######## sync_fifo_drain ########
==> src/rtl/sync_fifo_drain.sv <==
// -----------------------------------------------------------------------------
// sync_fifo_drain
//
// Read-side controller for sync_fifo. A start command drains exactly
// burst_len words from the FIFO and presents them on a valid/ready stream.
// The FIFO's level-based empty/rd_en interface has one cycle of read latency.
// A 2-entry output buffer absorbs that latency so one word per cycle can be
// sustained.
//
// Ports:
//   clk            - single clock, rising edge
//   reset          - asynchronous, active-low reset
//   start          - one-cycle command pulse, sampled only while idle
//   burst_len      - number of words to drain, latched on an accepted start
//   fifo_empty     - FIFO empty flag
//   fifo_read_data - FIFO read data, valid the cycle after a sampled rd_en
//   fifo_rd_en     - FIFO read enable (combinational)
//   out_valid      - output word valid
//   out_ready      - downstream accepts the word
//   out_data       - output word (head of the buffer)
//   busy           - burst in progress (READ or DRAIN)
//   done           - one-cycle pulse when a burst completes
//   xfer_count     - words accepted downstream in the current burst
// -----------------------------------------------------------------------------
module sync_fifo_drain #(
   parameter int WIDTH = 8,
   parameter int LEN_W = 8
) (
   input  logic             clk,
   input  logic             reset,
   input  logic             start,
   input  logic [LEN_W-1:0] burst_len,
   input  logic             fifo_empty,
   input  logic [WIDTH-1:0] fifo_read_data,
   output logic             fifo_rd_en,
   output logic             out_valid,
   input  logic             out_ready,
   output logic [WIDTH-1:0] out_data,
   output logic             busy,
   output logic             done,
   output logic [LEN_W-1:0] xfer_count
);

   typedef enum logic [1:0] {
      IDLE  = 2'd0,
      READ  = 2'd1,
      DRAIN = 2'd2
   } state_t;

   state_t           state_q, state_d;
   logic [LEN_W-1:0] len_q, len_d;
   logic [LEN_W-1:0] issued_q, issued_d;
   logic [LEN_W-1:0] xfer_q, xfer_d;
   logic             inflight_q, inflight_d;
   logic [1:0]       occ_q, occ_d;
   logic [WIDTH-1:0] buf_q [2];
   logic [WIDTH-1:0] buf_d [2];
   logic             done_q, done_d;
   logic             busy_q, busy_d;

   logic             pop;
   logic             last_pop;
   logic             room;

   assign out_valid  = (occ_q != 2'd0);
   assign out_data   = buf_q[0];
   assign busy       = busy_q;
   assign done       = done_q;
   assign xfer_count = xfer_q;

   assign pop = out_valid & out_ready;

   // Space check counts the word already in flight from the FIFO, and credits
   // the entry being popped this cycle so back-to-back reads keep flowing.
   assign room = (({1'b0, occ_q} + {2'b00, inflight_q}) < (3'd2 + {2'b00, pop}));

   assign fifo_rd_en = (state_q == READ) & ~fifo_empty & (issued_q < len_q) & room;

   // The final word of the burst leaves the buffer this cycle.
   assign last_pop = pop & (state_q != IDLE) & ((xfer_q + LEN_W'(1)) == len_q);

   always_comb begin
      state_d    = state_q;
      len_d      = len_q;
      issued_d   = issued_q + LEN_W'(fifo_rd_en);
      xfer_d     = xfer_q + LEN_W'(pop);
      inflight_d = fifo_rd_en;
      done_d     = 1'b0;

      // Buffer: pop shifts the tail into the head, then the word returned by
      // the previous read lands in the first free slot, preserving order.
      buf_d = buf_q;
      occ_d = occ_q;
      if (pop) begin
         buf_d[0] = buf_q[1];
         occ_d    = occ_q - 2'd1;
      end
      if (inflight_q) begin
         if (occ_d == 2'd0) begin
            buf_d[0] = fifo_read_data;
         end else begin
            buf_d[1] = fifo_read_data;
         end
         occ_d = occ_d + 2'd1;
      end

      case (state_q)
         IDLE: begin
            if (start) begin
               len_d    = burst_len;
               issued_d = '0;
               xfer_d   = '0;
               if (burst_len == '0) begin
                  done_d = 1'b1;
               end else begin
                  state_d = READ;
               end
            end
         end
         READ: begin
            if (last_pop) begin
               state_d = IDLE;
               done_d  = 1'b1;
            end else if (issued_d == len_q) begin
               state_d = DRAIN;
            end
         end
         DRAIN: begin
            if (last_pop) begin
               state_d = IDLE;
               done_d  = 1'b1;
            end
         end
         default: begin
            state_d = IDLE;
         end
      endcase

      busy_d = (state_d != IDLE);
   end

   always_ff @(posedge clk or negedge reset) begin
      if (!reset) begin
         state_q    <= IDLE;
         len_q      <= '0;
         issued_q   <= '0;
         xfer_q     <= '0;
         inflight_q <= 1'b0;
         occ_q      <= 2'd0;
         buf_q[0]   <= '0;
         buf_q[1]   <= '0;
         done_q     <= 1'b0;
         busy_q     <= 1'b0;
      end else begin
         state_q    <= state_d;
         len_q      <= len_d;
         issued_q   <= issued_d;
         xfer_q     <= xfer_d;
         inflight_q <= inflight_d;
         occ_q      <= occ_d;
         buf_q      <= buf_d;
         done_q     <= done_d;
         busy_q     <= busy_d;
      end
   end

endmodule

==> config.mk <==
export PLATFORM = sky130hd
export DESIGN_NAME = sync_fifo_drain
export DESIGN_NICKNAME = d
export VERILOG_FILES = /design/src/rtl/sync_fifo_drain.sv
export SDC_FILE = /design/constraint.sdc
export NUM_CORES = 1
export LEC_CHECK = 0
export ABC_CLOCK_PERIOD_IN_PS = 10000
export CORE_ASPECT_RATIO = 1.4
export CORE_MARGIN = 4
export CORE_UTILIZATION = 40
export DETAILED_ROUTE_END_ITERATION = 6
export PLACE_DENSITY = 0.65
export SLEW_MARGIN = 20
export SYNTH_ARGS = -nofsm -noshare
export SYNTH_HDL_FRONTEND = slang
export SYNTH_SLANG_ARGS = --single-unit
==> constraint.sdc <==
create_clock -name clk -period 10 [get_ports clk]
set_clock_uncertainty 0.15 [all_clocks]
set_input_delay 2 -clock clk [delete_from_list [all_inputs] [get_ports clk]]
set_output_delay 2 -clock clk [all_outputs]
set_load 0.02 [all_outputs]
**sync_fifo_drain: metal 1**

Bar = 20 microns. Supply wires on this layer in gray.
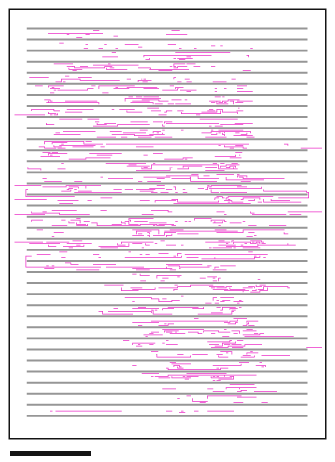
longest straight run: 35.0 microns
share of all routed wire: 41%
nets with wire on the layer: 300
wire length on this layer: 2,270 microns
main direction: horizontal

**sync_fifo_drain: gate families picked out**

Bar = 20 microns.
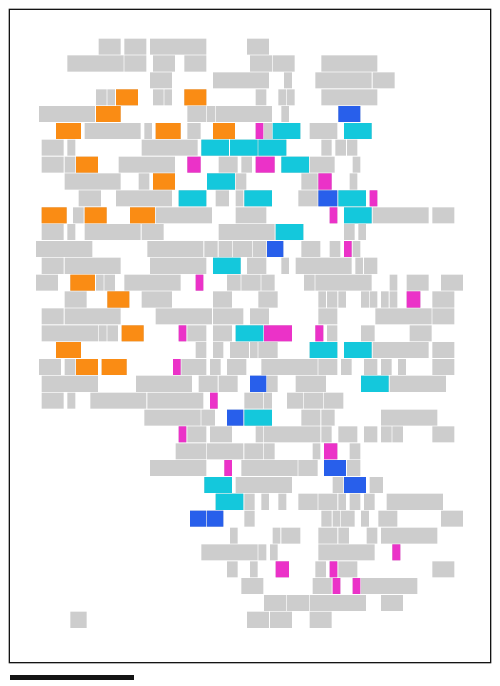
[magenta] NOR gates | cells: 22 | most used: nor2_1
[orange] multiplexers | cells: 17 | most used: mux2i_1
[blue] AND-OR and OR-AND gates | cells: 9 | most used: a21o_1
[cyan] adder and majority cells | cells: 20 | most used: ha_1

==> impl_metrics.ini <==
; physical design summary
[final_layout]
fin_area_sq_um = 3190
top_area_cell_class = combinational gates
comb.multi_input.count = 189
fin_util = 0.485
nClkBuffers = 5

[placement]
finalWeightedCongestion = 0.783

[critical_path]
timing.critical_path.buf_inv = 2
regToRegEndpoint = busy
r2r_setup_slack_ns = 6.16
path_depth = 6

[worst_hold_path]
holdPathEnd = buf_q[0]
worstHoldStart = buf_q[0]
hold_path_class = flip-flop to flip-flop

[clock_network]
clk-insertion-delay-late_ns = 0.30
cts_sinks = 47
cts_tree = done
post_cts_buffers = 0
clockBufferDepth = 2

[synthesis]
syn_area_per_cell_sq_um = 10.1
asyncSetResetFlopFracSynth = 1.00
synth_seq_share = 0.436
ys_warn_count = 0
ys_types = 38
post-synth-top-area-fraction = 0.436
top_cells_by_area = dfrtp_1 44%, ha_1 9.3%, xnor2_1 7.5%

[detailed_routing]
routed_wire_length_per_instance_microns = 14.7
drt_iter0_markers = 82

[floorplan]
tapCellCount = 74
ios = 41
initCoreUtil = 0.411

[power]
leakagePower_nw = 1.43

[final_timing]
finalSetupTns_ns = 0

[job]
tool_warnings = 29

[grt]
gr-usage-all-layers = 0.141

[status]
outcome = finished, final reports clean
[routing by layer]
metal  wire, microns  global-route usage
met2            2930               0.261
met5               0                   0
met3             206              0.0302
met4              73              0.0471
met1            2270               0.157
[worst register-to-register path, cell delays in order (launching register included)]
cell	delay (ns)
dfrtp_1	0.41
inv_1	0.07
ha_1	0.29
a21o_1	0.16
a21o_1	0.17
a21o_1	0.18
a21o_1	0.17
a21o_1	0.20
a31oi_1	0.28
ha_1	0.23
and3_1	0.30
nand3_2	0.12
xor2_2	0.17
xnor2_1	0.15
nor4_2	0.37
a2bb2oi_1	0.16
a22oi_2	0.19
[cells by family after synthesis]
logic type / Yosys count / synth area share
AND/OR/NAND/NOR: 77 / 0.140
adder cells (fa/ha/maj): 20 / 0.0927
flip-flops: 47 / 0.436
buffers and inverters: 32 / 0.0589
AND-OR/OR-AND: 42 / 0.0964
XOR/XNOR: 33 / 0.110
multiplexers: 17 / 0.0668
[where the power goes]
part	switching (mW)	internal, mW
Sequential	0.0570	0.258
Clock	0.0712	0.0519
Combinational	0.200	0.195
Total	0.328	0.505

######## sca_ch_enable_ctrl_flat ########
**sca_ch_enable_ctrl_flat: signal wires on met3**

Bar = 20 microns.
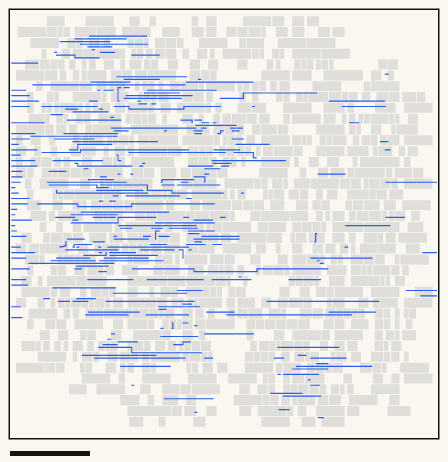
## config.mk

```make
export PLATFORM = sky130hd
export DESIGN_NAME = sca_ch_enable_ctrl_flat
export DESIGN_NICKNAME = d
export VERILOG_FILES = /design/src/rtl/sca_ch_enable_ctrl_if.sv /design/src/rtl/sca_ch_enable_ctrl.sv /design/src/flat_wrapper.sv
export SDC_FILE = /design/constraint.sdc
export NUM_CORES = 1
export LEC_CHECK = 0
export CORE_UTILIZATION = 45
export DETAILED_ROUTE_END_ITERATION = 16
export HOLD_SLACK_MARGIN = 0.08
export PLACE_DENSITY = 0.7
export SLEW_MARGIN = 20
export SYNTH_ARGS = -nofsm -noshare
export SYNTH_HDL_FRONTEND = slang
export SYNTH_SLANG_ARGS = --single-unit
```

## constraint.sdc

```tcl
create_clock -name clk -period 2.2 [get_ports clk]
set_input_delay 0.66 -clock clk [delete_from_list [all_inputs] [get_ports clk]]
set_output_delay 0.66 -clock clk [all_outputs]
set_load 0.05 [all_outputs]
```

## src/rtl/sca_ch_enable_ctrl_if.sv

```systemverilog
// Command/response bus of the SCA channel-enable controller.
// The master issues register commands; the slave returns one response per command.
interface sca_ch_enable_ctrl_if;
  logic       cmd_valid;
  logic       cmd_ready;
  logic       cmd_write;
  logic [1:0] cmd_addr;
  logic [7:0] cmd_wdata;
  logic       rsp_valid;
  logic       rsp_ready;
  logic [7:0] rsp_rdata;
  logic [1:0] rsp_error;

  modport master (
    output cmd_valid, cmd_write, cmd_addr, cmd_wdata, rsp_ready,
    input  cmd_ready, rsp_valid, rsp_rdata, rsp_error
  );

  modport slave (
    input  cmd_valid, cmd_write, cmd_addr, cmd_wdata, rsp_ready,
    output cmd_ready, rsp_valid, rsp_rdata, rsp_error
  );
endinterface

```

## src/rtl/sca_ch_enable_ctrl.sv

```systemverilog
// SCA channel-enable registers CRB/CRC/CRD driving ch_enable into the gating stage.
// Enables apply at once; disables wait for the channel to drain or for a timeout.
module sca_ch_enable_ctrl #(
  parameter int n_ch         = 22,
  parameter int SETTLE_CYC   = 4,
  parameter int BUSY_TIMEOUT = 255
) (
  input  logic                  clk,
  input  logic                  reset,
  sca_ch_enable_ctrl_if.slave   bus,
  input  logic [n_ch-1:0]       ch_busy,
  output logic [n_ch-1:0]       ch_enable
);

  typedef enum logic [1:0] {IDLE, DRAIN, SETTLE, RESP} state_t;

  localparam logic [15:0] DRAIN_LAST  = 16'(BUSY_TIMEOUT - 1);
  localparam logic [7:0]  SETTLE_LAST = 8'(SETTLE_CYC - 1);
  localparam logic [1:0]  ERR_OK      = 2'b00;
  localparam logic [1:0]  ERR_ADDR    = 2'b01;
  localparam logic [1:0]  ERR_TIMEOUT = 2'b10;

  state_t          state_q, state_d;
  logic [n_ch-1:0] ch_enable_q, ch_enable_d;
  logic [n_ch-1:0] pending_q, pending_d;
  logic [15:0]     drain_cnt_q, drain_cnt_d;
  logic [7:0]      settle_cnt_q, settle_cnt_d;
  logic            timeout_q, timeout_d;
  logic [1:0]      addr_q, addr_d;
  logic            rsp_valid_q, rsp_valid_d;
  logic [7:0]      rsp_rdata_q, rsp_rdata_d;
  logic [1:0]      rsp_error_q, rsp_error_d;

  logic [n_ch-1:0] wr_vec;
  logic [n_ch-1:0] turn_on;
  logic [n_ch-1:0] turn_off;
  logic [n_ch-1:0] drained;
  logic [n_ch-1:0] remaining;
  logic [23:0]     en_ext;
  logic [1:0]      rd_sel;
  logic [7:0]      rd_slice;

  // Candidate enable vector after a write: the addressed slice takes wdata,
  // channels of other registers keep their current value.
  for (genvar gi = 0; gi < n_ch; gi++) begin : g_wr
    assign wr_vec[gi] = (bus.cmd_addr == 2'(gi / 8)) ? bus.cmd_wdata[gi % 8]
                                                     : ch_enable_q[gi];
  end

  assign turn_on   = wr_vec & ~ch_enable_q;
  assign turn_off  = ch_enable_q & ~wr_vec;
  assign drained   = pending_q & ~ch_busy;
  assign remaining = pending_q & ch_busy;

  // Bits beyond n_ch read as zero through the zero extension.
  assign en_ext = 24'(ch_enable_q);
  assign rd_sel = (state_q == IDLE) ? bus.cmd_addr : addr_q;

  always_comb begin
    rd_slice = 8'h00;
    case (rd_sel)
      2'd0:    rd_slice = en_ext[7:0];
      2'd1:    rd_slice = en_ext[15:8];
      2'd2:    rd_slice = en_ext[23:16];
      default: rd_slice = 8'h00;
    endcase
  end

  always_comb begin
    state_d      = state_q;
    ch_enable_d  = ch_enable_q;
    pending_d    = pending_q;
    drain_cnt_d  = drain_cnt_q;
    settle_cnt_d = settle_cnt_q;
    timeout_d    = timeout_q;
    addr_d       = addr_q;
    rsp_valid_d  = rsp_valid_q;
    rsp_rdata_d  = rsp_rdata_q;
    rsp_error_d  = rsp_error_q;

    case (state_q)
      IDLE: begin
        if (bus.cmd_valid && bus.cmd_ready) begin
          if (bus.cmd_addr == 2'd3) begin
            state_d     = RESP;
            rsp_valid_d = 1'b1;
            rsp_rdata_d = 8'h00;
            rsp_error_d = ERR_ADDR;
          end else if (!bus.cmd_write) begin
            state_d     = RESP;
            rsp_valid_d = 1'b1;
            rsp_rdata_d = rd_slice;
            rsp_error_d = ERR_OK;
          end else begin
            addr_d      = bus.cmd_addr;
            timeout_d   = 1'b0;
            ch_enable_d = (ch_enable_q | turn_on) & ~(turn_off & ~ch_busy);
            pending_d   = turn_off & ch_busy;
            if (pending_d == '0) begin
              state_d      = SETTLE;
              settle_cnt_d = 8'd0;
            end else begin
              state_d     = DRAIN;
              drain_cnt_d = 16'd0;
            end
          end
        end
      end

      DRAIN: begin
        ch_enable_d  = ch_enable_q & ~drained;
        pending_d    = remaining;
        drain_cnt_d  = drain_cnt_q + 16'd1;
        settle_cnt_d = 8'd0;
        // A channel that drains on the timeout edge counts as drained.
        if (remaining == '0) begin
          state_d = SETTLE;
        end else if (drain_cnt_q == DRAIN_LAST) begin
          ch_enable_d = ch_enable_q & ~pending_q;
          pending_d   = '0;
          timeout_d   = 1'b1;
          state_d     = SETTLE;
        end
      end

      SETTLE: begin
        if (settle_cnt_q == SETTLE_LAST) begin
          state_d     = RESP;
          rsp_valid_d = 1'b1;
          rsp_rdata_d = rd_slice;
          rsp_error_d = timeout_q ? ERR_TIMEOUT : ERR_OK;
        end else begin
          settle_cnt_d = settle_cnt_q + 8'd1;
        end
      end

      RESP: begin
        if (bus.rsp_ready) begin
          state_d     = IDLE;
          rsp_valid_d = 1'b0;
        end
      end

      default: state_d = IDLE;
    endcase
  end

  always_ff @(posedge clk) begin
    if (reset) begin
      state_q      <= IDLE;
      ch_enable_q  <= '0;
      pending_q    <= '0;
      drain_cnt_q  <= 16'd0;
      settle_cnt_q <= 8'd0;
      timeout_q    <= 1'b0;
      addr_q       <= 2'd0;
      rsp_valid_q  <= 1'b0;
      rsp_rdata_q  <= 8'h00;
      rsp_error_q  <= 2'b00;
    end else begin
      state_q      <= state_d;
      ch_enable_q  <= ch_enable_d;
      pending_q    <= pending_d;
      drain_cnt_q  <= drain_cnt_d;
      settle_cnt_q <= settle_cnt_d;
      timeout_q    <= timeout_d;
      addr_q       <= addr_d;
      rsp_valid_q  <= rsp_valid_d;
      rsp_rdata_q  <= rsp_rdata_d;
      rsp_error_q  <= rsp_error_d;
    end
  end

  assign bus.cmd_ready = (state_q == IDLE) & ~reset;
  assign bus.rsp_valid = rsp_valid_q;
  assign bus.rsp_rdata = rsp_rdata_q;
  assign bus.rsp_error = rsp_error_q;
  assign ch_enable     = ch_enable_q;

endmodule
```

## src/flat_wrapper.sv

```systemverilog
// flat-port wrapper written by rule: the top's interface ports become plain ports
module sca_ch_enable_ctrl_flat 
#(
  parameter int n_ch         = 22,
  parameter int SETTLE_CYC   = 4,
  parameter int BUSY_TIMEOUT = 255
)
  (clk, reset, ch_busy, ch_enable, bus_cmd_valid, bus_cmd_write, bus_cmd_addr, bus_cmd_wdata, bus_rsp_ready, bus_cmd_ready, bus_rsp_valid, bus_rsp_rdata, bus_rsp_error);
  sca_ch_enable_ctrl_if bus_i ();
  input  logic clk;
  input  logic reset;
  input  logic [n_ch-1:0] ch_busy;
  output logic [n_ch-1:0] ch_enable;
  input wire logic [$bits(bus_i.cmd_valid)-1:0] bus_cmd_valid;
  input wire logic [$bits(bus_i.cmd_write)-1:0] bus_cmd_write;
  input wire logic [$bits(bus_i.cmd_addr)-1:0] bus_cmd_addr;
  input wire logic [$bits(bus_i.cmd_wdata)-1:0] bus_cmd_wdata;
  input wire logic [$bits(bus_i.rsp_ready)-1:0] bus_rsp_ready;
  output wire logic [$bits(bus_i.cmd_ready)-1:0] bus_cmd_ready;
  output wire logic [$bits(bus_i.rsp_valid)-1:0] bus_rsp_valid;
  output wire logic [$bits(bus_i.rsp_rdata)-1:0] bus_rsp_rdata;
  output wire logic [$bits(bus_i.rsp_error)-1:0] bus_rsp_error;
  assign bus_i.cmd_valid = bus_cmd_valid;
  assign bus_i.cmd_write = bus_cmd_write;
  assign bus_i.cmd_addr = bus_cmd_addr;
  assign bus_i.cmd_wdata = bus_cmd_wdata;
  assign bus_i.rsp_ready = bus_rsp_ready;
  assign bus_cmd_ready = bus_i.cmd_ready;
  assign bus_rsp_valid = bus_i.rsp_valid;
  assign bus_rsp_rdata = bus_i.rsp_rdata;
  assign bus_rsp_error = bus_i.rsp_error;
  sca_ch_enable_ctrl #(.n_ch(n_ch), .SETTLE_CYC(SETTLE_CYC), .BUSY_TIMEOUT(BUSY_TIMEOUT)) u_core (.clk(clk), .reset(reset), .bus(bus_i), .ch_busy(ch_busy), .ch_enable(ch_enable));
endmodule
```

==> impl_metrics.ini <==
; physical design summary
[worst_hold_path]
holdPathEnd = u_core.bus.rsp_error[0]
worstHoldStart = u_core.bus.rsp_error[0]

[placement]
preCtsSetupSlack_ns = -0.765
dpl.cell_count = 973
finalWeightedCongestion = 0.958

[job]
tool_warnings = 32

[critical_path]
r2r_setup_slack_ns = 0.05
regToRegEndpoint = u_core.bus.rsp_rdata[6]
crit_path_end_kind = flip-flop
arrival_ns = 2.53

[power]
finalPower_mw = 5.86

[synthesis]
ys_chip_area_sq_um = 5010
floorplan.nets = 719
synth_area_sq_um = 5010
ys.flops = 84

[final_timing]
rsz0062_at_grt = true
skew_ns = 0.00884
clock.fmax_ghz = 0.455
tightest_slew_ns = 0.513
hold_slack_ns = 0.457

[detailed_routing]
drc = 0
routed_via_density = 6.36
routed_wire_length_per_instance_microns = 20.2
met2_length_mm = 9.37
ant_nets = 0

[final_layout]
synthToLayoutAreaGrowth_pct = 47.1
comb_area_frac = 0.455
n_all_buffers = 222

[status]
outcome = finished, final reports clean

[clock_network]
cts_sinks = 84
clk-insertion-delay-late_ns = 0.39

[floorplan]
ios = 71
About 'signal wires on met3' of sca_ch_enable_ctrl_flat:
share of all routed wire: 9.3%
longest straight run: 38.2 microns
main direction: horizontal
nets with wire on the layer: 165
wire length on this layer: 1,920 microns
grt met3 use: 0.0678
vias: 6,453
WL final: 20.5 mm

[where the power goes]
part / total [mW] / switching (mW) / leakage (nW) / internal [mW]
Combinational: 2.87 / 1.70 / 2.09 / 1.17
Sequential: 1.72 / 0.0938 / 0.679 / 1.62
Clock: 1.27 / 0.603 / 0.107 / 0.670
[synthesized netlist by cell type, drive strengths merged (14+ instances only)]
library cell and instances:
nand4 14, dfxtp 84, a21oi 71, inv 34, nand2 73, nor3 24, nand3 36, clkbuf 31
o21ai 60, nand3b 20, o22ai 25, nor2 41
[repair_timing]
| item | CTS | global route |
|---|---|---|
| buffers inserted | 14 | 7 |
| hold buffers | 0 | 0 |
| pin swaps | 40 | 26 |
| endpoints found under the setup margin | 83 | 71 |
| gates cloned | 4 | 0 |
| gates resized | 111 | 73 |
[critical path, cell delays in order]
cell,delay [ns]
dlygate4sd2_1,0.30
a22oi_2,0.17
nand2_1,0.12
or4_4,0.52
buf_6,0.15
a21oi_4,0.20
buf_6,0.17
a21o_1,0.13
a32o_1,0.12
[cells by family after synthesis]
family	synth area share
multiplexers	0.0250
AND/OR/NAND/NOR	0.266
adder cells (fa/ha/maj)	0.0175
buffers and inverters	0.0579
AND-OR/OR-AND	0.298
flip-flops	0.335

######## mem_rd_unaligned ########
### src/rtl/mem_rd_unaligned_pkg.sv
`default_nettype none
// ============================================================================
//  Module      : mem_rd_unaligned_pkg
//  Description : Shared definitions for the unaligned load/store units on the
//                32-bit word-organised block memory. Holds the access-size
//                encodings, the load FSM state encoding and the straddle test
//                used by both the reader and the halfword writer.
//  Contents    : SZ_BYTE/SZ_HALF/SZ_WORD   access-size codes (2 bits)
//                ST_IDLE/ST_FIRST/ST_SECOND/ST_RESP   FSM states (2 bits)
//                straddles()               needs-a-second-word predicate
//  Revision    : 1.0  initial release
// ============================================================================
package mem_rd_unaligned_pkg;

   // Access-size encodings. The unused code 2'b11 is handled as a word.
   localparam logic [1:0] SZ_BYTE = 2'b00;
   localparam logic [1:0] SZ_HALF = 2'b01;
   localparam logic [1:0] SZ_WORD = 2'b10;

   // Load FSM state encoding.
   localparam logic [1:0] ST_IDLE   = 2'd0;
   localparam logic [1:0] ST_FIRST  = 2'd1;
   localparam logic [1:0] ST_SECOND = 2'd2;
   localparam logic [1:0] ST_RESP   = 2'd3;

   // True when an access of the given size at the given byte offset spills
   // past the end of its word, i.e. the last byte lands in the next word.
   function automatic logic straddles(input logic [1:0] offset,
                                      input logic [1:0] size);
      logic result;
      result = 1'b0;
      case (size)
         SZ_BYTE:          result = 1'b0;
         SZ_HALF:          result = (offset == 2'd3);
         SZ_WORD, 2'b11:   result = (offset != 2'd0);
         default:          result = 1'b0;
      endcase
      return result;
   endfunction

endpackage
`default_nettype wire

### src/rtl/mem_rd_unaligned_load_align.sv
`default_nettype none
// ============================================================================
//  Module      : load_align
//  Description : Combinational byte extractor. Treats {first, second} as an
//                8-byte big-endian stream, picks 1, 2 or 4 bytes starting at
//                byte 'offset', right-justifies them and zero- or
//                sign-extends the result to 32 bits.
//  Ports       : first     [31:0] in   word holding the addressed byte
//                second    [31:0] in   following word (used when straddling)
//                offset    [1:0]  in   byte offset inside 'first'
//                size      [1:0]  in   SZ_BYTE / SZ_HALF / word (2'b1x)
//                is_signed        in   1 = sign-extend byte/half results
//                data      [31:0] out  extracted, extended result
//  Revision    : 1.0  initial release
// ============================================================================
module load_align
   import mem_rd_unaligned_pkg::*;
(
   input  logic [31:0] first,
   input  logic [31:0] second,
   input  logic [1:0]  offset,
   input  logic [1:0]  size,
   input  logic        is_signed,
   output logic [31:0] data
);

   logic [63:0] w_cat;
   logic [5:0]  w_lo;
   logic [31:0] w_win;
   logic        w_fill;

   always_comb begin
      w_cat = {first, second};
      // Byte k starts at bit 63-8k, so a 4-byte window beginning there has
      // its LSB at bit 32-8k. Byte and half results are the top of that
      // window, which keeps one shifter for all three sizes.
      w_lo  = 6'd32 - {1'b0, offset, 3'b000};
      w_win = w_cat[w_lo +: 32];
   end

   always_comb begin
      w_fill = is_signed & w_win[31];
      case (size)
         SZ_BYTE: data = {{24{w_fill}}, w_win[31:24]};
         SZ_HALF: data = {{16{w_fill}}, w_win[31:16]};
         default: data = w_win;
      endcase
   end

endmodule
`default_nettype wire

### src/rtl/mem_rd_unaligned.sv
`default_nettype none
// ============================================================================
//  Module      : mem_rd_unaligned
//  Description : Unaligned load unit for the 32-bit word-organised block
//                memory. Accepts a byte address and size, reads one or two
//                consecutive words through the synchronous read port and
//                returns the requested byte/half/word right-justified with
//                zero or sign extension.
//  Parameters  : ADDR_W               byte-address width (word addr ADDR_W-2)
//  Ports       : clk, rst_n           clock, async active-low reset
//                req_valid/req_ready  request handshake
//                req_addr  [ADDR_W-1:0] byte address
//                req_size  [1:0]      00 byte, 01 half, 1x word
//                req_signed           sign-extend byte/half
//                rsp_valid/rsp_ready  response handshake
//                rsp_data  [31:0]     result, stable while rsp_valid
//                mem_addr  [ADDR_W-3:0] word address to memory
//                mem_rdata [31:0]     memory data, one cycle after mem_addr
//  Revision    : 1.0  initial release
// ============================================================================
module mem_rd_unaligned
   import mem_rd_unaligned_pkg::*;
#(
   parameter int ADDR_W = 8
)(
   input  logic              clk,
   input  logic              rst_n,
   input  logic              req_valid,
   output logic              req_ready,
   input  logic [ADDR_W-1:0] req_addr,
   input  logic [1:0]        req_size,
   input  logic              req_signed,
   output logic              rsp_valid,
   input  logic              rsp_ready,
   output logic [31:0]       rsp_data,
   output logic [ADDR_W-3:0] mem_addr,
   input  logic [31:0]       mem_rdata
);

   localparam int               WA         = ADDR_W - 2;
   localparam logic [WA-1:0]    C_WORD_ONE = {{(WA-1){1'b0}}, 1'b1};

   logic [1:0]    r_state;
   logic [WA-1:0] r_word;
   logic [1:0]    r_off;
   logic [1:0]    r_size;
   logic          r_signed;
   logic [31:0]   r_first;
   logic [31:0]   r_second;
   logic [31:0]   r_rsp_data;

   logic          w_straddle;
   logic [WA-1:0] w_next_word;
   logic [31:0]   w_first_in;
   logic [31:0]   w_second_in;
   logic [31:0]   w_align;

   // ------------------------------------------------------------------------
   // Address generation and aligner operand selection
   // ------------------------------------------------------------------------
   always_comb begin
      w_straddle  = straddles(r_off, r_size);
      // Natural modulo-2^WA wrap: the word after the last one is word 0.
      w_next_word = r_word + C_WORD_ONE;

      case (r_state)
         ST_IDLE:  mem_addr = req_addr[ADDR_W-1:2];
         ST_FIRST: mem_addr = w_straddle ? w_next_word : r_word;
         default:  mem_addr = r_word;
      endcase

      // The word arriving this cycle is fed straight to the aligner so the
      // result can be registered in the same cycle it is captured.
      w_first_in  = (r_state == ST_FIRST)  ? mem_rdata : r_first;
      w_second_in = (r_state == ST_SECOND) ? mem_rdata : r_second;
   end

   load_align u_load_align (
      .first     (w_first_in),
      .second    (w_second_in),
      .offset    (r_off),
      .size      (r_size),
      .is_signed (r_signed),
      .data      (w_align)
   );

   // ------------------------------------------------------------------------
   // Control FSM and datapath registers
   // ------------------------------------------------------------------------
   always_ff @(posedge clk or negedge rst_n) begin
      if (!rst_n) begin
         r_state    <= ST_IDLE;
         r_word     <= '0;
         r_off      <= 2'b00;
         r_size     <= SZ_BYTE;
         r_signed   <= 1'b0;
         r_first    <= 32'h0000_0000;
         r_second   <= 32'h0000_0000;
         r_rsp_data <= 32'h0000_0000;
      end else begin
         case (r_state)
            ST_IDLE: begin
               if (req_valid) begin
                  r_word   <= req_addr[ADDR_W-1:2];
                  r_off    <= req_addr[1:0];
                  r_size   <= req_size;
                  r_signed <= req_signed;
                  r_state  <= ST_FIRST;
               end
            end
            ST_FIRST: begin
               r_first <= mem_rdata;
               if (w_straddle) begin
                  r_state <= ST_SECOND;
               end else begin
                  r_rsp_data <= w_align;
                  r_state    <= ST_RESP;
               end
            end
            ST_SECOND: begin
               r_second   <= mem_rdata;
               r_rsp_data <= w_align;
               r_state    <= ST_RESP;
            end
            ST_RESP: begin
               if (rsp_ready) begin
                  r_state <= ST_IDLE;
               end
            end
            default: r_state <= ST_IDLE;
         endcase
      end
   end

   assign req_ready = (r_state == ST_IDLE);
   assign rsp_valid = (r_state == ST_RESP);
   assign rsp_data  = r_rsp_data;

endmodule
`default_nettype wire

### config.mk
export PLATFORM = sky130hd
export DESIGN_NAME = mem_rd_unaligned
export DESIGN_NICKNAME = d
export VERILOG_FILES = /design/src/rtl/mem_rd_unaligned_pkg.sv /design/src/rtl/mem_rd_unaligned_load_align.sv /design/src/rtl/mem_rd_unaligned.sv
export SDC_FILE = /design/constraint.sdc
export NUM_CORES = 1
export LEC_CHECK = 0
export ABC_AREA = 1
export CAP_MARGIN = 20
export CORE_ASPECT_RATIO = 1.2
export CORE_UTILIZATION = 42
export CTS_CLUSTER_DIAMETER = 30
export DETAILED_ROUTE_END_ITERATION = 8
export PLACE_DENSITY = 0.66
export RECOVER_POWER = 25
export SLEW_MARGIN = 20
export SYNTH_ARGS = -nofsm -noshare
export SYNTH_HDL_FRONTEND = slang
export SYNTH_SLANG_ARGS = --single-unit
### constraint.sdc
create_clock -name clk -period 2.6 [get_ports clk]
set_input_delay 0.78 -clock clk [delete_from_list [all_inputs] [get_ports clk]]
set_output_delay 0.78 -clock clk [all_outputs]
set_load 0.05 [all_outputs]
**mem_rd_unaligned: a small window of the routed layout**

Bar = 10 microns. Region (68, 15) to (108, 55) microns. Cells in gray, sequential cells in the stronger gray; small squares are vias.
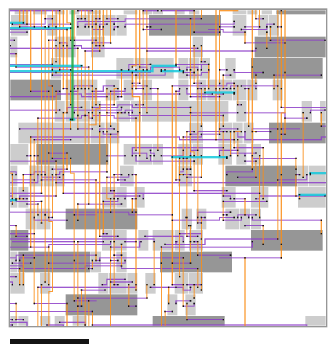
[purple] met1
[orange] met2
[cyan] met3
[green] met4
most frequent: nand2_1 (50), nand3_1 (24), dfrtp_1 (12)
sequential cells in the window: 12
cells with their middle in the window: 115
netlist names of flops here include: `r_second` (7), `r_first` (5)

==> impl_metrics.ini <==
; physical design summary
[critical_path]
critical_path.cell_chain = inv_2, ha_4, inv_4, nand2_4, o21ai_4, inv_2, nor2_4, nand3_2, xnor2_1, nand2_1, nand3_4, buf_12
cp_slowest_cell = dfrtp_1
cp-start-kind = flip-flop

[synthesis]
synth_area_sq_um = 6750
post-synth-top-area-fraction = 0.404
ys_chip_area_sq_um = 6750
synth_seq_share = 0.404
yosysTopAreaCell = dfrtp_1

[status]
violations = negative setup slack
outcome = complete, but fails checks

[final_timing]
skew_ns = 0.00892
setup_viol = 2
setup_slack_ns = -0.0728
slew_viol_final = 0
hold_slack_ns = 0.471
finalClockPeriodUsage = 1.03
hold_viol_final = 0

[grt]
gr-usage-all-layers = 0.235
met1_usage = 0.345

[placement]
finalWeightedCongestion = 0.821
preCtsSetupSlack_ns = 0.0653
dp_hpwl_mm = 13.0
placed_cell_area_sq_um = 7880

[clock_network]
holdBufCountCts = 0
cts_tree = done

[job]
tool_warnings = 32

[detailed_routing]
routed_via_density = 5.23
routed_wire_length_per_instance_microns = 15.4
ant_nets = 0

[final_layout]
final_common_cell = nand2_1
seqCellArea_sq_um = 2730
**mem_rd_unaligned: track usage over the die**

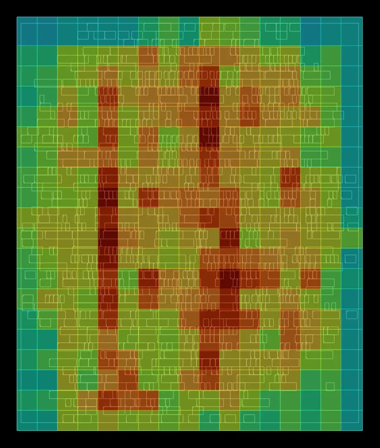
fin util: 0.528
met2 usage: 0.357

## kinds of logic after synthesis
group | count (synthesis) | share of synthesized area
flip-flops | 109 | 0.404
multiplexers | 7 | 0.0117
adder cells (fa/ha/maj) | 7 | 0.0130
XOR/XNOR | 3 | 0.00389
AND/OR/NAND/NOR | 676 | 0.430
AND-OR/OR-AND | 61 | 0.0621
buffers and inverters | 91 | 0.0753
## final cells by class
type                            instances  area share
Clock buffer                           11      0.0282
Clock inverter                          5     0.00909
Inverter                               36      0.0176
Multi-Input combinational cell        754       0.441
Sequential cell                       109       0.331
Tap cell                              208      0.0315
Timing Repair Buffer                  114       0.142
## path summary, 6_finish.rpt
| path | start | endpoint | slack, ns | cells after the start |
|---|---|---|---|---|
| min reg2reg | r_second[4] | r_second[4] | 0.47 | 2 |
| min | r_second[4] | r_second[4] | 0.47 | 2 |
| max in group asynchronous | rst_n | r_size[1] | 0.36 | 2 |
| max reg2reg | r_state[1] | rsp_data[22] | 0.25 | 13 |
| min in group asynchronous | rst_n | r_word[0] | 0.59 | 1 |
| max | r_off[0] | mem_addr[5] | -0.07 | 12 |

######## multi_debounce ########
**multi_debounce: signal wires on met3**

Bar = 20 microns.
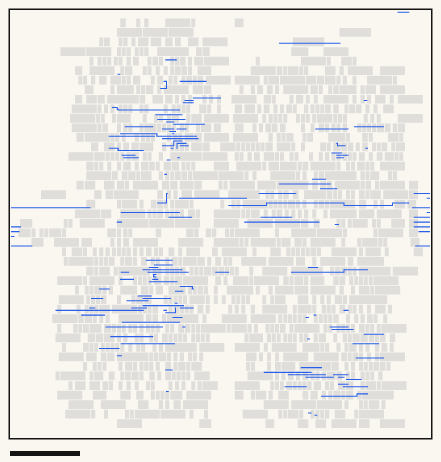
**multi_debounce: a small window of the routed layout**

Bar = 10 microns. Region (70, 10) to (110, 50) microns. Cells in gray, sequential cells in the stronger gray; small squares are vias.
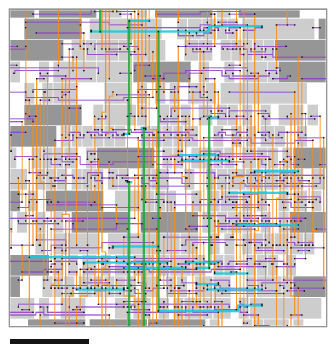
[config.mk]
export PLATFORM = sky130hd
export DESIGN_NAME = multi_debounce
export DESIGN_NICKNAME = d
export VERILOG_FILES = /design/src/rtl/multi_debounce.sv
export SDC_FILE = /design/constraint.sdc
export NUM_CORES = 1
export LEC_CHECK = 0
export ABC_AREA = 1
export CORE_AREA = 2 2 118 120
export DETAILED_ROUTE_END_ITERATION = 10
export DIE_AREA = 0 0 120 122
export HOLD_SLACK_MARGIN = 0.02
export PLACE_DENSITY = 0.82
export SETUP_SLACK_MARGIN = 0.3
export SLEW_MARGIN = 20
export SYNTH_ARGS = -nofsm -noshare
export SYNTH_HDL_FRONTEND = slang
export SYNTH_SLANG_ARGS = --single-unit
[constraint.sdc]
create_clock -name clk -period 2.5 [get_ports clk]
set_clock_uncertainty 0.15 [all_clocks]
set_input_delay 0.375 -clock clk [delete_from_list [all_inputs] [get_ports clk]]
set_output_delay 0.375 -clock clk [all_outputs]
set_load 0.1 [all_outputs]
[src/rtl/multi_debounce.sv]
// multi_debounce: CHANNELS independent button debouncers, each with a 2-FF
// synchroniser, a stability qualifier, a post-change lockout and registered
// press/release strobes. any_press is the same-cycle OR of the press strobes.
// Optional auto-repeat press strobes: define DEBOUNCE_REPEAT_EN.
module multi_debounce #(
    parameter int unsigned CHANNELS       = 4,
    parameter int unsigned STABLE_CYCLES  = 100,
    parameter int unsigned LOCKOUT_CYCLES = 5000000,
    parameter int unsigned REPEAT_DELAY   = 25000000,
    parameter int unsigned REPEAT_PERIOD  = 5000000
) (
    input  logic                clk,
    input  logic                rst,
    input  logic [CHANNELS-1:0] btn_in,
    output logic [CHANNELS-1:0] btn_state,
    output logic [CHANNELS-1:0] btn_press,
    output logic [CHANNELS-1:0] btn_release,
    output logic                any_press
);

    localparam int unsigned MAX_SL  = (STABLE_CYCLES > LOCKOUT_CYCLES) ? STABLE_CYCLES : LOCKOUT_CYCLES;
    localparam int unsigned MAX_RP  = (REPEAT_DELAY > REPEAT_PERIOD) ? REPEAT_DELAY : REPEAT_PERIOD;
    localparam int unsigned MAX_CNT = (MAX_SL > MAX_RP) ? MAX_SL : MAX_RP;
    localparam int unsigned CNT_W   = $clog2(MAX_CNT + 1);

    localparam logic [CNT_W-1:0] STABLE_LAST = CNT_W'(STABLE_CYCLES - 1);
    localparam logic [CNT_W-1:0] LOCK_LAST   = CNT_W'(LOCKOUT_CYCLES - 1);

    typedef enum logic [1:0] {
        ST_STABLE = 2'd0,
        ST_QUAL   = 2'd1,
        ST_LOCK   = 2'd2
    } state_e;

    state_e              state_q [CHANNELS];
    state_e              state_d [CHANNELS];
    logic [CNT_W-1:0]    cnt_q   [CHANNELS];
    logic [CNT_W-1:0]    cnt_d   [CHANNELS];
    logic [CHANNELS-1:0] sync1_q, sync2_q;
    logic [CHANNELS-1:0] level_q, level_d;
    logic [CHANNELS-1:0] press_q, press_d;
    logic [CHANNELS-1:0] release_q, release_d;
    logic [CHANNELS-1:0] flip_c;
    logic [CHANNELS-1:0] flip_press_c;

    // Per-channel qualify/lockout state machine; flip_c marks an accepted change.
    always_comb begin
        state_d = state_q;
        cnt_d   = cnt_q;
        flip_c  = '0;
        for (int i = 0; i < int'(CHANNELS); i++) begin
            unique case (state_q[i])
                ST_STABLE: begin
                    cnt_d[i] = '0;
                    if (sync2_q[i] != level_q[i]) begin
                        if (STABLE_CYCLES <= 1) begin
                            flip_c[i] = 1'b1;
                        end else begin
                            state_d[i] = ST_QUAL;
                            cnt_d[i]   = CNT_W'(1);
                        end
                    end
                end
                ST_QUAL: begin
                    if (sync2_q[i] == level_q[i]) begin
                        state_d[i] = ST_STABLE;
                        cnt_d[i]   = '0;
                    end else if (cnt_q[i] == STABLE_LAST) begin
                        flip_c[i] = 1'b1;
                    end else begin
                        cnt_d[i] = cnt_q[i] + CNT_W'(1);
                    end
                end
                ST_LOCK: begin
                    if (cnt_q[i] == LOCK_LAST) begin
                        state_d[i] = ST_STABLE;
                        cnt_d[i]   = '0;
                    end else begin
                        cnt_d[i] = cnt_q[i] + CNT_W'(1);
                    end
                end
                default: begin
                    state_d[i] = ST_STABLE;
                    cnt_d[i]   = '0;
                end
            endcase
            if (flip_c[i]) begin
                state_d[i] = (LOCKOUT_CYCLES == 0) ? ST_STABLE : ST_LOCK;
                cnt_d[i]   = '0;
            end
        end
    end

    assign level_d      = level_q ^ flip_c;
    assign flip_press_c = flip_c & ~level_q;
    assign release_d    = flip_c & level_q;

`ifdef DEBOUNCE_REPEAT_EN
    localparam logic [CNT_W-1:0] DELAY_LAST  = CNT_W'(REPEAT_DELAY - 1);
    localparam logic [CNT_W-1:0] PERIOD_LAST = CNT_W'(REPEAT_PERIOD - 1);

    logic [CNT_W-1:0]    rep_cnt_q [CHANNELS];
    logic [CNT_W-1:0]    rep_cnt_d [CHANNELS];
    logic [CHANNELS-1:0] rep_phase_q, rep_phase_d;
    logic [CHANNELS-1:0] rep_fire_c;

    // Auto-repeat timer: first interval REPEAT_DELAY, then REPEAT_PERIOD while held.
    always_comb begin
        rep_cnt_d   = rep_cnt_q;
        rep_phase_d = rep_phase_q;
        rep_fire_c  = '0;
        for (int i = 0; i < int'(CHANNELS); i++) begin
            if (flip_c[i] || !level_q[i]) begin
                rep_cnt_d[i]   = '0;
                rep_phase_d[i] = 1'b0;
            end else if ((!rep_phase_q[i] && rep_cnt_q[i] == DELAY_LAST) ||
                         ( rep_phase_q[i] && rep_cnt_q[i] == PERIOD_LAST)) begin
                rep_fire_c[i]  = 1'b1;
                rep_cnt_d[i]   = '0;
                rep_phase_d[i] = 1'b1;
            end else begin
                rep_cnt_d[i] = rep_cnt_q[i] + CNT_W'(1);
            end
        end
    end

    // Repeat timer registers.
    always_ff @(posedge clk) begin
        if (rst) begin
            rep_phase_q <= '0;
            for (int i = 0; i < int'(CHANNELS); i++) rep_cnt_q[i] <= '0;
        end else begin
            rep_phase_q <= rep_phase_d;
            rep_cnt_q   <= rep_cnt_d;
        end
    end

    assign press_d = flip_press_c | rep_fire_c;
`else
    assign press_d = flip_press_c;
`endif

    // Synchronisers, FSM state, debounced level and strobe registers.
    always_ff @(posedge clk) begin
        if (rst) begin
            sync1_q   <= '0;
            sync2_q   <= '0;
            level_q   <= '0;
            press_q   <= '0;
            release_q <= '0;
            for (int i = 0; i < int'(CHANNELS); i++) begin
                state_q[i] <= ST_STABLE;
                cnt_q[i]   <= '0;
            end
        end else begin
            sync1_q   <= btn_in;
            sync2_q   <= sync1_q;
            level_q   <= level_d;
            press_q   <= press_d;
            release_q <= release_d;
            state_q   <= state_d;
            cnt_q     <= cnt_d;
        end
    end

    assign btn_state   = level_q;
    assign btn_press   = press_q;
    assign btn_release = release_q;
    assign any_press   = |press_q;

endmodule

==> impl_metrics.ini <==
; physical design summary
[critical_path]
r2r_setup_slack_ns = 0.44
cp-start-kind = flip-flop
r2r-start = cnt_q[50]
crit_path_end_kind = flip-flop
arrival_ns = 2.23
cp_data_required_time_ns = 2.66
regToRegEndpoint = cnt_q[58]

[final_layout]
seq_area_frac = 0.314
antenna_cells = 0
fillers = 1228
final_common_cell = nor2_1
nonClkBufAreaFrac = 0.0213
design.seq.count = 128

[synthesis]
ys.flops = 128
ys_types = 34
syn_area_per_cell_sq_um = 6.53
ys_warn_count = 0

[final_timing]
slew-limit-headroom = 0.691
finalClockPeriodUsage = 0.826

[clock_network]
cts_buffers = 17
post_cts_buffers = 0
clockBufferDepth = 2
clk-insertion-delay-late_ns = 0.43
cts_sinks = 128

[grt]
grt_pass1_vias = 6310
grt_pass1_wl_mm = 27.3
busiest_layer = met2

[floorplan]
initCoreUtil = 0.539
ios = 19
dieHeight_microns = 122
placement_rows = 43

[status]
outcome = finished, final reports clean

[job]
cap_viol_max_count = 0

[power]
power_switching_mw = 0.911
pg_seq_mw = 2.06
powerDensity_nw_per_um2 = 557
p_clk_frac = 0.536
comb_power_share = 0.013

[placement]
preCtsSetupSlack_ns = 0.401

[detailed_routing]
wl_met1_mm = 7.44
routed_wire_length_per_instance_microns = 12.0

[worst_hold_path]
whs_path_depth = 2
Notes on 'signal wires on met3' of multi_debounce above:
wire length on this layer: 799 microns
share of all routed wire: 5.0%
nets with wire on the layer: 91
vias: 6,767
WL final: 16.1 mm
grt met3 use: 0.0421

Notes on 'a small window of the routed layout' of multi_debounce above:
[purple] met1
[cyan] met3
[green] met4
[orange] met2
sequential cells in the window: 15
cells with their middle in the window: 196
most frequent: nand2_1 (52), nor2_1 (45), inv_1 (27)
netlist names of flops here include: `cnt_q` (15)

[worst max-delay path: stages (launching register included)]
cell and delay (ns):
dfxtp_1 0.34, ha_2 0.24, nand2_1 0.07, nor2_1 0.16, nand3_1 0.12, nor2_1 0.18
nand2_1 0.10, nand2_1 0.08, nand2_1 0.12, nand2_1 0.10, buf_6 0.20, nor2_1 0.07
[cell families after synthesis]
| group | count (synthesis) | synth area share |
|---|---|---|
| flops | 128 | 0.352 |
| xor+xnor | 58 | 0.0697 |
| fa+ha+maj | 13 | 0.0223 |
| simple gates | 719 | 0.438 |
| compound gates | 21 | 0.0163 |
| buf+inv | 177 | 0.102 |
[cell usage after synthesis, types with 11 or more instances]
| cell | n | area share |
|---|---|---|
| nor2_1 | 261 | 0.13 |
| nor3_1 | 31 | 0.021 |
| nand2_2 | 11 | 0.0094 |
| nor2_2 | 32 | 0.027 |
| inv_1 | 161 | 0.083 |
| nand2_1 | 244 | 0.13 |
| nand4_1 | 31 | 0.027 |
| ha_1 | 13 | 0.022 |
| xor2_1 | 46 | 0.055 |
| xnor2_1 | 12 | 0.014 |
| dfxtp_1 | 128 | 0.35 |
| nand3_1 | 75 | 0.052 |

######## mem_store_unit ########
**mem_store_unit: metal 1**

Bar = 50 microns. Supply wires on this layer in gray.
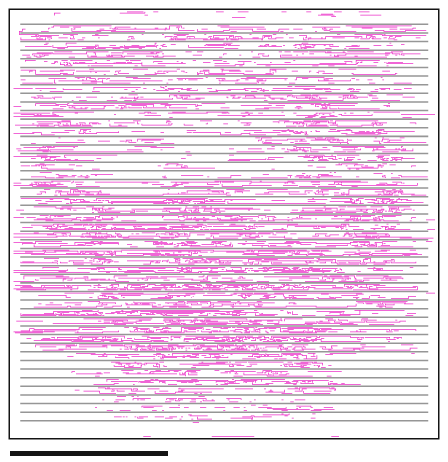
**mem_store_unit: track usage over the die**

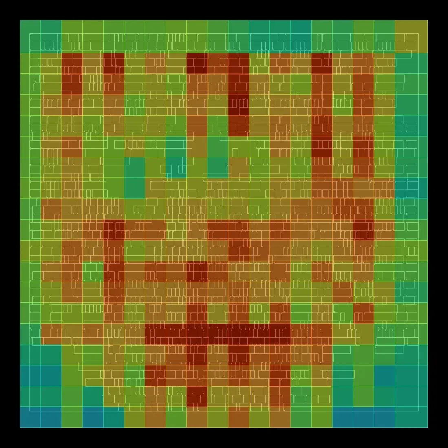
--- src/rtl/mem_store_unit.sv ---
// Store unit: lane-aligns one MEM-stage store into a 64-bit strobed write request and
// holds the pipeline until the write is accepted, rejected as misaligned, or times out.
module mem_store_unit #(
  parameter int TIMEOUT_CYCLES = 255,
  parameter int CNT_W          = 8
) (
  input  logic        clk,
  input  logic        rst,
  input  logic        st_req,
  input  logic [2:0]  mem,
  input  logic [63:0] st_addr,
  input  logic [63:0] st_data,
  output logic        mem_w_valid,
  input  logic        mem_w_ready,
  output logic [63:0] mem_w_addr,
  output logic [63:0] mem_w_data,
  output logic [7:0]  mem_w_mask,
  output logic        stall,
  output logic        store_done,
  output logic        store_misalign,
  output logic        store_timeout
);

  typedef enum logic [1:0] {
    ST_IDLE  = 2'd0,
    ST_REQ   = 2'd1,
    ST_DONE  = 2'd2,
    ST_ABORT = 2'd3
  } state_t;

  // Unshifted byte strobes for a size code; the sign bit of the code is irrelevant to stores.
  function automatic logic [7:0] size_mask(input logic [2:0] code);
    logic [7:0] m;
    case (code)
      3'b001, 3'b100: m = 8'h01;
      3'b010, 3'b101: m = 8'h03;
      3'b011, 3'b110: m = 8'h0F;
      3'b111:         m = 8'hFF;
      default:        m = 8'h00;
    endcase
    return m;
  endfunction

  function automatic logic is_aligned(input logic [2:0] code, input logic [2:0] off);
    logic ok;
    case (code)
      3'b001, 3'b100: ok = 1'b1;
      3'b010, 3'b101: ok = (off[0] == 1'b0);
      3'b011, 3'b110: ok = (off[1:0] == 2'b00);
      3'b111:         ok = (off == 3'b000);
      default:        ok = 1'b0;
    endcase
    return ok;
  endfunction

  state_t            state_r, state_next_s;
  logic [CNT_W-1:0]  cnt_r;
  logic              valid_r, done_r, timeout_r, misalign_r;
  logic [63:0]       addr_r, data_r;
  logic [7:0]        mask_r;
  logic [2:0]        off_s;
  logic              active_s, aligned_s, accept_s, misalign_s, cnt_last_s, stall_s;

  assign off_s      = st_addr[2:0];
  assign active_s   = st_req & (mem != 3'b000);
  assign aligned_s  = is_aligned(mem, off_s);
  assign accept_s   = (state_r == ST_IDLE) & active_s & aligned_s;
  assign misalign_s = (state_r == ST_IDLE) & active_s & ~aligned_s;
  assign cnt_last_s = (cnt_r == CNT_W'(TIMEOUT_CYCLES - 1));

  // Next-state and pipeline-hold decode.
  always_comb begin
    state_next_s = state_r;
    stall_s      = 1'b0;
    case (state_r)
      ST_IDLE: begin
        stall_s = accept_s;
        if (accept_s) state_next_s = ST_REQ;
        else          state_next_s = ST_IDLE;
      end
      ST_REQ: begin
        stall_s = 1'b1;
        if (mem_w_ready)     state_next_s = ST_DONE;
        else if (cnt_last_s) state_next_s = ST_ABORT;
        else                 state_next_s = ST_REQ;
      end
      ST_DONE:  state_next_s = ST_IDLE;
      ST_ABORT: state_next_s = ST_IDLE;
      default:  state_next_s = ST_IDLE;
    endcase
  end

  // State, registered status outputs, captured request and wait counter.
  always_ff @(posedge clk or posedge rst) begin
    if (rst) begin
      state_r    <= ST_IDLE;
      valid_r    <= 1'b0;
      done_r     <= 1'b0;
      timeout_r  <= 1'b0;
      misalign_r <= 1'b0;
      cnt_r      <= '0;
      addr_r     <= 64'h0;
      data_r     <= 64'h0;
      mask_r     <= 8'h00;
    end else begin
      state_r    <= state_next_s;
      valid_r    <= (state_next_s == ST_REQ);
      done_r     <= (state_next_s == ST_DONE);
      timeout_r  <= (state_next_s == ST_ABORT);
      misalign_r <= misalign_s;
      if (accept_s) begin
        addr_r <= {st_addr[63:3], 3'b000};
        data_r <= st_data << {off_s, 3'b000};
        mask_r <= size_mask(mem) << off_s;
        cnt_r  <= '0;
      end else if ((state_r == ST_REQ) && !mem_w_ready) begin
        cnt_r <= cnt_r + CNT_W'(1);
      end
    end
  end

  // Reset forces the hold low even while a request is presented in IDLE.
  assign stall          = stall_s & ~rst;
  assign mem_w_valid    = valid_r;
  assign mem_w_addr     = addr_r;
  assign mem_w_data     = data_r;
  assign mem_w_mask     = mask_r;
  assign store_done     = done_r;
  assign store_timeout  = timeout_r;
  assign store_misalign = misalign_r;

endmodule

--- config.mk ---
export PLATFORM = sky130hd
export DESIGN_NAME = mem_store_unit
export DESIGN_NICKNAME = d
export VERILOG_FILES = /design/src/rtl/mem_store_unit.sv
export SDC_FILE = /design/constraint.sdc
export NUM_CORES = 1
export LEC_CHECK = 0
export ABC_AREA = 1
export CAP_MARGIN = 20
export CORE_MARGIN = 3
export CORE_UTILIZATION = 46
export DETAILED_ROUTE_END_ITERATION = 8
export MAX_ROUTING_LAYER = met4
export PLACE_DENSITY = 0.93
export SYNTH_ARGS = -nofsm -noshare
export SYNTH_HDL_FRONTEND = slang
export SYNTH_SLANG_ARGS = --single-unit
--- constraint.sdc ---
create_clock -name clk -period 6.28 [get_ports clk]
set_input_delay 1.256 -clock clk [delete_from_list [all_inputs] [get_ports clk]]
set_output_delay 1.256 -clock clk [all_outputs]
set_load 0.02 [all_outputs]
==> impl_metrics.ini <==
; physical design summary
[grt]
busiest_layer = met2
grt_pass1_wl_mm = 40.3
grt_pass1_vias = 7466

[power]
comb-power_mw = 1.57
powerClk_mw = 1.02
pg_seq_mw = 1.40
max-vdd-ir-drop_mv = 0.225

[detailed_routing]
routed_via_density = 5.21
met2_length_mm = 12.3
drtPass1Iterations = 6
ant_nets = 0

[placement]
dp_hpwl_mm = 18.9

[final_layout]
nonClkBufAreaFrac = 0.255
seqCellArea_sq_um = 3680
comb_area_sq_um = 3500
mostFrequentLayoutCells = 595 x nand2_1, 270 x clkdlybuf4s50_1, 147 x dfrtp_1

[worst_hold_path]
holdPathEnd = mem_w_data[9]
worstHoldStart = mem_w_data[9]

[final_timing]
finalSetupTns_ns = 0
skew_ns = 0.00824

[status]
outcome = finished, final reports clean

[critical_path]
worstSetupPathType = primary input to output port
crit_fanout = 7
cp_slowest_cell = clkdlybuf4s50_1

[floorplan]
ios = 276
placement_rows = 46
fp.coreArea_sq_um = 16100

[synthesis]
asyncSetResetFlopFracSynth = 1.00
ys_types = 28
About 'metal 1' of mem_store_unit:
share of all routed wire: 40%
longest straight run: 38.6 microns
nets with wire on the layer: 1,307
wire length on this layer: 10,700 microns
main direction: horizontal

About 'track usage over the die' of mem_store_unit:
GR Util met1: 0.394
grt met3 use: 0.0727
met2 usage: 0.432

[cell usage after synthesis (all sizes together) (2+ instances only)]
library cell  instances  area [sq um]
nand2               595          2230
o21a                  7          52.6
xor2                  5          43.8
a21oi                 5          25.0
dfrtp               147          3680
nand3                56           280
nor3                 12          60.1
o211ai               30           225
o311ai                8          70.1
buf                  36           215
clkbuf               34           128
nor2                 45           179
inv                  44           165
or2                   3          18.8
o21ai                44           220
ha                    2          25.0
nand4                 3          18.8
[logic make-up (layout without fill, tap and decap cells)]
group,after synthesis,in the layout,share of synthesized area
AND/OR/NAND/NOR,716,716,0.366
flip-flops,147,147,0.480
buffers and inverters,114,359,0.0663
AND-OR/OR-AND,94,94,0.0774
XOR/XNOR,6,6,0.00686
adder cells (fa/ha/maj),2,2,0.00326
other,1,7,0.000489
[through the flow]
step,setup slack [ns],instance area (sq um),power [mW],hold slack [ns]
after global routing,1.61,11000,4.19,0.494
after floorplan,1.07,7670,2.16,0.505
after CTS,1.78,11000,4.02,0.481
final,1.78,11000,4.00,0.478
after global placement,1.83,10400,2.94,0.461
after detailed placement,1.79,10400,2.98,0.464

######## mem_access_unit ########
**mem_access_unit: signal wires on met3**

Bar = 20 microns.
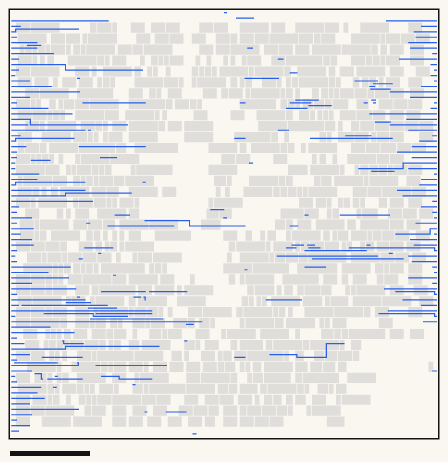
**mem_access_unit: track usage over the die**

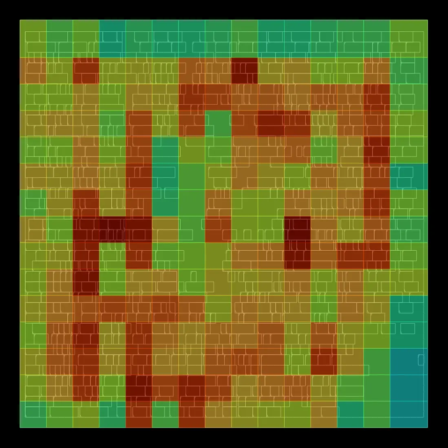
## src/rtl/mem_access_unit.sv

```systemverilog
// mem_access_unit: load/store engine between the multicycle control FSM and
// the data memory bus. A one-cycle start_i launches a single req/ack bus
// transaction with byte enables and store-lane steering. The unit returns
// sign/zero-extended load data, a one-cycle done pulse and error flags.
//
// Ports
//   clk_i, rst_ni       clock; synchronous active-low reset
//   start_i             one-cycle request pulse (honoured only when idle)
//   store_i, funct3_i   access type, sampled with start_i
//   addr_i, wdata_i     byte address and store data, sampled with start_i
//   busy_o              high from the cycle after an accepted start through done
//   done_o              one-cycle completion pulse
//   rdata_o             extended load result, held until overwritten by a load
//   err_align_o         misaligned address or illegal funct3 (valid with done)
//   err_timeout_o       no mem_ack_i within TIMEOUT cycles (valid with done)
//   mem_*_o / mem_*_i   memory bus request/ack handshake
module mem_access_unit #(
    parameter int unsigned TIMEOUT = 16
) (
    input  logic        clk_i,
    input  logic        rst_ni,
    input  logic        start_i,
    input  logic        store_i,
    input  logic [2:0]  funct3_i,
    input  logic [31:0] addr_i,
    input  logic [31:0] wdata_i,
    output logic        busy_o,
    output logic        done_o,
    output logic [31:0] rdata_o,
    output logic        err_align_o,
    output logic        err_timeout_o,
    output logic        mem_req_o,
    output logic        mem_we_o,
    output logic [31:0] mem_addr_o,
    output logic [3:0]  mem_be_o,
    output logic [31:0] mem_wdata_o,
    input  logic        mem_ack_i,
    input  logic [31:0] mem_rdata_i
);

    localparam int unsigned CntW = $clog2(TIMEOUT + 1);

    typedef enum logic [1:0] {
        S_IDLE = 2'd0,
        S_REQ  = 2'd1,
        S_FIN  = 2'd2
    } state_e;

    state_e            state_q;
    logic [CntW-1:0]   cnt_q;
    logic [2:0]        funct3_q;
    logic [1:0]        lsb_q;
    logic              busy_q, done_q, err_align_q, err_timeout_q;
    logic              mem_req_q, mem_we_q;
    logic [31:0]       rdata_q, mem_addr_q, mem_wdata_q;
    logic [3:0]        mem_be_q;

    logic              legal_d;
    logic [3:0]        be_d;
    logic [31:0]       wdata_d;
    logic [31:0]       lane_d;
    logic [31:0]       rdata_d;

    // Legality/alignment check and bus-lane setup for the incoming request.
    always_comb begin
        legal_d = 1'b0;
        be_d    = 4'b1111;
        wdata_d = wdata_i;
        case (funct3_i)
            3'b000, 3'b100: legal_d = 1'b1;
            3'b001, 3'b101: legal_d = ~addr_i[0];
            3'b010:         legal_d = (addr_i[1:0] == 2'b00);
            default:        legal_d = 1'b0;
        endcase
        case (funct3_i[1:0])
            2'b00: begin
                be_d    = 4'b0001 << addr_i[1:0];
                wdata_d = {4{wdata_i[7:0]}};
            end
            2'b01: begin
                be_d    = 4'b0011 << {addr_i[1], 1'b0};
                wdata_d = {2{wdata_i[15:0]}};
            end
            default: begin
                be_d    = 4'b1111;
                wdata_d = wdata_i;
            end
        endcase
    end

    // Load extraction: shift the addressed lane down, then extend.
    always_comb begin
        lane_d  = mem_rdata_i >> {lsb_q, 3'b000};
        rdata_d = lane_d;
        case (funct3_q)
            3'b000:  rdata_d = {{24{lane_d[7]}}, lane_d[7:0]};
            3'b100:  rdata_d = {24'h000000, lane_d[7:0]};
            3'b001:  rdata_d = {{16{lane_d[15]}}, lane_d[15:0]};
            3'b101:  rdata_d = {16'h0000, lane_d[15:0]};
            default: rdata_d = lane_d;
        endcase
    end

    // Control FSM with registered outputs.
    always_ff @(posedge clk_i) begin
        if (!rst_ni) begin
            state_q       <= S_IDLE;
            cnt_q         <= '0;
            funct3_q      <= 3'b000;
            lsb_q         <= 2'b00;
            busy_q        <= 1'b0;
            done_q        <= 1'b0;
            err_align_q   <= 1'b0;
            err_timeout_q <= 1'b0;
            mem_req_q     <= 1'b0;
            mem_we_q      <= 1'b0;
            rdata_q       <= 32'h0;
            mem_addr_q    <= 32'h0;
            mem_wdata_q   <= 32'h0;
            mem_be_q      <= 4'b0000;
        end else begin
            case (state_q)
                S_IDLE: begin
                    if (start_i) begin
                        funct3_q      <= funct3_i;
                        lsb_q         <= addr_i[1:0];
                        cnt_q         <= '0;
                        busy_q        <= 1'b1;
                        err_timeout_q <= 1'b0;
                        if (legal_d) begin
                            state_q     <= S_REQ;
                            err_align_q <= 1'b0;
                            mem_req_q   <= 1'b1;
                            mem_we_q    <= store_i;
                            mem_addr_q  <= {addr_i[31:2], 2'b00};
                            mem_be_q    <= be_d;
                            mem_wdata_q <= wdata_d;
                        end else begin
                            // Rejected request skips the bus entirely.
                            state_q     <= S_FIN;
                            err_align_q <= 1'b1;
                            done_q      <= 1'b1;
                        end
                    end
                end
                S_REQ: begin
                    if (mem_ack_i) begin
                        state_q   <= S_FIN;
                        mem_req_q <= 1'b0;
                        done_q    <= 1'b1;
                        if (!mem_we_q) begin
                            rdata_q <= rdata_d;
                        end
                    end else if (cnt_q == CntW'(TIMEOUT - 1)) begin
                        state_q       <= S_FIN;
                        mem_req_q     <= 1'b0;
                        done_q        <= 1'b1;
                        err_timeout_q <= 1'b1;
                    end else begin
                        cnt_q <= cnt_q + CntW'(1);
                    end
                end
                S_FIN: begin
                    state_q <= S_IDLE;
                    done_q  <= 1'b0;
                    busy_q  <= 1'b0;
                end
                default: begin
                    state_q   <= S_IDLE;
                    done_q    <= 1'b0;
                    busy_q    <= 1'b0;
                    mem_req_q <= 1'b0;
                end
            endcase
        end
    end

    assign busy_o        = busy_q;
    assign done_o        = done_q;
    assign rdata_o       = rdata_q;
    assign err_align_o   = err_align_q;
    assign err_timeout_o = err_timeout_q;
    assign mem_req_o     = mem_req_q;
    assign mem_we_o      = mem_we_q;
    assign mem_addr_o    = mem_addr_q;
    assign mem_be_o      = mem_be_q;
    assign mem_wdata_o   = mem_wdata_q;

endmodule

```

## config.mk

```make
export PLATFORM = sky130hd
export DESIGN_NAME = mem_access_unit
export DESIGN_NICKNAME = d
export VERILOG_FILES = /design/src/rtl/mem_access_unit.sv
export SDC_FILE = /design/constraint.sdc
export NUM_CORES = 1
export LEC_CHECK = 0
export CORE_UTILIZATION = 47
export DETAILED_ROUTE_END_ITERATION = 6
export HOLD_SLACK_MARGIN = 0.1
export PLACE_DENSITY = 0.87
export SLEW_MARGIN = 20
export SYNTH_ARGS = -nofsm -noshare
export SYNTH_HDL_FRONTEND = slang
export SYNTH_SLANG_ARGS = --single-unit
```

## constraint.sdc

```tcl
create_clock -name clk_i -period 4.5 [get_ports clk_i]
set_input_delay 0.675 -clock clk_i [delete_from_list [all_inputs] [get_ports clk_i]]
set_output_delay 0.675 -clock clk_i [all_outputs]
set_load 0.02 [all_outputs]
```

==> impl_metrics.ini <==
; physical design summary
[status]
outcome = finished, final reports clean

[clock_network]
holdBufCountCts = 0
cts_tree = done
clk-insertion-delay-late_ns = 0.52

[grt]
grt_pass1_wl_mm = 25.5
grt_pass1_vias = 5189
overflow = 0

[final_layout]
synthToLayoutAreaGrowth_pct = 51.2
layout.nets = 906

[detailed_routing]
routed_via_density = 5.52
drc = 0

[power]
leakagePower_nw = 2.78

[final_timing]
finalClockPeriodUsage = 0.622
skew_ns = 0.00668
rsz0062_at_grt = false

[synthesis]
top_cell = nand2_1
## Picture notes: 'signal wires on met3' of mem_access_unit
share of all routed wire: 9.6%
longest straight run: 47.1 microns
main direction: horizontal
nets with wire on the layer: 181

## Picture notes: 'track usage over the die' of mem_access_unit
GR Util met1: 0.302
met2 usage: 0.510
GR peak layer: met2
GRT Overall Usage: 0.290
routed len/inst: 17.0 microns

[critical path, stage by stage]
cell             delay (ns)
clkdlybuf4s50_1        0.50
nor4_2                 0.56
o21a_2                 0.71
buf_4                  0.42
nor2_1                 0.07
a311oi_1               0.27
[kinds of logic after synthesis]
kind of cell	Yosys count
DFF	116
other	1
and+or+nand+nor	222
xor gates and xnor gates	2
muxes	44
AOI/OAI and AO/OA	172
adders and majority gates	2
buffers and inverters	58
[power groups by stage]
stage	registers [mW]	logic, mW	clock network, mW
global placement	1.14	0.481	0
detailed placement	1.14	0.493	0
finish	1.12	0.498	1.28
CTS	1.12	0.497	1.29
floorplan	1.19	0.205	0
global route	1.13	0.532	1.35
[final cells by class]
cell class | count | area (sq um)
Clock buffer | 22 | 463
Clock inverter | 9 | 104
Fill cell | 739 | 2720
Inverter | 6 | 22.5
Multi-Input combinational cell | 444 | 2530
Sequential cell | 116 | 2320
Tap cell | 136 | 170
Timing Repair Buffer | 215 | 2130
[sequential cells by signal (all words and copies together), names as in the netlist, 2 cells and up]
register,count
mem_be_o,4
mem_wdata_o,32
lsb_q,2
cnt_q,5
state_q,2
funct3_q,3
rdata_o,32
mem_addr_o,30

######## apb_master_bridge ########
## src/rtl/apb_master_bridge_pkg.sv

```systemverilog
// rtl/apb_master_bridge_pkg.sv - shared FSM encodings and UART register offsets for the APB bridge
// Contents:
//   apb_state_t     bridge FSM state (IDLE/SETUP/ACCESS)
//   REG_UART_*      register offsets of the downstream UART APB slave
package apb_master_bridge_pkg;

    typedef enum logic [1:0] {
        ST_IDLE   = 2'd0,
        ST_SETUP  = 2'd1,
        ST_ACCESS = 2'd2
    } apb_state_t;

    localparam logic [3:0] REG_UART_DATA = 4'h0;
    localparam logic [3:0] REG_UART_CTRL = 4'h4;
    localparam logic [3:0] REG_UART_STAT = 4'h8;
    localparam logic [3:0] REG_UART_INT  = 4'hC;

endpackage

```

## src/rtl/apb_master_bridge.sv

```systemverilog
// rtl/apb_master_bridge.sv - single-beat command to APB transfer initiator with wait/timeout handling
// Ports:
//   PCLK, PRESETn                 clock, synchronous active-low reset
//   cmd_valid/ready/write/addr/wdata   requester command handshake
//   rsp_valid/rdata/err/timeout   one-cycle completion pulse plus held status
//   busy                          bridge not idle
//   PADDR/PSELx/PENABLE/PWRITE/PWDATA  APB request outputs
//   PREADY/PRDATA/PSLVERR         APB slave response inputs
module apb_master_bridge
    import apb_master_bridge_pkg::*;
#(
    parameter int ADDR_WIDTH     = 4,
    parameter int DATA_WIDTH     = 8,
    parameter int TIMEOUT_CYCLES = 255
) (
    input  logic                  PCLK,
    input  logic                  PRESETn,
    input  logic                  cmd_valid,
    output logic                  cmd_ready,
    input  logic                  cmd_write,
    input  logic [ADDR_WIDTH-1:0] cmd_addr,
    input  logic [DATA_WIDTH-1:0] cmd_wdata,
    output logic                  rsp_valid,
    output logic [DATA_WIDTH-1:0] rsp_rdata,
    output logic                  rsp_err,
    output logic                  rsp_timeout,
    output logic                  busy,
    output logic [ADDR_WIDTH-1:0] PADDR,
    output logic                  PSELx,
    output logic                  PENABLE,
    output logic                  PWRITE,
    output logic [DATA_WIDTH-1:0] PWDATA,
    input  logic                  PREADY,
    input  logic [DATA_WIDTH-1:0] PRDATA,
    input  logic                  PSLVERR
);

    // Counter value seen on the last ACCESS cycle allowed before abort.
    localparam logic [15:0] TO_LAST = (TIMEOUT_CYCLES == 0) ? 16'd0 : 16'(TIMEOUT_CYCLES - 1);

    apb_state_t  state;
    apb_state_t  state_next;
    logic [15:0] wait_cnt;
    logic        timeout_hit;

    assign timeout_hit = (TIMEOUT_CYCLES != 0) && (wait_cnt == TO_LAST);

    always_ff @(posedge PCLK) begin
        if (!PRESETn) begin
            state <= ST_IDLE;
        end else begin
            state <= state_next;
        end
    end

    always_comb begin
        state_next = state;
        case (state)
            ST_IDLE:   if (cmd_valid) state_next = ST_SETUP;
            ST_SETUP:  state_next = ST_ACCESS;
            ST_ACCESS: if (PREADY || timeout_hit) state_next = ST_IDLE;
            default:   state_next = ST_IDLE;
        endcase
    end

    always_comb begin
        cmd_ready = (state == ST_IDLE);
        busy      = (state != ST_IDLE);
    end

    // Bus and response registers. PADDR/PWRITE/PWDATA only change on
    // acceptance, so they stay quiet between transfers.
    always_ff @(posedge PCLK) begin
        if (!PRESETn) begin
            PADDR       <= '0;
            PWRITE      <= 1'b0;
            PWDATA      <= '0;
            PSELx       <= 1'b0;
            PENABLE     <= 1'b0;
            rsp_valid   <= 1'b0;
            rsp_rdata   <= '0;
            rsp_err     <= 1'b0;
            rsp_timeout <= 1'b0;
            wait_cnt    <= 16'd0;
        end else begin
            rsp_valid <= 1'b0;
            case (state)
                ST_IDLE: begin
                    if (cmd_valid) begin
                        PADDR   <= cmd_addr;
                        PWRITE  <= cmd_write;
                        PWDATA  <= cmd_write ? cmd_wdata : '0;
                        PSELx   <= 1'b1;
                        PENABLE <= 1'b0;
                    end
                end
                ST_SETUP: begin
                    PENABLE  <= 1'b1;
                    wait_cnt <= 16'd0;
                end
                ST_ACCESS: begin
                    // PREADY is checked first so a completion on the timeout
                    // cycle is reported as a normal transfer.
                    if (PREADY) begin
                        PSELx       <= 1'b0;
                        PENABLE     <= 1'b0;
                        rsp_valid   <= 1'b1;
                        rsp_err     <= PSLVERR;
                        rsp_rdata   <= PWRITE ? '0 : PRDATA;
                        rsp_timeout <= 1'b0;
                    end else if (timeout_hit) begin
                        PSELx       <= 1'b0;
                        PENABLE     <= 1'b0;
                        rsp_valid   <= 1'b1;
                        rsp_err     <= 1'b1;
                        rsp_rdata   <= '0;
                        rsp_timeout <= 1'b1;
                    end else begin
                        wait_cnt <= wait_cnt + 16'd1;
                    end
                end
                default: ;
            endcase
        end
    end

endmodule

```

## config.mk

```make
export PLATFORM = sky130hd
export DESIGN_NAME = apb_master_bridge
export DESIGN_NICKNAME = d
export VERILOG_FILES = /design/src/rtl/apb_master_bridge_pkg.sv /design/src/rtl/apb_master_bridge.sv
export SDC_FILE = /design/constraint.sdc
export NUM_CORES = 1
export LEC_CHECK = 0
export CORE_ASPECT_RATIO = 1.2
export CORE_MARGIN = 2
export CORE_UTILIZATION = 47
export DETAILED_ROUTE_END_ITERATION = 8
export HOLD_SLACK_MARGIN = 0.03
export PLACE_DENSITY = 0.9
export SLEW_MARGIN = 20
export SYNTH_ARGS = -nofsm -noshare
export SYNTH_HDL_FRONTEND = slang
export SYNTH_SLANG_ARGS = --single-unit
```

## constraint.sdc

```tcl
create_clock -name PCLK -period 2.3 [get_ports PCLK]
set_input_delay 0.23 -clock PCLK [delete_from_list [all_inputs] [get_ports PCLK]]
set_output_delay 0.23 -clock PCLK [all_outputs]
set_load 0.01 [all_outputs]
```

**apb_master_bridge: track usage over the die**

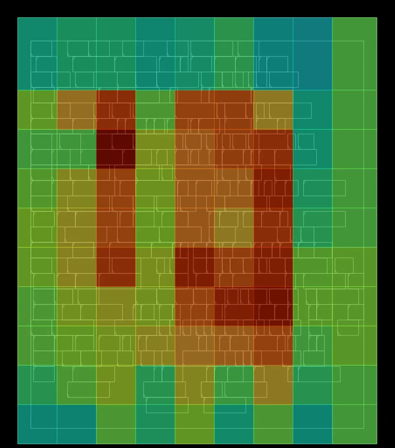
grt met3 use: 0.0717
GR peak layer: met2
GR Util met1: 0.279
GRT Overall Usage: 0.233

**apb_master_bridge: metal 1**

Bar = 20 microns. Supply wires on this layer in gray.
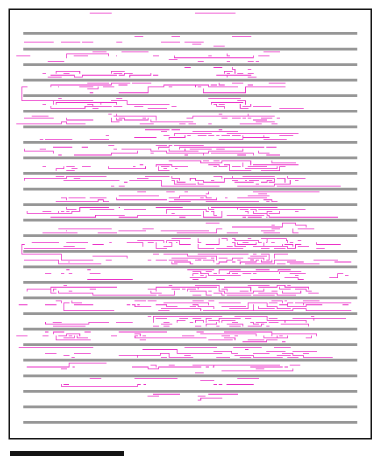
nets with wire on the layer: 263
longest straight run: 15.6 microns
main direction: horizontal
share of all routed wire: 40%

==> impl_metrics.ini <==
; physical design summary
[worst_hold_path]
hold_path_class = flip-flop to flip-flop
worstHoldStart = PADDR[0]

[final_timing]
setup_viol = 0

[grt]
grt_pass1_wl_mm = 8.59
grt_start_max_net_pins = 20
antenna_found_initial = 0

[final_layout]
drive_gt1_frac = 0.0809
fin_cells = 326
nonClkBufAreaFrac = 0.221
fillers = 328

[status]
outcome = finished, final reports clean

[clock_network]
clockBufferDepth = 2
holdBufCountCts = 0
cts_sinks = 44
post_cts_buffers = 0

[synthesis]
ys_warn_count = 0
ys_types = 45
top_logic_kind = simple AND/OR/NAND/NOR gates
ys_sh_adder = 0.0127
ys_sh_aoi = 0.218

[detailed_routing]
vias = 1919
drc = 0

[floorplan]
dieHeight_microns = 74.8
dieWidth_microns = 63.0

[critical_path]
critical_path.max_stage_delay_ns = 0.49
cp_slowest_cell = a41o_2

[job]
cap_viol_max_count = 0
**apb_master_bridge: a small window of the routed layout**

Bar = 10 microns. Region (23, 0) to (63, 40) microns. Cells in gray, sequential cells in the stronger gray; small squares are vias.
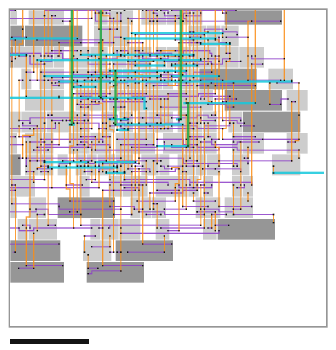
[cyan] met3
[purple] met1
[green] met4
[orange] met2
netlist names of flops here include: `wait_cnt` (11)
sequential cells in the window: 11
cells with their middle in the window: 108
most frequent: nand2_1 (14), dfxtp_1 (11), nand4_1 (9)

routing by layer:
layer | up-vias | part of all wire | global-route usage
li1 | 929 | - | -
met1 | 872 | 0.40 | 0.279
met2 | 103 | 0.48 | 0.391
met3 | 15 | 0.098 | 0.0717
met4 | 0 | 0.024 | 0.106
met5 | - | 0 | 0
report_power, final:
group          switching, mW  internal (mW)
Sequential            0.0158          0.782
Combinational         0.0935          0.100
Clock                  0.267          0.206
Total                  0.377           1.09
state kept, by name (all words and copies together) (netlist names), 2 cells and up:
signal     count
state          2
PWDATA         8
PADDR          4
wait_cnt      16
rsp_rdata      8
cells in the mapped netlist, types with 3 or more instances:
cell / count / area, sq um
dfxtp_1: 44 / 881
nand2_1: 26 / 97.6
a22o_1: 16 / 140
nor2_1: 15 / 56.3
nand4_1: 10 / 62.6
a21oi_1: 7 / 35.0
clkbuf_1: 7 / 26.3
inv_1: 7 / 26.3
nand3_1: 7 / 35.0
o211ai_1: 7 / 52.6
o21ai_0: 7 / 35.0
and4_1: 5 / 43.8
mux2i_1: 5 / 50.1
nor4_1: 5 / 31.3
nand2b_1: 4 / 25.0
nor3_1: 4 / 20.0
o311ai_0: 3 / 26.3
or4_1: 3 / 22.5

######## top_corr ########
**top_corr: track usage over the die**

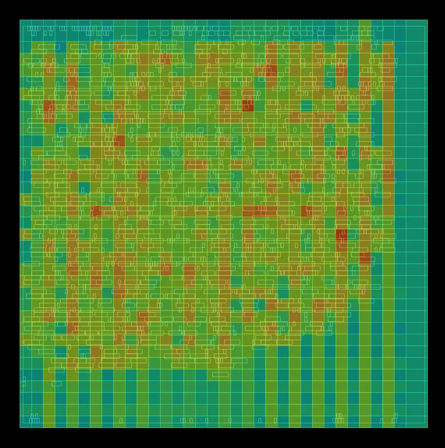
`src/rtl/top_corr_pkg.sv`:
```
// Shared widths, level table and matched-filter template for the PAM pulse analyser.
// No ports. Optional feature macro used by top_corr: CORR_PHASE_EN.
package top_corr_pkg;

    localparam int SAMPLE_W     = 32;
    localparam int COEF_W       = 40;
    localparam int TAPS         = 32;
    localparam int PULSE_LEN    = 32;
    localparam int PULSE_PERIOD = 20000;
    localparam int PROD_W       = SAMPLE_W + COEF_W;
    localparam int CORR_W       = SAMPLE_W + COEF_W + $clog2(TAPS);
    localparam int PERIOD_W     = 21;
    localparam int PHASE_W      = 10;
    localparam int GEN_W        = $clog2(PULSE_PERIOD);
    localparam int NUM_LEVELS   = 4;
    localparam int XW           = CORR_W + 3;

    localparam logic signed [CORR_W-1:0] DET_THR = 77'sd16384000;

    typedef logic signed [SAMPLE_W-1:0] level_arr_t [NUM_LEVELS];
    localparam level_arr_t LEVEL = '{32'sd1000, 32'sd2000, 32'sd3000, 32'sd4000};

    typedef logic signed [COEF_W-1:0] coef_arr_t [TAPS];
    localparam coef_arr_t COEF = '{default: 40'sd1024};

    typedef enum logic [1:0] {
        DET_IDLE,
        DET_ARMED,
        DET_HOLD
    } det_state_e;

endpackage

```
`src/rtl/pam_pulse_gen.sv`:
```
// Periodic amplitude-modulated rectangular pulse generator.
// Ports: clk, rst_n (async active-low), sample (signed, LEVEL[idx] for the first
// PULSE_LEN cycles of every PULSE_PERIOD, 0 otherwise; idx steps on each wrap).
module pam_pulse_gen
    import top_corr_pkg::*;
(
    input  logic                       clk,
    input  logic                       rst_n,
    output logic signed [SAMPLE_W-1:0] sample
);

    logic [GEN_W-1:0] gen_cnt_q, gen_cnt_d;
    logic [1:0]       idx_q, idx_d;
    logic             wrap;

    always_comb begin
        wrap      = (gen_cnt_q == GEN_W'(PULSE_PERIOD - 1));
        gen_cnt_d = wrap ? '0 : gen_cnt_q + 1'b1;
        idx_d     = wrap ? idx_q + 1'b1 : idx_q;
        sample    = (gen_cnt_q < GEN_W'(PULSE_LEN)) ? LEVEL[idx_q] : '0;
    end

    always_ff @(posedge clk or negedge rst_n) begin
        if (!rst_n) begin
            gen_cnt_q <= '0;
            idx_q     <= '0;
        end else begin
            gen_cnt_q <= gen_cnt_d;
            idx_q     <= idx_d;
        end
    end

endmodule

```
`src/rtl/top_corr.sv`:
```
// PAM pulse analyser: generator, 32-tap matched filter, peak/period/phase measurement.
// Ports: clk, rst_n (async active-low), corr_factor (registered correlation sum),
// period (cycles between last two peaks), time_point (1-cycle peak pulse),
// phase_time (peak to 0.6*peak decay in cycles), phase_mark (high during decay).
// Macro CORR_PHASE_EN enables the phase measurement; otherwise phase outputs are 0.
//
// Peak detector states:
//   state     | meaning
//   DET_IDLE  | corr_factor at or below threshold, waiting for a pulse
//   DET_ARMED | above threshold, looking for the first falling sample
//   DET_HOLD  | peak reported, waiting for corr_factor to fall back below threshold
module top_corr
    import top_corr_pkg::*;
(
    input  logic                     clk,
    input  logic                     rst_n,
    output logic signed [CORR_W-1:0] corr_factor,
    output logic [PERIOD_W-1:0]      period,
    output logic                     time_point,
    output logic [PHASE_W-1:0]       phase_time,
    output logic                     phase_mark
);

    localparam logic [PERIOD_W-1:0] PERIOD_MAX = '1;

    logic signed [SAMPLE_W-1:0] sample;
    logic signed [SAMPLE_W-1:0] taps_q [TAPS];
    logic signed [SAMPLE_W-1:0] taps_d [TAPS];
    logic signed [CORR_W-1:0]   corr_q, corr_d, prev_q;
    logic signed [PROD_W-1:0]   prod;
    det_state_e                 state_q, state_d;
    logic                       tp;
    logic [PERIOD_W-1:0]        per_cnt_q, per_cnt_d, period_q, period_d;
    logic                       seen_q, seen_d;

    pam_pulse_gen u_gen (
        .clk    (clk),
        .rst_n  (rst_n),
        .sample (sample)
    );

    always_comb begin
        taps_d[0] = sample;
        for (int i = 1; i < TAPS; i++) taps_d[i] = taps_q[i-1];
        corr_d = '0;
        prod   = '0;
        for (int i = 0; i < TAPS; i++) begin
            prod   = PROD_W'(taps_q[i]) * PROD_W'(COEF[i]);
            corr_d = corr_d + CORR_W'(prod);
        end
    end

    always_comb begin
        state_d = state_q;
        tp      = 1'b0;
        case (state_q)
            DET_IDLE:  if (corr_q > DET_THR) state_d = DET_ARMED;
            DET_ARMED: if (corr_q < prev_q) begin
                tp      = 1'b1;
                state_d = DET_HOLD;
            end
            DET_HOLD:  if (corr_q <= DET_THR) state_d = DET_IDLE;
            default:   state_d = DET_IDLE;
        endcase
    end

    always_comb begin
        per_cnt_d = (per_cnt_q == PERIOD_MAX) ? PERIOD_MAX : per_cnt_q + 1'b1;
        period_d  = period_q;
        seen_d    = seen_q | tp;
        if (tp) begin
            per_cnt_d = '0;
            // The very first peak has no predecessor to measure against.
            if (!seen_q)                      period_d = '0;
            else if (per_cnt_q == PERIOD_MAX) period_d = PERIOD_MAX;
            else                              period_d = per_cnt_q + 1'b1;
        end
    end

    always_ff @(posedge clk or negedge rst_n) begin
        if (!rst_n) begin
            for (int i = 0; i < TAPS; i++) taps_q[i] <= '0;
            corr_q    <= '0;
            prev_q    <= '0;
            state_q   <= DET_IDLE;
            per_cnt_q <= '0;
            period_q  <= '0;
            seen_q    <= 1'b0;
        end else begin
            for (int i = 0; i < TAPS; i++) taps_q[i] <= taps_d[i];
            corr_q    <= corr_d;
            prev_q    <= corr_q;
            state_q   <= state_d;
            per_cnt_q <= per_cnt_d;
            period_q  <= period_d;
            seen_q    <= seen_d;
        end
    end

    assign corr_factor = corr_q;
    assign period      = period_q;
    assign time_point  = tp;

`ifdef CORR_PHASE_EN
    logic signed [CORR_W-1:0] pk_q, pk_d;
    logic                     phase_q, phase_d;
    logic [PHASE_W-1:0]       phcnt_q, phcnt_d, phase_time_q, phase_time_d;
    logic signed [XW-1:0]     corr5, pk3;
    logic                     cross;

    always_comb begin
        corr5        = XW'(corr_q) * XW'(5);
        pk3          = XW'(pk_q) * XW'(3);
        cross        = (corr5 <= pk3);
        pk_d         = pk_q;
        phase_d      = phase_q;
        phcnt_d      = phcnt_q;
        phase_time_d = phase_time_q;
        if (tp) begin
            if (phase_q) phase_time_d = phcnt_q;
            pk_d    = prev_q;
            phase_d = 1'b1;
            // The time_point cycle itself counts as 1, so the register resumes at 2.
            phcnt_d = PHASE_W'(2);
        end else if (phase_q) begin
            if (cross) begin
                phase_time_d = phcnt_q;
                phase_d      = 1'b0;
            end else if (phcnt_q != '1) begin
                phcnt_d = phcnt_q + 1'b1;
            end
        end
    end

    always_ff @(posedge clk or negedge rst_n) begin
        if (!rst_n) begin
            pk_q         <= '0;
            phase_q      <= 1'b0;
            phcnt_q      <= '0;
            phase_time_q <= '0;
        end else begin
            pk_q         <= pk_d;
            phase_q      <= phase_d;
            phcnt_q      <= phcnt_d;
            phase_time_q <= phase_time_d;
        end
    end

    assign phase_mark = phase_q | tp;
    assign phase_time = phase_time_q;
`else
    assign phase_mark = 1'b0;
    assign phase_time = '0;
`endif

endmodule

```
`config.mk`:
```
export PLATFORM = sky130hd
export DESIGN_NAME = top_corr
export DESIGN_NICKNAME = d
export VERILOG_FILES = /design/src/rtl/top_corr_pkg.sv /design/src/rtl/pam_pulse_gen.sv /design/src/rtl/top_corr.sv
export SDC_FILE = /design/constraint.sdc
export NUM_CORES = 1
export LEC_CHECK = 0
export CORE_MARGIN = 1.5
export CORE_UTILIZATION = 30
export DETAILED_ROUTE_END_ITERATION = 10
export PLACE_DENSITY_LB_ADDON = 0.12
export SYNTH_ARGS = -nofsm -noshare
export SYNTH_HDL_FRONTEND = slang
export SYNTH_SLANG_ARGS = --single-unit
```
`constraint.sdc`:
```
create_clock -name clk -period 7.4 [get_ports clk]
set_input_delay 2.22 -clock clk [delete_from_list [all_inputs] [get_ports clk]]
set_output_delay 2.22 -clock clk [all_outputs]
set_load 0.01 [all_outputs]
```
==> impl_metrics.ini <==
; physical design summary
[final_timing]
finalSetupTns_ns = 0
setup_viol = 0
hold_slack_ns = 0.368
slew_viol_final = 0
slew-limit-headroom = 0.371

[power]
leakagePower_nw = 9.53
powerDensity_nw_per_um2 = 191

[clock_network]
cts_buffers = 39
clockBufferDepth = 3
clk_pin_slew_worst_paths_ns = 0.06
cts-root-buf = clkbuf_16

[synthesis]
post-synth-top-area-fraction = 0.468
asyncSetResetFlopFracSynth = 1.00
ys_chip_area_sq_um = 16900
ys_sh_aoi = 0.0307
yosysTopAreaCell = dfrtp_1
ys_warn_count = 0
top_cells_by_area = dfrtp_1 47%, fa_1 28%, inv_1 7.8%
top_logic_kind = adder cells
top_cell = inv_1
syn_area_per_cell_sq_um = 12.9

[detailed_routing]
drt_iter0_markers = 201
drc = 0
highest_layer = met4
wl_met1_mm = 13.5
met2_length_mm = 13.5

[status]
outcome = finished, final reports clean

[job]
cap_viol_max_count = 0
tool_warnings = 32

[floorplan]
dieWidth_microns = 240

[critical_path]
worstSetupPathType = flip-flop to flip-flop
arrival_ns = 7.12
cp-start-kind = flip-flop

[placement]
finalWeightedCongestion = 0.700

[worst_hold_path]
whs_path_depth = 0

[final_layout]
n_all_buffers = 42
clock_area_frac = 0.0669
mostFrequentLayoutCells = 352 x inv_1, 316 x dfrtp_1, 237 x fa_1

[grt]
grt_start_max_net_pins = 115
About 'track usage over the die' of top_corr:
routed len/inst: 13.3 microns
GR Util met1: 0.158
met2 usage: 0.173
GRT Overall Usage: 0.112
GR peak layer: met2

[worst max-delay path, stage by stage (launching register included)]
cell and delay (ns):
dfrtp_1 0.34, inv_1 0.06, fa_1 0.52, inv_1 0.05, fa_1 0.51, fa_1 0.53
fa_1 0.54, fa_1 0.54, fa_1 0.55, inv_1 0.06, fa_1 0.55, fa_1 0.42
inv_1 0.07, ha_1 0.16, inv_1 0.06, fa_1 0.44, nor2b_1 0.15, o21ai_1 0.09
a21oi_1 0.25, a2111oi_2 0.10, o31ai_1 0.40, a221o_1 0.21
[registers in the layout, indices dropped and copies added (netlist names)]
| name | flops |
|---|---|
| taps_d | 217 |
| per_cnt_q | 21 |
| period | 21 |
| corr_factor | 15 |
| prev_q | 15 |
| u_gen.gen_cnt_q | 15 |
| taps_q | 7 |
| state_q | 2 |
| u_gen.idx_q | 2 |
| seen_q | 1 |
[metal layers]
metal / vias to the layer above / track usage
li1: 3851 / -
met1: 4253 / 0.158
met2: 74 / 0.173
met3: 45 / 0.0212
met4: 0 / 0.0389
met5: - / 0
[where the power goes]
part	total, mW	switching, mW	internal (mW)	leakage (nW)
Clock	1.89	0.722	1.17	0.648
Combinational	0.0528	0.0499	0.00291	4.87
Sequential	1.73	0	1.73	4.02

######## seg_scan_driver_flat ########
**seg_scan_driver_flat: track usage over the die**

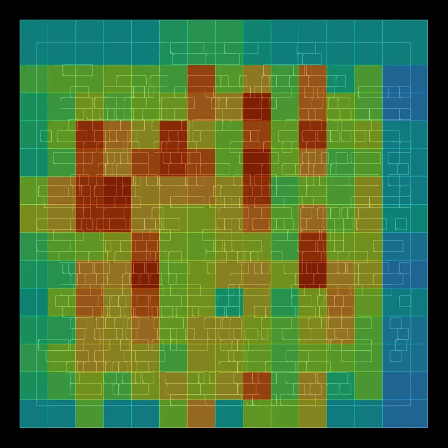
**seg_scan_driver_flat: gate families picked out**

Bar = 20 microns.
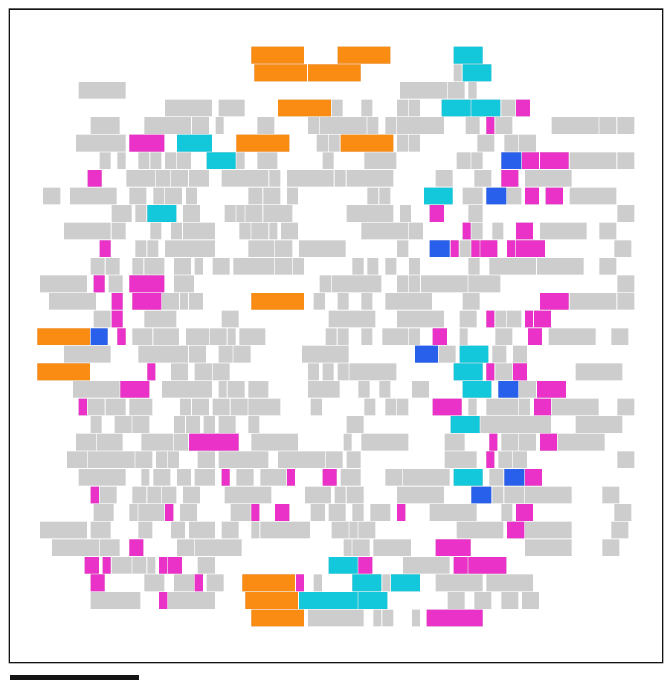
**config.mk**
```make
export PLATFORM = sky130hd
export DESIGN_NAME = seg_scan_driver_flat
export DESIGN_NICKNAME = d
export VERILOG_FILES = /design/src/rtl/seg_pkg.sv /design/src/rtl/seg_scan_driver_if.sv /design/src/rtl/seg_decoder.sv /design/src/rtl/seg_scan_driver.sv /design/src/flat_wrapper.sv
export SDC_FILE = /design/constraint.sdc
export NUM_CORES = 1
export LEC_CHECK = 0
export CORE_MARGIN = 4
export CORE_UTILIZATION = 40
export CTS_CLUSTER_SIZE = 12
export DETAILED_ROUTE_END_ITERATION = 12
export DONT_BUFFER_PORTS = 1
export PLACE_DENSITY_LB_ADDON = 0.08
export SKIP_CTS_REPAIR_TIMING = 1
export SYNTH_ARGS = -nofsm -noshare
export SYNTH_HDL_FRONTEND = slang
export SYNTH_HIERARCHICAL = 1
export SYNTH_SLANG_ARGS = --single-unit
```
**constraint.sdc**
```tcl
create_clock -name clk -period 1.6 [get_ports clk]
set_input_delay 0.32 -clock clk [delete_from_list [all_inputs] [get_ports clk]]
set_output_delay 0.32 -clock clk [all_outputs]
set_load 0.1 [all_outputs]
```
**src/rtl/seg_pkg.sv**
```systemverilog
// Shared segment constants and code decode for the multiplexed seven-segment scanner.
// Segment byte layout: bit 7 = dp, bits 6..0 = a..g.
package seg_pkg;

    localparam int unsigned DP_BIT = 7;

    localparam logic [3:0] DASH = 4'd10;

    localparam logic [7:0] SEG_0     = 8'h7E;
    localparam logic [7:0] SEG_1     = 8'h30;
    localparam logic [7:0] SEG_2     = 8'h6D;
    localparam logic [7:0] SEG_3     = 8'h79;
    localparam logic [7:0] SEG_4     = 8'h33;
    localparam logic [7:0] SEG_5     = 8'h5B;
    localparam logic [7:0] SEG_6     = 8'h5F;
    localparam logic [7:0] SEG_7     = 8'h70;
    localparam logic [7:0] SEG_8     = 8'h7F;
    localparam logic [7:0] SEG_9     = 8'h7B;
    localparam logic [7:0] SEG_DASH  = 8'h01;
    localparam logic [7:0] SEG_BLANK = 8'h00;

    // One digit's worth of state latched at the start of a scan slot.
    typedef struct packed {
        logic [3:0] code;
        logic       dp;
        logic       blink;
    } digit_cap_t;

    function automatic logic [7:0] seg_pattern(input logic [3:0] code);
        logic [7:0] pat;
        case (code)
            4'd0:    pat = SEG_0;
            4'd1:    pat = SEG_1;
            4'd2:    pat = SEG_2;
            4'd3:    pat = SEG_3;
            4'd4:    pat = SEG_4;
            4'd5:    pat = SEG_5;
            4'd6:    pat = SEG_6;
            4'd7:    pat = SEG_7;
            4'd8:    pat = SEG_8;
            4'd9:    pat = SEG_9;
            DASH:    pat = SEG_DASH;
            default: pat = SEG_BLANK;
        endcase
        return pat;
    endfunction

endpackage

```
**src/rtl/seg_scan_driver_if.sv**
```systemverilog
// Display-side bundle: digit/mask/brightness controls in, position select and segment drive out.
// slave is the scanner's view, master is the controller's view.
interface seg_scan_driver_if #(
    parameter int N_POS = 4
);
    logic [8*N_POS-1:0] digits;
    logic [2*N_POS-1:0] dp_mask;
    logic [2*N_POS-1:0] blink_mask;
    logic [N_POS-1:0]   lzb;
    logic [2:0]         bright;
    logic               en;

    logic [N_POS-1:0]   wei;
    logic [7:0]         duan;
    logic [7:0]         duan1;
    logic               frame_tick;

    modport master (
        output digits, dp_mask, blink_mask, lzb, bright, en,
        input  wei, duan, duan1, frame_tick
    );

    modport slave (
        input  digits, dp_mask, blink_mask, lzb, bright, en,
        output wei, duan, duan1, frame_tick
    );
endinterface

```
**src/rtl/seg_decoder.sv**
```systemverilog
// Combinational 4-bit code to segment byte, with dp insert and forced blank of a..g.
// Zero latency, no backpressure.
module seg_decoder
    import seg_pkg::*;
(
    input  logic [3:0] code,
    input  logic       dp,
    input  logic       blank,
    output logic [7:0] seg
);

    always_comb begin
        seg         = blank ? SEG_BLANK : seg_pattern(code);
        seg[DP_BIT] = dp;
    end

endmodule

```
**src/rtl/seg_scan_driver.sv**
```systemverilog
// Time-multiplexed dual-bank seven-segment scanner with dead time, PWM dimming, blink and LZB.
// All outputs registered (one cycle after state); free-running, no backpressure.
module seg_scan_driver
    import seg_pkg::*;
#(
    parameter int N_POS        = 4,
    parameter int SCAN_DIV     = 100000,
    parameter int DEAD         = 64,
    parameter int BLINK_FRAMES = 125
) (
    input  logic              clk,
    input  logic              rst,
    seg_scan_driver_if.slave  bus
);

    localparam int SLOT_W = $clog2(SCAN_DIV);
    localparam int POS_W  = (N_POS > 1) ? $clog2(N_POS) : 1;
    localparam int FRM_W  = (BLINK_FRAMES > 1) ? $clog2(BLINK_FRAMES) : 1;

    logic [SLOT_W-1:0] slot_cnt_q, slot_cnt_d;
    logic [POS_W-1:0]  pos_q, pos_d;
    logic [FRM_W-1:0]  frame_cnt_q, frame_cnt_d;
    logic              blink_ph_q, blink_ph_d;

    digit_cap_t        cap_lo_q, cap_lo_d;
    digit_cap_t        cap_hi_q, cap_hi_d;
    logic              cap_lzb_q, cap_lzb_d;

    logic [N_POS-1:0]  wei_q, wei_d;
    logic [7:0]        duan_q, duan_d;
    logic [7:0]        duan1_q, duan1_d;
    logic              frame_tick_q, frame_tick_d;

    logic              slot_wrap;
    logic              frame_end;
    logic              wei_on;
    logic              lo_blink_off;
    logic              hi_blink_off;
    logic              hi_lzb_off;
    logic [7:0]        lo_seg;
    logic [7:0]        hi_seg;

    always_comb begin
        slot_wrap   = (slot_cnt_q == SLOT_W'(SCAN_DIV - 1));
        frame_end   = slot_wrap && (pos_q == POS_W'(N_POS - 1));

        slot_cnt_d  = slot_wrap ? '0 : slot_cnt_q + 1'b1;

        pos_d = pos_q;
        if (slot_wrap) begin
            pos_d = (pos_q == POS_W'(N_POS - 1)) ? '0 : pos_q + 1'b1;
        end

        frame_cnt_d = frame_cnt_q;
        blink_ph_d  = blink_ph_q;
        if (frame_end) begin
            if (frame_cnt_q == FRM_W'(BLINK_FRAMES - 1)) begin
                frame_cnt_d = '0;
                blink_ph_d  = ~blink_ph_q;
            end else begin
                frame_cnt_d = frame_cnt_q + 1'b1;
            end
        end
        frame_tick_d = frame_end;
    end

    // Latch this position's codes and flags once per slot so mid-slot input edits never tear a digit.
    always_comb begin
        cap_lo_d  = cap_lo_q;
        cap_hi_d  = cap_hi_q;
        cap_lzb_d = cap_lzb_q;
        if (slot_cnt_q == '0) begin
            cap_lo_d.code  = bus.digits[{pos_q, 3'b000} +: 4];
            cap_hi_d.code  = bus.digits[{pos_q, 3'b100} +: 4];
            cap_lo_d.dp    = bus.dp_mask[{pos_q, 1'b0}];
            cap_hi_d.dp    = bus.dp_mask[{pos_q, 1'b1}];
            cap_lo_d.blink = bus.blink_mask[{pos_q, 1'b0}];
            cap_hi_d.blink = bus.blink_mask[{pos_q, 1'b1}];
            cap_lzb_d      = bus.lzb[pos_q];
        end
    end

    // Dead time at slot start, then a PWM window on the low counter bits sets brightness.
    always_comb begin
        wei_on = bus.en
              && (slot_cnt_q >= SLOT_W'(DEAD))
              && (slot_cnt_q[2:0] <= bus.bright);
        wei_d  = wei_on ? (N_POS'(1) << pos_q) : '0;

        lo_blink_off = cap_lo_q.blink & blink_ph_q;
        hi_blink_off = cap_hi_q.blink & blink_ph_q;
        hi_lzb_off   = cap_lzb_q && (cap_hi_q.code == 4'd0);

        duan_d  = wei_on ? lo_seg : SEG_BLANK;
        duan1_d = wei_on ? hi_seg : SEG_BLANK;
    end

    seg_decoder u_dec_lo (
        .code  (cap_lo_q.code),
        .dp    (cap_lo_q.dp & ~lo_blink_off),
        .blank (lo_blink_off),
        .seg   (lo_seg)
    );

    // Blink must also kill dp; LZB only blanks a..g and leaves dp to the mask.
    seg_decoder u_dec_hi (
        .code  (cap_hi_q.code),
        .dp    (cap_hi_q.dp & ~hi_blink_off),
        .blank (hi_blink_off | hi_lzb_off),
        .seg   (hi_seg)
    );

    always_ff @(posedge clk) begin
        if (rst) begin
            slot_cnt_q   <= '0;
            pos_q        <= '0;
            frame_cnt_q  <= '0;
            blink_ph_q   <= 1'b0;
            cap_lo_q     <= '0;
            cap_hi_q     <= '0;
            cap_lzb_q    <= 1'b0;
            wei_q        <= '0;
            duan_q       <= '0;
            duan1_q      <= '0;
            frame_tick_q <= 1'b0;
        end else begin
            slot_cnt_q   <= slot_cnt_d;
            pos_q        <= pos_d;
            frame_cnt_q  <= frame_cnt_d;
            blink_ph_q   <= blink_ph_d;
            cap_lo_q     <= cap_lo_d;
            cap_hi_q     <= cap_hi_d;
            cap_lzb_q    <= cap_lzb_d;
            wei_q        <= wei_d;
            duan_q       <= duan_d;
            duan1_q      <= duan1_d;
            frame_tick_q <= frame_tick_d;
        end
    end

    assign bus.wei        = wei_q;
    assign bus.duan       = duan_q;
    assign bus.duan1      = duan1_q;
    assign bus.frame_tick = frame_tick_q;

endmodule

```
**src/flat_wrapper.sv**
```systemverilog
// flat-port wrapper written by rule: the top's interface ports become plain ports
module seg_scan_driver_flat import seg_pkg::*;
#(
    parameter int N_POS        = 4,
    parameter int SCAN_DIV     = 100000,
    parameter int DEAD         = 64,
    parameter int BLINK_FRAMES = 125
)
  (clk, rst, bus_digits, bus_dp_mask, bus_blink_mask, bus_lzb, bus_bright, bus_en, bus_wei, bus_duan, bus_duan1, bus_frame_tick);
  seg_scan_driver_if #(.N_POS(N_POS)) bus_i ();
  input  logic clk;
  input  logic rst;
  input wire logic [$bits(bus_i.digits)-1:0] bus_digits;
  input wire logic [$bits(bus_i.dp_mask)-1:0] bus_dp_mask;
  input wire logic [$bits(bus_i.blink_mask)-1:0] bus_blink_mask;
  input wire logic [$bits(bus_i.lzb)-1:0] bus_lzb;
  input wire logic [$bits(bus_i.bright)-1:0] bus_bright;
  input wire logic [$bits(bus_i.en)-1:0] bus_en;
  output wire logic [$bits(bus_i.wei)-1:0] bus_wei;
  output wire logic [$bits(bus_i.duan)-1:0] bus_duan;
  output wire logic [$bits(bus_i.duan1)-1:0] bus_duan1;
  output wire logic [$bits(bus_i.frame_tick)-1:0] bus_frame_tick;
  assign bus_i.digits = bus_digits;
  assign bus_i.dp_mask = bus_dp_mask;
  assign bus_i.blink_mask = bus_blink_mask;
  assign bus_i.lzb = bus_lzb;
  assign bus_i.bright = bus_bright;
  assign bus_i.en = bus_en;
  assign bus_wei = bus_i.wei;
  assign bus_duan = bus_i.duan;
  assign bus_duan1 = bus_i.duan1;
  assign bus_frame_tick = bus_i.frame_tick;
  seg_scan_driver #(.N_POS(N_POS), .SCAN_DIV(SCAN_DIV), .DEAD(DEAD), .BLINK_FRAMES(BLINK_FRAMES)) u_core (.clk(clk), .rst(rst), .bus(bus_i));
endmodule
```
==> impl_metrics.ini <==
; physical design summary
[status]
outcome = complete, but fails checks
violations = negative setup slack

[final_layout]
layout.nets = 512
fillers = 761

[placement]
port_buffers = 0

[grt]
antenna_found_initial = 4

[final_timing]
skew_ns = 0.00997
fin_crit_ns = 1.67
setup_slack_ns = -0.0684
setup_viol = 6

[critical_path]
critPathTopFamily = simple AND/OR/NAND/NOR gates
endpoint = u_core/frame_cnt_q[5]

[job]
cap_viol_max_count = 0

[synthesis]
syn_area_per_cell_sq_um = 9.14
ys_types = 52
top_cells_by_area = dfxtp_1 35%, mux4_2 8.5%, ha_1 6.5%
ys_warn_count = 6
ys.flops = 61
floorplan.nets = 453
yosysTopAreaCell = dfxtp_1
edf_count = 0
mux_area_frac = 0.0849
ys_sh_aoi = 0.140
asyncSetResetFlopFracSynth = 0

[floorplan]
ios = 79
die_area_sq_um = 10200

[detailed_routing]
drc = 0
ant_nets = 0

[clock_network]
h-tree-depth = 3
clockBufferDepth = 2
clk-insertion-delay-late_ns = 0.35

[power]
comb_power_share = 0.147
## Picture notes: 'track usage over the die' of seg_scan_driver_flat
grt met3 use: 0.0443
met2 usage: 0.299

## Picture notes: 'gate families picked out' of seg_scan_driver_flat
[cyan] adder and majority cells | cells: 18 | most used: ha_1
[blue] AND-OR and OR-AND gates | cells: 8 | most used: a211o_1
[magenta] NOR gates | cells: 67 | most used: nor2_1
[orange] multiplexers | cells: 13 | most used: mux4_2

[layer usage]
layer	global-route usage	share of wire	up-vias
met4	0.0767	0.013	4
li1	-	-	1517
met3	0.0443	0.051	18
met5	0	0.0024	-
met2	0.299	0.52	57
met1	0.205	0.41	1414
[cell type report]
cell class	instances	area [sq um]	area share
antenna	2	5.00	0.00113
clock buffer	9	124	0.0279
clock inverter	7	75.1	0.0169
inverter	16	60.1	0.0135
multi-input combinational	272	2170	0.490
sequential	61	1230	0.278
tap	105	131	0.0296
timing repair buffer	76	633	0.143
[registers in the layout (all words and copies together), names as in the netlist]
register               count
u_core/bus.wei             4
u_core/cap_lo_q            6
u_core/cap_hi_q            6
u_core/bus.duan            8
u_core/bus.frame_tick      1
u_core/pos_q               2
u_core/cap_lzb_q           1
u_core/blink_ph_q          1
u_core/slot_cnt_q         17
u_core/bus.duan1           8
u_core/frame_cnt_q         7
[per-stage QoR]
stage	cell area [sq um]	std cells	total power, mW	util
3_3_place_gp	4020	524	2.12	0.485
2_1_floorplan	3470	377	2.00	-
6_report	4440	548	3.52	0.535
3_5_place_dp	4020	524	2.12	0.485
4_1_cts	4220	540	3.54	0.509
5_1_grt	4440	548	3.68	0.535

######## fma_unpack_stage ########
File: config.mk
export PLATFORM = sky130hd
export DESIGN_NAME = fma_unpack_stage
export DESIGN_NICKNAME = d
export VERILOG_FILES = /design/src/rtl/fma_unpack_stage.sv
export SDC_FILE = /design/constraint.sdc
export NUM_CORES = 1
export LEC_CHECK = 0
export CELL_PAD_IN_SITES_DETAIL_PLACEMENT = 0
export CELL_PAD_IN_SITES_GLOBAL_PLACEMENT = 1
export CORE_ASPECT_RATIO = 0.8
export CORE_MARGIN = 5
export CORE_UTILIZATION = 40
export DETAILED_ROUTE_END_ITERATION = 16
export PLACE_DENSITY = 0.87
export SKIP_LAST_GASP = 1
export SYNTH_ARGS = -nofsm -noshare
export SYNTH_HDL_FRONTEND = slang
export SYNTH_SLANG_ARGS = --single-unit
File: constraint.sdc
create_clock -name clk -period 36.5 [get_ports clk]
set_input_delay 3.65 -clock clk [delete_from_list [all_inputs] [get_ports clk]]
set_output_delay 3.65 -clock clk [all_outputs]
set_load 0.02 [all_outputs]
File: src/rtl/fma_unpack_stage.sv
// FMA input stage: unpacks and classifies three IEEE-754 operands, registered output
// behind a 2-entry skid buffer so in_ready never combinationally depends on out_ready.
module fma_unpack_stage #(
  parameter int WIDTH = 64,
  parameter int EXP_W = 11,
  parameter int MAN_W = 52
) (
  input  logic             clk,
  input  logic             rst,
  input  logic             in_valid,
  output logic             in_ready,
  input  logic [WIDTH-1:0] in_a,
  input  logic [WIDTH-1:0] in_b,
  input  logic [WIDTH-1:0] in_c,
  output logic             out_valid,
  input  logic             out_ready,
  output logic             out_sign_p,
  output logic             out_sign_c,
  output logic [EXP_W-1:0] out_exp_a,
  output logic [EXP_W-1:0] out_exp_b,
  output logic [EXP_W-1:0] out_exp_c,
  output logic [MAN_W:0]   out_sig_a,
  output logic [MAN_W:0]   out_sig_b,
  output logic [MAN_W:0]   out_sig_c,
  output logic [11:0]      out_class,
  output logic             out_invalid,
  output logic             out_special
);

  typedef struct packed {
    logic             sign;
    logic [EXP_W-1:0] exp;
    logic [MAN_W:0]   sig;
    logic [3:0]       cls;   // {nan,inf,sub,zero}
    logic             snan;
  } opnd_t;

  typedef struct packed {
    logic             sign_p;
    logic             sign_c;
    logic [EXP_W-1:0] exp_a;
    logic [EXP_W-1:0] exp_b;
    logic [EXP_W-1:0] exp_c;
    logic [MAN_W:0]   sig_a;
    logic [MAN_W:0]   sig_b;
    logic [MAN_W:0]   sig_c;
    logic [11:0]      cls;
    logic             invalid;
    logic             special;
  } trip_t;

  typedef enum logic [1:0] {EMPTY, ONE, FULL} state_t;

  localparam logic [EXP_W-1:0] EXP_ONE = {{(EXP_W-1){1'b0}}, 1'b1};

  function automatic opnd_t unpack(input logic [WIDTH-1:0] x);
    opnd_t            o;
    logic [EXP_W-1:0] e;
    logic [MAN_W-1:0] m;
    e      = x[WIDTH-2 -: EXP_W];
    m      = x[MAN_W-1:0];
    o.sign = x[WIDTH-1];
    o.exp  = e;
    o.sig  = {1'b1, m};
    o.cls  = 4'b0000;
    o.snan = 1'b0;
    if (e == '0) begin
      // zero and subnormal share the minimum effective exponent
      o.exp = EXP_ONE;
      o.sig = {1'b0, m};
      o.cls = (m == '0) ? 4'b0001 : 4'b0010;
    end else if (&e) begin
      o.cls  = (m == '0) ? 4'b0100 : 4'b1000;
      o.snan = (m != '0) && !m[MAN_W-1];
    end
    return o;
  endfunction

  opnd_t  ua, ub, uc;
  trip_t  in_trip;
  logic   prod_inf;

  always_comb begin
    ua = unpack(in_a);
    ub = unpack(in_b);
    uc = unpack(in_c);
    in_trip        = '0;
    in_trip.sign_p = ua.sign ^ ub.sign;
    in_trip.sign_c = uc.sign;
    in_trip.exp_a  = ua.exp;
    in_trip.exp_b  = ub.exp;
    in_trip.exp_c  = uc.exp;
    in_trip.sig_a  = ua.sig;
    in_trip.sig_b  = ub.sig;
    in_trip.sig_c  = uc.sig;
    in_trip.cls    = {uc.cls, ub.cls, ua.cls};
    // product is a true infinity only when neither factor is NaN or zero
    prod_inf = (ua.cls[2] | ub.cls[2]) & ~ua.cls[3] & ~ub.cls[3] & ~ua.cls[0] & ~ub.cls[0];
    in_trip.invalid = ua.snan | ub.snan | uc.snan
                    | (ua.cls[2] & ub.cls[0]) | (ua.cls[0] & ub.cls[2])
                    | (prod_inf & uc.cls[2] & (in_trip.sign_p != uc.sign));
    in_trip.special = ua.cls[3] | ub.cls[3] | uc.cls[3]
                    | ua.cls[2] | ub.cls[2] | uc.cls[2]
                    | ua.cls[0] | ub.cls[0];
  end

  state_t state_q, state_d;
  trip_t  main_q, main_d, skid_q, skid_d;
  logic   in_ready_q, in_ready_d;
  logic   in_fire, out_fire;

  assign in_fire  = in_valid & in_ready_q;
  assign out_fire = (state_q != EMPTY) & out_ready;

  always_comb begin
    state_d = state_q;
    main_d  = main_q;
    skid_d  = skid_q;
    case (state_q)
      EMPTY: if (in_fire) begin
        main_d  = in_trip;
        state_d = ONE;
      end
      ONE: begin
        if (in_fire && out_fire) main_d = in_trip;
        else if (in_fire) begin
          skid_d  = in_trip;
          state_d = FULL;
        end else if (out_fire) state_d = EMPTY;
      end
      FULL: if (out_fire) begin
        main_d  = skid_q;
        state_d = ONE;
      end
      default: state_d = EMPTY;
    endcase
    // computed from next state so the flop matches the state it will sit beside
    in_ready_d = (state_d != FULL);
  end

  always_ff @(posedge clk or posedge rst) begin
    if (rst) begin
      state_q    <= EMPTY;
      main_q     <= '0;
      skid_q     <= '0;
      in_ready_q <= 1'b0;
    end else begin
      state_q    <= state_d;
      main_q     <= main_d;
      skid_q     <= skid_d;
      in_ready_q <= in_ready_d;
    end
  end

  assign in_ready    = in_ready_q;
  assign out_valid   = (state_q != EMPTY);
  assign out_sign_p  = main_q.sign_p;
  assign out_sign_c  = main_q.sign_c;
  assign out_exp_a   = main_q.exp_a;
  assign out_exp_b   = main_q.exp_b;
  assign out_exp_c   = main_q.exp_c;
  assign out_sig_a   = main_q.sig_a;
  assign out_sig_b   = main_q.sig_b;
  assign out_sig_c   = main_q.sig_c;
  assign out_class   = main_q.cls;
  assign out_invalid = main_q.invalid;
  assign out_special = main_q.special;

endmodule

==> impl_metrics.ini <==
; physical design summary
[status]
outcome = finished, final reports clean

[clock_network]
cts_buffers = 44
clockBufferDepth = 3
cts_tree = done

[final_layout]
drive_gt1_frac = 0.0349
fin_util = 0.534
largest-register = skid_q
final_common_cell = nand2_1

[detailed_routing]
routed_via_density = 5.12
wl_met3_mm = 3.95
vias = 15900
ant_nets = 0

[placement]
dp_hpwl_mm = 36.9
finalWeightedCongestion = 0.867
dpl.cell_count = 3018

[floorplan]
die_area_sq_um = 49100
placement_rows = 69
dieWidth_microns = 246

[worst_hold_path]
hold_path_class = flip-flop to flip-flop
holdPathEnd = skid_q[78]

[synthesis]
synth_area_sq_um = 17900
yosysTopAreaCell = dfrtp_1
synthFlopType = dfrtp_1
ys.flops = 419

[grt]
gr-usage-all-layers = 0.224
antenna_found_initial = 3
grt_pass1_wl_mm = 89.1

[critical_path]
path_depth = 8
cp-start-kind = primary input
regToRegEndpoint = out_class[3]

[final_timing]
setup_slack_ns = 29.67
finalClockPeriodUsage = 0.187
clock.fmax_ghz = 0.146

[job]
tool_warnings = 38
==> cell type report <==
class	count	area share
Clock buffer	72	0.0549
Timing Repair Buffer	418	0.176
Multi-Input combinational cell	1572	0.290
Antenna cell	3	0.000318
Tap cell	603	0.0319
Clock inverter	4	0.00201
Inverter	6	0.00127
Sequential cell	419	0.444
==> logic make-up (layout without fill, tap and decap cells) <==
kind of cell	Yosys count	count (layout)	synth area share
mux	1	1	0.000560
simple gates	1313	1313	0.290
compound gates	256	256	0.0882
flops	419	419	0.586
buf+inv	145	500	0.0337
xor+xnor	2	2	0.000979
other cells	0	3	0
==> where the power goes <==
group          internal, mW  switching [mW]  total [mW]
Combinational         0.328           0.443       0.771
Clock                 0.248           0.181       0.429
Sequential            0.684           0.132       0.816
Total                  1.26           0.756        2.02
==> worst register-to-register path, delay by kind of cell (launching register included) <==
kind,cells,cell delay (ns)
AND-OR/OR-AND,3,0.66
AND/OR/NAND/NOR,2,0.45
flip-flops,1,0.43
buffers and inverters,3,2.12
==> routing by layer <==
metal,GRT usage,vias up
met1,0.322,7623
met5,0,-
met3,0.0489,88
li1,-,7625
met2,0.346,522
met4,0.0669,0
**fma_unpack_stage: a small window of the routed layout**

Bar = 10 microns. Region (165, 30) to (205, 70) microns. Cells in gray, sequential cells in the stronger gray; small squares are vias.
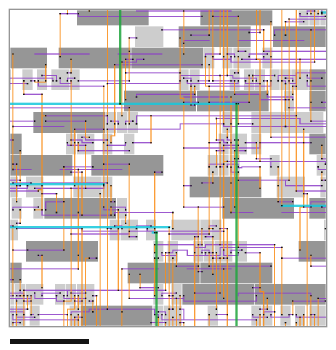
[purple] met1
[green] met4
[cyan] met3
[orange] met2
most frequent: nand2_1 (50), dfrtp_1 (21), a31oi_1 (12)
sequential cells in the window: 21
netlist names of flops here include: `skid_q` (12), `out_sig_c` (6), `out_sig_b` (3)
cells with their middle in the window: 99

**fma_unpack_stage: signal wires on met3**

Bar = 50 microns.
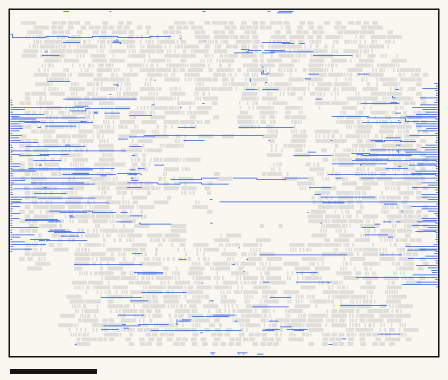
wire length on this layer: 3,950 microns
nets with wire on the layer: 266


######## key_event_dispatch ########
## config.mk

```make
export PLATFORM = sky130hd
export DESIGN_NAME = key_event_dispatch
export DESIGN_NICKNAME = d
export VERILOG_FILES = /design/src/rtl/key_event_dispatch.sv
export SDC_FILE = /design/constraint.sdc
export NUM_CORES = 1
export LEC_CHECK = 0
export CAP_MARGIN = 20
export CELL_PAD_IN_SITES_DETAIL_PLACEMENT = 1
export CELL_PAD_IN_SITES_GLOBAL_PLACEMENT = 1
export CORE_MARGIN = 4
export CORE_UTILIZATION = 51
export CTS_CLUSTER_SIZE = 10
export DETAILED_ROUTE_END_ITERATION = 10
export PLACE_DENSITY = 0.87
export SLEW_MARGIN = 20
export SYNTH_ARGS = -nofsm -noshare
export SYNTH_HDL_FRONTEND = slang
export SYNTH_SLANG_ARGS = --single-unit
```

## constraint.sdc

```tcl
create_clock -name clk -period 5.2 [get_ports clk]
set_input_delay 1.56 -clock clk [delete_from_list [all_inputs] [get_ports clk]]
set_output_delay 1.56 -clock clk [all_outputs]
set_load 0.1 [all_outputs]
```

## src/rtl/key_event_dispatch.sv

```systemverilog
// Key event dispatcher: queues decoded PS/2 key events and routes them in order to
// port A (non-arrow) or port B (arrow). Define KEY_REPEAT_FILTER_EN to drop auto-repeat makes.
module key_event_dispatch #(
    parameter int DEPTH_LOG2 = 3
) (
    input  logic                  clk,
    input  logic                  rst,
    input  logic [9:0]            kv_data,
    input  logic                  kv_valid,
    output logic [9:0]            a_data,
    output logic                  a_valid,
    input  logic                  a_ready,
    output logic [9:0]            b_data,
    output logic                  b_valid,
    input  logic                  b_ready,
    output logic [DEPTH_LOG2:0]   count,
    output logic                  ovf,
    input  logic                  ovf_clr
);

    localparam int DEPTH = 1 << DEPTH_LOG2;
    localparam logic [DEPTH_LOG2:0] FULL_COUNT = (DEPTH_LOG2 + 1)'(DEPTH);

    logic [9:0]            mem [DEPTH];
    logic [DEPTH_LOG2-1:0] wr_ptr_reg;
    logic [DEPTH_LOG2-1:0] rd_ptr_reg;
    logic [DEPTH_LOG2:0]   count_reg;
    logic [DEPTH_LOG2:0]   count_next;
    logic                  ovf_reg;

    logic [9:0] head;
    logic       not_empty;
    logic       full;
    logic       discard;
    logic       push_req;
    logic       push;
    logic       pop;
    logic       overflow;

    assign head      = mem[rd_ptr_reg];
    assign not_empty = (count_reg != '0);
    assign full      = (count_reg == FULL_COUNT);

    // Only the port selected by the head's arrow bit may pop; the other ready is ignored.
    assign a_valid = not_empty & ~head[8];
    assign b_valid = not_empty &  head[8];
    assign a_data  = head;
    assign b_data  = head;
    assign pop     = (a_valid & a_ready) | (b_valid & b_ready);

    assign push_req = kv_valid & ~discard;
    assign push     = push_req & (~full | pop);
    assign overflow = push_req & full & ~pop;

`ifdef KEY_REPEAT_FILTER_EN
    logic [8:0] last_key_reg;
    logic       last_valid_reg;
    logic       key_match;

    assign key_match = last_valid_reg & (kv_data[8:0] == last_key_reg);
    assign discard   = kv_valid & ~kv_data[9] & key_match;

    // Only makes that actually enter the queue become the repeat reference.
    always_ff @(posedge clk or negedge rst) begin
        if (!rst) begin
            last_key_reg   <= '0;
            last_valid_reg <= 1'b0;
        end else if (push & ~kv_data[9]) begin
            last_key_reg   <= kv_data[8:0];
            last_valid_reg <= 1'b1;
        end else if (kv_valid & kv_data[9] & key_match) begin
            last_valid_reg <= 1'b0;
        end
    end
`else
    assign discard = 1'b0;
`endif

    always_comb begin
        count_next = count_reg;
        case ({push, pop})
            2'b10:   count_next = count_reg + 1'b1;
            2'b01:   count_next = count_reg - 1'b1;
            default: count_next = count_reg;
        endcase
    end

    always_ff @(posedge clk) begin
        if (push) begin
            mem[wr_ptr_reg] <= kv_data;
        end
    end

    always_ff @(posedge clk or negedge rst) begin
        if (!rst) begin
            wr_ptr_reg <= '0;
            rd_ptr_reg <= '0;
            count_reg  <= '0;
            ovf_reg    <= 1'b0;
        end else begin
            if (push) begin
                wr_ptr_reg <= wr_ptr_reg + 1'b1;
            end
            if (pop) begin
                rd_ptr_reg <= rd_ptr_reg + 1'b1;
            end
            count_reg <= count_next;
            // A new overflow outranks a clear request in the same cycle.
            if (overflow) begin
                ovf_reg <= 1'b1;
            end else if (ovf_clr) begin
                ovf_reg <= 1'b0;
            end
        end
    end

    assign count = count_reg;
    assign ovf   = ovf_reg;

endmodule

```

**key_event_dispatch: metal 1**

Bar = 20 microns. Supply wires on this layer in gray.
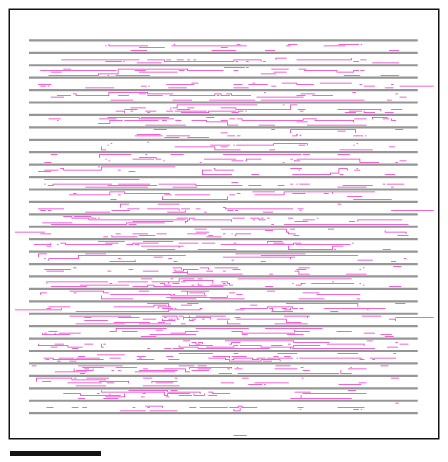
wire length on this layer: 2,940 microns
main direction: horizontal
nets with wire on the layer: 237
share of all routed wire: 41%
longest straight run: 27.1 microns
GR Util met1: 0.241
WL final: 7.25 mm
vias: 1,856

==> impl_metrics.ini <==
; physical design summary
[placement]
port_buffers = 42
preCtsSetupSlack_ns = 1.33

[clock_network]
cts_tree = done
cts_sinks = 91
postCtsResizedCells = 0

[status]
outcome = finished, final reports clean

[final_timing]
tightest_slew_ns = 1.04

[critical_path]
cp_slowest_cell = mux4_2
r2r_setup_slack_ns = 1.65
crit_path_end_kind = output port
crit_fanout = 11
crit_top_cell = buf_4

[grt]
grt_start_max_net_pins = 17

[synthesis]
edf_count = 80
ys_chip_area_sq_um = 3740
postSynthCellCount = 193

[floorplan]
initCoreUtil = 0.539

[final_layout]
n_all_buffers = 51
nClkBuffers = 9
design.seq.count = 91

[detailed_routing]
routed_wire_length_per_instance_microns = 21.3

[worst_hold_path]
worstHoldStart = count[3]
cell usage in the layout (no fill, tap or decap), types with 2 or more instances in the layout:
cell type / instances
buf_4: 31
clkbuf_8: 9
clkdlybuf4s50_1: 20
clkinvlp_4: 3
dfrtp_1: 11
edfxtp_1: 80
ha_1: 5
inv_1: 5
mux2_2: 13
mux2i_1: 2
mux4_2: 19
nand2_1: 6
nand3_1: 2
nor2_1: 8
nor3_1: 2
xnor2_1: 5
xor2_1: 3
how the worst max path moves through the flow:
stage | from | end | slack (ns) | cells past startpoint
after floorplan | rd_ptr_reg[0] | a_valid | 0.67 | 3
after global placement | kv_valid | mem[2][1] | 1.42 | 5
after detailed placement | kv_valid | mem[2][1] | 1.33 | 5
after CTS | rd_ptr_reg[0] | a_valid | 1.01 | 5
after global routing | rd_ptr_reg[0] | a_valid | 0.89 | 5
final | rd_ptr_reg[0] | a_valid | 1.06 | 5
per-layer routing:
metal,track usage,up-vias
met5,0,-
met4,0.0686,0
met3,0.0329,6
met2,0.303,47
met1,0.241,961
li1,-,842

######## systolic_mac_row ########
### src/rtl/systolic_mac_row.sv
// -----------------------------------------------------------------------------
// systolic_mac_row
//   Weight-stationary systolic dot-product row. It consumes the skewed lane
//   stream of the matrix row buffer. Lane u carries row k on pass cycle k+u.
//   The block emits one signed result per row, tagged with the row index.
//
//   Optional feature: define MAC_RELU_EN to clamp negative results to zero.
//   The clamp is combinational on the final chain register, so the latency
//   does not change. With MAC_RELU_EN undefined, res_o is the raw signed sum.
// -----------------------------------------------------------------------------
module systolic_mac_row #(
    parameter int DATA_WIDTH   = 8,
    parameter int WEIGHT_WIDTH = 8,
    parameter int LANES        = 3,
    parameter int MEM_DEPTH    = 8,
    parameter int ACC_WIDTH    = DATA_WIDTH + WEIGHT_WIDTH + $clog2(LANES),
    parameter int PCNT_WIDTH   = 8
) (
    input  logic                              clk,
    input  logic                              rst,
    input  logic                              w_load,
    input  logic [LANES*WEIGHT_WIDTH-1:0]     w_i,
    input  logic                              data_valid_i,
    input  logic [LANES*DATA_WIDTH-1:0]       row_i,
    output logic                              res_valid_o,
    output logic signed [ACC_WIDTH-1:0]       res_o,
    output logic [$clog2(MEM_DEPTH)-1:0]      res_idx_o,
    output logic                              pass_done_o,
    output logic [PCNT_WIDTH-1:0]             pass_cnt_o,
    output logic                              busy_o,
    output logic                              err_o
);

    localparam int IDX_WIDTH = $clog2(MEM_DEPTH);
    // The input counter must reach MEM_DEPTH+LANES-2, which is the last skewed cycle.
    localparam int CNT_WIDTH = $clog2(MEM_DEPTH + LANES);

    localparam logic [CNT_WIDTH-1:0] LAST_CNT = CNT_WIDTH'(MEM_DEPTH + LANES - 2);
    localparam logic [CNT_WIDTH-1:0] ROWS_CNT = CNT_WIDTH'(MEM_DEPTH);
    localparam logic [IDX_WIDTH-1:0] LAST_IDX = IDX_WIDTH'(MEM_DEPTH - 1);

    localparam logic [0:0] ST_IDLE = 1'b0;
    localparam logic [0:0] ST_RUN  = 1'b1;

    // -------------------------------------------------------------------------
    // Registers
    // -------------------------------------------------------------------------
    logic [0:0]                     r_state;
    logic [CNT_WIDTH-1:0]           r_in_cnt;
    logic signed [WEIGHT_WIDTH-1:0] r_w_shadow [LANES];
    logic signed [WEIGHT_WIDTH-1:0] r_w_active [LANES];
    logic signed [ACC_WIDTH-1:0]    r_psum     [LANES];
    logic                           r_tag_v    [LANES];
    logic [IDX_WIDTH-1:0]           r_tag_idx  [LANES];
    logic                           r_err;
    logic [PCNT_WIDTH-1:0]          r_pass_cnt;

    // -------------------------------------------------------------------------
    // Wires
    // -------------------------------------------------------------------------
    logic                           w_start;
    logic                           w_run;
    logic                           w_abort;
    logic                           w_finish;
    logic                           w_proc;
    logic [CNT_WIDTH-1:0]           w_cnt;
    logic                           w_ins_v;
    logic [IDX_WIDTH-1:0]           w_ins_idx;
    logic                           w_tag_nxt_v;
    logic [IDX_WIDTH-1:0]           w_tag_nxt_idx;
    logic signed [WEIGHT_WIDTH-1:0] w_w_eff [LANES];
    logic signed [ACC_WIDTH-1:0]    w_prod  [LANES];
    logic signed [ACC_WIDTH-1:0]    w_sum;
    logic signed [ACC_WIDTH-1:0]    w_res;

    // This function multiplies an unsigned activation by a signed weight.
    // Both operands are extended to ACC_WIDTH, so the product wraps
    // modulo 2^ACC_WIDTH like the sums in the chain.
    function automatic logic signed [ACC_WIDTH-1:0] f_mac_prod(
        input logic        [DATA_WIDTH-1:0]   x,
        input logic signed [WEIGHT_WIDTH-1:0] w
    );
        logic signed [ACC_WIDTH-1:0] x_ext;
        logic signed [ACC_WIDTH-1:0] w_ext;
        x_ext = signed'({{(ACC_WIDTH-DATA_WIDTH){1'b0}}, x});
        w_ext = {{(ACC_WIDTH-WEIGHT_WIDTH){w[WEIGHT_WIDTH-1]}}, w};
        return x_ext * w_ext;
    endfunction

    // -------------------------------------------------------------------------
    // Pass control decode
    // -------------------------------------------------------------------------
    assign w_run    = (r_state == ST_RUN);
    assign w_start  = (r_state == ST_IDLE) && data_valid_i;
    assign w_abort  = w_run && !data_valid_i && (r_in_cnt < LAST_CNT);
    assign w_finish = w_run && data_valid_i && (r_in_cnt == LAST_CNT);
    assign w_proc   = w_start || (w_run && data_valid_i);
    // The start cycle is pass cycle 0, even though the counter still holds its idle value.
    assign w_cnt     = w_start ? '0 : r_in_cnt;
    assign w_ins_v   = w_proc && (w_cnt < ROWS_CNT);
    assign w_ins_idx = w_cnt[IDX_WIDTH-1:0];

    // This block selects the weights per lane and forms the products.
    // At pass start the new shadow weights are already in effect for cycle 0.
    // NOTE: every element is assigned on every pass through the block, so no latch is inferred.
    always_comb begin
        for (int u = 0; u < LANES; u++) begin
            w_w_eff[u] = w_start ? r_w_shadow[u] : r_w_active[u];
            w_prod[u]  = f_mac_prod(row_i[u*DATA_WIDTH +: DATA_WIDTH], w_w_eff[u]);
        end
    end

    // This block is the pass FSM and the skewed input-cycle counter.
    // NOTE: sequential state uses non-blocking assignments so all flops update together at the edge.
    always_ff @(posedge clk or posedge rst) begin
        if (rst) begin
            r_state  <= ST_IDLE;
            r_in_cnt <= '0;
        end else begin
            case (r_state)
                ST_IDLE: begin
                    if (data_valid_i) begin
                        r_state  <= ST_RUN;
                        r_in_cnt <= CNT_WIDTH'(1);
                    end
                end
                ST_RUN: begin
                    if (w_finish || w_abort) begin
                        r_state  <= ST_IDLE;
                        r_in_cnt <= '0;
                    end else if (data_valid_i) begin
                        r_in_cnt <= r_in_cnt + CNT_WIDTH'(1);
                    end
                end
                default: begin
                    r_state  <= ST_IDLE;
                    r_in_cnt <= '0;
                end
            endcase
        end
    end

    // This block holds the shadow weights, which w_load writes at any time.
    // It also holds the active weights, which are swapped in only at pass start.
    // NOTE: these arrays are a few flops each, not a RAM, so they take the async reset.
    always_ff @(posedge clk or posedge rst) begin
        if (rst) begin
            for (int u = 0; u < LANES; u++) begin
                r_w_shadow[u] <= '0;
                r_w_active[u] <= '0;
            end
        end else begin
            for (int u = 0; u < LANES; u++) begin
                if (w_load) begin
                    r_w_shadow[u] <= w_i[u*WEIGHT_WIDTH +: WEIGHT_WIDTH];
                end
                if (w_start) begin
                    r_w_active[u] <= r_w_shadow[u];
                end
            end
        end
    end

    // This block is the systolic partial-sum chain. Stage u adds its lane product
    // to the partial sum of stage u-1, so row k leaves the last stage LANES cycles after it entered.
    always_ff @(posedge clk or posedge rst) begin
        if (rst) begin
            for (int u = 0; u < LANES; u++) begin
                r_psum[u] <= '0;
            end
        end else begin
            r_psum[0] <= w_prod[0];
            for (int u = 1; u < LANES; u++) begin
                r_psum[u] <= r_psum[u-1] + w_prod[u];
            end
        end
    end

    // This block is the row-tag pipeline. It runs in step with the chain and is
    // flushed on abort, so a truncated pass emits nothing more.
    always_ff @(posedge clk or posedge rst) begin
        if (rst) begin
            for (int u = 0; u < LANES; u++) begin
                r_tag_v[u]   <= 1'b0;
                r_tag_idx[u] <= '0;
            end
        end else if (w_abort) begin
            for (int u = 0; u < LANES; u++) begin
                r_tag_v[u]   <= 1'b0;
                r_tag_idx[u] <= '0;
            end
        end else begin
            r_tag_v[0]   <= w_ins_v;
            r_tag_idx[0] <= w_ins_v ? w_ins_idx : '0;
            for (int u = 1; u < LANES; u++) begin
                r_tag_v[u]   <= r_tag_v[u-1];
                r_tag_idx[u] <= r_tag_idx[u-1];
            end
        end
    end

    // The pass counter looks one stage ahead of the output tag. This way it
    // increments on the same edge that presents the last row of a pass.
    generate
        if (LANES == 1) begin : g_tag_nxt_single
            assign w_tag_nxt_v   = w_ins_v;
            assign w_tag_nxt_idx = w_ins_idx;
        end else begin : g_tag_nxt_chain
            assign w_tag_nxt_v   = r_tag_v[LANES-2];
            assign w_tag_nxt_idx = r_tag_idx[LANES-2];
        end
    endgenerate

    // This block holds the sticky truncation flag and the completed-pass counter.
    // If an abort and a w_load arrive in the same cycle, the abort wins and err_o stays set.
    always_ff @(posedge clk or posedge rst) begin
        if (rst) begin
            r_err      <= 1'b0;
            r_pass_cnt <= '0;
        end else begin
            if (w_abort) begin
                r_err <= 1'b1;
            end else if (w_load) begin
                r_err <= 1'b0;
            end
            if (!w_abort && w_tag_nxt_v && (w_tag_nxt_idx == LAST_IDX)) begin
                r_pass_cnt <= r_pass_cnt + PCNT_WIDTH'(1);
            end
        end
    end

    // This block forms the outputs. Result and index are forced to zero
    // whenever the beat is not valid.
    always_comb begin
        w_sum = r_psum[LANES-1];
`ifdef MAC_RELU_EN
        w_res = w_sum[ACC_WIDTH-1] ? '0 : w_sum;
`else
        w_res = w_sum;
`endif
        res_valid_o = r_tag_v[LANES-1];
        res_o       = r_tag_v[LANES-1] ? w_res : '0;
        res_idx_o   = r_tag_v[LANES-1] ? r_tag_idx[LANES-1] : '0;
        pass_done_o = r_tag_v[LANES-1] && (r_tag_idx[LANES-1] == LAST_IDX);
        pass_cnt_o  = r_pass_cnt;
        busy_o      = w_run;
        err_o       = r_err;
    end

endmodule

### config.mk
export PLATFORM = sky130hd
export DESIGN_NAME = systolic_mac_row
export DESIGN_NICKNAME = d
export VERILOG_FILES = /design/src/rtl/systolic_mac_row.sv
export SDC_FILE = /design/constraint.sdc
export NUM_CORES = 1
export LEC_CHECK = 0
export ABC_AREA = 1
export CAP_MARGIN = 20
export CORE_MARGIN = 5
export CORE_UTILIZATION = 52
export CTS_BUF_LIST = sky130_fd_sc_hd__clkbuf_4
export CTS_CLUSTER_DIAMETER = 150
export CTS_CLUSTER_SIZE = 24
export DETAILED_ROUTE_END_ITERATION = 10
export PLACE_DENSITY = 0.72
export SETUP_SLACK_MARGIN = 0.15
export SKIP_LAST_GASP = 1
export SLEW_MARGIN = 10
export SYNTH_ARGS = -nofsm -noshare
export SYNTH_HDL_FRONTEND = slang
export SYNTH_SLANG_ARGS = --single-unit
### constraint.sdc
create_clock -name clk -period 5.65 [get_ports clk]
set_input_delay 0.565 -clock clk [delete_from_list [all_inputs] [get_ports clk]]
set_output_delay 0.565 -clock clk [all_outputs]
set_load 0.02 [all_outputs]
**systolic_mac_row: metal 1**

Bar = 50 microns. Supply wires on this layer in gray.
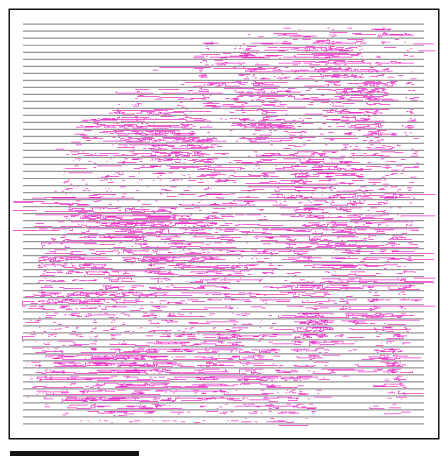
nets with wire on the layer: 1,832
longest straight run: 46.9 microns

==> impl_metrics.ini <==
; physical design summary
[critical_path]
r2r_setup_slack_ns = 0.59
cp-start-kind = flip-flop
regToRegEndpoint = r_psum[32]
reg2reg_depth = 21
r2r-start = busy_o
timing.critical_path.buf_inv = 6

[floorplan]
die_area_sq_um = 27600
fp.coreArea_sq_um = 24100
tapCellCount = 324
dieHeight_microns = 166

[detailed_routing]
vias = 9628
routed_wl_mm = 26.2

[final_timing]
finalSetupTns_ns = 0
clock.fmax_ghz = 0.197
slew-limit-headroom = 0.405

[job]
tool_warnings = 29

[final_layout]
comb_area_frac = 0.551
final_common_cell = inv_1
mostFrequentLayoutCells = 363 x inv_1, 292 x nand2_1, 170 x nor2_1
seq_area_frac = 0.221
inverters_excl_clock = 383
fin_cells = 1958

[synthesis]
asyncSetResetFlopFracSynth = 1.00
ys_warn_count = 0
yosysTopAreaCell = dfrtp_1
postSynthCellCount = 1488
synth_seq_share = 0.251

[status]
outcome = finished, final reports clean

[clock_network]
post_cts_buffers = 0
cts_buffers = 17

[placement]
finalWeightedCongestion = 0.939
dp_hpwl_mm = 22.4
preCtsSetupSlack_ns = 0.102

[worst_hold_path]
whs_path_depth = 2

[grt]
grt_pass1_vias = 10200
## state kept, by name (all words and copies together), names as in the netlist
register       flops
res_valid_o        1
busy_o             1
r_in_cnt           4
r_w_shadow        24
w_res             18
r_w_active        24
r_tag_idx          6
r_psum            35
r_tag_v            1
w_tag_nxt_v        1
pass_cnt_o         8
err_o              1
w_tag_nxt_idx      3
## per-layer routing
| metal | track usage | share of wire | vias to the layer above |
|---|---|---|---|
| li1 | - | - | 4705 |
| met1 | 0.272 | 0.45 | 4690 |
| met2 | 0.349 | 0.49 | 194 |
| met3 | 0.0357 | 0.041 | 39 |
| met4 | 0.0577 | 0.021 | 0 |
| met5 | 0 | 0 | - |
## logic make-up (layout without fill, tap and decap cells)
group                    count (synthesis)  count (layout)  share of synthesized area
flip-flops                             127             127                      0.251
other                                    0               1                          0
buffers and inverters                  396             541                      0.123
AND/OR/NAND/NOR                        539             539                      0.173
AND-OR/OR-AND                          102             102                     0.0587
adder cells (fa/ha/maj)                291             291                      0.372
multiplexers                             1               1                   0.000890
XOR/XNOR                                32              32                     0.0221

######## sipo_word_receiver ########
## config.mk

```make
export PLATFORM = sky130hd
export DESIGN_NAME = sipo_word_receiver
export DESIGN_NICKNAME = d
export VERILOG_FILES = /design/src/rtl/sipo_rx_pkg.sv /design/src/rtl/rx_word_holding_reg.sv /design/src/rtl/sipo_word_receiver.sv
export SDC_FILE = /design/constraint.sdc
export NUM_CORES = 1
export LEC_CHECK = 0
export ABC_AREA = 1
export CAP_MARGIN = 20
export CORE_MARGIN = 4
export CORE_UTILIZATION = 55
export CTS_BUF_LIST = sky130_fd_sc_hd__clkbuf_4
export CTS_CLUSTER_DIAMETER = 40
export DETAILED_ROUTE_END_ITERATION = 16
export GPL_TIMING_DRIVEN = 0
export HOLD_SLACK_MARGIN = 0.15
export PLACE_DENSITY = 0.82
export SLEW_MARGIN = 20
export SYNTH_ARGS = -nofsm -noshare
export SYNTH_HDL_FRONTEND = slang
export SYNTH_SLANG_ARGS = --single-unit
```

## constraint.sdc

```tcl
create_clock -name Clk_In -period 2.58 [get_ports Clk_In]
set_input_delay 0.387 -clock Clk_In [delete_from_list [all_inputs] [get_ports Clk_In]]
set_output_delay 0.387 -clock Clk_In [all_outputs]
set_load 0.05 [all_outputs]
```

## src/rtl/sipo_rx_pkg.sv

```systemverilog
// Shared types and helpers for the serial word receiver.
// RX_PARITY_EN (optional macro) enables the trailing even-parity bit per frame.
package sipo_rx_pkg;

  typedef enum logic {
    SHIFT  = 1'b0,
    PARITY = 1'b1
  } rx_state_t;

  localparam int unsigned DEFAULT_DATA_WIDTH = 32;

  function automatic int unsigned cnt_width(input int unsigned width);
    return $clog2(width + 1);
  endfunction

endpackage

```

## src/rtl/rx_word_holding_reg.sv

```systemverilog
// Holding register with valid/ready handshake and sticky overrun flag.
// RX_PARITY_EN adds a parity-error bit that travels with the held word.
module rx_word_holding_reg #(
  parameter int unsigned DATA_WIDTH = 32
) (
  input  logic                  clk,
  input  logic                  rst,
  input  logic                  word_done,
  input  logic [DATA_WIDTH-1:0] word,
`ifdef RX_PARITY_EN
  input  logic                  parity_err_in,
  output logic                  parity_error,
`endif
  input  logic                  ready,
  input  logic                  overrun_clear,
  output logic [DATA_WIDTH-1:0] data,
  output logic                  valid,
  output logic                  overrun
);

  logic load;
  logic drop;

  // A completed word may replace the held one only if that one leaves this cycle.
  assign load = word_done & (~valid | ready);
  assign drop = word_done & valid & ~ready;

  always_ff @(posedge clk or posedge rst) begin
    if (rst) begin
      data  <= '0;
      valid <= 1'b0;
`ifdef RX_PARITY_EN
      parity_error <= 1'b0;
`endif
    end else if (load) begin
      data  <= word;
      valid <= 1'b1;
`ifdef RX_PARITY_EN
      parity_error <= parity_err_in;
`endif
    end else if (valid && ready) begin
      valid <= 1'b0;
    end
  end

  always_ff @(posedge clk or posedge rst) begin
    if (rst)                overrun <= 1'b0;
    else if (drop)          overrun <= 1'b1;
    else if (overrun_clear) overrun <= 1'b0;
  end

endmodule

```

## src/rtl/sipo_word_receiver.sv

```systemverilog
// Serial-to-parallel word receiver: bit assembly FSM feeding a holding register.
// RX_PARITY_EN adds a PARITY state and the Parity_Error_Out port.
module sipo_word_receiver
  import sipo_rx_pkg::*;
#(
  parameter int unsigned DATA_WIDTH = DEFAULT_DATA_WIDTH,
  parameter bit          MSB_FIRST  = 1'b1
) (
  input  logic                                 Clk_In,
  input  logic                                 Reset_In,
  input  logic                                 Enable_In,
  input  logic                                 Shift_Data_Signal_In,
  input  logic                                 Serial_Data_In,
  input  logic                                 Frame_Start_In,
  input  logic                                 Data_Ready_In,
  input  logic                                 Overrun_Clear_In,
  output logic [DATA_WIDTH-1:0]                Parallel_Data_Out,
  output logic                                 Data_Valid_Out,
  output logic                                 Overrun_Out,
`ifdef RX_PARITY_EN
  output logic                                 Parity_Error_Out,
`endif
  output logic [cnt_width(DATA_WIDTH)-1:0]     Bit_Count_Out
);

  localparam int unsigned CW = cnt_width(DATA_WIDTH);

  rx_state_t             state;
  logic [CW-1:0]         bit_count;
  logic [DATA_WIDTH-1:0] assembly;
  logic [DATA_WIDTH-1:0] base;
  logic [DATA_WIDTH-1:0] shifted;
  logic                  accepted;
  logic                  resync;
  logic                  last_data;
  logic                  word_done;
  logic [DATA_WIDTH-1:0] word;

  assign accepted  = Enable_In & Shift_Data_Signal_In;
  assign resync    = Enable_In & Frame_Start_In;
  assign last_data = accepted & ~resync & (state == SHIFT) &
                     (bit_count == CW'(DATA_WIDTH - 1));

  // Resync shifts into a cleared register, so the strobed bit becomes bit 0 of a new frame.
  always_comb begin
    base = resync ? '0 : assembly;
    if (MSB_FIRST) shifted = {base[DATA_WIDTH-2:0], Serial_Data_In};
    else           shifted = {Serial_Data_In, base[DATA_WIDTH-1:1]};
  end

`ifdef RX_PARITY_EN
  logic parity_err;
  assign word_done  = accepted & ~resync & (state == PARITY);
  assign word       = assembly;
  assign parity_err = ^assembly ^ Serial_Data_In;
`else
  assign word_done  = last_data;
  assign word       = shifted;
`endif

  always_ff @(posedge Clk_In or posedge Reset_In) begin
    if (Reset_In) begin
      state     <= SHIFT;
      bit_count <= '0;
      assembly  <= '0;
    end else if (resync) begin
      state     <= SHIFT;
      assembly  <= accepted ? shifted : '0;
      bit_count <= accepted ? CW'(1) : '0;
    end else if (accepted) begin
      case (state)
        SHIFT: begin
          assembly <= shifted;
          if (last_data) begin
`ifdef RX_PARITY_EN
            bit_count <= CW'(DATA_WIDTH);
            state     <= PARITY;
`else
            bit_count <= '0;
`endif
          end else begin
            bit_count <= bit_count + 1'b1;
          end
        end
        default: begin
          bit_count <= '0;
          state     <= SHIFT;
        end
      endcase
    end
  end

  assign Bit_Count_Out = bit_count;

  rx_word_holding_reg #(
    .DATA_WIDTH(DATA_WIDTH)
  ) u_hold (
    .clk           (Clk_In),
    .rst           (Reset_In),
    .word_done     (word_done),
    .word          (word),
`ifdef RX_PARITY_EN
    .parity_err_in (parity_err),
    .parity_error  (Parity_Error_Out),
`endif
    .ready         (Data_Ready_In),
    .overrun_clear (Overrun_Clear_In),
    .data          (Parallel_Data_Out),
    .valid         (Data_Valid_Out),
    .overrun       (Overrun_Out)
  );

endmodule

```

==> impl_metrics.ini <==
; physical design summary
[detailed_routing]
highest_layer = met4
ant_nets = 0
drc = 0
wl_met3_microns = 255
routed_via_density = 5.18
routed_wire_length_per_instance_microns = 13.1
met2_length_mm = 2.91
routed_wl_mm = 6.12

[clock_network]
cts_buffers = 9
postCtsResizedCells = 0

[critical_path]
path_depth = 1
critical_path.cell_chain = clkdlybuf4s50_1
crit_fanout = 6
arrival_ns = 1.73

[final_layout]
inverters_excl_clock = 43
comb_area_sq_um = 971
final_common_cell = nand2_1
drive_gt1_frac = 0.0957
top_area_cell_class = flip-flops and latches
largest_reg_flops = 32

[synthesis]
floorplan.nets = 342
postSynthCellCount = 333
synth_seq_share = 0.587
ys.flops = 71

[placement]
dp_hpwl_mm = 4.22
finalWeightedCongestion = 0.779

[power]
pg_seq_mw = 1.13
pwr-share-seq = 0.557
leakagePower_nw = 1.84
internal_power_mw = 1.55
power_switching_mw = 0.481
powerClk_mw = 0.770

[floorplan]
placement_rows = 26
ios = 48

[grt]
grt_pass1_wl_mm = 10.6
grt_pass1_vias = 2356
gr-usage-all-layers = 0.206

[status]
outcome = finished, final reports clean

[final_timing]
rsz0062_at_grt = false
setup_viol = 0

[job]
cap_viol_max_count = 0
[Yosys cell counts, drive strengths merged]
master,count
nand2,82
ha,1
nand3,9
a22o,1
nand4,32
clkbuf,5
buf,16
o21bai,1
o21ai,5
xnor2,1
inv,43
o22ai,30
nor2,36
dfrtp,71
[stage by stage]
stage               cells  setup TNS, ns
floorplan             333              0
global route          467              0
detailed placement    451              0
CTS                   467              0
finish                467              0
global placement      450         -49.08
[cell families after synthesis]
| logic type | Yosys count | share of synthesized area |
|---|---|---|
| XOR/XNOR | 1 | 0.00289 |
| buffers and inverters | 64 | 0.0922 |
| AND/OR/NAND/NOR | 159 | 0.238 |
| adder cells (fa/ha/maj) | 1 | 0.00413 |
| flip-flops | 71 | 0.587 |
| AND-OR/OR-AND | 37 | 0.0757 |
[final timing paths]
check | from | endpoint
setup / recovery | Bit_Count_Out[2] | Bit_Count_Out[2]
hold / removal | Reset_In | u_hold.data[11]
setup reg to reg | Bit_Count_Out[1] | u_hold.data[4]
hold reg to reg | u_hold.data[29] | u_hold.data[29]
max in group asynchronous | Reset_In | u_hold.data[2]
min in group Clk_In | u_hold.data[29] | u_hold.data[29]
**sipo_word_receiver: track usage over the die**

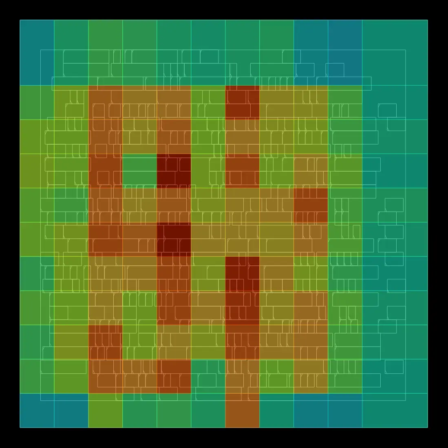
GR peak layer: met2
met2 usage: 0.332
fin util: 0.724

**sipo_word_receiver: gate families picked out**

Bar = 20 microns.
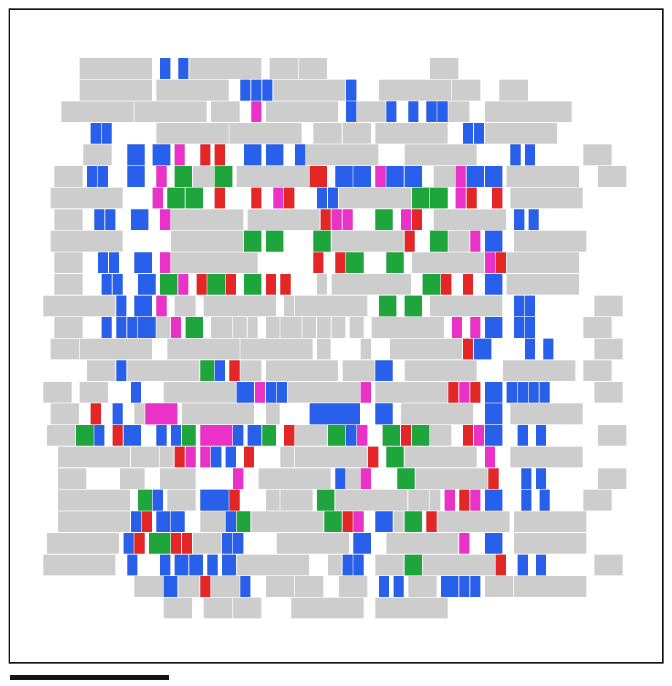
[magenta] NOR gates | cells: 36 | most used: nor2_1
[red] inverters | cells: 43 | most used: inv_1
[blue] NAND gates | cells: 123 | most used: nand2_1 | where: spread over the die
[green] inverting AOI/OAI gates | cells: 36 | most used: o22ai_1

**sipo_word_receiver: signal wires on met3**

Bar = 20 microns.
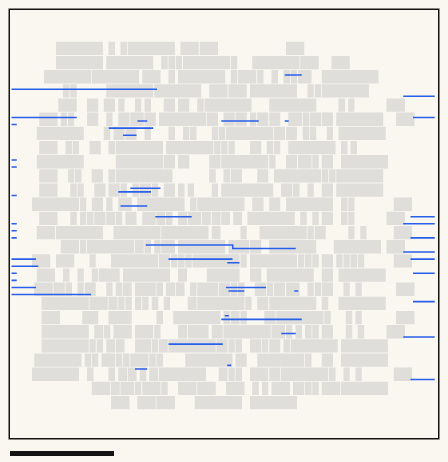
share of all routed wire: 4.2%
main direction: horizontal
wire length on this layer: 256 microns


######## cic_decimator_core ########
**cic_decimator_core: metal 1**

Bar = 100 microns. Supply wires on this layer in gray.
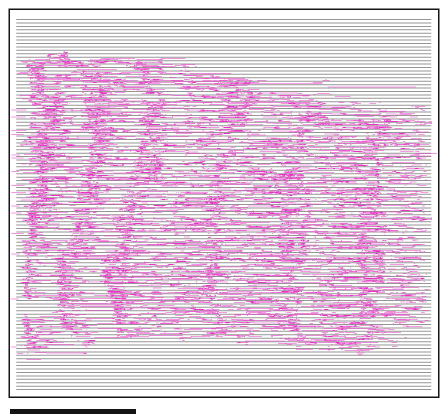
$ cat src/rtl/cic_pkg.sv
// Shared sizing helpers and the signed saturation function for the CIC decimator.
package cic_pkg;

    localparam int SAT_WIDTH = 128;

    function automatic int clog2(input int value);
        int result;
        result = 0;
        while ((1 << result) < value) result++;
        return result;
    endfunction

    function automatic int acc_width(input int input_width, input int stages, input int decimation);
        return input_width + stages * clog2(decimation);
    endfunction

    function automatic int shift_amt(input int stages, input int decimation);
        return stages * clog2(decimation);
    endfunction

    // Clamp a wide signed value into the signed range of 'width' bits; caller truncates.
    function automatic logic signed [SAT_WIDTH-1:0] sat_to_width(
        input logic signed [SAT_WIDTH-1:0] value,
        input int width
    );
        logic signed [SAT_WIDTH-1:0] max_val;
        logic signed [SAT_WIDTH-1:0] min_val;
        max_val = (128'sd1 <<< (width - 1)) - 128'sd1;
        min_val = -max_val - 128'sd1;
        if (value > max_val) return max_val;
        if (value < min_val) return min_val;
        return value;
    endfunction

endpackage

$ cat src/rtl/cic_comb_stage.sv
// One registered CIC differentiator (M = 1); advances only when enabled.
module cic_comb_stage #(
    parameter int WIDTH = 41
) (
    input  logic             clk,
    input  logic             rst,
    input  logic             enable,
    input  logic [WIDTH-1:0] data_in,
    output logic [WIDTH-1:0] data_out,
    output logic             valid_out
);

    logic [WIDTH-1:0] prev;

    always_ff @(posedge clk or posedge rst) begin
        if (rst) begin
            prev      <= '0;
            data_out  <= '0;
            valid_out <= 1'b0;
        end else begin
            valid_out <= enable;
            if (enable) begin
                data_out <= data_in - prev;
                prev     <= data_in;
            end
        end
    end

endmodule

$ cat src/rtl/cic_decimator_core.sv
// N-stage CIC decimator with exact 1/R^N gain compensation and output saturation.
// Optional macro CIC_ROUND_EN: round-half-up before the compensating shift (default truncates).
module cic_decimator_core
    import cic_pkg::*;
#(
    parameter int INPUT_WIDTH  = 32,
    parameter int OUTPUT_WIDTH = 32,
    parameter int STAGES       = 3,
    parameter int DECIMATION   = 8
) (
    input  logic                    clk,
    input  logic                    rst,
    input  logic [INPUT_WIDTH-1:0]  data_in,
    input  logic                    data_valid,
    output logic [OUTPUT_WIDTH-1:0] data_out,
    output logic                    output_valid
);

    localparam int ACC_WIDTH   = acc_width(INPUT_WIDTH, STAGES, DECIMATION);
    localparam int SHIFT       = shift_amt(STAGES, DECIMATION);
    localparam int PHASE_WIDTH = clog2(DECIMATION);
    localparam logic [PHASE_WIDTH-1:0] LAST_PHASE = PHASE_WIDTH'(DECIMATION - 1);

    logic [ACC_WIDTH-1:0]   integ [STAGES];
    logic [ACC_WIDTH-1:0]   in_ext;
    logic [PHASE_WIDTH-1:0] phase;
    logic                   dec_strobe;
    logic [ACC_WIDTH-1:0]   tap;
    logic                   tap_valid;
    logic [ACC_WIDTH-1:0]   comb_data [STAGES+1];
    logic [STAGES:0]        comb_valid;

    logic signed [ACC_WIDTH-1:0] biased;
    logic signed [ACC_WIDTH-1:0] scaled;
    logic signed [SAT_WIDTH-1:0] scaled_wide;

    assign in_ext = {{(ACC_WIDTH - INPUT_WIDTH){data_in[INPUT_WIDTH-1]}}, data_in};

    // Pipelined integrators: each stage adds the previous stage's registered value.
    always_ff @(posedge clk or posedge rst) begin
        if (rst) begin
            for (int k = 0; k < STAGES; k++) integ[k] <= '0;
        end else if (data_valid) begin
            integ[0] <= integ[0] + in_ext;
            for (int k = 1; k < STAGES; k++) integ[k] <= integ[k] + integ[k-1];
        end
    end

    always_ff @(posedge clk or posedge rst) begin
        if (rst) begin
            phase      <= '0;
            dec_strobe <= 1'b0;
        end else begin
            dec_strobe <= data_valid && (phase == LAST_PHASE);
            if (data_valid) phase <= phase + PHASE_WIDTH'(1);
        end
    end

    // Tap the last integrator one clock after the group's final accept has landed in it.
    always_ff @(posedge clk or posedge rst) begin
        if (rst) begin
            tap       <= '0;
            tap_valid <= 1'b0;
        end else begin
            tap_valid <= dec_strobe;
            if (dec_strobe) tap <= integ[STAGES-1];
        end
    end

    assign comb_data[0]  = tap;
    assign comb_valid[0] = tap_valid;

    for (genvar g = 0; g < STAGES; g++) begin : g_comb
        cic_comb_stage #(
            .WIDTH(ACC_WIDTH)
        ) u_comb (
            .clk      (clk),
            .rst      (rst),
            .enable   (comb_valid[g]),
            .data_in  (comb_data[g]),
            .data_out (comb_data[g+1]),
            .valid_out(comb_valid[g+1])
        );
    end

`ifdef CIC_ROUND_EN
    localparam logic [ACC_WIDTH-1:0] ROUND_BIAS = ACC_WIDTH'(1) << (SHIFT - 1);
`endif

    always_comb begin
`ifdef CIC_ROUND_EN
        biased = comb_data[STAGES] + ROUND_BIAS;
`else
        biased = comb_data[STAGES];
`endif
        scaled      = biased >>> SHIFT;
        scaled_wide = {{(SAT_WIDTH - ACC_WIDTH){scaled[ACC_WIDTH-1]}}, scaled};
    end

    always_ff @(posedge clk or posedge rst) begin
        if (rst) begin
            data_out     <= '0;
            output_valid <= 1'b0;
        end else begin
            output_valid <= comb_valid[STAGES];
            if (comb_valid[STAGES]) data_out <= OUTPUT_WIDTH'(sat_to_width(scaled_wide, OUTPUT_WIDTH));
        end
    end

endmodule

$ cat config.mk
export PLATFORM = sky130hd
export DESIGN_NAME = cic_decimator_core
export DESIGN_NICKNAME = d
export VERILOG_FILES = /design/src/rtl/cic_pkg.sv /design/src/rtl/cic_comb_stage.sv /design/src/rtl/cic_decimator_core.sv
export SDC_FILE = /design/constraint.sdc
export NUM_CORES = 1
export LEC_CHECK = 0
export CAP_MARGIN = 20
export CORE_ASPECT_RATIO = 0.9
export CORE_MARGIN = 5
export CORE_UTILIZATION = 30
export CTS_BUF_LIST = sky130_fd_sc_hd__clkbuf_8
export CTS_CLUSTER_DIAMETER = 80
export DETAILED_ROUTE_END_ITERATION = 10
export PLACE_DENSITY = 0.47
export SLEW_MARGIN = 40
export SYNTH_ARGS = -nofsm -noshare
export SYNTH_HDL_FRONTEND = slang
export SYNTH_HIERARCHICAL = 1
export SYNTH_SLANG_ARGS = --single-unit
$ cat constraint.sdc
create_clock -name clk -period 17.53 [get_ports clk]
set_input_delay 2.6295 -clock clk [delete_from_list [all_inputs] [get_ports clk]]
set_output_delay 2.6295 -clock clk [all_outputs]
set_load 0.01 [all_outputs]
==> impl_metrics.ini <==
; physical design summary
[floorplan]
fp.coreArea_sq_um = 96800
die_area_sq_um = 104000

[final_layout]
mostFrequentLayoutCells = 439 x dfrtp_1, 287 x nand2_1, 255 x mux2_2
drive_gt1_frac = 0.139
fin_cells = 4437

[final_timing]
setup_viol = 0
fin_crit_ns = 5.28
slew_viol_final = 0

[grt]
antenna_found_initial = 2
use_met2 = 0.191
grt_start_max_net_pins = 100
grt_pass1_wl_mm = 112

[clock_network]
cts_sinks = 442
clockBufferDepth = 3
cts-root-buf = clkbuf_8

[status]
outcome = finished, final reports clean

[critical_path]
crit_fanout = 5

[synthesis]
postSynthCellCount = 3068

[detailed_routing]
drtPass1Iterations = 9
About 'metal 1' of cic_decimator_core:
nets with wire on the layer: 3,207
main direction: horizontal
WL final: 66.2 mm
vias: 21,800
GR Util met1: 0.184

-- final timing paths --
check	from	end	slack (ns)	depth (start not counted)
max	data_in[2]	integ[121]	12.25	11
min	integ[40]	integ[40]	0.47	1
max reg2reg	integ[41]	integ[81]	13.58	11
min reg2reg	integ[40]	integ[40]	0.47	1
max in group asynchronous	rst	integ[84]	13.24	4
min in group asynchronous	rst	g_comb[0].u_comb/data_out[34]	2.62	2
-- worst max-delay path, cell delays in order --
cell	delay, ns
clkdlybuf4s50_1	0.40
ha_1	0.34
o21ai_0	0.15
o21ai_1	0.23
a311oi_1	0.25
or4_4	0.57
a2111oi_4	0.50
o21bai_2	0.17
a2111o_1	0.44
o31ai_1	0.07
a221o_1	0.13
-- cell type report --
class | instances | area [sq um]
antenna | 2 | 5.00
clock buffer | 102 | 1400
clock inverter | 40 | 205
fill | 10000 | 64000
inverter | 192 | 741
multi-input combinational | 2314 | 17000
sequential | 442 | 11100
tap | 1265 | 1580
timing repair buffer | 80 | 773
-- per-stage QoR --
stage | instance area (sq um) | util
6_report | 32800 | 0.339
5_1_grt | 32800 | 0.339
3_5_place_dp | 31100 | 0.322
3_3_place_gp | 31100 | 0.322
2_1_floorplan | 29400 | -
4_1_cts | 32700 | 0.338

######## rf_port_arb ########
**rf_port_arb: a small window of the routed layout**

Bar = 10 microns. Region (30, 0) to (70, 40) microns. Cells in gray, sequential cells in the stronger gray; small squares are vias.
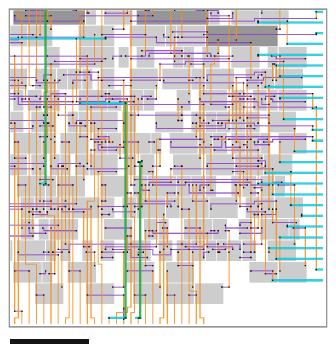
**rf_port_arb: gate families picked out**

Bar = 20 microns.
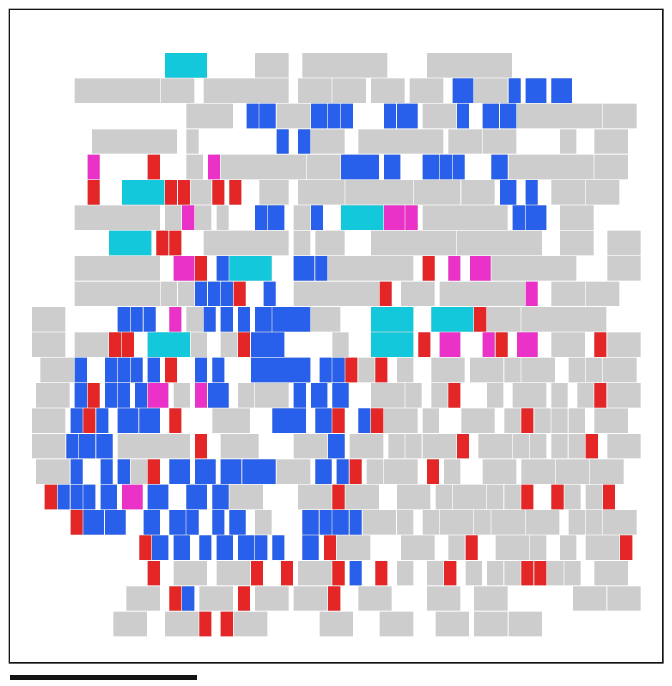
**rf_port_arb: signal wires on met3**

Bar = 20 microns.
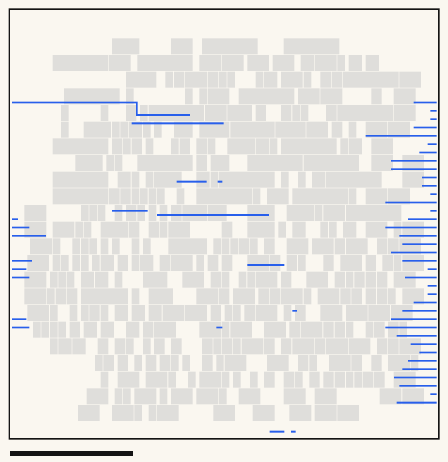
**config.mk**
```make
export PLATFORM = sky130hd
export DESIGN_NAME = rf_port_arb
export DESIGN_NICKNAME = d
export VERILOG_FILES = /design/src/rtl/rf_arb_pkg.sv /design/src/rtl/rf_rr_pick.sv /design/src/rtl/rf_port_arb.sv
export SDC_FILE = /design/constraint.sdc
export NUM_CORES = 1
export LEC_CHECK = 0
export ABC_AREA = 1
export CAP_MARGIN = 20
export CORE_MARGIN = 2
export CORE_UTILIZATION = 43
export CTS_CLUSTER_SIZE = 30
export DETAILED_ROUTE_END_ITERATION = 8
export GPL_TIMING_DRIVEN = 0
export MAX_ROUTING_LAYER = met4
export PLACE_DENSITY = 0.86
export SKIP_CTS_REPAIR_TIMING = 1
export SLEW_MARGIN = 20
export SYNTH_ARGS = -nofsm -noshare
export SYNTH_HDL_FRONTEND = slang
export SYNTH_SLANG_ARGS = --single-unit
```
**constraint.sdc**
```tcl
create_clock -name clk -period 4.5 [get_ports clk]
set_input_delay 0.9 -clock clk [delete_from_list [all_inputs] [get_ports clk]]
set_output_delay 0.9 -clock clk [all_outputs]
set_load 0.01 [all_outputs]
```
**src/rtl/rf_arb_pkg.sv**
```systemverilog
// Shared types and default sizes for the register-file port A arbiter.
//   arb_state_e : sequencer states (WAIT -> CLEAR -> RUN)
//   *_DEF       : default parameter values used by rf_port_arb
package rf_arb_pkg;

  typedef enum logic [1:0] {
    WAIT  = 2'd0,  // one idle cycle after reset release
    CLEAR = 2'd1,  // writing zero to every RF entry
    RUN   = 2'd2   // round-robin arbitration of port A
  } arb_state_e;

  localparam int N_REQ_DEF  = 4;
  localparam int ADDR_W_DEF = 4;
  localparam int DATA_W_DEF = 8;

endpackage

```
**src/rtl/rf_rr_pick.sv**
```systemverilog
// Combinational round-robin picker.
//   req       in  : request vector
//   ptr       in  : highest-priority index for this cycle
//   grant     out : one-hot grant (zero when nothing requested)
//   grant_idx out : index of the granted requester
//   any_grant out : at least one request present
module rf_rr_pick #(
  parameter int N     = 4,
  parameter int IDX_W = 2
) (
  input  logic [N-1:0]     req,
  input  logic [IDX_W-1:0] ptr,
  output logic [N-1:0]     grant,
  output logic [IDX_W-1:0] grant_idx,
  output logic             any_grant
);

  always_comb begin
    int               j;
    logic [IDX_W-1:0] cand;
    j         = 0;
    cand      = '0;
    grant_idx = '0;
    any_grant = 1'b0;
    // Walk from the lowest priority back to ptr so the last hit is the winner.
    for (int k = N - 1; k >= 0; k--) begin
      j    = (int'(ptr) + k) % N;
      cand = IDX_W'(j);
      if (req[cand]) begin
        grant_idx = cand;
        any_grant = 1'b1;
      end
    end
    grant = any_grant ? (N'(1) << grant_idx) : '0;
  end

endmodule

```
**src/rtl/rf_port_arb.sv**
```systemverilog
// Register-file port A arbiter.
// After reset it clears every RF entry to zero, then shares the single R/W
// port between N_REQ requesters with round-robin priority.
//   req_valid/req_we/req_addr/req_wdata in : packed per-requester requests
//   req_ready     out : one-hot grant, transfer on valid & ready
//   rsp_valid     out : one-cycle read-data pulse for the requester
//   rsp_data      out : read data, held between reads
//   init_done     out : RF clear finished, arbitration active
//   rf_port_A*        : address / write data / write enable / async read data
module rf_port_arb
  import rf_arb_pkg::*;
#(
  parameter int N_REQ  = N_REQ_DEF,
  parameter int ADDR_W = ADDR_W_DEF,
  parameter int DATA_W = DATA_W_DEF
) (
  input  logic                clk,
  input  logic                rst_n,
  input  logic [N_REQ-1:0]        req_valid,
  input  logic [N_REQ-1:0]        req_we,
  input  logic [N_REQ*ADDR_W-1:0] req_addr,
  input  logic [N_REQ*DATA_W-1:0] req_wdata,
  output logic [N_REQ-1:0]        req_ready,
  output logic [N_REQ-1:0]        rsp_valid,
  output logic [DATA_W-1:0]       rsp_data,
  output logic                    init_done,
  output logic [ADDR_W-1:0]       rf_port_A,
  output logic [DATA_W-1:0]       rf_port_A_in,
  output logic                    rf_port_A_we,
  input  logic [DATA_W-1:0]       rf_port_A_out
);

  localparam int IDX_W = $clog2(N_REQ);
  localparam int DEPTH = 2 ** ADDR_W;

  arb_state_e        state_q, state_d;
  logic [ADDR_W-1:0] clr_addr_q, clr_addr_d;
  logic [IDX_W-1:0]  rr_ptr_q, rr_ptr_d;
  logic [N_REQ-1:0]  rsp_valid_q, rsp_valid_d;
  logic [DATA_W-1:0] rsp_data_q, rsp_data_d;
  logic              init_done_q, init_done_d;

  logic [N_REQ-1:0]  pick_grant;
  logic [IDX_W-1:0]  pick_idx;
  logic              pick_any;

  rf_rr_pick #(.N(N_REQ), .IDX_W(IDX_W)) u_pick (
    .req       (req_valid),
    .ptr       (rr_ptr_q),
    .grant     (pick_grant),
    .grant_idx (pick_idx),
    .any_grant (pick_any)
  );

  always_comb begin
    state_d      = state_q;
    clr_addr_d   = clr_addr_q;
    rr_ptr_d     = rr_ptr_q;
    rsp_valid_d  = '0;
    rsp_data_d   = rsp_data_q;
    req_ready    = '0;
    rf_port_A    = '0;
    rf_port_A_in = '0;
    rf_port_A_we = 1'b0;
    case (state_q)
      WAIT: state_d = CLEAR;
      CLEAR: begin
        rf_port_A    = clr_addr_q;
        rf_port_A_we = 1'b1;
        clr_addr_d   = clr_addr_q + ADDR_W'(1);
        if (clr_addr_q == ADDR_W'(DEPTH - 1)) state_d = RUN;
      end
      RUN: begin
        if (pick_any) begin
          req_ready    = pick_grant;
          rf_port_A    = req_addr[int'(pick_idx)*ADDR_W +: ADDR_W];
          rf_port_A_in = req_wdata[int'(pick_idx)*DATA_W +: DATA_W];
          rf_port_A_we = req_we[pick_idx];
          // Winner drops to lowest priority.
          rr_ptr_d = (pick_idx == IDX_W'(N_REQ - 1)) ? '0 : pick_idx + IDX_W'(1);
          // Async RF read: capture the data in the same cycle as the grant.
          if (!req_we[pick_idx]) begin
            rsp_valid_d = pick_grant;
            rsp_data_d  = rf_port_A_out;
          end
        end
      end
      default: state_d = WAIT;
    endcase
    init_done_d = (state_d == RUN);
  end

  always_ff @(posedge clk or negedge rst_n) begin
    if (!rst_n) begin
      state_q     <= WAIT;
      clr_addr_q  <= '0;
      rr_ptr_q    <= '0;
      rsp_valid_q <= '0;
      rsp_data_q  <= '0;
      init_done_q <= 1'b0;
    end else begin
      state_q     <= state_d;
      clr_addr_q  <= clr_addr_d;
      rr_ptr_q    <= rr_ptr_d;
      rsp_valid_q <= rsp_valid_d;
      rsp_data_q  <= rsp_data_d;
      init_done_q <= init_done_d;
    end
  end

  assign rsp_valid = rsp_valid_q;
  assign rsp_data  = rsp_data_q;
  assign init_done = init_done_q;

endmodule

```
==> impl_metrics.ini <==
; physical design summary
[status]
outcome = finished, final reports clean

[critical_path]
crit_fanout = 10
cp-start-kind = primary input
critical_path.cell_chain = clkdlybuf4s50_1, inv_1, nand2_1, nand3_1, nand2_1, inv_1, nor2_1, nor2_1, nand2_2, nand2_2, buf_2, nand2_1, nand3_1, nand2_1, nand2_1, a21oi_1, clkdlybuf4s50_1
timing.critical_path.buf_inv = 5
critical_path.max_stage_delay_ns = 0.56
r2r_setup_slack_ns = 2.28
worstSetupPathType = primary input to output port

[placement]
finalWeightedCongestion = 0.810
dp_hpwl_mm = 4.12

[final_timing]
finalSetupTns_ns = 0
setup_viol = 0
skew_ns = 0.00477
slew-limit-headroom = 0.684
clock.fmax_ghz = 0.234

[synthesis]
ys_sh_adder = 0.0604
synth_seq_share = 0.282
synthFlopType = dfrtp_1

[final_layout]
layout.nets = 458
seqCellArea_sq_um = 526
comb_area_sq_um = 1040

[clock_network]
cts_buffers = 3
h-tree-depth = 1
cts_tree = done

[detailed_routing]
routed_wire_length_per_instance_microns = 11.9
ant_nets = 0
wl_met1_mm = 2.22
highest_layer = met4

[grt]
grt_pass1_vias = 1963
busiest_layer = met2

[worst_hold_path]
worstHoldStart = rsp_data[1]
whs_path_depth = 2

[floorplan]
initCoreUtil = 0.456

[power]
finalPower_mw = 2.80
## Picture notes: 'a small window of the routed layout' of rf_port_arb
[cyan] met3
[orange] met2
[green] met4
[purple] met1
cells with their middle in the window: 154
most frequent: clkdlybuf4s50_1 (53), inv_1 (29), o21ai_0 (18)
netlist names of flops here include: `rsp_valid` (2), `clr_addr_q` (1)
sequential cells in the window: 3

## Picture notes: 'gate families picked out' of rf_port_arb
[red] inverters | cells: 59 | most used: inv_1
[blue] NAND gates | cells: 111 | most used: nand2_1
[cyan] adder and majority cells | cells: 9 | most used: ha_1
[magenta] NOR gates | cells: 16 | most used: nor2_1

## Picture notes: 'signal wires on met3' of rf_port_arb
wire length on this layer: 264 microns
main direction: horizontal
share of all routed wire: 5.1%
grt met3 use: 0.0422
vias: 2,057
WL final: 5.16 mm

[cell usage in the layout, fill, tap and decap left out, drive strengths merged]
master | synthesis | routed
a21oi | 23 | 23
a31oi | 2 | 2
buf | 7 | 8
clkbuf | 4 | 7
clkdlybuf4s50 | 0 | 94
clkinv | 0 | 1
dfrtp | 21 | 21
ha | 9 | 9
inv | 59 | 59
nand2 | 77 | 77
nand3 | 33 | 33
nand4 | 1 | 1
nor2 | 15 | 15
nor4 | 1 | 1
o21ai | 28 | 28
xnor2 | 1 | 1
xor2 | 2 | 2
[power breakdown]
group	leakage, nW	internal [mW]	switching, mW
logic	1.22	1.09	1.31
clock network	0.0255	0.0616	0.0595
registers	0.263	0.254	0.0380
total	1.51	1.40	1.40
[per-stage QoR]
stage	hold slack (ns)	setup WS, ns	instance area (sq um)	util
after detailed placement	0.466	0.0864	2880	0.704
after floorplan	0.466	1.36	1860	-
after CTS	0.486	0.0805	2920	0.716
after global placement	0.459	0.146	2880	0.704
after global routing	0.510	0.0224	2920	0.715
final	0.482	0.226	2920	0.715

######## sys_time_mod_scheduler_flat ########
**sys_time_mod_scheduler_flat: a small window of the routed layout**

Bar = 10 microns. Region (161, 85) to (201, 125) microns. Cells in gray, sequential cells in the stronger gray; small squares are vias.
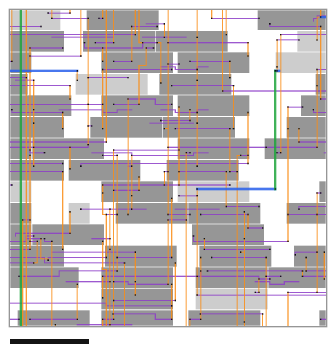
**sys_time_mod_scheduler_flat: metal 1**

Bar = 50 microns. Supply wires on this layer in gray.
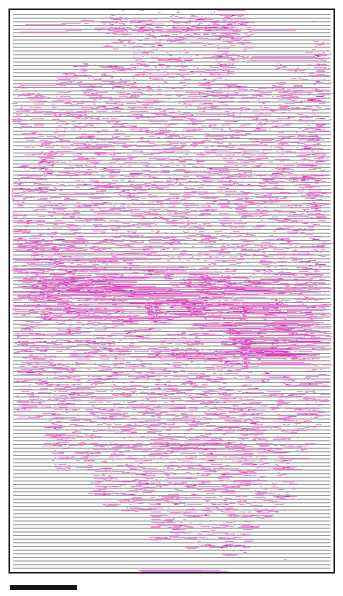
[config.mk]
export PLATFORM = sky130hd
export DESIGN_NAME = sys_time_mod_scheduler_flat
export DESIGN_NICKNAME = d
export VERILOG_FILES = /design/src/rtl/sys_time_mod_scheduler_pkg.sv /design/src/rtl/sys_time_mod_scheduler_if.sv /design/src/rtl/sys_time_mod_scheduler_rr_arbiter.sv /design/src/rtl/sys_time_mod_scheduler.sv /design/src/flat_wrapper.sv
export SDC_FILE = /design/constraint.sdc
export NUM_CORES = 1
export LEC_CHECK = 0
export CORE_ASPECT_RATIO = 1.75
export CORE_MARGIN = 2
export CORE_UTILIZATION = 40
export CTS_CLUSTER_SIZE = 8
export DETAILED_ROUTE_END_ITERATION = 12
export PLACE_DENSITY_LB_ADDON = 0.2
export SYNTH_ARGS = -nofsm -noshare
export SYNTH_HDL_FRONTEND = slang
export SYNTH_SLANG_ARGS = --single-unit
[constraint.sdc]
create_clock -name CLK -period 3.1 [get_ports CLK]
set_input_delay 0.62 -clock CLK [delete_from_list [all_inputs] [get_ports CLK]]
set_output_delay 0.62 -clock CLK [all_outputs]
set_load 0.02 [all_outputs]
[src/rtl/sys_time_mod_scheduler_pkg.sv]
// Shared types for the system-time modulo scheduler: FSM states, the
// in-flight tag carried alongside the divider pipeline, and index sizing.
package sys_time_mod_scheduler_pkg;

  localparam int N_REQ_DEFAULT = 3;
  localparam int DIVISOR_W     = 16;

  function automatic int idx_w(input int n);
    return (n > 1) ? $clog2(n) : 1;
  endfunction

  // Tag fields are sized for the default requester count and the divider's
  // native divisor width; N_REQ must fit in TAG_IDX_W bits.
  localparam int TAG_IDX_W = idx_w(N_REQ_DEFAULT);

  typedef enum logic [0:0] {
    FLUSH = 1'b0,
    RUN   = 1'b1
  } state_t;

  typedef struct packed {
    logic                 valid;
    logic [TAG_IDX_W-1:0] idx;
    logic [DIVISOR_W-1:0] divisor;
  } tag_t;

endpackage

[src/rtl/sys_time_mod_scheduler_if.sv]
// Link between the scheduler and the shared pipelined remainder divider.
interface sys_time_mod_scheduler_if #(
  parameter int WIDTH = 16
);
  // DIV_TVALID is a one-cycle issue strobe with no back-pressure: the divider
  // accepts every issue and raises DIV_REM_VALID exactly DIV_LATENCY clocks later.
  logic [63:0]      DIV_DIVIDEND;
  logic [WIDTH-1:0] DIV_DIVISOR;
  logic             DIV_TVALID;
  logic [WIDTH-1:0] DIV_REM;
  logic             DIV_REM_VALID;

  modport master (
    output DIV_DIVIDEND, DIV_DIVISOR, DIV_TVALID,
    input  DIV_REM, DIV_REM_VALID
  );

  modport slave (
    input  DIV_DIVIDEND, DIV_DIVISOR, DIV_TVALID,
    output DIV_REM, DIV_REM_VALID
  );
endinterface

[src/rtl/sys_time_mod_scheduler_rr_arbiter.sv]
// Combinational round-robin picker: first eligible index at or after PTR.
module sys_time_mod_scheduler_rr_arbiter #(
  parameter int N  = 3,
  parameter int IW = 2
) (
  input  logic [N-1:0]  ELIGIBLE,
  input  logic [IW-1:0] PTR,
  output logic          GRANT_VALID,
  output logic [IW-1:0] GRANT_IDX
);
  int j;

  // Scan from the farthest offset down so the closest hit to PTR wins.
  always_comb begin
    GRANT_VALID = 1'b0;
    GRANT_IDX   = '0;
    j           = 0;
    for (int k = N - 1; k >= 0; k--) begin
      j = int'(PTR) + k;
      if (j >= N) j = j - N;
      if (ELIGIBLE[j]) begin
        GRANT_VALID = 1'b1;
        GRANT_IDX   = IW'(j);
      end
    end
  end
endmodule

[src/rtl/sys_time_mod_scheduler.sv]
// Shares one pipelined 64/16 remainder divider among N_REQ requesters that each
// need ((SYS_TIME + LEAD) >> SHIFT) mod CYCLE; results return by tag pipeline.
module sys_time_mod_scheduler
  import sys_time_mod_scheduler_pkg::*;
#(
  parameter int          N_REQ       = 3,
  parameter int          WIDTH       = 16,
  parameter int          DIV_LATENCY = 67,
  parameter int          SHIFT       = 2,
  parameter logic [63:0] LEAD        = 64'd0
) (
  input  logic                   CLK,
  input  logic                   RST_N,
  input  logic [63:0]            SYS_TIME,
  input  logic [N_REQ-1:0]       REQ,
  input  logic [N_REQ*WIDTH-1:0] CYCLE,
  output logic [N_REQ*WIDTH-1:0] REM,
  output logic [N_REQ-1:0]       REM_VALID,
  output logic [N_REQ-1:0]       BUSY,
  output logic                   ERR,
  output state_t                 DBG_STATE,
  sys_time_mod_scheduler_if.master div
);
  localparam int IW = idx_w(N_REQ);
  localparam int CW = $clog2(DIV_LATENCY + 1);

  logic [WIDTH-1:0] cyc   [N_REQ];
  logic [WIDTH-1:0] rem_q [N_REQ];

  for (genvar g = 0; g < N_REQ; g++) begin : g_unpack
    assign cyc[g]                   = CYCLE[g*WIDTH +: WIDTH];
    assign REM[g*WIDTH +: WIDTH]    = rem_q[g];
  end

  state_t        state, state_nxt;
  logic [CW-1:0] flush_cnt, flush_cnt_nxt;

  always_ff @(posedge CLK or negedge RST_N) begin
    if (!RST_N) begin
      state     <= FLUSH;
      flush_cnt <= '0;
    end else begin
      state     <= state_nxt;
      flush_cnt <= flush_cnt_nxt;
    end
  end

  // FLUSH outlasts the divider latency so stale results from an un-reset
  // divider drain out before any tag can be expected.
  always_comb begin
    state_nxt     = state;
    flush_cnt_nxt = flush_cnt;
    case (state)
      FLUSH: begin
        if (flush_cnt == CW'(DIV_LATENCY)) begin
          state_nxt     = RUN;
          flush_cnt_nxt = '0;
        end else begin
          flush_cnt_nxt = flush_cnt + CW'(1);
        end
      end
      RUN:     state_nxt = RUN;
      default: state_nxt = FLUSH;
    endcase
  end

  logic [N_REQ-1:0] busy_q, rem_vld_q, eligible;
  logic [IW-1:0]    ptr_q, grant_idx;
  logic             grant_valid, err_q;
  logic [63:0]      dividend_q;
  logic [WIDTH-1:0] divisor_q;
  tag_t             issue_q;
  tag_t             pipe_q [DIV_LATENCY];
  tag_t             tail;
  logic [IW-1:0]    tail_idx;

  always_comb begin
    eligible = '0;
    for (int i = 0; i < N_REQ; i++)
      eligible[i] = (state == RUN) && REQ[i] && !busy_q[i] && (cyc[i] != '0);
  end

  sys_time_mod_scheduler_rr_arbiter #(.N(N_REQ), .IW(IW)) u_arb (
    .ELIGIBLE    (eligible),
    .PTR         (ptr_q),
    .GRANT_VALID (grant_valid),
    .GRANT_IDX   (grant_idx)
  );

  assign tail     = pipe_q[DIV_LATENCY-1];
  assign tail_idx = tail.idx[IW-1:0];

  logic ret_clear, ret_accept, err_set;

  // A changed (or zeroed) CYCLE makes the stored divisor mismatch, so the
  // stale remainder is dropped but the requester is still released.
  always_comb begin
    ret_clear  = 1'b0;
    ret_accept = 1'b0;
    err_set    = 1'b0;
    if (state == RUN) begin
      if (tail.valid) begin
        ret_clear = 1'b1;
        if (div.DIV_REM_VALID)
          ret_accept = (tail.divisor == DIVISOR_W'(cyc[tail_idx]));
        else
          err_set = 1'b1;
      end else if (div.DIV_REM_VALID) begin
        err_set = 1'b1;
      end
    end
  end

  always_ff @(posedge CLK or negedge RST_N) begin
    if (!RST_N) begin
      ptr_q      <= '0;
      busy_q     <= '0;
      rem_vld_q  <= '0;
      err_q      <= 1'b0;
      dividend_q <= '0;
      divisor_q  <= '0;
      issue_q    <= '0;
      for (int i = 0; i < N_REQ; i++)       rem_q[i]  <= '0;
      for (int k = 0; k < DIV_LATENCY; k++) pipe_q[k] <= '0;
    end else begin
      rem_vld_q <= '0;
      issue_q   <= '0;
      pipe_q[0] <= issue_q;
      for (int k = 1; k < DIV_LATENCY; k++) pipe_q[k] <= pipe_q[k-1];
      if (grant_valid) begin
        ptr_q      <= (grant_idx == IW'(N_REQ - 1)) ? '0 : grant_idx + IW'(1);
        dividend_q <= (SYS_TIME + LEAD) >> SHIFT;
        divisor_q  <= cyc[grant_idx];
        issue_q    <= '{valid: 1'b1, idx: TAG_IDX_W'(grant_idx),
                        divisor: DIVISOR_W'(cyc[grant_idx])};
        busy_q[grant_idx] <= 1'b1;
      end
      // BUSY is still set on the return cycle, so grant and clear never share an index.
      if (ret_clear) busy_q[tail_idx] <= 1'b0;
      if (ret_accept) begin
        rem_q[tail_idx]     <= div.DIV_REM;
        rem_vld_q[tail_idx] <= 1'b1;
      end
      if (err_set) err_q <= 1'b1;
    end
  end

  assign div.DIV_DIVIDEND = dividend_q;
  assign div.DIV_DIVISOR  = divisor_q;
  assign div.DIV_TVALID   = issue_q.valid;
  assign REM_VALID        = rem_vld_q;
  assign BUSY             = busy_q;
  assign ERR              = err_q;
  assign DBG_STATE        = state;

endmodule
[src/flat_wrapper.sv]
// flat-port wrapper written by rule: the top's interface ports become plain ports
module sys_time_mod_scheduler_flat import sys_time_mod_scheduler_pkg::*;
#(
  parameter int          N_REQ       = 3,
  parameter int          WIDTH       = 16,
  parameter int          DIV_LATENCY = 67,
  parameter int          SHIFT       = 2,
  parameter logic [63:0] LEAD        = 64'd0
)
  (CLK, RST_N, SYS_TIME, REQ, CYCLE, REM, REM_VALID, BUSY, ERR, DBG_STATE, div_DIV_DIVIDEND, div_DIV_DIVISOR, div_DIV_TVALID, div_DIV_REM, div_DIV_REM_VALID);
  sys_time_mod_scheduler_if #(.WIDTH(WIDTH)) div_i ();
  input  logic CLK;
  input  logic RST_N;
  input  logic [63:0] SYS_TIME;
  input  logic [N_REQ-1:0] REQ;
  input  logic [N_REQ*WIDTH-1:0] CYCLE;
  output logic [N_REQ*WIDTH-1:0] REM;
  output logic [N_REQ-1:0] REM_VALID;
  output logic [N_REQ-1:0] BUSY;
  output logic ERR;
  output state_t DBG_STATE;
  output wire logic [$bits(div_i.DIV_DIVIDEND)-1:0] div_DIV_DIVIDEND;
  output wire logic [$bits(div_i.DIV_DIVISOR)-1:0] div_DIV_DIVISOR;
  output wire logic [$bits(div_i.DIV_TVALID)-1:0] div_DIV_TVALID;
  input wire logic [$bits(div_i.DIV_REM)-1:0] div_DIV_REM;
  input wire logic [$bits(div_i.DIV_REM_VALID)-1:0] div_DIV_REM_VALID;
  assign div_DIV_DIVIDEND = div_i.DIV_DIVIDEND;
  assign div_DIV_DIVISOR = div_i.DIV_DIVISOR;
  assign div_DIV_TVALID = div_i.DIV_TVALID;
  assign div_i.DIV_REM = div_DIV_REM;
  assign div_i.DIV_REM_VALID = div_DIV_REM_VALID;
  sys_time_mod_scheduler #(.N_REQ(N_REQ), .WIDTH(WIDTH), .DIV_LATENCY(DIV_LATENCY), .SHIFT(SHIFT), .LEAD(LEAD)) u_core (.CLK(CLK), .RST_N(RST_N), .SYS_TIME(SYS_TIME), .REQ(REQ), .CYCLE(CYCLE), .REM(REM), .REM_VALID(REM_VALID), .BUSY(BUSY), .ERR(ERR), .DBG_STATE(DBG_STATE), .div(div_i));
endmodule
==> impl_metrics.ini <==
; physical design summary
[power]
powerDensity_nw_per_um2 = 758
finalPower_mw = 38.2

[final_layout]
top_area_cell_class = flip-flops and latches
seq_area_frac = 0.714

[synthesis]
edf_count = 0
synthFlopType = dfrtp_1
syn_area_per_cell_sq_um = 21.1
postSynthCellCount = 1873
synth_area_sq_um = 39500
ys_sh_aoi = 0.0203
top_logic_kind = multiplexers
ys_warn_count = 0

[critical_path]
reg2reg_depth = 9
worstSetupPathType = flip-flop to flip-flop
cp_data_required_time_ns = 3.75
path_depth = 9
arrival_ns = 3.57

[clock_network]
clk-insertion-delay-late_ns = 0.77
cts_buffers = 197
h-tree-depth = 4

[status]
outcome = finished, final reports clean

[grt]
met1_usage = 0.216
use_met3 = 0.0445

[final_timing]
fin_crit_ns = 2.92
rsz0062_at_grt = false

[detailed_routing]
ant_nets = 0

[job]
tool_warnings = 42
## Picture notes: 'a small window of the routed layout' of sys_time_mod_scheduler_flat
[orange] met2
[green] met4
[purple] met1
[blue] met3
sequential cells in the window: 38
most frequent: dfrtp_1 (38), clkbuf_16 (5), buf_4 (1)
cells with their middle in the window: 44
netlist names of flops here include: `u_core.pipe_q` (37), `u_core.issue_q` (1)

## Picture notes: 'metal 1' of sys_time_mod_scheduler_flat
longest straight run: 111 microns
wire length on this layer: 33.0 mm
nets with wire on the layer: 2,430
share of all routed wire: 45%
main direction: horizontal

-- flip-flops by register name, indices dropped and copies added, names as in the netlist --
register,flops
u_core.pipe_q,1271
u_core.REM_VALID,3
u_core.ptr_q,2
u_core.flush_cnt,7
u_core.tail_idx,2
u_core.div.DIV_DIVIDEND,62
u_core.issue_q,18
u_core.BUSY,3
u_core.ERR,1
u_core.DBG_STATE,1
u_core.REM,48
u_core.div.DIV_TVALID,1
u_core.div.DIV_DIVISOR,16
-- cell usage in the layout (no fill, tap or decap), types with 4 or more instances in the layout --
cell                n
a211oi_1           16
and4_1             19
buf_12             24
buf_4             127
clkbuf_16         198
clkdlybuf4s50_1   265
clkinv_16           6
dfrtp_1          1435
inv_1              46
inv_16              4
mux2_1             11
mux2_2             84
mux2_4             20
mux2i_1            14
nand2_1            14
nand3_1             4
nand4_1             4
nor2_1             11
nor2b_1             5
nor3_1             24
nor4_1             13
o21ai_0            18
o221a_2             9
o22ai_1             9
o32ai_1            23
xnor2_1             7
-- power by group --
part | switching [mW] | internal, mW
logic | 0.490 | 0.284
registers | 0 | 18.8
clock network | 7.37 | 11.2

######## seq_magnitude_comparator ########
[src/rtl/seq_magnitude_comparator.sv]
// Sequential magnitude comparator: walks the latched operands one CHUNK-bit
// slice per cycle from the top, stopping at the first differing slice.
module seq_magnitude_comparator #(
  parameter int WIDTH = 16,
  parameter int CHUNK = 2
) (
  input  logic             clk,
  input  logic             rst,
  input  logic             start,
  input  logic [WIDTH-1:0] a,
  input  logic [WIDTH-1:0] b,
  input  logic             signed_mode,
  output logic             busy,
  output logic             done,
  output logic             a_gt_b,
  output logic             a_lt_b,
  output logic             a_eq_b
);

  localparam int N     = WIDTH / CHUNK;
  localparam int IDX_W = (N > 1) ? $clog2(N) : 1;
  localparam logic [WIDTH-1:0] MSB_MASK = WIDTH'(1) << (WIDTH - 1);

  typedef enum logic {IDLE, COMPARE} state_t;

  state_t             state_q, state_d;
  logic [WIDTH-1:0]   a_q, a_d, b_q, b_d;
  logic [IDX_W-1:0]   idx_q, idx_d;
  logic               done_q, done_d;
  logic               gt_q, gt_d, lt_q, lt_d, eq_q, eq_d;
  logic [CHUNK-1:0]   slice_a, slice_b;

  assign slice_a = a_q[int'(idx_q) * CHUNK +: CHUNK];
  assign slice_b = b_q[int'(idx_q) * CHUNK +: CHUNK];

  always_comb begin
    // NOTE: every signal driven here gets a default first, so no path leaves
    // one unassigned and no latch is inferred.
    state_d = state_q;
    a_d     = a_q;
    b_d     = b_q;
    idx_d   = idx_q;
    done_d  = 1'b0;
    gt_d    = gt_q;
    lt_d    = lt_q;
    eq_d    = eq_q;
    unique case (state_q)
      IDLE: begin
        if (start) begin
          // Flipping the sign bit of both operands maps two's-complement
          // order onto unsigned order, so every slice compares unsigned.
          a_d     = a ^ (signed_mode ? MSB_MASK : '0);
          b_d     = b ^ (signed_mode ? MSB_MASK : '0);
          idx_d   = IDX_W'(N - 1);
          state_d = COMPARE;
        end
      end
      COMPARE: begin
        if (slice_a != slice_b) begin
          gt_d    = (slice_a > slice_b);
          lt_d    = (slice_a < slice_b);
          eq_d    = 1'b0;
          done_d  = 1'b1;
          state_d = IDLE;
        end else if (idx_q == '0) begin
          gt_d    = 1'b0;
          lt_d    = 1'b0;
          eq_d    = 1'b1;
          done_d  = 1'b1;
          state_d = IDLE;
        end else begin
          idx_d = idx_q - 1'b1;
        end
      end
      default: state_d = IDLE;
    endcase
  end

  // NOTE: state registers use non-blocking assignments so every register
  // samples the pre-edge values computed above, independent of block order.
  always_ff @(posedge clk or posedge rst) begin
    if (rst) begin
      state_q <= IDLE;
      a_q     <= '0;
      b_q     <= '0;
      idx_q   <= '0;
      done_q  <= 1'b0;
      gt_q    <= 1'b0;
      lt_q    <= 1'b0;
      eq_q    <= 1'b0;
    end else begin
      state_q <= state_d;
      a_q     <= a_d;
      b_q     <= b_d;
      idx_q   <= idx_d;
      done_q  <= done_d;
      gt_q    <= gt_d;
      lt_q    <= lt_d;
      eq_q    <= eq_d;
    end
  end

  assign busy   = (state_q == COMPARE);
  assign done   = done_q;
  assign a_gt_b = gt_q;
  assign a_lt_b = lt_q;
  assign a_eq_b = eq_q;

endmodule
[config.mk]
export PLATFORM = sky130hd
export DESIGN_NAME = seq_magnitude_comparator
export DESIGN_NICKNAME = d
export VERILOG_FILES = /design/src/rtl/seq_magnitude_comparator.sv
export SDC_FILE = /design/constraint.sdc
export NUM_CORES = 1
export LEC_CHECK = 0
export ABC_AREA = 1
export CAP_MARGIN = 10
export CORE_ASPECT_RATIO = 0.8
export CORE_UTILIZATION = 50
export DETAILED_ROUTE_END_ITERATION = 6
export GPL_TIMING_DRIVEN = 0
export HOLD_SLACK_MARGIN = 0.06
export PLACE_DENSITY = 0.78
export SYNTH_ARGS = -nofsm -noshare
export SYNTH_HDL_FRONTEND = slang
export SYNTH_SLANG_ARGS = --single-unit
[constraint.sdc]
create_clock -name clk -period 2.2 [get_ports clk]
set_input_delay 0.22 -clock clk [delete_from_list [all_inputs] [get_ports clk]]
set_output_delay 0.22 -clock clk [all_outputs]
set_load 0.01 [all_outputs]
**seq_magnitude_comparator: track usage over the die**

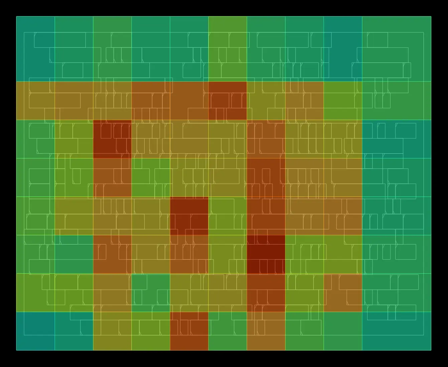
met2 usage: 0.373
GR Util met1: 0.306
grt met3 use: 0.0422

==> impl_metrics.ini <==
; physical design summary
[clock_network]
clk-insertion-delay-late_ns = 0.29
cts_sinks = 40
clk_pin_slew_worst_paths_ns = 0.08
holdBufCountCts = 0

[final_layout]
seqCellArea_sq_um = 1000
mostFrequentLayoutCells = 64 x nand2_1, 40 x dfrtp_1, 40 x clkdlybuf4s50_1
design.seq.count = 40
antenna_cells = 0
top_area_cell_class = flip-flops and latches
nClkBuffers = 8

[critical_path]
r2r_setup_slack_ns = 0.15
crit_fanout = 10
reg2reg_depth = 14
arrival_ns = 2.21
cp_data_required_time_ns = 2.37

[detailed_routing]
vias = 1742
drt_iter0_markers = 83

[final_timing]
tightest_slew_ns = 0.834
hold_slack_ns = 0.404
setup_slack_ns = 0.154

[floorplan]
dieHeight_microns = 60.0
die_area_sq_um = 4470
placement_rows = 20

[job]
cap_viol_max_count = 0

[placement]
dpl.cell_count = 348
dp_hpwl_mm = 3.15

[worst_hold_path]
hold_path_class = primary input to async pin

[power]
finalPower_mw = 3.81
max-vdd-ir-drop_mv = 1.03

[synthesis]
mux_area_frac = 0
syn_area_per_cell_sq_um = 8.31
ys.flops = 40
synthFlopType = dfrtp_1

[grt]
gr-usage-all-layers = 0.224
grt_start_max_net_pins = 41
grt_pass1_vias = 1594

[status]
outcome = finished, final reports clean
## registers in the layout (all words and copies together) (netlist names)
name / cells
a_lt_b: 1
a_eq_b: 1
done: 1
a_q: 16
busy: 1
b_q: 16
a_gt_b: 1
idx_q: 3
## metal layers
layer	up-vias	GRT usage	wire (microns)
met5	-	0	0
met4	0	0.0485	48
met3	6	0.0422	193
met2	40	0.373	2070
met1	823	0.306	2130
li1	873	-	-
## kinds of logic (layout without fill, tap and decap cells)
logic type	Yosys count	after routing
AND-OR/OR-AND	35	35
AND/OR/NAND/NOR	123	123
buffers and inverters	49	97
adder cells (fa/ha/maj)	4	4
flip-flops	40	40
XOR/XNOR	2	2
## worst max-delay path by stage
stage / startpoint / endpoint / slack (ns)
after detailed placement: idx_q[0] / a_gt_b / 0.04
after floorplan: idx_q[0] / a_gt_b / 0.39
final: idx_q[0] / a_gt_b / 0.15
after global routing: idx_q[0] / a_gt_b / 0.003
after CTS: idx_q[0] / a_gt_b / 0.02
after global placement: idx_q[0] / a_gt_b / 0.09
## where the power goes
part	internal, mW	leakage (nW)	switching [mW]
combinational	0.814	0.830	1.25
sequential	1.10	0.450	0.145
clock	0.256	0.0455	0.248

######## ulpi_link_tx ########
**ulpi_link_tx: gate families picked out**

Bar = 20 microns.
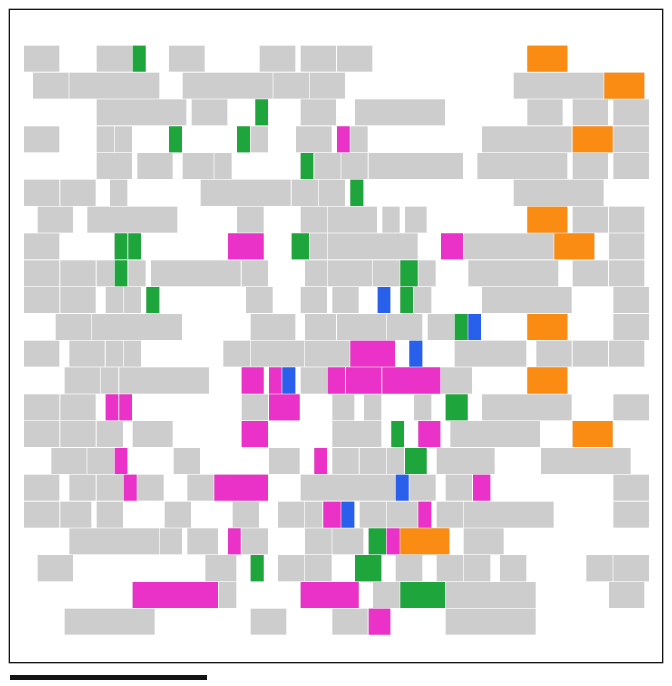
$ cat src/rtl/ulpi_pkg.sv
// Shared definitions for the ULPI link transmit engine: command prefixes,
// FSM state encoding and the bus idle byte.
package ulpi_pkg;

    typedef enum logic [3:0] {
        ST_IDLE,
        ST_CMD,
        ST_REG_WDATA,
        ST_REG_STP,
        ST_RD_TURN,
        ST_RD_DATA,
        ST_TX_DATA,
        ST_TX_STP,
        ST_DRAIN
    } state_t;

    localparam logic [1:0] PFX_TX   = 2'b01;
    localparam logic [1:0] PFX_REGW = 2'b10;
    localparam logic [1:0] PFX_REGR = 2'b11;

    localparam logic [7:0] NOOP = 8'h00;

    function automatic logic [7:0] mk_cmd(input logic [1:0] pfx, input logic [5:0] payload);
        return {pfx, payload};
    endfunction

endpackage

$ cat src/rtl/ulpi_link_tx.sv
// Link-side ULPI transmit / register-access engine. Owns ulpi_data_o and
// ulpi_stp_o during link cycles; all outputs registered except tx_ready_o.
//
// state      | meaning
// IDLE       | bus idle (0x00); start on bus-free, register request first
// CMD        | command byte held until nxt
// REG_WDATA  | write data held until nxt
// REG_STP    | stp + ack for a register write
// RD_TURN    | waiting for PHY to take the bus (dir=1)
// RD_DATA    | capture read data, ack
// TX_DATA    | packet bytes, accepted while nxt & ~dir
// TX_STP     | stp closing a packet
// DRAIN      | PHY aborted the packet; discard through tx_last_i
module ulpi_link_tx
    import ulpi_pkg::*;
(
    input  logic       clk_i,
    input  logic       rst_i,
    input  logic [7:0] ulpi_data_i,
    output logic [7:0] ulpi_data_o,
    input  logic       ulpi_dir_i,
    input  logic       ulpi_nxt_i,
    output logic       ulpi_stp_o,
    input  logic       reg_req_i,
    input  logic       reg_we_i,
    input  logic [5:0] reg_addr_i,
    input  logic [7:0] reg_wdata_i,
    output logic       reg_ack_o,
    output logic [7:0] reg_rdata_o,
    input  logic       tx_valid_i,
    input  logic [7:0] tx_data_i,
    input  logic       tx_last_i,
    output logic       tx_ready_o,
    output logic       tx_err_o
);

    state_t     state_q, state_d;
    logic       dir_q;
    logic [7:0] data_q, data_d;
    logic       stp_q, stp_d;
    logic       ack_q, ack_d;
    logic       err_q, err_d;
    logic [7:0] rdata_q, rdata_d;
    logic [1:0] kind_q, kind_d;
    logic       last_q, last_d;
    logic       bus_free;

    // Requiring dir low for two consecutive cycles guarantees the turnaround.
    assign bus_free = ~ulpi_dir_i & ~dir_q;

    always_ff @(posedge clk_i or negedge rst_i) begin
        if (!rst_i) begin
            state_q <= ST_IDLE;
            dir_q   <= 1'b1;
            data_q  <= NOOP;
            stp_q   <= 1'b0;
            ack_q   <= 1'b0;
            err_q   <= 1'b0;
            rdata_q <= 8'h00;
            kind_q  <= PFX_TX;
            last_q  <= 1'b0;
        end else begin
            state_q <= state_d;
            dir_q   <= ulpi_dir_i;
            data_q  <= data_d;
            stp_q   <= stp_d;
            ack_q   <= ack_d;
            err_q   <= err_d;
            rdata_q <= rdata_d;
            kind_q  <= kind_d;
            last_q  <= last_d;
        end
    end

    always_comb begin
        state_d    = state_q;
        data_d     = data_q;
        stp_d      = 1'b0;
        ack_d      = 1'b0;
        err_d      = 1'b0;
        rdata_d    = rdata_q;
        kind_d     = kind_q;
        last_d     = last_q;
        tx_ready_o = 1'b0;

        case (state_q)
            ST_IDLE: begin
                data_d = NOOP;
                if (bus_free) begin
                    if (reg_req_i) begin
                        kind_d  = reg_we_i ? PFX_REGW : PFX_REGR;
                        data_d  = mk_cmd(reg_we_i ? PFX_REGW : PFX_REGR, reg_addr_i);
                        last_d  = 1'b0;
                        state_d = ST_CMD;
                    end else if (tx_valid_i) begin
                        tx_ready_o = 1'b1;
                        kind_d     = PFX_TX;
                        data_d     = mk_cmd(PFX_TX, {2'b00, tx_data_i[3:0]});
                        last_d     = tx_last_i;
                        state_d    = ST_CMD;
                    end
                end
            end
            ST_CMD: begin
                if (ulpi_dir_i) begin
                    // Register requests stay pending and retry; a packet has lost its PID.
                    data_d = NOOP;
                    if (kind_q == PFX_TX) begin
                        err_d   = 1'b1;
                        state_d = last_q ? ST_IDLE : ST_DRAIN;
                    end else begin
                        state_d = ST_IDLE;
                    end
                end else if (ulpi_nxt_i) begin
                    case (kind_q)
                        PFX_REGW: begin
                            data_d  = reg_wdata_i;
                            state_d = ST_REG_WDATA;
                        end
                        PFX_REGR: begin
                            data_d  = NOOP;
                            state_d = ST_RD_TURN;
                        end
                        default: begin
                            if (last_q) begin
                                data_d  = NOOP;
                                stp_d   = 1'b1;
                                state_d = ST_TX_STP;
                            end else begin
                                state_d = ST_TX_DATA;
                            end
                        end
                    endcase
                end
            end
            ST_REG_WDATA: begin
                if (ulpi_dir_i) begin
                    data_d  = NOOP;
                    state_d = ST_IDLE;
                end else if (ulpi_nxt_i) begin
                    data_d  = NOOP;
                    stp_d   = 1'b1;
                    ack_d   = 1'b1;
                    state_d = ST_REG_STP;
                end
            end
            ST_REG_STP: begin
                data_d  = NOOP;
                state_d = ST_IDLE;
            end
            ST_RD_TURN: begin
                if (ulpi_dir_i) begin
                    state_d = ST_RD_DATA;
                end
            end
            ST_RD_DATA: begin
                rdata_d = ulpi_data_i;
                ack_d   = 1'b1;
                state_d = ST_IDLE;
            end
            ST_TX_DATA: begin
                if (ulpi_dir_i) begin
                    data_d  = NOOP;
                    err_d   = 1'b1;
                    state_d = last_q ? ST_IDLE : ST_DRAIN;
                end else if (last_q) begin
                    // Last byte is on the bus this cycle; stp follows.
                    data_d  = NOOP;
                    stp_d   = 1'b1;
                    state_d = ST_TX_STP;
                end else begin
                    tx_ready_o = ulpi_nxt_i;
                    if (ulpi_nxt_i && tx_valid_i) begin
                        data_d = tx_data_i;
                        last_d = tx_last_i;
                    end
                end
            end
            ST_TX_STP: begin
                data_d  = NOOP;
                state_d = ST_IDLE;
            end
            ST_DRAIN: begin
                tx_ready_o = 1'b1;
                data_d     = NOOP;
                if (tx_valid_i && tx_last_i) begin
                    state_d = ST_IDLE;
                end
            end
            default: begin
                data_d  = NOOP;
                state_d = ST_IDLE;
            end
        endcase
    end

    assign ulpi_data_o = data_q;
    assign ulpi_stp_o  = stp_q;
    assign reg_ack_o   = ack_q;
    assign reg_rdata_o = rdata_q;
    assign tx_err_o    = err_q;

endmodule

$ cat config.mk
export PLATFORM = sky130hd
export DESIGN_NAME = ulpi_link_tx
export DESIGN_NICKNAME = d
export VERILOG_FILES = /design/src/rtl/ulpi_pkg.sv /design/src/rtl/ulpi_link_tx.sv
export SDC_FILE = /design/constraint.sdc
export NUM_CORES = 1
export LEC_CHECK = 0
export ABC_CLOCK_PERIOD_IN_PS = 1800
export CORE_MARGIN = 1
export CORE_UTILIZATION = 37
export CTS_CLUSTER_SIZE = 20
export DETAILED_ROUTE_END_ITERATION = 16
export PLACE_DENSITY = 0.72
export SYNTH_ARGS = -nofsm -noshare
export SYNTH_HDL_FRONTEND = slang
export SYNTH_SLANG_ARGS = --single-unit
$ cat constraint.sdc
create_clock -name clk_i -period 1.8 [get_ports clk_i]
set_input_delay 0.45 -clock clk_i [delete_from_list [all_inputs] [get_ports clk_i]]
set_output_delay 0.45 -clock clk_i [all_outputs]
set_load 0.01 [all_outputs]
==> impl_metrics.ini <==
; physical design summary
[final_layout]
layout.nets = 275
fin_cells = 284

[placement]
preCtsSetupSlack_ns = -0.915

[detailed_routing]
drtPass1Iterations = 5

[synthesis]
synth_seq_share = 0.445

[final_timing]
tightest_slew_ns = 0.380
setup_viol = 1
setup_slack_ns = -0.321

[floorplan]
dieWidth_microns = 66.2
dieHeight_microns = 66.2
initCoreUtil = 0.401
ios = 58

[critical_path]
crit_path_end_kind = output port

[status]
violations = negative setup slack
outcome = complete, but fails checks

[grt]
overflow = 0

[clock_network]
clk_pin_slew_worst_paths_ns = 0.10
About 'gate families picked out' of ulpi_link_tx:
[green] NAND gates | cells: 21 | most used: nand2_1
[orange] multiplexers | cells: 9 | most used: mux2_2
[magenta] NOR gates | cells: 26 | most used: nor2_1
[blue] inverters | cells: 6 | most used: inv_1 | where: middle

## path summary, 6_finish.rpt
kind | from | end
hold reg to reg | ulpi_data_o[4] | ulpi_data_o[4]
min in group asynchronous | rst_i | state_q[0]
setup / recovery | dir_q | tx_ready_o
setup reg to reg | state_q[0] | state_q[2]
hold / removal | ulpi_data_o[4] | ulpi_data_o[4]
max in group asynchronous | rst_i | kind_q[0]
## per-layer routing
layer  vias up  track usage  part of all wire
met4         0       0.0745             0.019
met3        11       0.0276             0.065
met5         -            0                 0
li1        739            -                 -
met1       758        0.292              0.42
met2        83        0.380              0.49
## area by class of cell
| type | instances | area, sq um |
|---|---|---|
| multi-input combinational | 113 | 831 |
| clock buffer | 3 | 41.3 |
| sequential | 27 | 678 |
| clock inverter | 1 | 7.51 |
| timing repair buffer | 86 | 795 |
| tap | 48 | 60.1 |
| fill | 309 | 1360 |
| inverter | 6 | 22.5 |
## through the flow
step | util | instance area [sq um] | setup TNS [ns]
after detailed placement | 0.611 | 2320 | -6.60
after global routing | 0.641 | 2430 | -0.528
final | 0.641 | 2430 | -0.321
after floorplan | - | 1540 | -0.0686
after global placement | 0.611 | 2320 | -6.27
after CTS | 0.631 | 2400 | -0.356

######## dht11_reader ########
**dht11_reader: a small window of the routed layout**

Bar = 10 microns. Region (65, 2) to (105, 42) microns. Cells in gray, sequential cells in the stronger gray; small squares are vias.
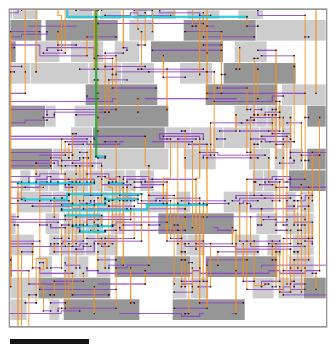
**dht11_reader: track usage over the die**

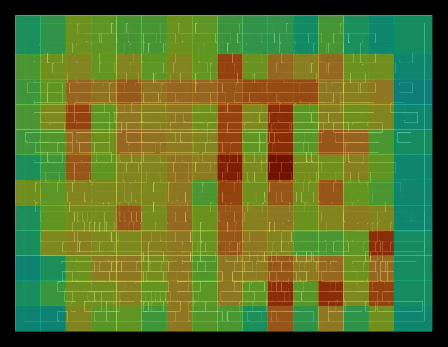
$ cat config.mk
export PLATFORM = sky130hd
export DESIGN_NAME = dht11_reader
export DESIGN_NICKNAME = d
export VERILOG_FILES = /design/src/rtl/dht11_reader.sv
export SDC_FILE = /design/constraint.sdc
export NUM_CORES = 1
export LEC_CHECK = 0
export CAP_MARGIN = 20
export CORE_ASPECT_RATIO = 0.75
export CORE_MARGIN = 2
export CORE_UTILIZATION = 58
export CTS_CLUSTER_SIZE = 30
export DETAILED_ROUTE_END_ITERATION = 8
export GPL_ROUTABILITY_DRIVEN = 0
export PLACE_DENSITY = 0.76
export SYNTH_ARGS = -nofsm -noshare
export SYNTH_HDL_FRONTEND = slang
export SYNTH_SLANG_ARGS = --single-unit
$ cat constraint.sdc
create_clock -name hclk -period 4.1 [get_ports hclk]
set_input_delay 0.82 -clock hclk [delete_from_list [all_inputs] [get_ports hclk]]
set_output_delay 0.82 -clock hclk [all_outputs]
set_load 0.01 [all_outputs]
$ cat src/rtl/dht11_reader.sv
// DHT11 single-wire bus master: host start pulse, sensor handshake, 40-bit
// capture with checksum check; checked bytes are held for the display path.
module dht11_reader #(
  parameter int CLKS_PER_US   = 12,
  parameter int START_LOW_US  = 18000,
  parameter int TIMEOUT_US    = 200,
  parameter int BIT_THRESH_US = 48
) (
  input  logic       hclk,
  input  logic       rst_n,
  input  logic       start,
  input  logic       dht_in,
  output logic       dht_oe,
  output logic       busy,
  output logic       valid,
  output logic [7:0] humidity,
  output logic [7:0] hum_dec,
  output logic [7:0] temperature,
  output logic [7:0] temp_dec,
  output logic       err_timeout,
  output logic       err_checksum
);

  localparam int CNT_MAX = (START_LOW_US > TIMEOUT_US) ? START_LOW_US : TIMEOUT_US;
  localparam int CW      = $clog2(CNT_MAX + 1);
  localparam int PW      = (CLKS_PER_US > 1) ? $clog2(CLKS_PER_US) : 1;

  localparam logic [PW-1:0] PRESC_LAST   = PW'(CLKS_PER_US - 1);
  localparam logic [CW-1:0] START_LAST   = CW'(START_LOW_US - 1);
  localparam logic [CW-1:0] TIMEOUT_LAST = CW'(TIMEOUT_US - 1);
  localparam logic [CW-1:0] THRESH       = CW'(BIT_THRESH_US);

  typedef enum logic [2:0] {
    S_IDLE, S_START_LOW, S_WAIT_RESP, S_RESP_LOW,
    S_RESP_HIGH, S_BIT_LOW, S_BIT_HIGH, S_CHECK
  } state_t;

  state_t        state_q, state_d;
  logic          sync1_q, sync2_q, prev_q;
  logic [PW-1:0] presc_q, presc_d;
  logic [CW-1:0] cnt_q, cnt_d;
  logic [5:0]    idx_q, idx_d;
  logic [39:0]   frame_q, frame_d;
  logic          dht_oe_q, dht_oe_d;
  logic          busy_q, busy_d;
  logic          valid_q, valid_d;
  logic          err_to_q, err_to_d;
  logic          err_ck_q, err_ck_d;
  logic [7:0]    hum_q, hum_d, hdec_q, hdec_d, temp_q, temp_d, tdec_q, tdec_d;

  logic          tick, rise, fall, sensor_phase;
  logic [7:0]    sum;

  always_comb begin
    tick = (presc_q == PRESC_LAST);
    rise = sync2_q & ~prev_q;
    fall = ~sync2_q & prev_q;
    sum  = frame_q[39:32] + frame_q[31:24] + frame_q[23:16] + frame_q[15:8];

    state_d      = state_q;
    presc_d      = tick ? '0 : presc_q + 1'b1;
    cnt_d        = tick ? cnt_q + 1'b1 : cnt_q;
    idx_d        = idx_q;
    frame_d      = frame_q;
    dht_oe_d     = dht_oe_q;
    busy_d       = busy_q;
    valid_d      = 1'b0;
    err_to_d     = 1'b0;
    err_ck_d     = 1'b0;
    hum_d        = hum_q;
    hdec_d       = hdec_q;
    temp_d       = temp_q;
    tdec_d       = tdec_q;
    sensor_phase = 1'b0;

    case (state_q)
      S_IDLE: begin
        if (start) begin
          state_d  = S_START_LOW;
          dht_oe_d = 1'b1;
          busy_d   = 1'b1;
        end
      end
      S_START_LOW: begin
        if (tick && cnt_q == START_LAST) begin
          state_d  = S_WAIT_RESP;
          dht_oe_d = 1'b0;
        end
      end
      S_WAIT_RESP: begin
        sensor_phase = 1'b1;
        if (fall) state_d = S_RESP_LOW;
      end
      S_RESP_LOW: begin
        sensor_phase = 1'b1;
        if (rise) state_d = S_RESP_HIGH;
      end
      S_RESP_HIGH: begin
        sensor_phase = 1'b1;
        if (fall) begin
          state_d = S_BIT_LOW;
          idx_d   = '0;
        end
      end
      S_BIT_LOW: begin
        sensor_phase = 1'b1;
        if (rise) state_d = S_BIT_HIGH;
      end
      S_BIT_HIGH: begin
        sensor_phase = 1'b1;
        if (fall) begin
          // cnt_q is the high-phase length in whole microseconds
          frame_d = {frame_q[38:0], (cnt_q >= THRESH)};
          if (idx_q == 6'd39) begin
            state_d = S_CHECK;
          end else begin
            idx_d   = idx_q + 6'd1;
            state_d = S_BIT_LOW;
          end
        end
      end
      S_CHECK: begin
        state_d = S_IDLE;
        busy_d  = 1'b0;
        if (sum == frame_q[7:0]) begin
          valid_d = 1'b1;
          hum_d   = frame_q[39:32];
          hdec_d  = frame_q[31:24];
          temp_d  = frame_q[23:16];
          tdec_d  = frame_q[15:8];
        end else begin
          err_ck_d = 1'b1;
        end
      end
      default: state_d = S_IDLE;
    endcase

    // An edge arriving on the same cycle as the timeout wins
    if (sensor_phase && state_d == state_q && tick && cnt_q == TIMEOUT_LAST) begin
      state_d  = S_IDLE;
      busy_d   = 1'b0;
      err_to_d = 1'b1;
    end

    if (state_d != state_q || state_q == S_IDLE) begin
      presc_d = '0;
      cnt_d   = '0;
    end
  end

  always_ff @(posedge hclk or negedge rst_n) begin
    if (!rst_n) begin
      state_q  <= S_IDLE;
      sync1_q  <= 1'b1;
      sync2_q  <= 1'b1;
      prev_q   <= 1'b1;
      presc_q  <= '0;
      cnt_q    <= '0;
      idx_q    <= '0;
      frame_q  <= '0;
      dht_oe_q <= 1'b0;
      busy_q   <= 1'b0;
      valid_q  <= 1'b0;
      err_to_q <= 1'b0;
      err_ck_q <= 1'b0;
      hum_q    <= '0;
      hdec_q   <= '0;
      temp_q   <= '0;
      tdec_q   <= '0;
    end else begin
      state_q  <= state_d;
      sync1_q  <= dht_in;
      sync2_q  <= sync1_q;
      prev_q   <= sync2_q;
      presc_q  <= presc_d;
      cnt_q    <= cnt_d;
      idx_q    <= idx_d;
      frame_q  <= frame_d;
      dht_oe_q <= dht_oe_d;
      busy_q   <= busy_d;
      valid_q  <= valid_d;
      err_to_q <= err_to_d;
      err_ck_q <= err_ck_d;
      hum_q    <= hum_d;
      hdec_q   <= hdec_d;
      temp_q   <= temp_d;
      tdec_q   <= tdec_d;
    end
  end

  assign dht_oe       = dht_oe_q;
  assign busy         = busy_q;
  assign valid        = valid_q;
  assign err_timeout  = err_to_q;
  assign err_checksum = err_ck_q;
  assign humidity     = hum_q;
  assign hum_dec      = hdec_q;
  assign temperature  = temp_q;
  assign temp_dec     = tdec_q;

endmodule

==> impl_metrics.ini <==
; physical design summary
[grt]
antenna_found_initial = 0
overflow = 0
grt_pass1_wl_mm = 16.4

[detailed_routing]
routed_wire_length_per_instance_microns = 16.8

[clock_network]
cts_buffers = 9
cts_sinks = 108
clk-insertion-delay-late_ns = 0.35

[final_layout]
layout.nets = 482
comb_area_frac = 0.400
inverters_excl_clock = 11
comb_area_sq_um = 2420
top_area_cell_class = flip-flops and latches
nonClkBufAreaFrac = 0.0774
seq_area_frac = 0.448

[final_timing]
skew_ns = 0.00979
slew_viol_final = 0
hold_slack_ns = 0.357

[synthesis]
asyncSetResetFlopFracSynth = 1.00
ys_sh_adder = 0.0795
simple_gate_share = 0.115
yosysTopAreaCell = dfrtp_1
ys_cells = 413

[critical_path]
crit_path_end_kind = flip-flop
startpoint = frame_q[9]
timing.critical_path.buf_inv = 2

[power]
p_clk_frac = 0.395
power_switching_mw = 0.461
switching_share = 0.231

[status]
outcome = finished, final reports clean

[worst_hold_path]
worstHoldStart = sync1_q

[floorplan]
ios = 41
fp.coreArea_sq_um = 8930
## Picture notes: 'a small window of the routed layout' of dht11_reader
[purple] met1
[orange] met2
[green] met4
[cyan] met3
sequential cells in the window: 16
cells with their middle in the window: 102
netlist names of flops here include: `frame_q` (5), `idx_q` (4), `state_q` (3)
most frequent: dfrtp_1 (13), nor2_1 (10)

## Picture notes: 'track usage over the die' of dht11_reader
GR peak layer: met2
GRT Overall Usage: 0.217

==> layer usage <==
layer,part of all wire,vias to the layer above,global-route usage
li1,-,1530,-
met1,0.50,1621,0.321
met2,0.45,54,0.323
met3,0.035,8,0.0538
met4,0.011,0,0.0599
met5,0,-,0
==> metrics by stage <==
| stage | worst slack, ns | cells |
|---|---|---|
| floorplan | 0.525 | 413 |
| detailed placement | 0.273 | 553 |
| global route | 0.0269 | 569 |
| global placement | 0.404 | 553 |
| CTS | 0.249 | 568 |
| finish | 0.277 | 569 |
==> power groups by stage <==
stage	Combinational, mW	Sequential (mW)	Clock (mW)
after CTS	0.104	1.11	0.813
final	0.100	1.11	0.790
after global placement	0.100	1.13	0
after floorplan	0.0793	1.12	0
after global routing	0.121	1.11	0.858
after detailed placement	0.104	1.13	0
==> sequential cells by signal, indices dropped and copies added, names as in the netlist, 3 cells and up <==
register and cells:
cnt_q 15, frame_q 40, hum_dec 8, humidity 8, idx_q 6, presc_q 4
state_q 3, temp_dec 8, temperature 8

######## microwave_timer ########
### src/rtl/microwave_pkg.sv
// Shared types, constants and BCD arithmetic for the microwave cook timer.
//   bcd_t          : one BCD digit
//   timer_state_t  : IDLE / SET / COUNT / EXPIRED
//   bcd_time_t     : mm:ss as four packed BCD digits
//   bcd_add        : add 1:00 and/or 0:10 with saturation at 99:59
//   bcd_dec        : subtract one second (caller guarantees time != 00:00)
package microwave_pkg;

  typedef logic [3:0] bcd_t;

  typedef enum logic [1:0] {
    IDLE    = 2'd0,
    SET     = 2'd1,
    COUNT   = 2'd2,
    EXPIRED = 2'd3
  } timer_state_t;

  typedef struct packed {
    bcd_t min_tens;
    bcd_t min_ones;
    bcd_t sec_tens;
    bcd_t sec_ones;
  } bcd_time_t;

  localparam logic [7:0] MAX_MIN_BCD = 8'h99;
  localparam logic [7:0] MAX_SEC_BCD = 8'h59;

  // Both pulses may apply at once. The 10 s add can carry one minute, so the
  // minute increment is 0..2; any carry out of the tens-of-minutes digit means
  // the true result exceeds 99:59 and the whole value clamps to 99:59.
  function automatic bcd_time_t bcd_add(input bcd_time_t t, input logic add_min,
                                        input logic add_10s);
    bcd_time_t  r;
    logic [1:0] inc;
    logic [4:0] ones;
    logic       sat;
    r   = t;
    inc = {1'b0, add_min};
    sat = 1'b0;
    if (add_10s) begin
      if (r.sec_tens == 4'd5) begin
        r.sec_tens = 4'd0;
        inc        = inc + 2'd1;
      end else begin
        r.sec_tens = r.sec_tens + 4'd1;
      end
    end
    ones = {1'b0, r.min_ones} + {3'b000, inc};
    if (ones > 5'd9) begin
      r.min_ones = 4'(ones - 5'd10);
      if (r.min_tens == 4'd9) begin
        sat = 1'b1;
      end else begin
        r.min_tens = r.min_tens + 4'd1;
      end
    end else begin
      r.min_ones = ones[3:0];
    end
    if (sat) begin
      r = bcd_time_t'({MAX_MIN_BCD, MAX_SEC_BCD});
    end
    return r;
  endfunction

  // One-second BCD decrement with borrows ss 00 -> 59 and mm x0 -> (x-1)9.
  function automatic bcd_time_t bcd_dec(input bcd_time_t t);
    bcd_time_t r;
    r = t;
    if (r.sec_ones != 4'd0) begin
      r.sec_ones = r.sec_ones - 4'd1;
    end else begin
      r.sec_ones = 4'd9;
      if (r.sec_tens != 4'd0) begin
        r.sec_tens = r.sec_tens - 4'd1;
      end else begin
        r.sec_tens = 4'd5;
        if (r.min_ones != 4'd0) begin
          r.min_ones = r.min_ones - 4'd1;
        end else begin
          r.min_ones = 4'd9;
          r.min_tens = r.min_tens - 4'd1;
        end
      end
    end
    return r;
  endfunction

endpackage

### src/rtl/microwave_prescaler.sv
// Divides the system clock down to one cooking second.
//   clk, nrst : clock and synchronous active-low reset
//   en        : advance the count this cycle (held value when low)
//   clr       : force the count to zero (wins over en)
//   sec_tick  : combinational strobe, high on the cycle the count wraps
module microwave_prescaler #(
  parameter int TICKS_PER_SEC = 50_000_000
) (
  input  logic clk,
  input  logic nrst,
  input  logic en,
  input  logic clr,
  output logic sec_tick
);

  localparam int W = (TICKS_PER_SEC > 1) ? $clog2(TICKS_PER_SEC) : 1;
  localparam logic [W-1:0] LAST = W'(TICKS_PER_SEC - 1);

  logic [W-1:0] cnt;

  assign sec_tick = en && !clr && (cnt == LAST);

  always_ff @(posedge clk) begin
    if (!nrst) begin
      cnt <= '0;
    end else if (clr) begin
      cnt <= '0;
    end else if (en) begin
      cnt <= sec_tick ? '0 : cnt + W'(1);
    end
  end

endmodule

### src/rtl/microwave_timer.sv
// Cook-time countdown: holds a BCD mm:ss time loaded by front-panel pulses and
// counts it down once per second while the controller heats.
//   clk, nrst          : clock and synchronous active-low reset
//   run                : level, controller is heating
//   add_min, add_10s   : one-cycle pulses adding 1:00 / 0:10 (only while idle/set)
//   clear              : one-cycle pulse, cancel and zero the time
//   min_tens..sec_ones : registered BCD display digits
//   ready              : registered, time != 00:00
//   finish             : registered one-cycle strobe when the count reaches 00:00
// The FSM state is held in state_q.
module microwave_timer
  import microwave_pkg::*;
#(
  parameter int TICKS_PER_SEC = 50_000_000
) (
  input  logic clk,
  input  logic nrst,
  input  logic run,
  input  logic add_min,
  input  logic add_10s,
  input  logic clear,
  output bcd_t min_tens,
  output bcd_t min_ones,
  output bcd_t sec_tens,
  output bcd_t sec_ones,
  output logic ready,
  output logic finish
);

  timer_state_t state_q;
  bcd_time_t    time_q;
  bcd_time_t    added;
  bcd_time_t    decd;
  logic         sec_tick;
  logic         presc_en;

  assign added = bcd_add(time_q, add_min, add_10s);
  assign decd  = bcd_dec(time_q);

  // The prescaler only advances while actually counting; it keeps its value
  // through a pause so a partial second survives a door opening.
  assign presc_en = (state_q == COUNT) && run;

  microwave_prescaler #(.TICKS_PER_SEC(TICKS_PER_SEC)) u_presc (
    .clk      (clk),
    .nrst     (nrst),
    .en       (presc_en),
    .clr      (clear),
    .sec_tick (sec_tick)
  );

  assign min_tens = time_q.min_tens;
  assign min_ones = time_q.min_ones;
  assign sec_tens = time_q.sec_tens;
  assign sec_ones = time_q.sec_ones;

  always_ff @(posedge clk) begin
    if (!nrst) begin
      state_q <= IDLE;
      time_q  <= '0;
      ready   <= 1'b0;
      finish  <= 1'b0;
    end else if (clear) begin
      state_q <= IDLE;
      time_q  <= '0;
      ready   <= 1'b0;
      finish  <= 1'b0;
    end else begin
      finish <= 1'b0;
      case (state_q)
        IDLE, SET: begin
          if (state_q == SET && run) begin
            state_q <= COUNT;
          end else if (!run) begin
            // State follows the freshly loaded time on the same edge.
            time_q  <= added;
            ready   <= (added != '0);
            state_q <= (added != '0) ? SET : IDLE;
          end
        end
        COUNT: begin
          if (!run) begin
            state_q <= SET;
          end else if (sec_tick) begin
            time_q <= decd;
            if (decd == '0) begin
              finish  <= 1'b1;
              ready   <= 1'b0;
              state_q <= EXPIRED;
            end
          end
        end
        EXPIRED: begin
          state_q <= IDLE;
        end
        default: begin
          state_q <= IDLE;
        end
      endcase
    end
  end

endmodule

### config.mk
export PLATFORM = sky130hd
export DESIGN_NAME = microwave_timer
export DESIGN_NICKNAME = d
export VERILOG_FILES = /design/src/rtl/microwave_pkg.sv /design/src/rtl/microwave_prescaler.sv /design/src/rtl/microwave_timer.sv
export SDC_FILE = /design/constraint.sdc
export NUM_CORES = 1
export LEC_CHECK = 0
export CELL_PAD_IN_SITES_DETAIL_PLACEMENT = 0
export CELL_PAD_IN_SITES_GLOBAL_PLACEMENT = 1
export CORE_MARGIN = 10
export CORE_UTILIZATION = 44
export CTS_BUF_LIST = sky130_fd_sc_hd__clkbuf_16
export DETAILED_ROUTE_END_ITERATION = 8
export PLACE_DENSITY = 0.88
export SLEW_MARGIN = 20
export SYNTH_ARGS = -nofsm -noshare
export SYNTH_HDL_FRONTEND = slang
export SYNTH_SLANG_ARGS = --single-unit
### constraint.sdc
create_clock -name clk -period 4.9 [get_ports clk]
set_input_delay 1.47 -clock clk [delete_from_list [all_inputs] [get_ports clk]]
set_output_delay 1.47 -clock clk [all_outputs]
set_load 0.02 [all_outputs]
**microwave_timer: metal 1**

Bar = 20 microns. Supply wires on this layer in gray.
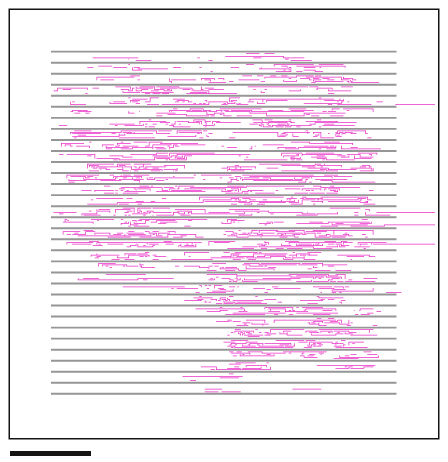
share of all routed wire: 46%
longest straight run: 25.8 microns

**microwave_timer: signal wires on met3**

Bar = 20 microns.
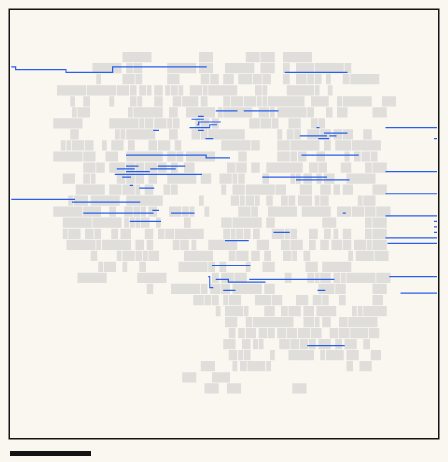
wire length on this layer: 464 microns
longest straight run: 23.0 microns
share of all routed wire: 5.6%
main direction: horizontal
nets with wire on the layer: 45
WL final: 8.26 mm
vias: 3,096
grt met3 use: 0.0292

**microwave_timer: a small window of the routed layout**

Bar = 10 microns. Region (59, 6) to (99, 46) microns. Cells in gray, sequential cells in the stronger gray; small squares are vias.
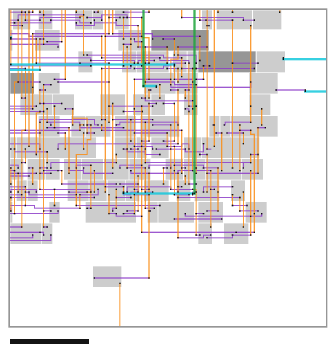
[purple] met1
[green] met4
[cyan] met3
[orange] met2
sequential cells in the window: 2
most frequent: nand2_1 (6), buf_4 (6)
cells with their middle in the window: 76
netlist names of flops here include: `min_ones` (2)

==> impl_metrics.ini <==
; physical design summary
[final_layout]
clock_area_frac = 0.0380
nonClkBufAreaFrac = 0.0884
design.seq.count = 46
final_common_cell = dfxtp_1
comb_area_frac = 0.573

[grt]
met1_usage = 0.182
grt_pass1_wl_mm = 14.1
use_met2 = 0.249
overflow = 0

[placement]
finalWeightedCongestion = 0.867

[floorplan]
dieWidth_microns = 105
placement_rows = 31

[critical_path]
arrival_ns = 4.74
worstSetupPathType = primary input to flip-flop

[detailed_routing]
wl_met3_microns = 463
drc = 0

[synthesis]
ys_cells = 412
top_logic_kind = simple AND/OR/NAND/NOR gates
ys_warn_count = 0
common_cells = 46 x dfxtp_1, 32 x a21oi_1, 32 x nand2_1, 32 x nor2_1, 22 x nand3_1
ys_types = 69

[final_timing]
clock.fmax_ghz = 0.219
setup_viol = 0
fin_crit_ns = 4.57

[clock_network]
cts-root-buf = clkbuf_16
h-tree-depth = 2

[status]
outcome = finished, final reports clean

[power]
leakagePower_nw = 1.19
-- flip-flops by register name (all words and copies together), names as in the netlist --
name and cells:
ready 1, u_presc.cnt 26, min_tens 4, sec_tens 4, finish 1, state_q 2, sec_ones 4, min_ones 4
-- worst max-delay path: stages --
cell and delay, ns:
clkdlybuf4s50_1 0.48, nand3_1 0.10, nor3_1 0.25, xor2_1 0.17
ha_1 0.18, inv_1 0.05, fa_1 0.56, nor2b_4 0.22
xnor2_1 0.07, and3_1 0.18, or4_4 0.50, a2111oi_4 0.38
a21oi_1 0.11
-- per-stage QoR --
stage,worst slack [ns],instance area [sq um]
global placement,0.0443,3490
detailed placement,0.0104,3490
finish,0.327,3620
floorplan,0.540,3210
CTS,0.300,3620
global route,0.0729,3620
-- worst paths after layout --
kind / start / end / depth (start not counted)
max reg2reg: sec_tens[2] / state_q[0] / 12
max: add_10s / state_q[0] / 13
min reg2reg: u_presc.cnt[1] / u_presc.cnt[1] / 2
min: u_presc.cnt[1] / u_presc.cnt[1] / 2
-- report_power, final --
part | internal (mW) | switching (mW) | leakage (nW)
Sequential | 0.376 | 0.00421 | 0.371
Combinational | 0.0261 | 0.0379 | 0.748
Clock | 0.185 | 0.139 | 0.0724

######## jk_ff_bank_flat ########
--- src/rtl/jk_ff_bank_if.sv ---
// Signal bundle for the JK flip-flop bank: update controls in, registered state out.
// The design uses the slave modport and the driver uses the master modport.
interface jk_ff_bank_if #(
    parameter int WIDTH = 8
);
    localparam int CW = $clog2(WIDTH + 1);

    logic             enable;
    logic [1:0]       mode;
    logic [WIDTH-1:0] j;
    logic [WIDTH-1:0] k;
    logic             err_clr;
    logic [WIDTH-1:0] q;
    logic [WIDTH-1:0] qbar;
    logic [CW-1:0]    change_count;
    logic [WIDTH-1:0] sr_err;

    modport slave (
        input  enable, mode, j, k, err_clr,
        output q, qbar, change_count, sr_err
    );

    modport master (
        output enable, mode, j, k, err_clr,
        input  q, qbar, change_count, sr_err
    );
endinterface

--- src/rtl/jk_ff_bank.sv ---
// Bank of WIDTH flip-flops with runtime-selected JK/D/T/SR update rule,
// per-edge change count and sticky per-bit SR-violation flags.
module jk_ff_lane #(
    parameter logic RST_VAL = 1'b0
) (
    input  logic       clk_i,
    input  logic       rst_i,
    input  logic       en_i,
    input  logic [1:0] mode_i,
    input  logic       j_i,
    input  logic       k_i,
    input  logic       clr_i,
    output logic       q_o,
    output logic       err_o,
    output logic       chg_o
);
    logic q_q, q_d;
    logic err_q, err_d;

    always_comb begin
        q_d   = q_q;
        err_d = err_q & ~clr_i;
        if (en_i) begin
            unique case (mode_i)
                2'b00: q_d = (j_i & ~q_q) | (~k_i & q_q);
                2'b01: q_d = j_i;
                2'b10: q_d = q_q ^ j_i;
                2'b11: begin
                    // J=K=1 is illegal in SR mode: hold Q, flag it; a fresh error beats ErrClr.
                    if (j_i & k_i) err_d = 1'b1;
                    else if (j_i)  q_d   = 1'b1;
                    else if (k_i)  q_d   = 1'b0;
                end
            endcase
        end
    end

    always_ff @(posedge clk_i) begin
        if (rst_i) begin
            q_q   <= RST_VAL;
            err_q <= 1'b0;
        end else begin
            q_q   <= q_d;
            err_q <= err_d;
        end
    end

    assign q_o   = q_q;
    assign err_o = err_q;
    assign chg_o = q_d ^ q_q;
endmodule

module jk_ff_bank #(
    parameter int               WIDTH     = 8,
    parameter logic [WIDTH-1:0] RESET_VAL = '0
) (
    input  logic        clk_i,
    input  logic        rst_i,
    jk_ff_bank_if.slave bus
);
    localparam int CW = $clog2(WIDTH + 1);

    logic [WIDTH-1:0] q, err, chg;
    logic [CW-1:0]    cnt_q, cnt_d;

    for (genvar i = 0; i < WIDTH; i++) begin : g_lane
        jk_ff_lane #(.RST_VAL(RESET_VAL[i])) u_lane (
            .clk_i  (clk_i),
            .rst_i  (rst_i),
            .en_i   (bus.enable),
            .mode_i (bus.mode),
            .j_i    (bus.j[i]),
            .k_i    (bus.k[i]),
            .clr_i  (bus.err_clr),
            .q_o    (q[i]),
            .err_o  (err[i]),
            .chg_o  (chg[i])
        );
    end

    always_comb begin
        cnt_d = '0;
        for (int i = 0; i < WIDTH; i++) cnt_d = cnt_d + CW'(chg[i]);
    end

    always_ff @(posedge clk_i) begin
        if (rst_i) cnt_q <= '0;
        else       cnt_q <= cnt_d;
    end

    assign bus.q            = q;
    assign bus.qbar         = ~q;
    assign bus.change_count = cnt_q;
    assign bus.sr_err       = err;
endmodule

--- src/flat_wrapper.sv ---
// flat-port wrapper written by rule: the top's interface ports become plain ports
module jk_ff_bank_flat 
#(
    parameter int               WIDTH     = 8,
    parameter logic [WIDTH-1:0] RESET_VAL = '0
)
  (clk_i, rst_i, bus_enable, bus_mode, bus_j, bus_k, bus_err_clr, bus_q, bus_qbar, bus_change_count, bus_sr_err);
  jk_ff_bank_if #(.WIDTH(WIDTH)) bus_i ();
  input  logic clk_i;
  input  logic rst_i;
  input wire logic [$bits(bus_i.enable)-1:0] bus_enable;
  input wire logic [$bits(bus_i.mode)-1:0] bus_mode;
  input wire logic [$bits(bus_i.j)-1:0] bus_j;
  input wire logic [$bits(bus_i.k)-1:0] bus_k;
  input wire logic [$bits(bus_i.err_clr)-1:0] bus_err_clr;
  output wire logic [$bits(bus_i.q)-1:0] bus_q;
  output wire logic [$bits(bus_i.qbar)-1:0] bus_qbar;
  output wire logic [$bits(bus_i.change_count)-1:0] bus_change_count;
  output wire logic [$bits(bus_i.sr_err)-1:0] bus_sr_err;
  assign bus_i.enable = bus_enable;
  assign bus_i.mode = bus_mode;
  assign bus_i.j = bus_j;
  assign bus_i.k = bus_k;
  assign bus_i.err_clr = bus_err_clr;
  assign bus_q = bus_i.q;
  assign bus_qbar = bus_i.qbar;
  assign bus_change_count = bus_i.change_count;
  assign bus_sr_err = bus_i.sr_err;
  jk_ff_bank #(.WIDTH(WIDTH), .RESET_VAL(RESET_VAL)) u_core (.clk_i(clk_i), .rst_i(rst_i), .bus(bus_i));
endmodule
--- config.mk ---
export PLATFORM = sky130hd
export DESIGN_NAME = jk_ff_bank_flat
export DESIGN_NICKNAME = d
export VERILOG_FILES = /design/src/rtl/jk_ff_bank_if.sv /design/src/rtl/jk_ff_bank.sv /design/src/flat_wrapper.sv
export SDC_FILE = /design/constraint.sdc
export NUM_CORES = 1
export LEC_CHECK = 0
export ABC_AREA = 0
export CORE_MARGIN = 2
export CORE_UTILIZATION = 52
export DETAILED_ROUTE_END_ITERATION = 8
export PLACE_DENSITY = 0.86
export SLEW_MARGIN = 20
export SYNTH_ARGS = -nofsm -noshare
export SYNTH_HDL_FRONTEND = slang
export SYNTH_SLANG_ARGS = --single-unit
--- constraint.sdc ---
create_clock -name clk_i -period 9.9 [get_ports clk_i]
set_input_delay 1.98 -clock clk_i [delete_from_list [all_inputs] [get_ports clk_i]]
set_output_delay 1.98 -clock clk_i [all_outputs]
set_load 0.01 [all_outputs]
==> impl_metrics.ini <==
; physical design summary
[final_layout]
design.seq.count = 20
synthToLayoutAreaGrowth_pct = 22.9
comb_area_sq_um = 1130

[power]
switching_share = 0.305
p_clk_frac = 0.281

[synthesis]
ys_sh_adder = 0.0659
mux_area_frac = 0.0589
ys_warn_count = 0

[job]
cap_viol_max_count = 0
tool_warnings = 26

[final_timing]
finalSetupTns_ns = 0
slew_viol_final = 0
setup_viol = 0
slew-limit-headroom = 0.383
hold_viol_final = 0

[status]
outcome = finished, final reports clean

[critical_path]
critPathTopFamily = adder cells
arrival_ns = 6.07

[clock_network]
holdBufCountCts = 0

[floorplan]
initCoreUtil = 0.539
die_area_sq_um = 3920

[detailed_routing]
routed_wire_length_per_instance_microns = 13.7

[grt]
overflow = 0
-- cell families (layout without fill, tap and decap cells) --
group / Yosys count / in the layout
AND/OR/NAND/NOR: 85 / 85
AND-OR/OR-AND: 65 / 65
buffers and inverters: 45 / 68
flip-flops: 20 / 20
adder cells (fa/ha/maj): 7 / 7
multiplexers: 7 / 7
XOR/XNOR: 1 / 1
-- layer usage --
| layer | up-vias | global-route usage | part of all wire |
|---|---|---|---|
| met5 | - | 0 | 0 |
| met4 | 0 | 0.0556 | 0.0041 |
| met3 | 2 | 0.0468 | 0.074 |
| met2 | 66 | 0.336 | 0.46 |
| met1 | 777 | 0.289 | 0.46 |
| li1 | 852 | - | - |
-- per-stage QoR --
stage / utilization / setup slack [ns] / std cells / hold slack [ns] / power, mW
2_1_floorplan: - / 4.86 / 230 / 0.451 / 0.145
3_3_place_gp: 0.647 / 3.87 / 295 / 0.463 / 0.176
3_5_place_dp: 0.647 / 3.79 / 295 / 0.474 / 0.178
4_1_cts: 0.663 / 4.09 / 299 / 0.505 / 0.247
5_1_grt: 0.663 / 3.83 / 299 / 0.538 / 0.262
6_report: 0.663 / 4.06 / 299 / 0.495 / 0.246
**jk_ff_bank_flat: metal 1**

Bar = 20 microns. Supply wires on this layer in gray.
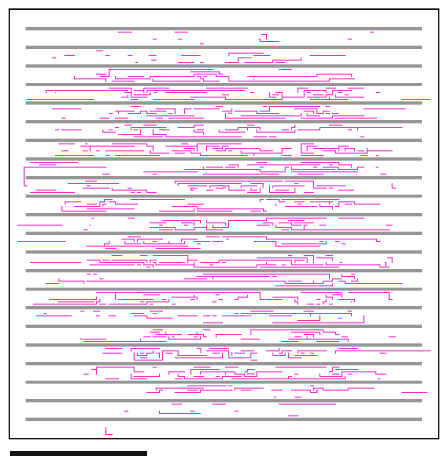
nets with wire on the layer: 242
share of all routed wire: 46%
main direction: horizontal
longest straight run: 29.0 microns
WL final: 4.10 mm
GR Util met1: 0.289
vias: 1,697

**jk_ff_bank_flat: signal wires on met3**

Bar = 20 microns.
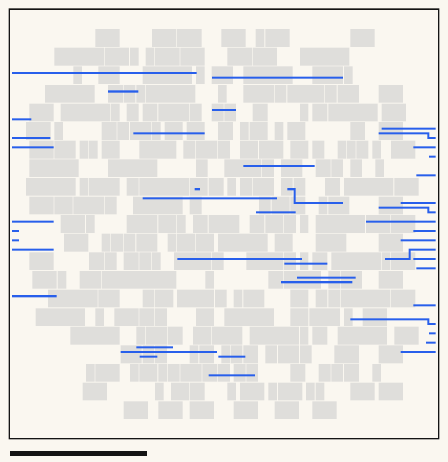
nets with wire on the layer: 42
longest straight run: 26.7 microns
wire length on this layer: 305 microns
share of all routed wire: 7.4%
main direction: horizontal


######## spi_frame_rx ########
**spi_frame_rx: signal wires on met3**

Bar = 20 microns.
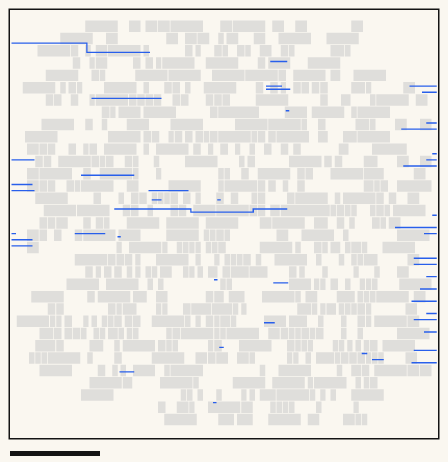
===== src/rtl/spi_frame_rx.sv =====
// SPI slave receive front-end: synchronises sck/mosi/cs into clk, deframes 14-bit MSB-first
// words and delivers each {header, x, d} frame as an (x, d) pair with a one-cycle strobe.
module spi_frame_rx #(
  parameter int unsigned    W           = 14,
  parameter logic [W-1:0]   HDR         = 14'h0FFF,
  parameter int unsigned    TIMEOUT_CYC = 1024
) (
  input  logic         clk,
  input  logic         rstn,
  input  logic         sck,
  input  logic         mosi,
  input  logic         cs,
  output logic [W-1:0] x_out,
  output logic [W-1:0] d_out,
  output logic         sample_valid,
  output logic         frame_err,
  output logic [15:0]  pair_cnt
);

  localparam int unsigned CntW = $clog2(W + 2);
  localparam int unsigned GapW = $clog2(TIMEOUT_CYC + 1);
  localparam logic [CntW-1:0] CntFull = CntW'(W);
  localparam logic [CntW-1:0] CntSat  = CntW'(W + 1);
  localparam logic [GapW-1:0] GapLast = GapW'(TIMEOUT_CYC - 1);

  typedef enum logic [1:0] {StIdle, StHdrOk, StXOk} state_e;

  // Synchroniser chains: bit 0 = s1, bit 1 = s2, bit 2 = s3 (edge-detect history).
  logic [2:0]      sck_sync_q, sck_sync_d;
  logic [1:0]      mosi_sync_q, mosi_sync_d;
  logic [2:0]      cs_sync_q, cs_sync_d;
  logic [W-1:0]    shreg_q, shreg_d;
  logic [CntW-1:0] bit_cnt_q, bit_cnt_d;
  logic [GapW-1:0] gap_cnt_q, gap_cnt_d;
  state_e          state_q, state_d;
  logic [W-1:0]    x_hold_q, x_hold_d;
  logic [W-1:0]    x_out_q, x_out_d;
  logic [W-1:0]    d_out_q, d_out_d;
  logic            sample_valid_q, sample_valid_d;
  logic            frame_err_q, frame_err_d;
  logic [15:0]     pair_cnt_q, pair_cnt_d;

  logic sck_rise, cs_high, cs_rise;

  assign sck_rise = sck_sync_q[1] & ~sck_sync_q[2];
  assign cs_high  = cs_sync_q[1];
  assign cs_rise  = cs_sync_q[1] & ~cs_sync_q[2];

  always_comb begin
    sck_sync_d     = {sck_sync_q[1:0], sck};
    mosi_sync_d    = {mosi_sync_q[0], mosi};
    cs_sync_d      = {cs_sync_q[1:0], cs};
    shreg_d        = shreg_q;
    bit_cnt_d      = bit_cnt_q;
    gap_cnt_d      = gap_cnt_q;
    state_d        = state_q;
    x_hold_d       = x_hold_q;
    x_out_d        = x_out_q;
    d_out_d        = d_out_q;
    sample_valid_d = 1'b0;
    frame_err_d    = 1'b0;
    pair_cnt_d     = pair_cnt_q;

    if (cs_high) begin
      bit_cnt_d = '0;
    end else if (sck_rise) begin
      shreg_d = {shreg_q[W-2:0], mosi_sync_q[1]};
      if (bit_cnt_q != CntSat) begin
        bit_cnt_d = bit_cnt_q + 1'b1;
      end
    end

    if (state_q == StIdle || !cs_high) begin
      gap_cnt_d = '0;
    end else begin
      gap_cnt_d = gap_cnt_q + 1'b1;
    end

    // A word ending wins over a timeout landing in the same cycle.
    if (cs_rise) begin
      if (bit_cnt_q != CntFull) begin
        frame_err_d = 1'b1;
        state_d     = StIdle;
      end else begin
        unique case (state_q)
          StIdle: begin
            if (shreg_q == HDR) begin
              state_d = StHdrOk;
            end else begin
              frame_err_d = 1'b1;
            end
          end
          StHdrOk: begin
            x_hold_d = shreg_q;
            state_d  = StXOk;
          end
          StXOk: begin
            x_out_d        = x_hold_q;
            d_out_d        = shreg_q;
            sample_valid_d = 1'b1;
            pair_cnt_d     = pair_cnt_q + 16'd1;
            state_d        = StIdle;
          end
          default: state_d = StIdle;
        endcase
      end
    end else if (state_q != StIdle && cs_high && gap_cnt_q == GapLast) begin
      frame_err_d = 1'b1;
      state_d     = StIdle;
    end
  end

  always_ff @(posedge clk) begin
    if (!rstn) begin
      sck_sync_q     <= '0;
      mosi_sync_q    <= '0;
      cs_sync_q      <= '0;
      shreg_q        <= '0;
      bit_cnt_q      <= '0;
      gap_cnt_q      <= '0;
      state_q        <= StIdle;
      x_hold_q       <= '0;
      x_out_q        <= '0;
      d_out_q        <= '0;
      sample_valid_q <= 1'b0;
      frame_err_q    <= 1'b0;
      pair_cnt_q     <= '0;
    end else begin
      sck_sync_q     <= sck_sync_d;
      mosi_sync_q    <= mosi_sync_d;
      cs_sync_q      <= cs_sync_d;
      shreg_q        <= shreg_d;
      bit_cnt_q      <= bit_cnt_d;
      gap_cnt_q      <= gap_cnt_d;
      state_q        <= state_d;
      x_hold_q       <= x_hold_d;
      x_out_q        <= x_out_d;
      d_out_q        <= d_out_d;
      sample_valid_q <= sample_valid_d;
      frame_err_q    <= frame_err_d;
      pair_cnt_q     <= pair_cnt_d;
    end
  end

  assign x_out        = x_out_q;
  assign d_out        = d_out_q;
  assign sample_valid = sample_valid_q;
  assign frame_err    = frame_err_q;
  assign pair_cnt     = pair_cnt_q;

endmodule


===== config.mk =====
export PLATFORM = sky130hd
export DESIGN_NAME = spi_frame_rx
export DESIGN_NICKNAME = d
export VERILOG_FILES = /design/src/rtl/spi_frame_rx.sv
export SDC_FILE = /design/constraint.sdc
export NUM_CORES = 1
export LEC_CHECK = 0
export ABC_AREA = 1
export CAP_MARGIN = 20
export CORE_UTILIZATION = 45
export CTS_CLUSTER_SIZE = 24
export DETAILED_ROUTE_END_ITERATION = 8
export PLACE_DENSITY_LB_ADDON = 0.15
export SYNTH_ARGS = -nofsm -noshare
export SYNTH_HDL_FRONTEND = slang
export SYNTH_SLANG_ARGS = --single-unit

===== constraint.sdc =====
create_clock -name clk -period 1.7 [get_ports clk]
set_clock_uncertainty 0.05 [all_clocks]
set_input_delay 0.34 -clock clk [delete_from_list [all_inputs] [get_ports clk]]
set_output_delay 0.34 -clock clk [all_outputs]
set_load 0.05 [all_outputs]

==> impl_metrics.ini <==
; physical design summary
[status]
outcome = finished, final reports clean

[synthesis]
synth_area_sq_um = 3870
syn_area_per_cell_sq_um = 7.67
ys_sh_aoi = 0.177
asyncSetResetFlopFracSynth = 0
yosysTopAreaCell = dfxtp_1
synthFlopType = dfxtp_1
ys.flops = 99
top_cells_by_area = dfxtp_1 51%, nand2_1 9.0%, a21oi_1 8.8%
ys_cells = 504

[detailed_routing]
routed_wire_length_per_instance_microns = 11.7
vias = 3231

[final_timing]
rsz0062_at_grt = true
finalSetupTns_ns = 0
finalClockPeriodUsage = 0.937
clock.fmax_ghz = 0.628

[critical_path]
crit_path_end_kind = flip-flop
r2r-start = bit_cnt_q[1]
worstSetupPathType = flip-flop to flip-flop
startpoint = bit_cnt_q[1]
cp-start-kind = flip-flop
arrival_ns = 1.85

[final_layout]
seqCellArea_sq_um = 1980
final_common_cell = dfxtp_1
design.seq.count = 99
antenna_cells = 0
layout.nets = 563
mostFrequentLayoutCells = 97 x dfxtp_1, 93 x nand2_1, 68 x a21oi_1

[clock_network]
h-tree-depth = 3
holdBufCountCts = 0
clk_pin_slew_worst_paths_ns = 0.09
cts-root-buf = clkbuf_8

[placement]
finalWeightedCongestion = 0.854

[grt]
gr-usage-all-layers = 0.180
grt_pass1_wl_mm = 12.7

[floorplan]
dieWidth_microns = 94.7
ios = 51
placement_rows = 33
die_area_sq_um = 8970

[job]
cap_viol_max_count = 0
tool_warnings = 28

[power]
leakagePower_nw = 1.86
## Picture notes: 'signal wires on met3' of spi_frame_rx
longest straight run: 16.8 microns
share of all routed wire: 3.1%
nets with wire on the layer: 38
main direction: horizontal
wire length on this layer: 244 microns

registers in the layout, summed over array words and instances (netlist names):
| name | cells |
|---|---|
| sample_valid | 1 |
| bit_cnt_q | 4 |
| mosi_sync_q | 2 |
| gap_cnt_q | 11 |
| pair_cnt | 16 |
| shreg_q | 14 |
| x_hold_q | 14 |
| x_out | 14 |
| cs_sync_q | 3 |
| state_q | 2 |
| sck_sync_q | 3 |
| d_out | 14 |
| frame_err | 1 |
critical path, cell delays in order, from the launching register on:
cell	delay, ns
dfxtp_1	0.40
ha_1	0.20
nand3_2	0.10
nor2_4	0.13
nand2_4	0.12
buf_4	0.23
o21ai_0	0.16
nand2_1	0.06
nor2_1	0.08
where the power goes:
| group | total [mW] | internal, mW | leakage (nW) | switching (mW) |
|---|---|---|---|---|
| combinational | 0.126 | 0.0403 | 0.965 | 0.0859 |
| clock | 1.52 | 0.690 | 0.0938 | 0.833 |
| sequential | 2.36 | 2.35 | 0.802 | 0.0176 |
| total | 4.01 | 3.08 | 1.86 | 0.937 |
routing by layer:
layer	vias up	GRT usage	share of wire
met1	1451	0.233	0.49
met2	56	0.291	0.46
met3	15	0.0242	0.031
met4	0	0.0947	0.024
met5	-	0	0
li1	1709	-	-

######## rgb_frame_fetch ########
**rgb_frame_fetch: track usage over the die**

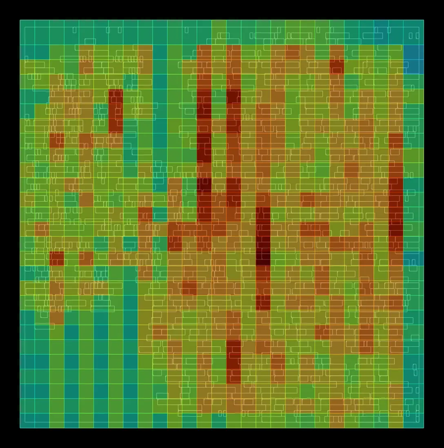
File: src/rtl/rgb_frame_fetch.sv
// rgb_frame_fetch: streams one frame of packed RGB pixels out of SRAM.
// Each group of three 16-bit words carries two 24-bit pixels. A group is
// fetched as three back-to-back reads and unpacked into a small pixel FIFO
// that feeds a valid/ready consumer.
module rgb_frame_fetch #(
    parameter logic [17:0] BASE_ADDR  = 18'd146944,
    parameter int unsigned NUM_PIXELS = 76800,
    parameter int unsigned FIFO_DEPTH = 8
) (
    input  logic        Clock,
    input  logic        Reset,
    input  logic        Start,
    output logic [17:0] SRAM_address,
    input  logic [15:0] SRAM_read_data,
    output logic        SRAM_we_n,
    output logic [15:0] SRAM_write_data,
    output logic        Pixel_valid,
    input  logic        Pixel_ready,
    output logic [7:0]  Pixel_R,
    output logic [7:0]  Pixel_G,
    output logic [7:0]  Pixel_B,
    output logic        Busy,
    output logic        Frame_done
);

    localparam int unsigned NUM_WORDS = 3 * NUM_PIXELS / 2;
    localparam logic [17:0] LAST_ADDR = 18'(BASE_ADDR + NUM_WORDS - 1);
    localparam logic [16:0] LAST_PIX  = 17'(NUM_PIXELS - 1);
    localparam int          CW        = $clog2(FIFO_DEPTH + 1);
    localparam int          SW        = CW + 1;
    localparam int          PW        = (FIFO_DEPTH > 1) ? $clog2(FIFO_DEPTH) : 1;

    typedef enum logic [1:0] {IDLE, FETCH, DRAIN} state_t;

    typedef struct packed {
        logic [7:0] r;
        logic [7:0] g;
        logic [7:0] b;
    } pixel_t;

    state_t        state;
    logic [1:0]    grp_phase;   // word of the current group issued next: 0=w0, 1=w1, 2=w2
    logic [17:0]   addr_cnt;    // next SRAM address to issue
    logic [16:0]   pix_cnt;     // pixels handed to the consumer this frame

    // Read-return tracking: which group word arrives on SRAM_read_data.
    logic          s1_vld, s2_vld;
    logic [1:0]    s1_ph, s2_ph;
    logic [7:0]    r0, g0, b0, r1;

    pixel_t        fifo_mem [FIFO_DEPTH];
    logic [PW-1:0] wr_ptr, rd_ptr;
    logic [CW-1:0] fifo_count;
    logic [CW-1:0] in_flight;   // pixels of started groups not yet in the FIFO

    logic          room, start_grp, issue, push, pop;
    pixel_t        head;

    function automatic logic [PW-1:0] ptr_inc(input logic [PW-1:0] p);
        return (p == PW'(FIFO_DEPTH - 1)) ? '0 : p + 1'b1;
    endfunction

    assign SRAM_we_n       = 1'b1;
    assign SRAM_write_data = 16'd0;
    assign Pixel_valid     = (fifo_count != '0);
    assign head            = Pixel_valid ? fifo_mem[rd_ptr] : '0;
    assign Pixel_R         = head.r;
    assign Pixel_G         = head.g;
    assign Pixel_B         = head.b;

    // Issue / push / pop decisions for the current cycle.
    // NOTE: every signal here is assigned on every pass, so no latch can form.
    always_comb begin
        room      = ({1'b0, fifo_count} + {1'b0, in_flight} + SW'(2)) <= SW'(FIFO_DEPTH);
        start_grp = (state == FETCH) && (grp_phase == 2'd0) && room;
        issue     = (state == FETCH) && ((grp_phase != 2'd0) || room);
        push      = s2_vld && (s2_ph == 2'd2);
        pop       = Pixel_valid && Pixel_ready;
    end

    // Frame sequencing: address generation, pixel counting, Busy and Frame_done.
    // NOTE: state registers use non-blocking assignments so every block sees pre-edge values.
    always_ff @(posedge Clock or posedge Reset) begin
        if (Reset) begin
            state        <= IDLE;
            grp_phase    <= 2'd0;
            addr_cnt     <= '0;
            pix_cnt      <= '0;
            SRAM_address <= '0;
            Busy         <= 1'b0;
            Frame_done   <= 1'b0;
        end else begin
            Frame_done <= 1'b0;
            if (pop) pix_cnt <= pix_cnt + 1'b1;
            case (state)
                IDLE: begin
                    if (Start) begin
                        state     <= FETCH;
                        Busy      <= 1'b1;
                        addr_cnt  <= BASE_ADDR;
                        grp_phase <= 2'd0;
                        pix_cnt   <= '0;
                    end
                end
                FETCH: begin
                    if (issue) begin
                        SRAM_address <= addr_cnt;
                        // Hold the counter on the final word so it never wraps.
                        if (addr_cnt != LAST_ADDR) addr_cnt <= addr_cnt + 1'b1;
                        if (grp_phase == 2'd2) begin
                            grp_phase <= 2'd0;
                            if (addr_cnt == LAST_ADDR) state <= DRAIN;
                        end else begin
                            grp_phase <= grp_phase + 1'b1;
                        end
                    end
                end
                DRAIN: begin
                    if (pop && (pix_cnt == LAST_PIX)) begin
                        state      <= IDLE;
                        Busy       <= 1'b0;
                        Frame_done <= 1'b1;
                    end
                end
                default: state <= IDLE;
            endcase
        end
    end

    // Track each issued word through the two-cycle SRAM latency and unpack it.
    always_ff @(posedge Clock or posedge Reset) begin
        if (Reset) begin
            s1_vld <= 1'b0;
            s1_ph  <= 2'd0;
            s2_vld <= 1'b0;
            s2_ph  <= 2'd0;
            r0     <= '0;
            g0     <= '0;
            b0     <= '0;
            r1     <= '0;
        end else begin
            s1_vld <= issue;
            s1_ph  <= grp_phase;
            s2_vld <= s1_vld;
            s2_ph  <= s1_ph;
            if (s2_vld) begin
                case (s2_ph)
                    2'd0:    {r0, g0} <= SRAM_read_data;
                    2'd1:    {b0, r1} <= SRAM_read_data;
                    default: ;  // w2 goes straight into the FIFO
                endcase
            end
        end
    end

    // FIFO pointers, occupancy and reservation for groups still in the SRAM pipe.
    always_ff @(posedge Clock or posedge Reset) begin
        if (Reset) begin
            wr_ptr     <= '0;
            rd_ptr     <= '0;
            fifo_count <= '0;
            in_flight  <= '0;
        end else begin
            if (push) wr_ptr <= ptr_inc(ptr_inc(wr_ptr));
            if (pop)  rd_ptr <= ptr_inc(rd_ptr);
            case ({push, pop})
                2'b10:   fifo_count <= fifo_count + CW'(2);
                2'b01:   fifo_count <= fifo_count - CW'(1);
                2'b11:   fifo_count <= fifo_count + CW'(1);
                default: ;
            endcase
            case ({start_grp, push})
                2'b10:   in_flight <= in_flight + CW'(2);
                2'b01:   in_flight <= in_flight - CW'(2);
                default: ;
            endcase
        end
    end

    // Pixel storage: both pixels of a group land on the w2 capture edge, pixel 0 first.
    // NOTE: storage is not reset; fifo_count alone decides which entries are live.
    always_ff @(posedge Clock) begin
        if (push) begin
            fifo_mem[wr_ptr]          <= {r0, g0, b0};
            fifo_mem[ptr_inc(wr_ptr)] <= {r1, SRAM_read_data[15:8], SRAM_read_data[7:0]};
        end
    end

endmodule

File: config.mk
export PLATFORM = sky130hd
export DESIGN_NAME = rgb_frame_fetch
export DESIGN_NICKNAME = d
export VERILOG_FILES = /design/src/rtl/rgb_frame_fetch.sv
export SDC_FILE = /design/constraint.sdc
export NUM_CORES = 1
export LEC_CHECK = 0
export ABC_CLOCK_PERIOD_IN_PS = 8950
export CAP_MARGIN = 40
export CORE_AREA = 2 2 187 189
export DETAILED_ROUTE_END_ITERATION = 16
export DIE_AREA = 0 0 189 191
export DONT_BUFFER_PORTS = 1
export PLACE_DENSITY = 0.57
export SLEW_MARGIN = 25
export SYNTH_ARGS = -nofsm -noshare
export SYNTH_HDL_FRONTEND = slang
export SYNTH_SLANG_ARGS = --single-unit
File: constraint.sdc
create_clock -name Clock -period 8.95 [get_ports Clock]
set_clock_uncertainty 0.2 [all_clocks]
set_input_delay 1.3425 -clock Clock [delete_from_list [all_inputs] [get_ports Clock]]
set_output_delay 1.3425 -clock Clock [all_outputs]
set_load 0.005 [all_outputs]
==> impl_metrics.ini <==
; physical design summary
[placement]
dpl.cell_count = 1446

[final_timing]
hold_viol_final = 0
fin_crit_ns = 4.19
slew_viol_final = 0

[worst_hold_path]
hold_path_class = flip-flop to flip-flop
worstHoldStart = s1_vld

[synthesis]
asyncSetResetFlopFracSynth = 0.364
synthFlopType = edfxtp_1

[power]
leakagePower_nw = 6.12
comb_power_share = 0.367

[critical_path]
r2r-start = fifo_count[1]

[detailed_routing]
drtPass1Iterations = 5

[floorplan]
placement_rows = 68
dieWidth_microns = 189

[status]
outcome = finished, final reports clean

[final_layout]
top_area_cell_class = flip-flops and latches
About 'track usage over the die' of rgb_frame_fetch:
met2 usage: 0.361
routed len/inst: 24.5 microns

metrics by stage:
step	total power, mW	setup slack (ns)	hold WS (ns)
2_1_floorplan	3.94	4.51	0.131
3_3_place_gp	4.37	5.07	0.132
3_5_place_dp	4.45	5.25	0.135
4_1_cts	5.85	4.70	0.148
5_1_grt	6.16	4.64	0.171
6_report	5.79	4.76	0.147
cells by family (layout without fill, tap and decap cells):
family                   count (synthesis)  after routing  share of synthesized area
adder cells (fa/ha/maj)                 18             18                     0.0164
AND-OR/OR-AND                           65             65                     0.0317
XOR/XNOR                                25             25                     0.0145
flip-flops                             302            302                      0.564
buffers and inverters                  110            112                     0.0382
multiplexers                           300            300                      0.260
AND/OR/NAND/NOR                        218            218                     0.0748
other                                    2             17                   0.000497
sequential cells by signal, summed over array words and instances (netlist names), 3 cells and up:
register / cells
SRAM_address: 18
addr_cnt: 18
b0: 8
fifo_count: 4
fifo_mem: 192
g0: 8
in_flight: 3
pix_cnt: 17
r0: 8
r1: 8
rd_ptr: 3
wr_ptr: 3
worst max-delay path: stages, from the launching register on:
cell     delay, ns
dfrtp_4       0.55
buf_4         0.37
buf_16        0.29
mux4_2        0.52
mux2i_1       0.27
nor2_1        0.11

######## bcd_counter_chain ########
[src/rtl/bcd_counter_chain.sv]
// N-digit BCD up/down counter with programmable terminal value.
// Each digit has its own increment/decrement cell. A ripple chain of
// "all lower digits are 9" / "all lower digits are 0" flags decides which
// digits step. No binary arithmetic is used on the count itself.

module bcd_digit (
   input  logic [3:0] d,
   input  logic       inc_en,
   input  logic       dec_en,
   output logic [3:0] d_inc,
   output logic [3:0] d_dec,
   output logic       carry_inc,
   output logic       carry_dec
);
   // One decade: next value and rollover flag for each direction.
   always_comb begin
      d_inc     = d;
      d_dec     = d;
      carry_inc = 1'b0;
      carry_dec = 1'b0;
      if (inc_en) begin
         if (d == 4'd9) begin
            d_inc     = 4'd0;
            carry_inc = 1'b1;
         end else begin
            d_inc = d + 4'd1;
         end
      end
      if (dec_en) begin
         if (d == 4'd0) begin
            d_dec     = 4'd9;
            carry_dec = 1'b1;
         end else begin
            d_dec = d - 4'd1;
         end
      end
   end
endmodule

module bcd_counter_chain #(
   parameter int DIGITS    = 4,
   parameter int MAX_VALUE = 9675,
   parameter int WRAP      = 1
) (
   input  logic                  clk,
   input  logic                  rst,
   input  logic                  en,
   input  logic                  up,
   input  logic                  load,
   input  logic [4*DIGITS-1:0]   load_data,
   output logic [4*DIGITS-1:0]   count,
   output logic [DIGITS-1:0]     digit_carry,
   output logic                  tc,
   output logic                  load_err
);
   localparam int W = 4 * DIGITS;

   // Decimal-to-BCD conversion happens once, at elaboration.
   function automatic logic [W-1:0] to_bcd(input int v);
      logic [W-1:0] b;
      int           r;
      b = '0;
      r = v;
      for (int i = 0; i < DIGITS; i++) begin
         b[4*i +: 4] = 4'(r % 10);
         r = r / 10;
      end
      return b;
   endfunction

   localparam logic [W-1:0] MAX_BCD = to_bcd(MAX_VALUE);
   localparam bit           WRAP_EN = (WRAP != 0);

   logic [DIGITS-1:0] all9;       // every digit below i is 9
   logic [DIGITS-1:0] all0;       // every digit below i is 0
   logic [DIGITS-1:0] nibble_ok;
   logic [DIGITS-1:0] carry_inc;
   logic [DIGITS-1:0] carry_dec;
   logic [W-1:0]      cnt_inc;
   logic [W-1:0]      cnt_dec;
   logic              load_ok;
   logic              at_max;
   logic              at_zero;

   assign all9[0] = 1'b1;
   assign all0[0] = 1'b1;

   for (genvar g = 0; g < DIGITS; g++) begin : g_digit
      if (g < DIGITS - 1) begin : g_chain
         assign all9[g+1] = all9[g] & (count[4*g +: 4] == 4'd9);
         assign all0[g+1] = all0[g] & (count[4*g +: 4] == 4'd0);
      end
      assign nibble_ok[g] = (load_data[4*g +: 4] <= 4'd9);

      bcd_digit u_digit (
         .d         (count[4*g +: 4]),
         .inc_en    (all9[g]),
         .dec_en    (all0[g]),
         .d_inc     (cnt_inc[4*g +: 4]),
         .d_dec     (cnt_dec[4*g +: 4]),
         .carry_inc (carry_inc[g]),
         .carry_dec (carry_dec[g])
      );
   end

   // With every nibble <= 9, packed BCD orders the same as its decimal value,
   // so a plain unsigned compare against MAX_BCD is a decimal compare.
   assign load_ok = (&nibble_ok) && (load_data <= MAX_BCD);
   assign at_max  = (count == MAX_BCD);
   assign at_zero = (count == '0);

   // Count register and one-cycle pulses; priority is rst > load > en.
   always_ff @(posedge clk) begin
      if (rst) begin
         count       <= '0;
         digit_carry <= '0;
         tc          <= 1'b0;
         load_err    <= 1'b0;
      end else begin
         digit_carry <= '0;
         tc          <= 1'b0;
         load_err    <= 1'b0;
         if (load) begin
            if (load_ok) count    <= load_data;
            else         load_err <= 1'b1;
         end else if (en) begin
            if (up) begin
               if (at_max) begin
                  tc <= 1'b1;
                  if (WRAP_EN) count <= '0;
               end else begin
                  count       <= cnt_inc;
                  digit_carry <= carry_inc;
               end
            end else begin
               if (at_zero) begin
                  tc <= 1'b1;
                  if (WRAP_EN) count <= MAX_BCD;
               end else begin
                  count       <= cnt_dec;
                  digit_carry <= carry_dec;
               end
            end
         end
      end
   end
endmodule
[config.mk]
export PLATFORM = sky130hd
export DESIGN_NAME = bcd_counter_chain
export DESIGN_NICKNAME = d
export VERILOG_FILES = /design/src/rtl/bcd_counter_chain.sv
export SDC_FILE = /design/constraint.sdc
export NUM_CORES = 1
export LEC_CHECK = 0
export CELL_PAD_IN_SITES_DETAIL_PLACEMENT = 1
export CELL_PAD_IN_SITES_GLOBAL_PLACEMENT = 2
export CORE_ASPECT_RATIO = 1.75
export CORE_MARGIN = 2
export CORE_UTILIZATION = 27
export DETAILED_ROUTE_END_ITERATION = 8
export HOLD_SLACK_MARGIN = 0.06
export PLACE_DENSITY_LB_ADDON = 0.15
export SYNTH_ARGS = -nofsm -noshare
export SYNTH_HDL_FRONTEND = slang
export SYNTH_HIERARCHICAL = 1
export SYNTH_SLANG_ARGS = --single-unit
[constraint.sdc]
create_clock -name clk -period 2.55 [get_ports clk]
set_input_delay 0.765 -clock clk [delete_from_list [all_inputs] [get_ports clk]]
set_output_delay 0.765 -clock clk [all_outputs]
set_load 0.02 [all_outputs]
**bcd_counter_chain: a small window of the routed layout**

Bar = 10 microns. Region (32, 11) to (72, 51) microns. Cells in gray, sequential cells in the stronger gray; small squares are vias.
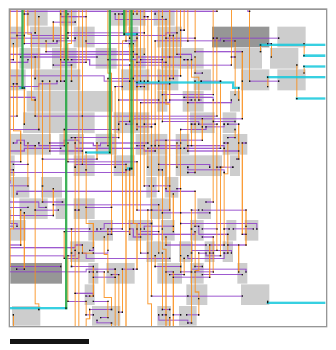
[green] met4
[cyan] met3
[purple] met1
[orange] met2
netlist names of flops here include: `count` (1), `digit_carry` (1)
cells with their middle in the window: 77
sequential cells in the window: 2
most frequent: buf_4 (16), clkdlybuf4s50_1 (7), o21ai_1 (5)

**bcd_counter_chain: gate families picked out**

Bar = 20 microns.
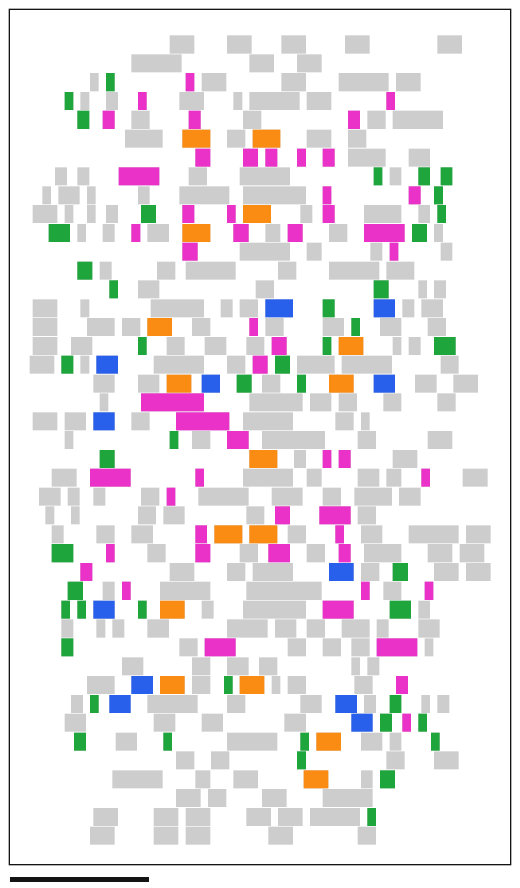
[magenta] NOR gates | cells: 52 | most used: nor2_1
[orange] multiplexers | cells: 16 | most used: mux2i_1
[blue] AND-OR and OR-AND gates | cells: 12 | most used: a22o_1
[green] NAND gates | cells: 45 | most used: nand2_1 | where: spread over the die
non-filler cells, final: 446
most frequent logic cell in the layout: buf_4
combinational share of cell area: 0.512

**bcd_counter_chain: signal wires on met3**

Bar = 20 microns.
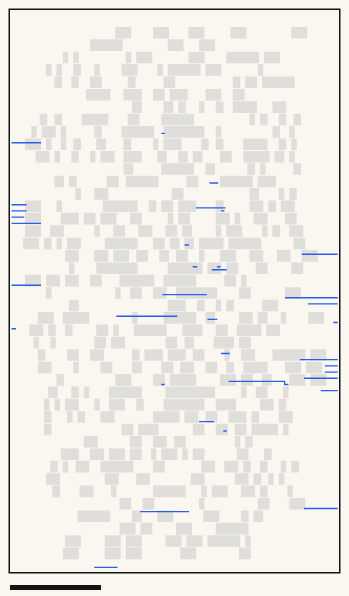
main direction: horizontal
nets with wire on the layer: 25
longest straight run: 13.1 microns
grt met3 use: 0.0163
WL final: 8.57 mm
vias: 2,400

==> impl_metrics.ini <==
; physical design summary
[floorplan]
ios = 43
dieWidth_microns = 72.2

[clock_network]
clk_pin_slew_worst_paths_ns = 0.07
cts-root-buf = clkbuf_16
cts_tree = done

[grt]
overflow = 0
met1_usage = 0.219
antenna_found_initial = 0
grt_pass1_vias = 2628
grt_pass1_wl_mm = 13.7
grt_start_max_net_pins = 18
use_met2 = 0.389

[status]
outcome = finished, final reports clean

[job]
cap_viol_max_count = 0

[power]
internal_power_mw = 1.00
powerClk_mw = 0.475
switching_share = 0.346
comb-power_mw = 0.651
pg_seq_mw = 0.409

[final_timing]
skew_ns = 0.00401
setup_viol = 0
fin_crit_ns = 2.45

[detailed_routing]
highest_layer = met4

[synthesis]
ys_types = 51
postSynthCellCount = 274
ys_chip_area_sq_um = 2200
ys.flops = 22
synth_seq_share = 0.201
ys_sh_aoi = 0.260
post-synth-top-area-fraction = 0.201
asyncSetResetFlopFracSynth = 0
yosysTopAreaCell = dfxtp_1
edf_count = 0

[final_layout]
mostFrequentLayoutCells = 52 x buf_4, 42 x clkdlybuf4s50_1, 22 x nand2_1
layout.nets = 378

[critical_path]
worstSetupPathType = primary input to flip-flop
cp_data_required_time_ns = 2.71
sequential cells by signal (all words and copies together) (netlist names):
name / cells
count: 16
digit_carry: 4
load_err: 1
tc: 1
repair_timing:
item / CTS / global route
setup endpoints to repair: 0 / 3
gates resized: 0 / 2
hold buffers: 0 / 0
layout make-up:
type / count / area (sq um)
fillers: 944 / 4780
multi-input cells: 221 / 1600
repair buffers: 94 / 811
flip-flops and latches: 22 / 442
well taps: 90 / 113
clock buffers: 3 / 75.1
inverters: 15 / 56.3
clock inverters: 1 / 30.0
per-stage QoR:
stage                     utilization  setup slack (ns)  setup TNS [ns]
after CTS                       0.395             0.105               0
after global placement          0.382            -0.105           -1.28
final                           0.396             0.101               0
after global routing            0.396          0.000751               0
after detailed placement        0.382            -0.173           -2.34
after floorplan                     -           0.00404               0
path summary, 6_finish.rpt:
path,from,to,slack [ns],cells past startpoint
max,load_data[10],count[11],0.10,7
min,count[10],count[10],0.59,2
max reg2reg,count[2],count[14],0.18,9
min reg2reg,count[10],count[10],0.59,2
critical path, cell delays in order:
cell	delay, ns
clkdlybuf4s50_1	0.52
and4bb_1	0.27
o221a_1	0.21
o2111ai_2	0.17
a22oi_4	0.17
buf_4	0.17
mux2_2	0.33


==> gallery <==
Metal 1.
shot_01.png
Bar = 20 microns. Supply wires on this layer in gray.
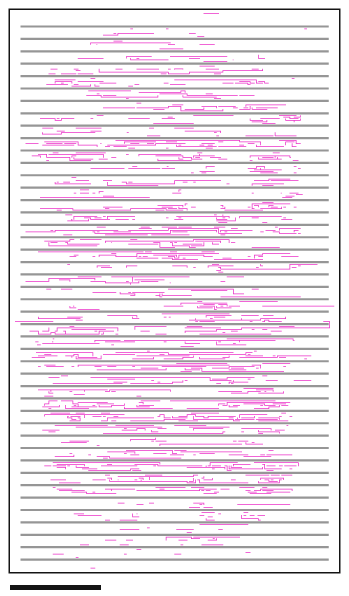
shot_02.png
Bar = 20 microns. Supply wires on this layer in gray.
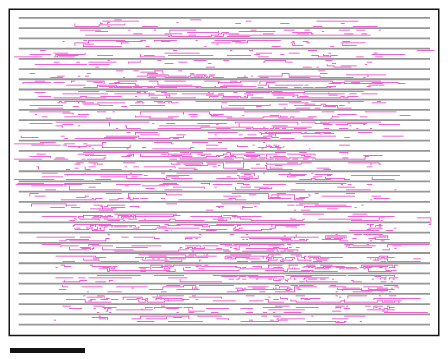
shot_03.png
Bar = 20 microns. Supply wires on this layer in gray.
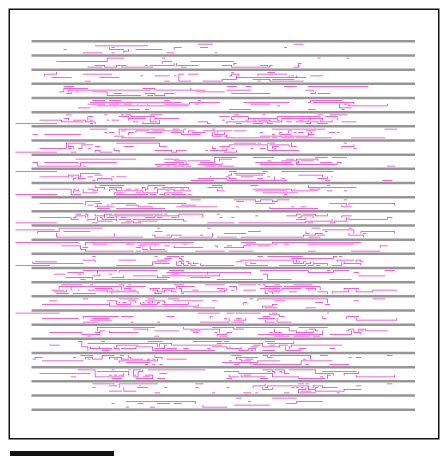
shot_04.png
Bar = 20 microns. Supply wires on this layer in gray.
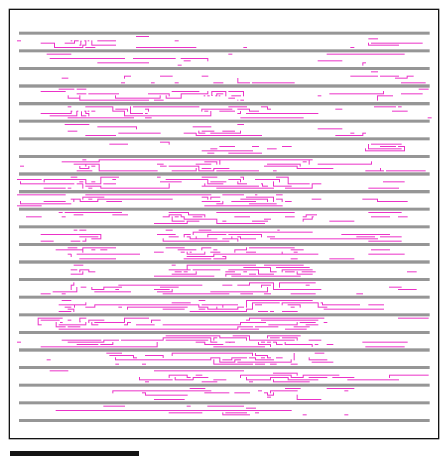
shot_05.png
Bar = 20 microns. Supply wires on this layer in gray.
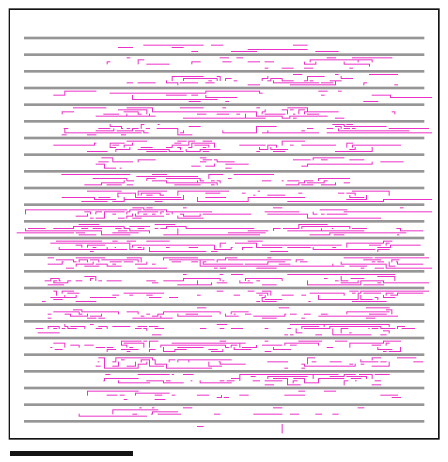
shot_06.png
Bar = 50 microns. Supply wires on this layer in gray.
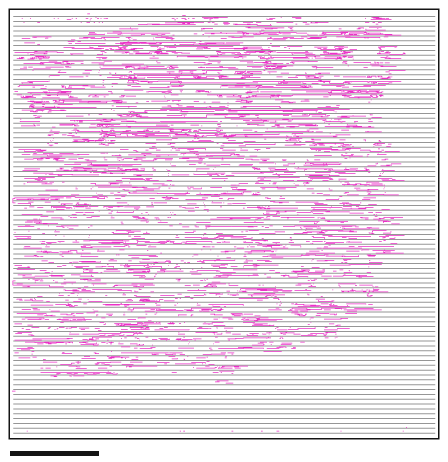
shot_02.png comes from dht11_reader.
shot_01.png comes from bcd_counter_chain.
shot_03.png comes from sipo_word_receiver.
shot_04.png comes from ulpi_link_tx.
shot_06.png comes from top_corr.
shot_05.png comes from rf_port_arb.
- largest die: shot_06.png

Key to shot_03.png:
wire length on this layer: 2,810 microns
share of all routed wire: 46%
main direction: horizontal
nets with wire on the layer: 365


==> notes/layouts.md <==
Pictures saved along the way, in no particular order.

Signal wires on met3.
Plate I
Bar = 100 microns.
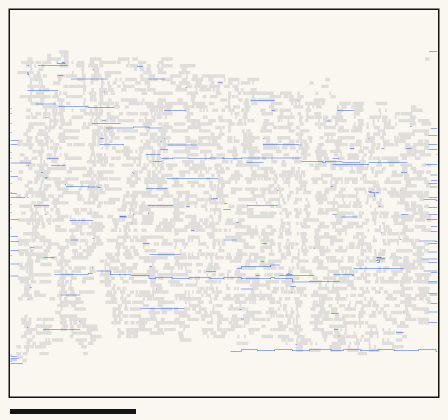
Plate II
Bar = 20 microns.
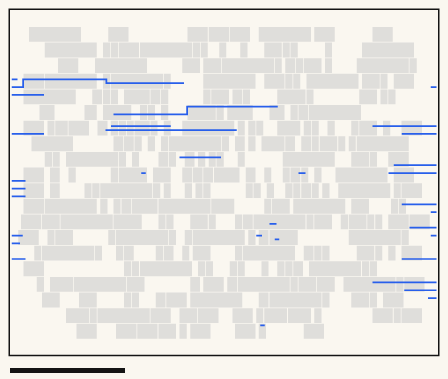
Plate III
Bar = 20 microns.
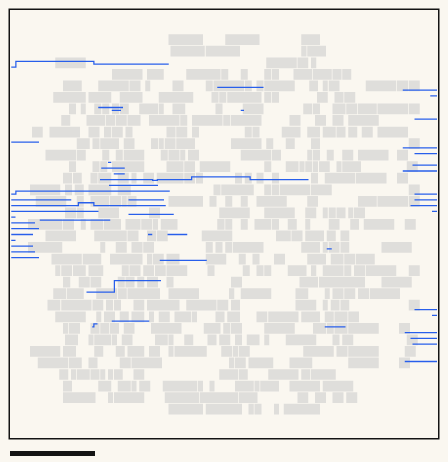
Plate IV
Bar = 20 microns.
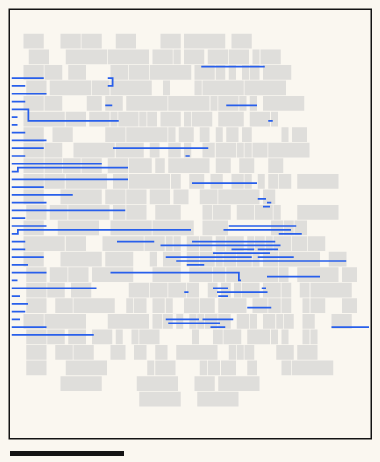
Plate V
Bar = 20 microns.
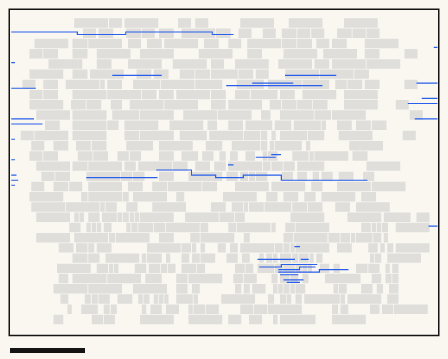
- largest die: Plate I
Plate I -> cic_decimator_core
Plate IV -> apb_master_bridge
Plate V -> dht11_reader
Plate III -> seg_scan_driver_flat
Plate II -> seq_magnitude_comparator

Power is estimated from default activity; no workload was simulated.
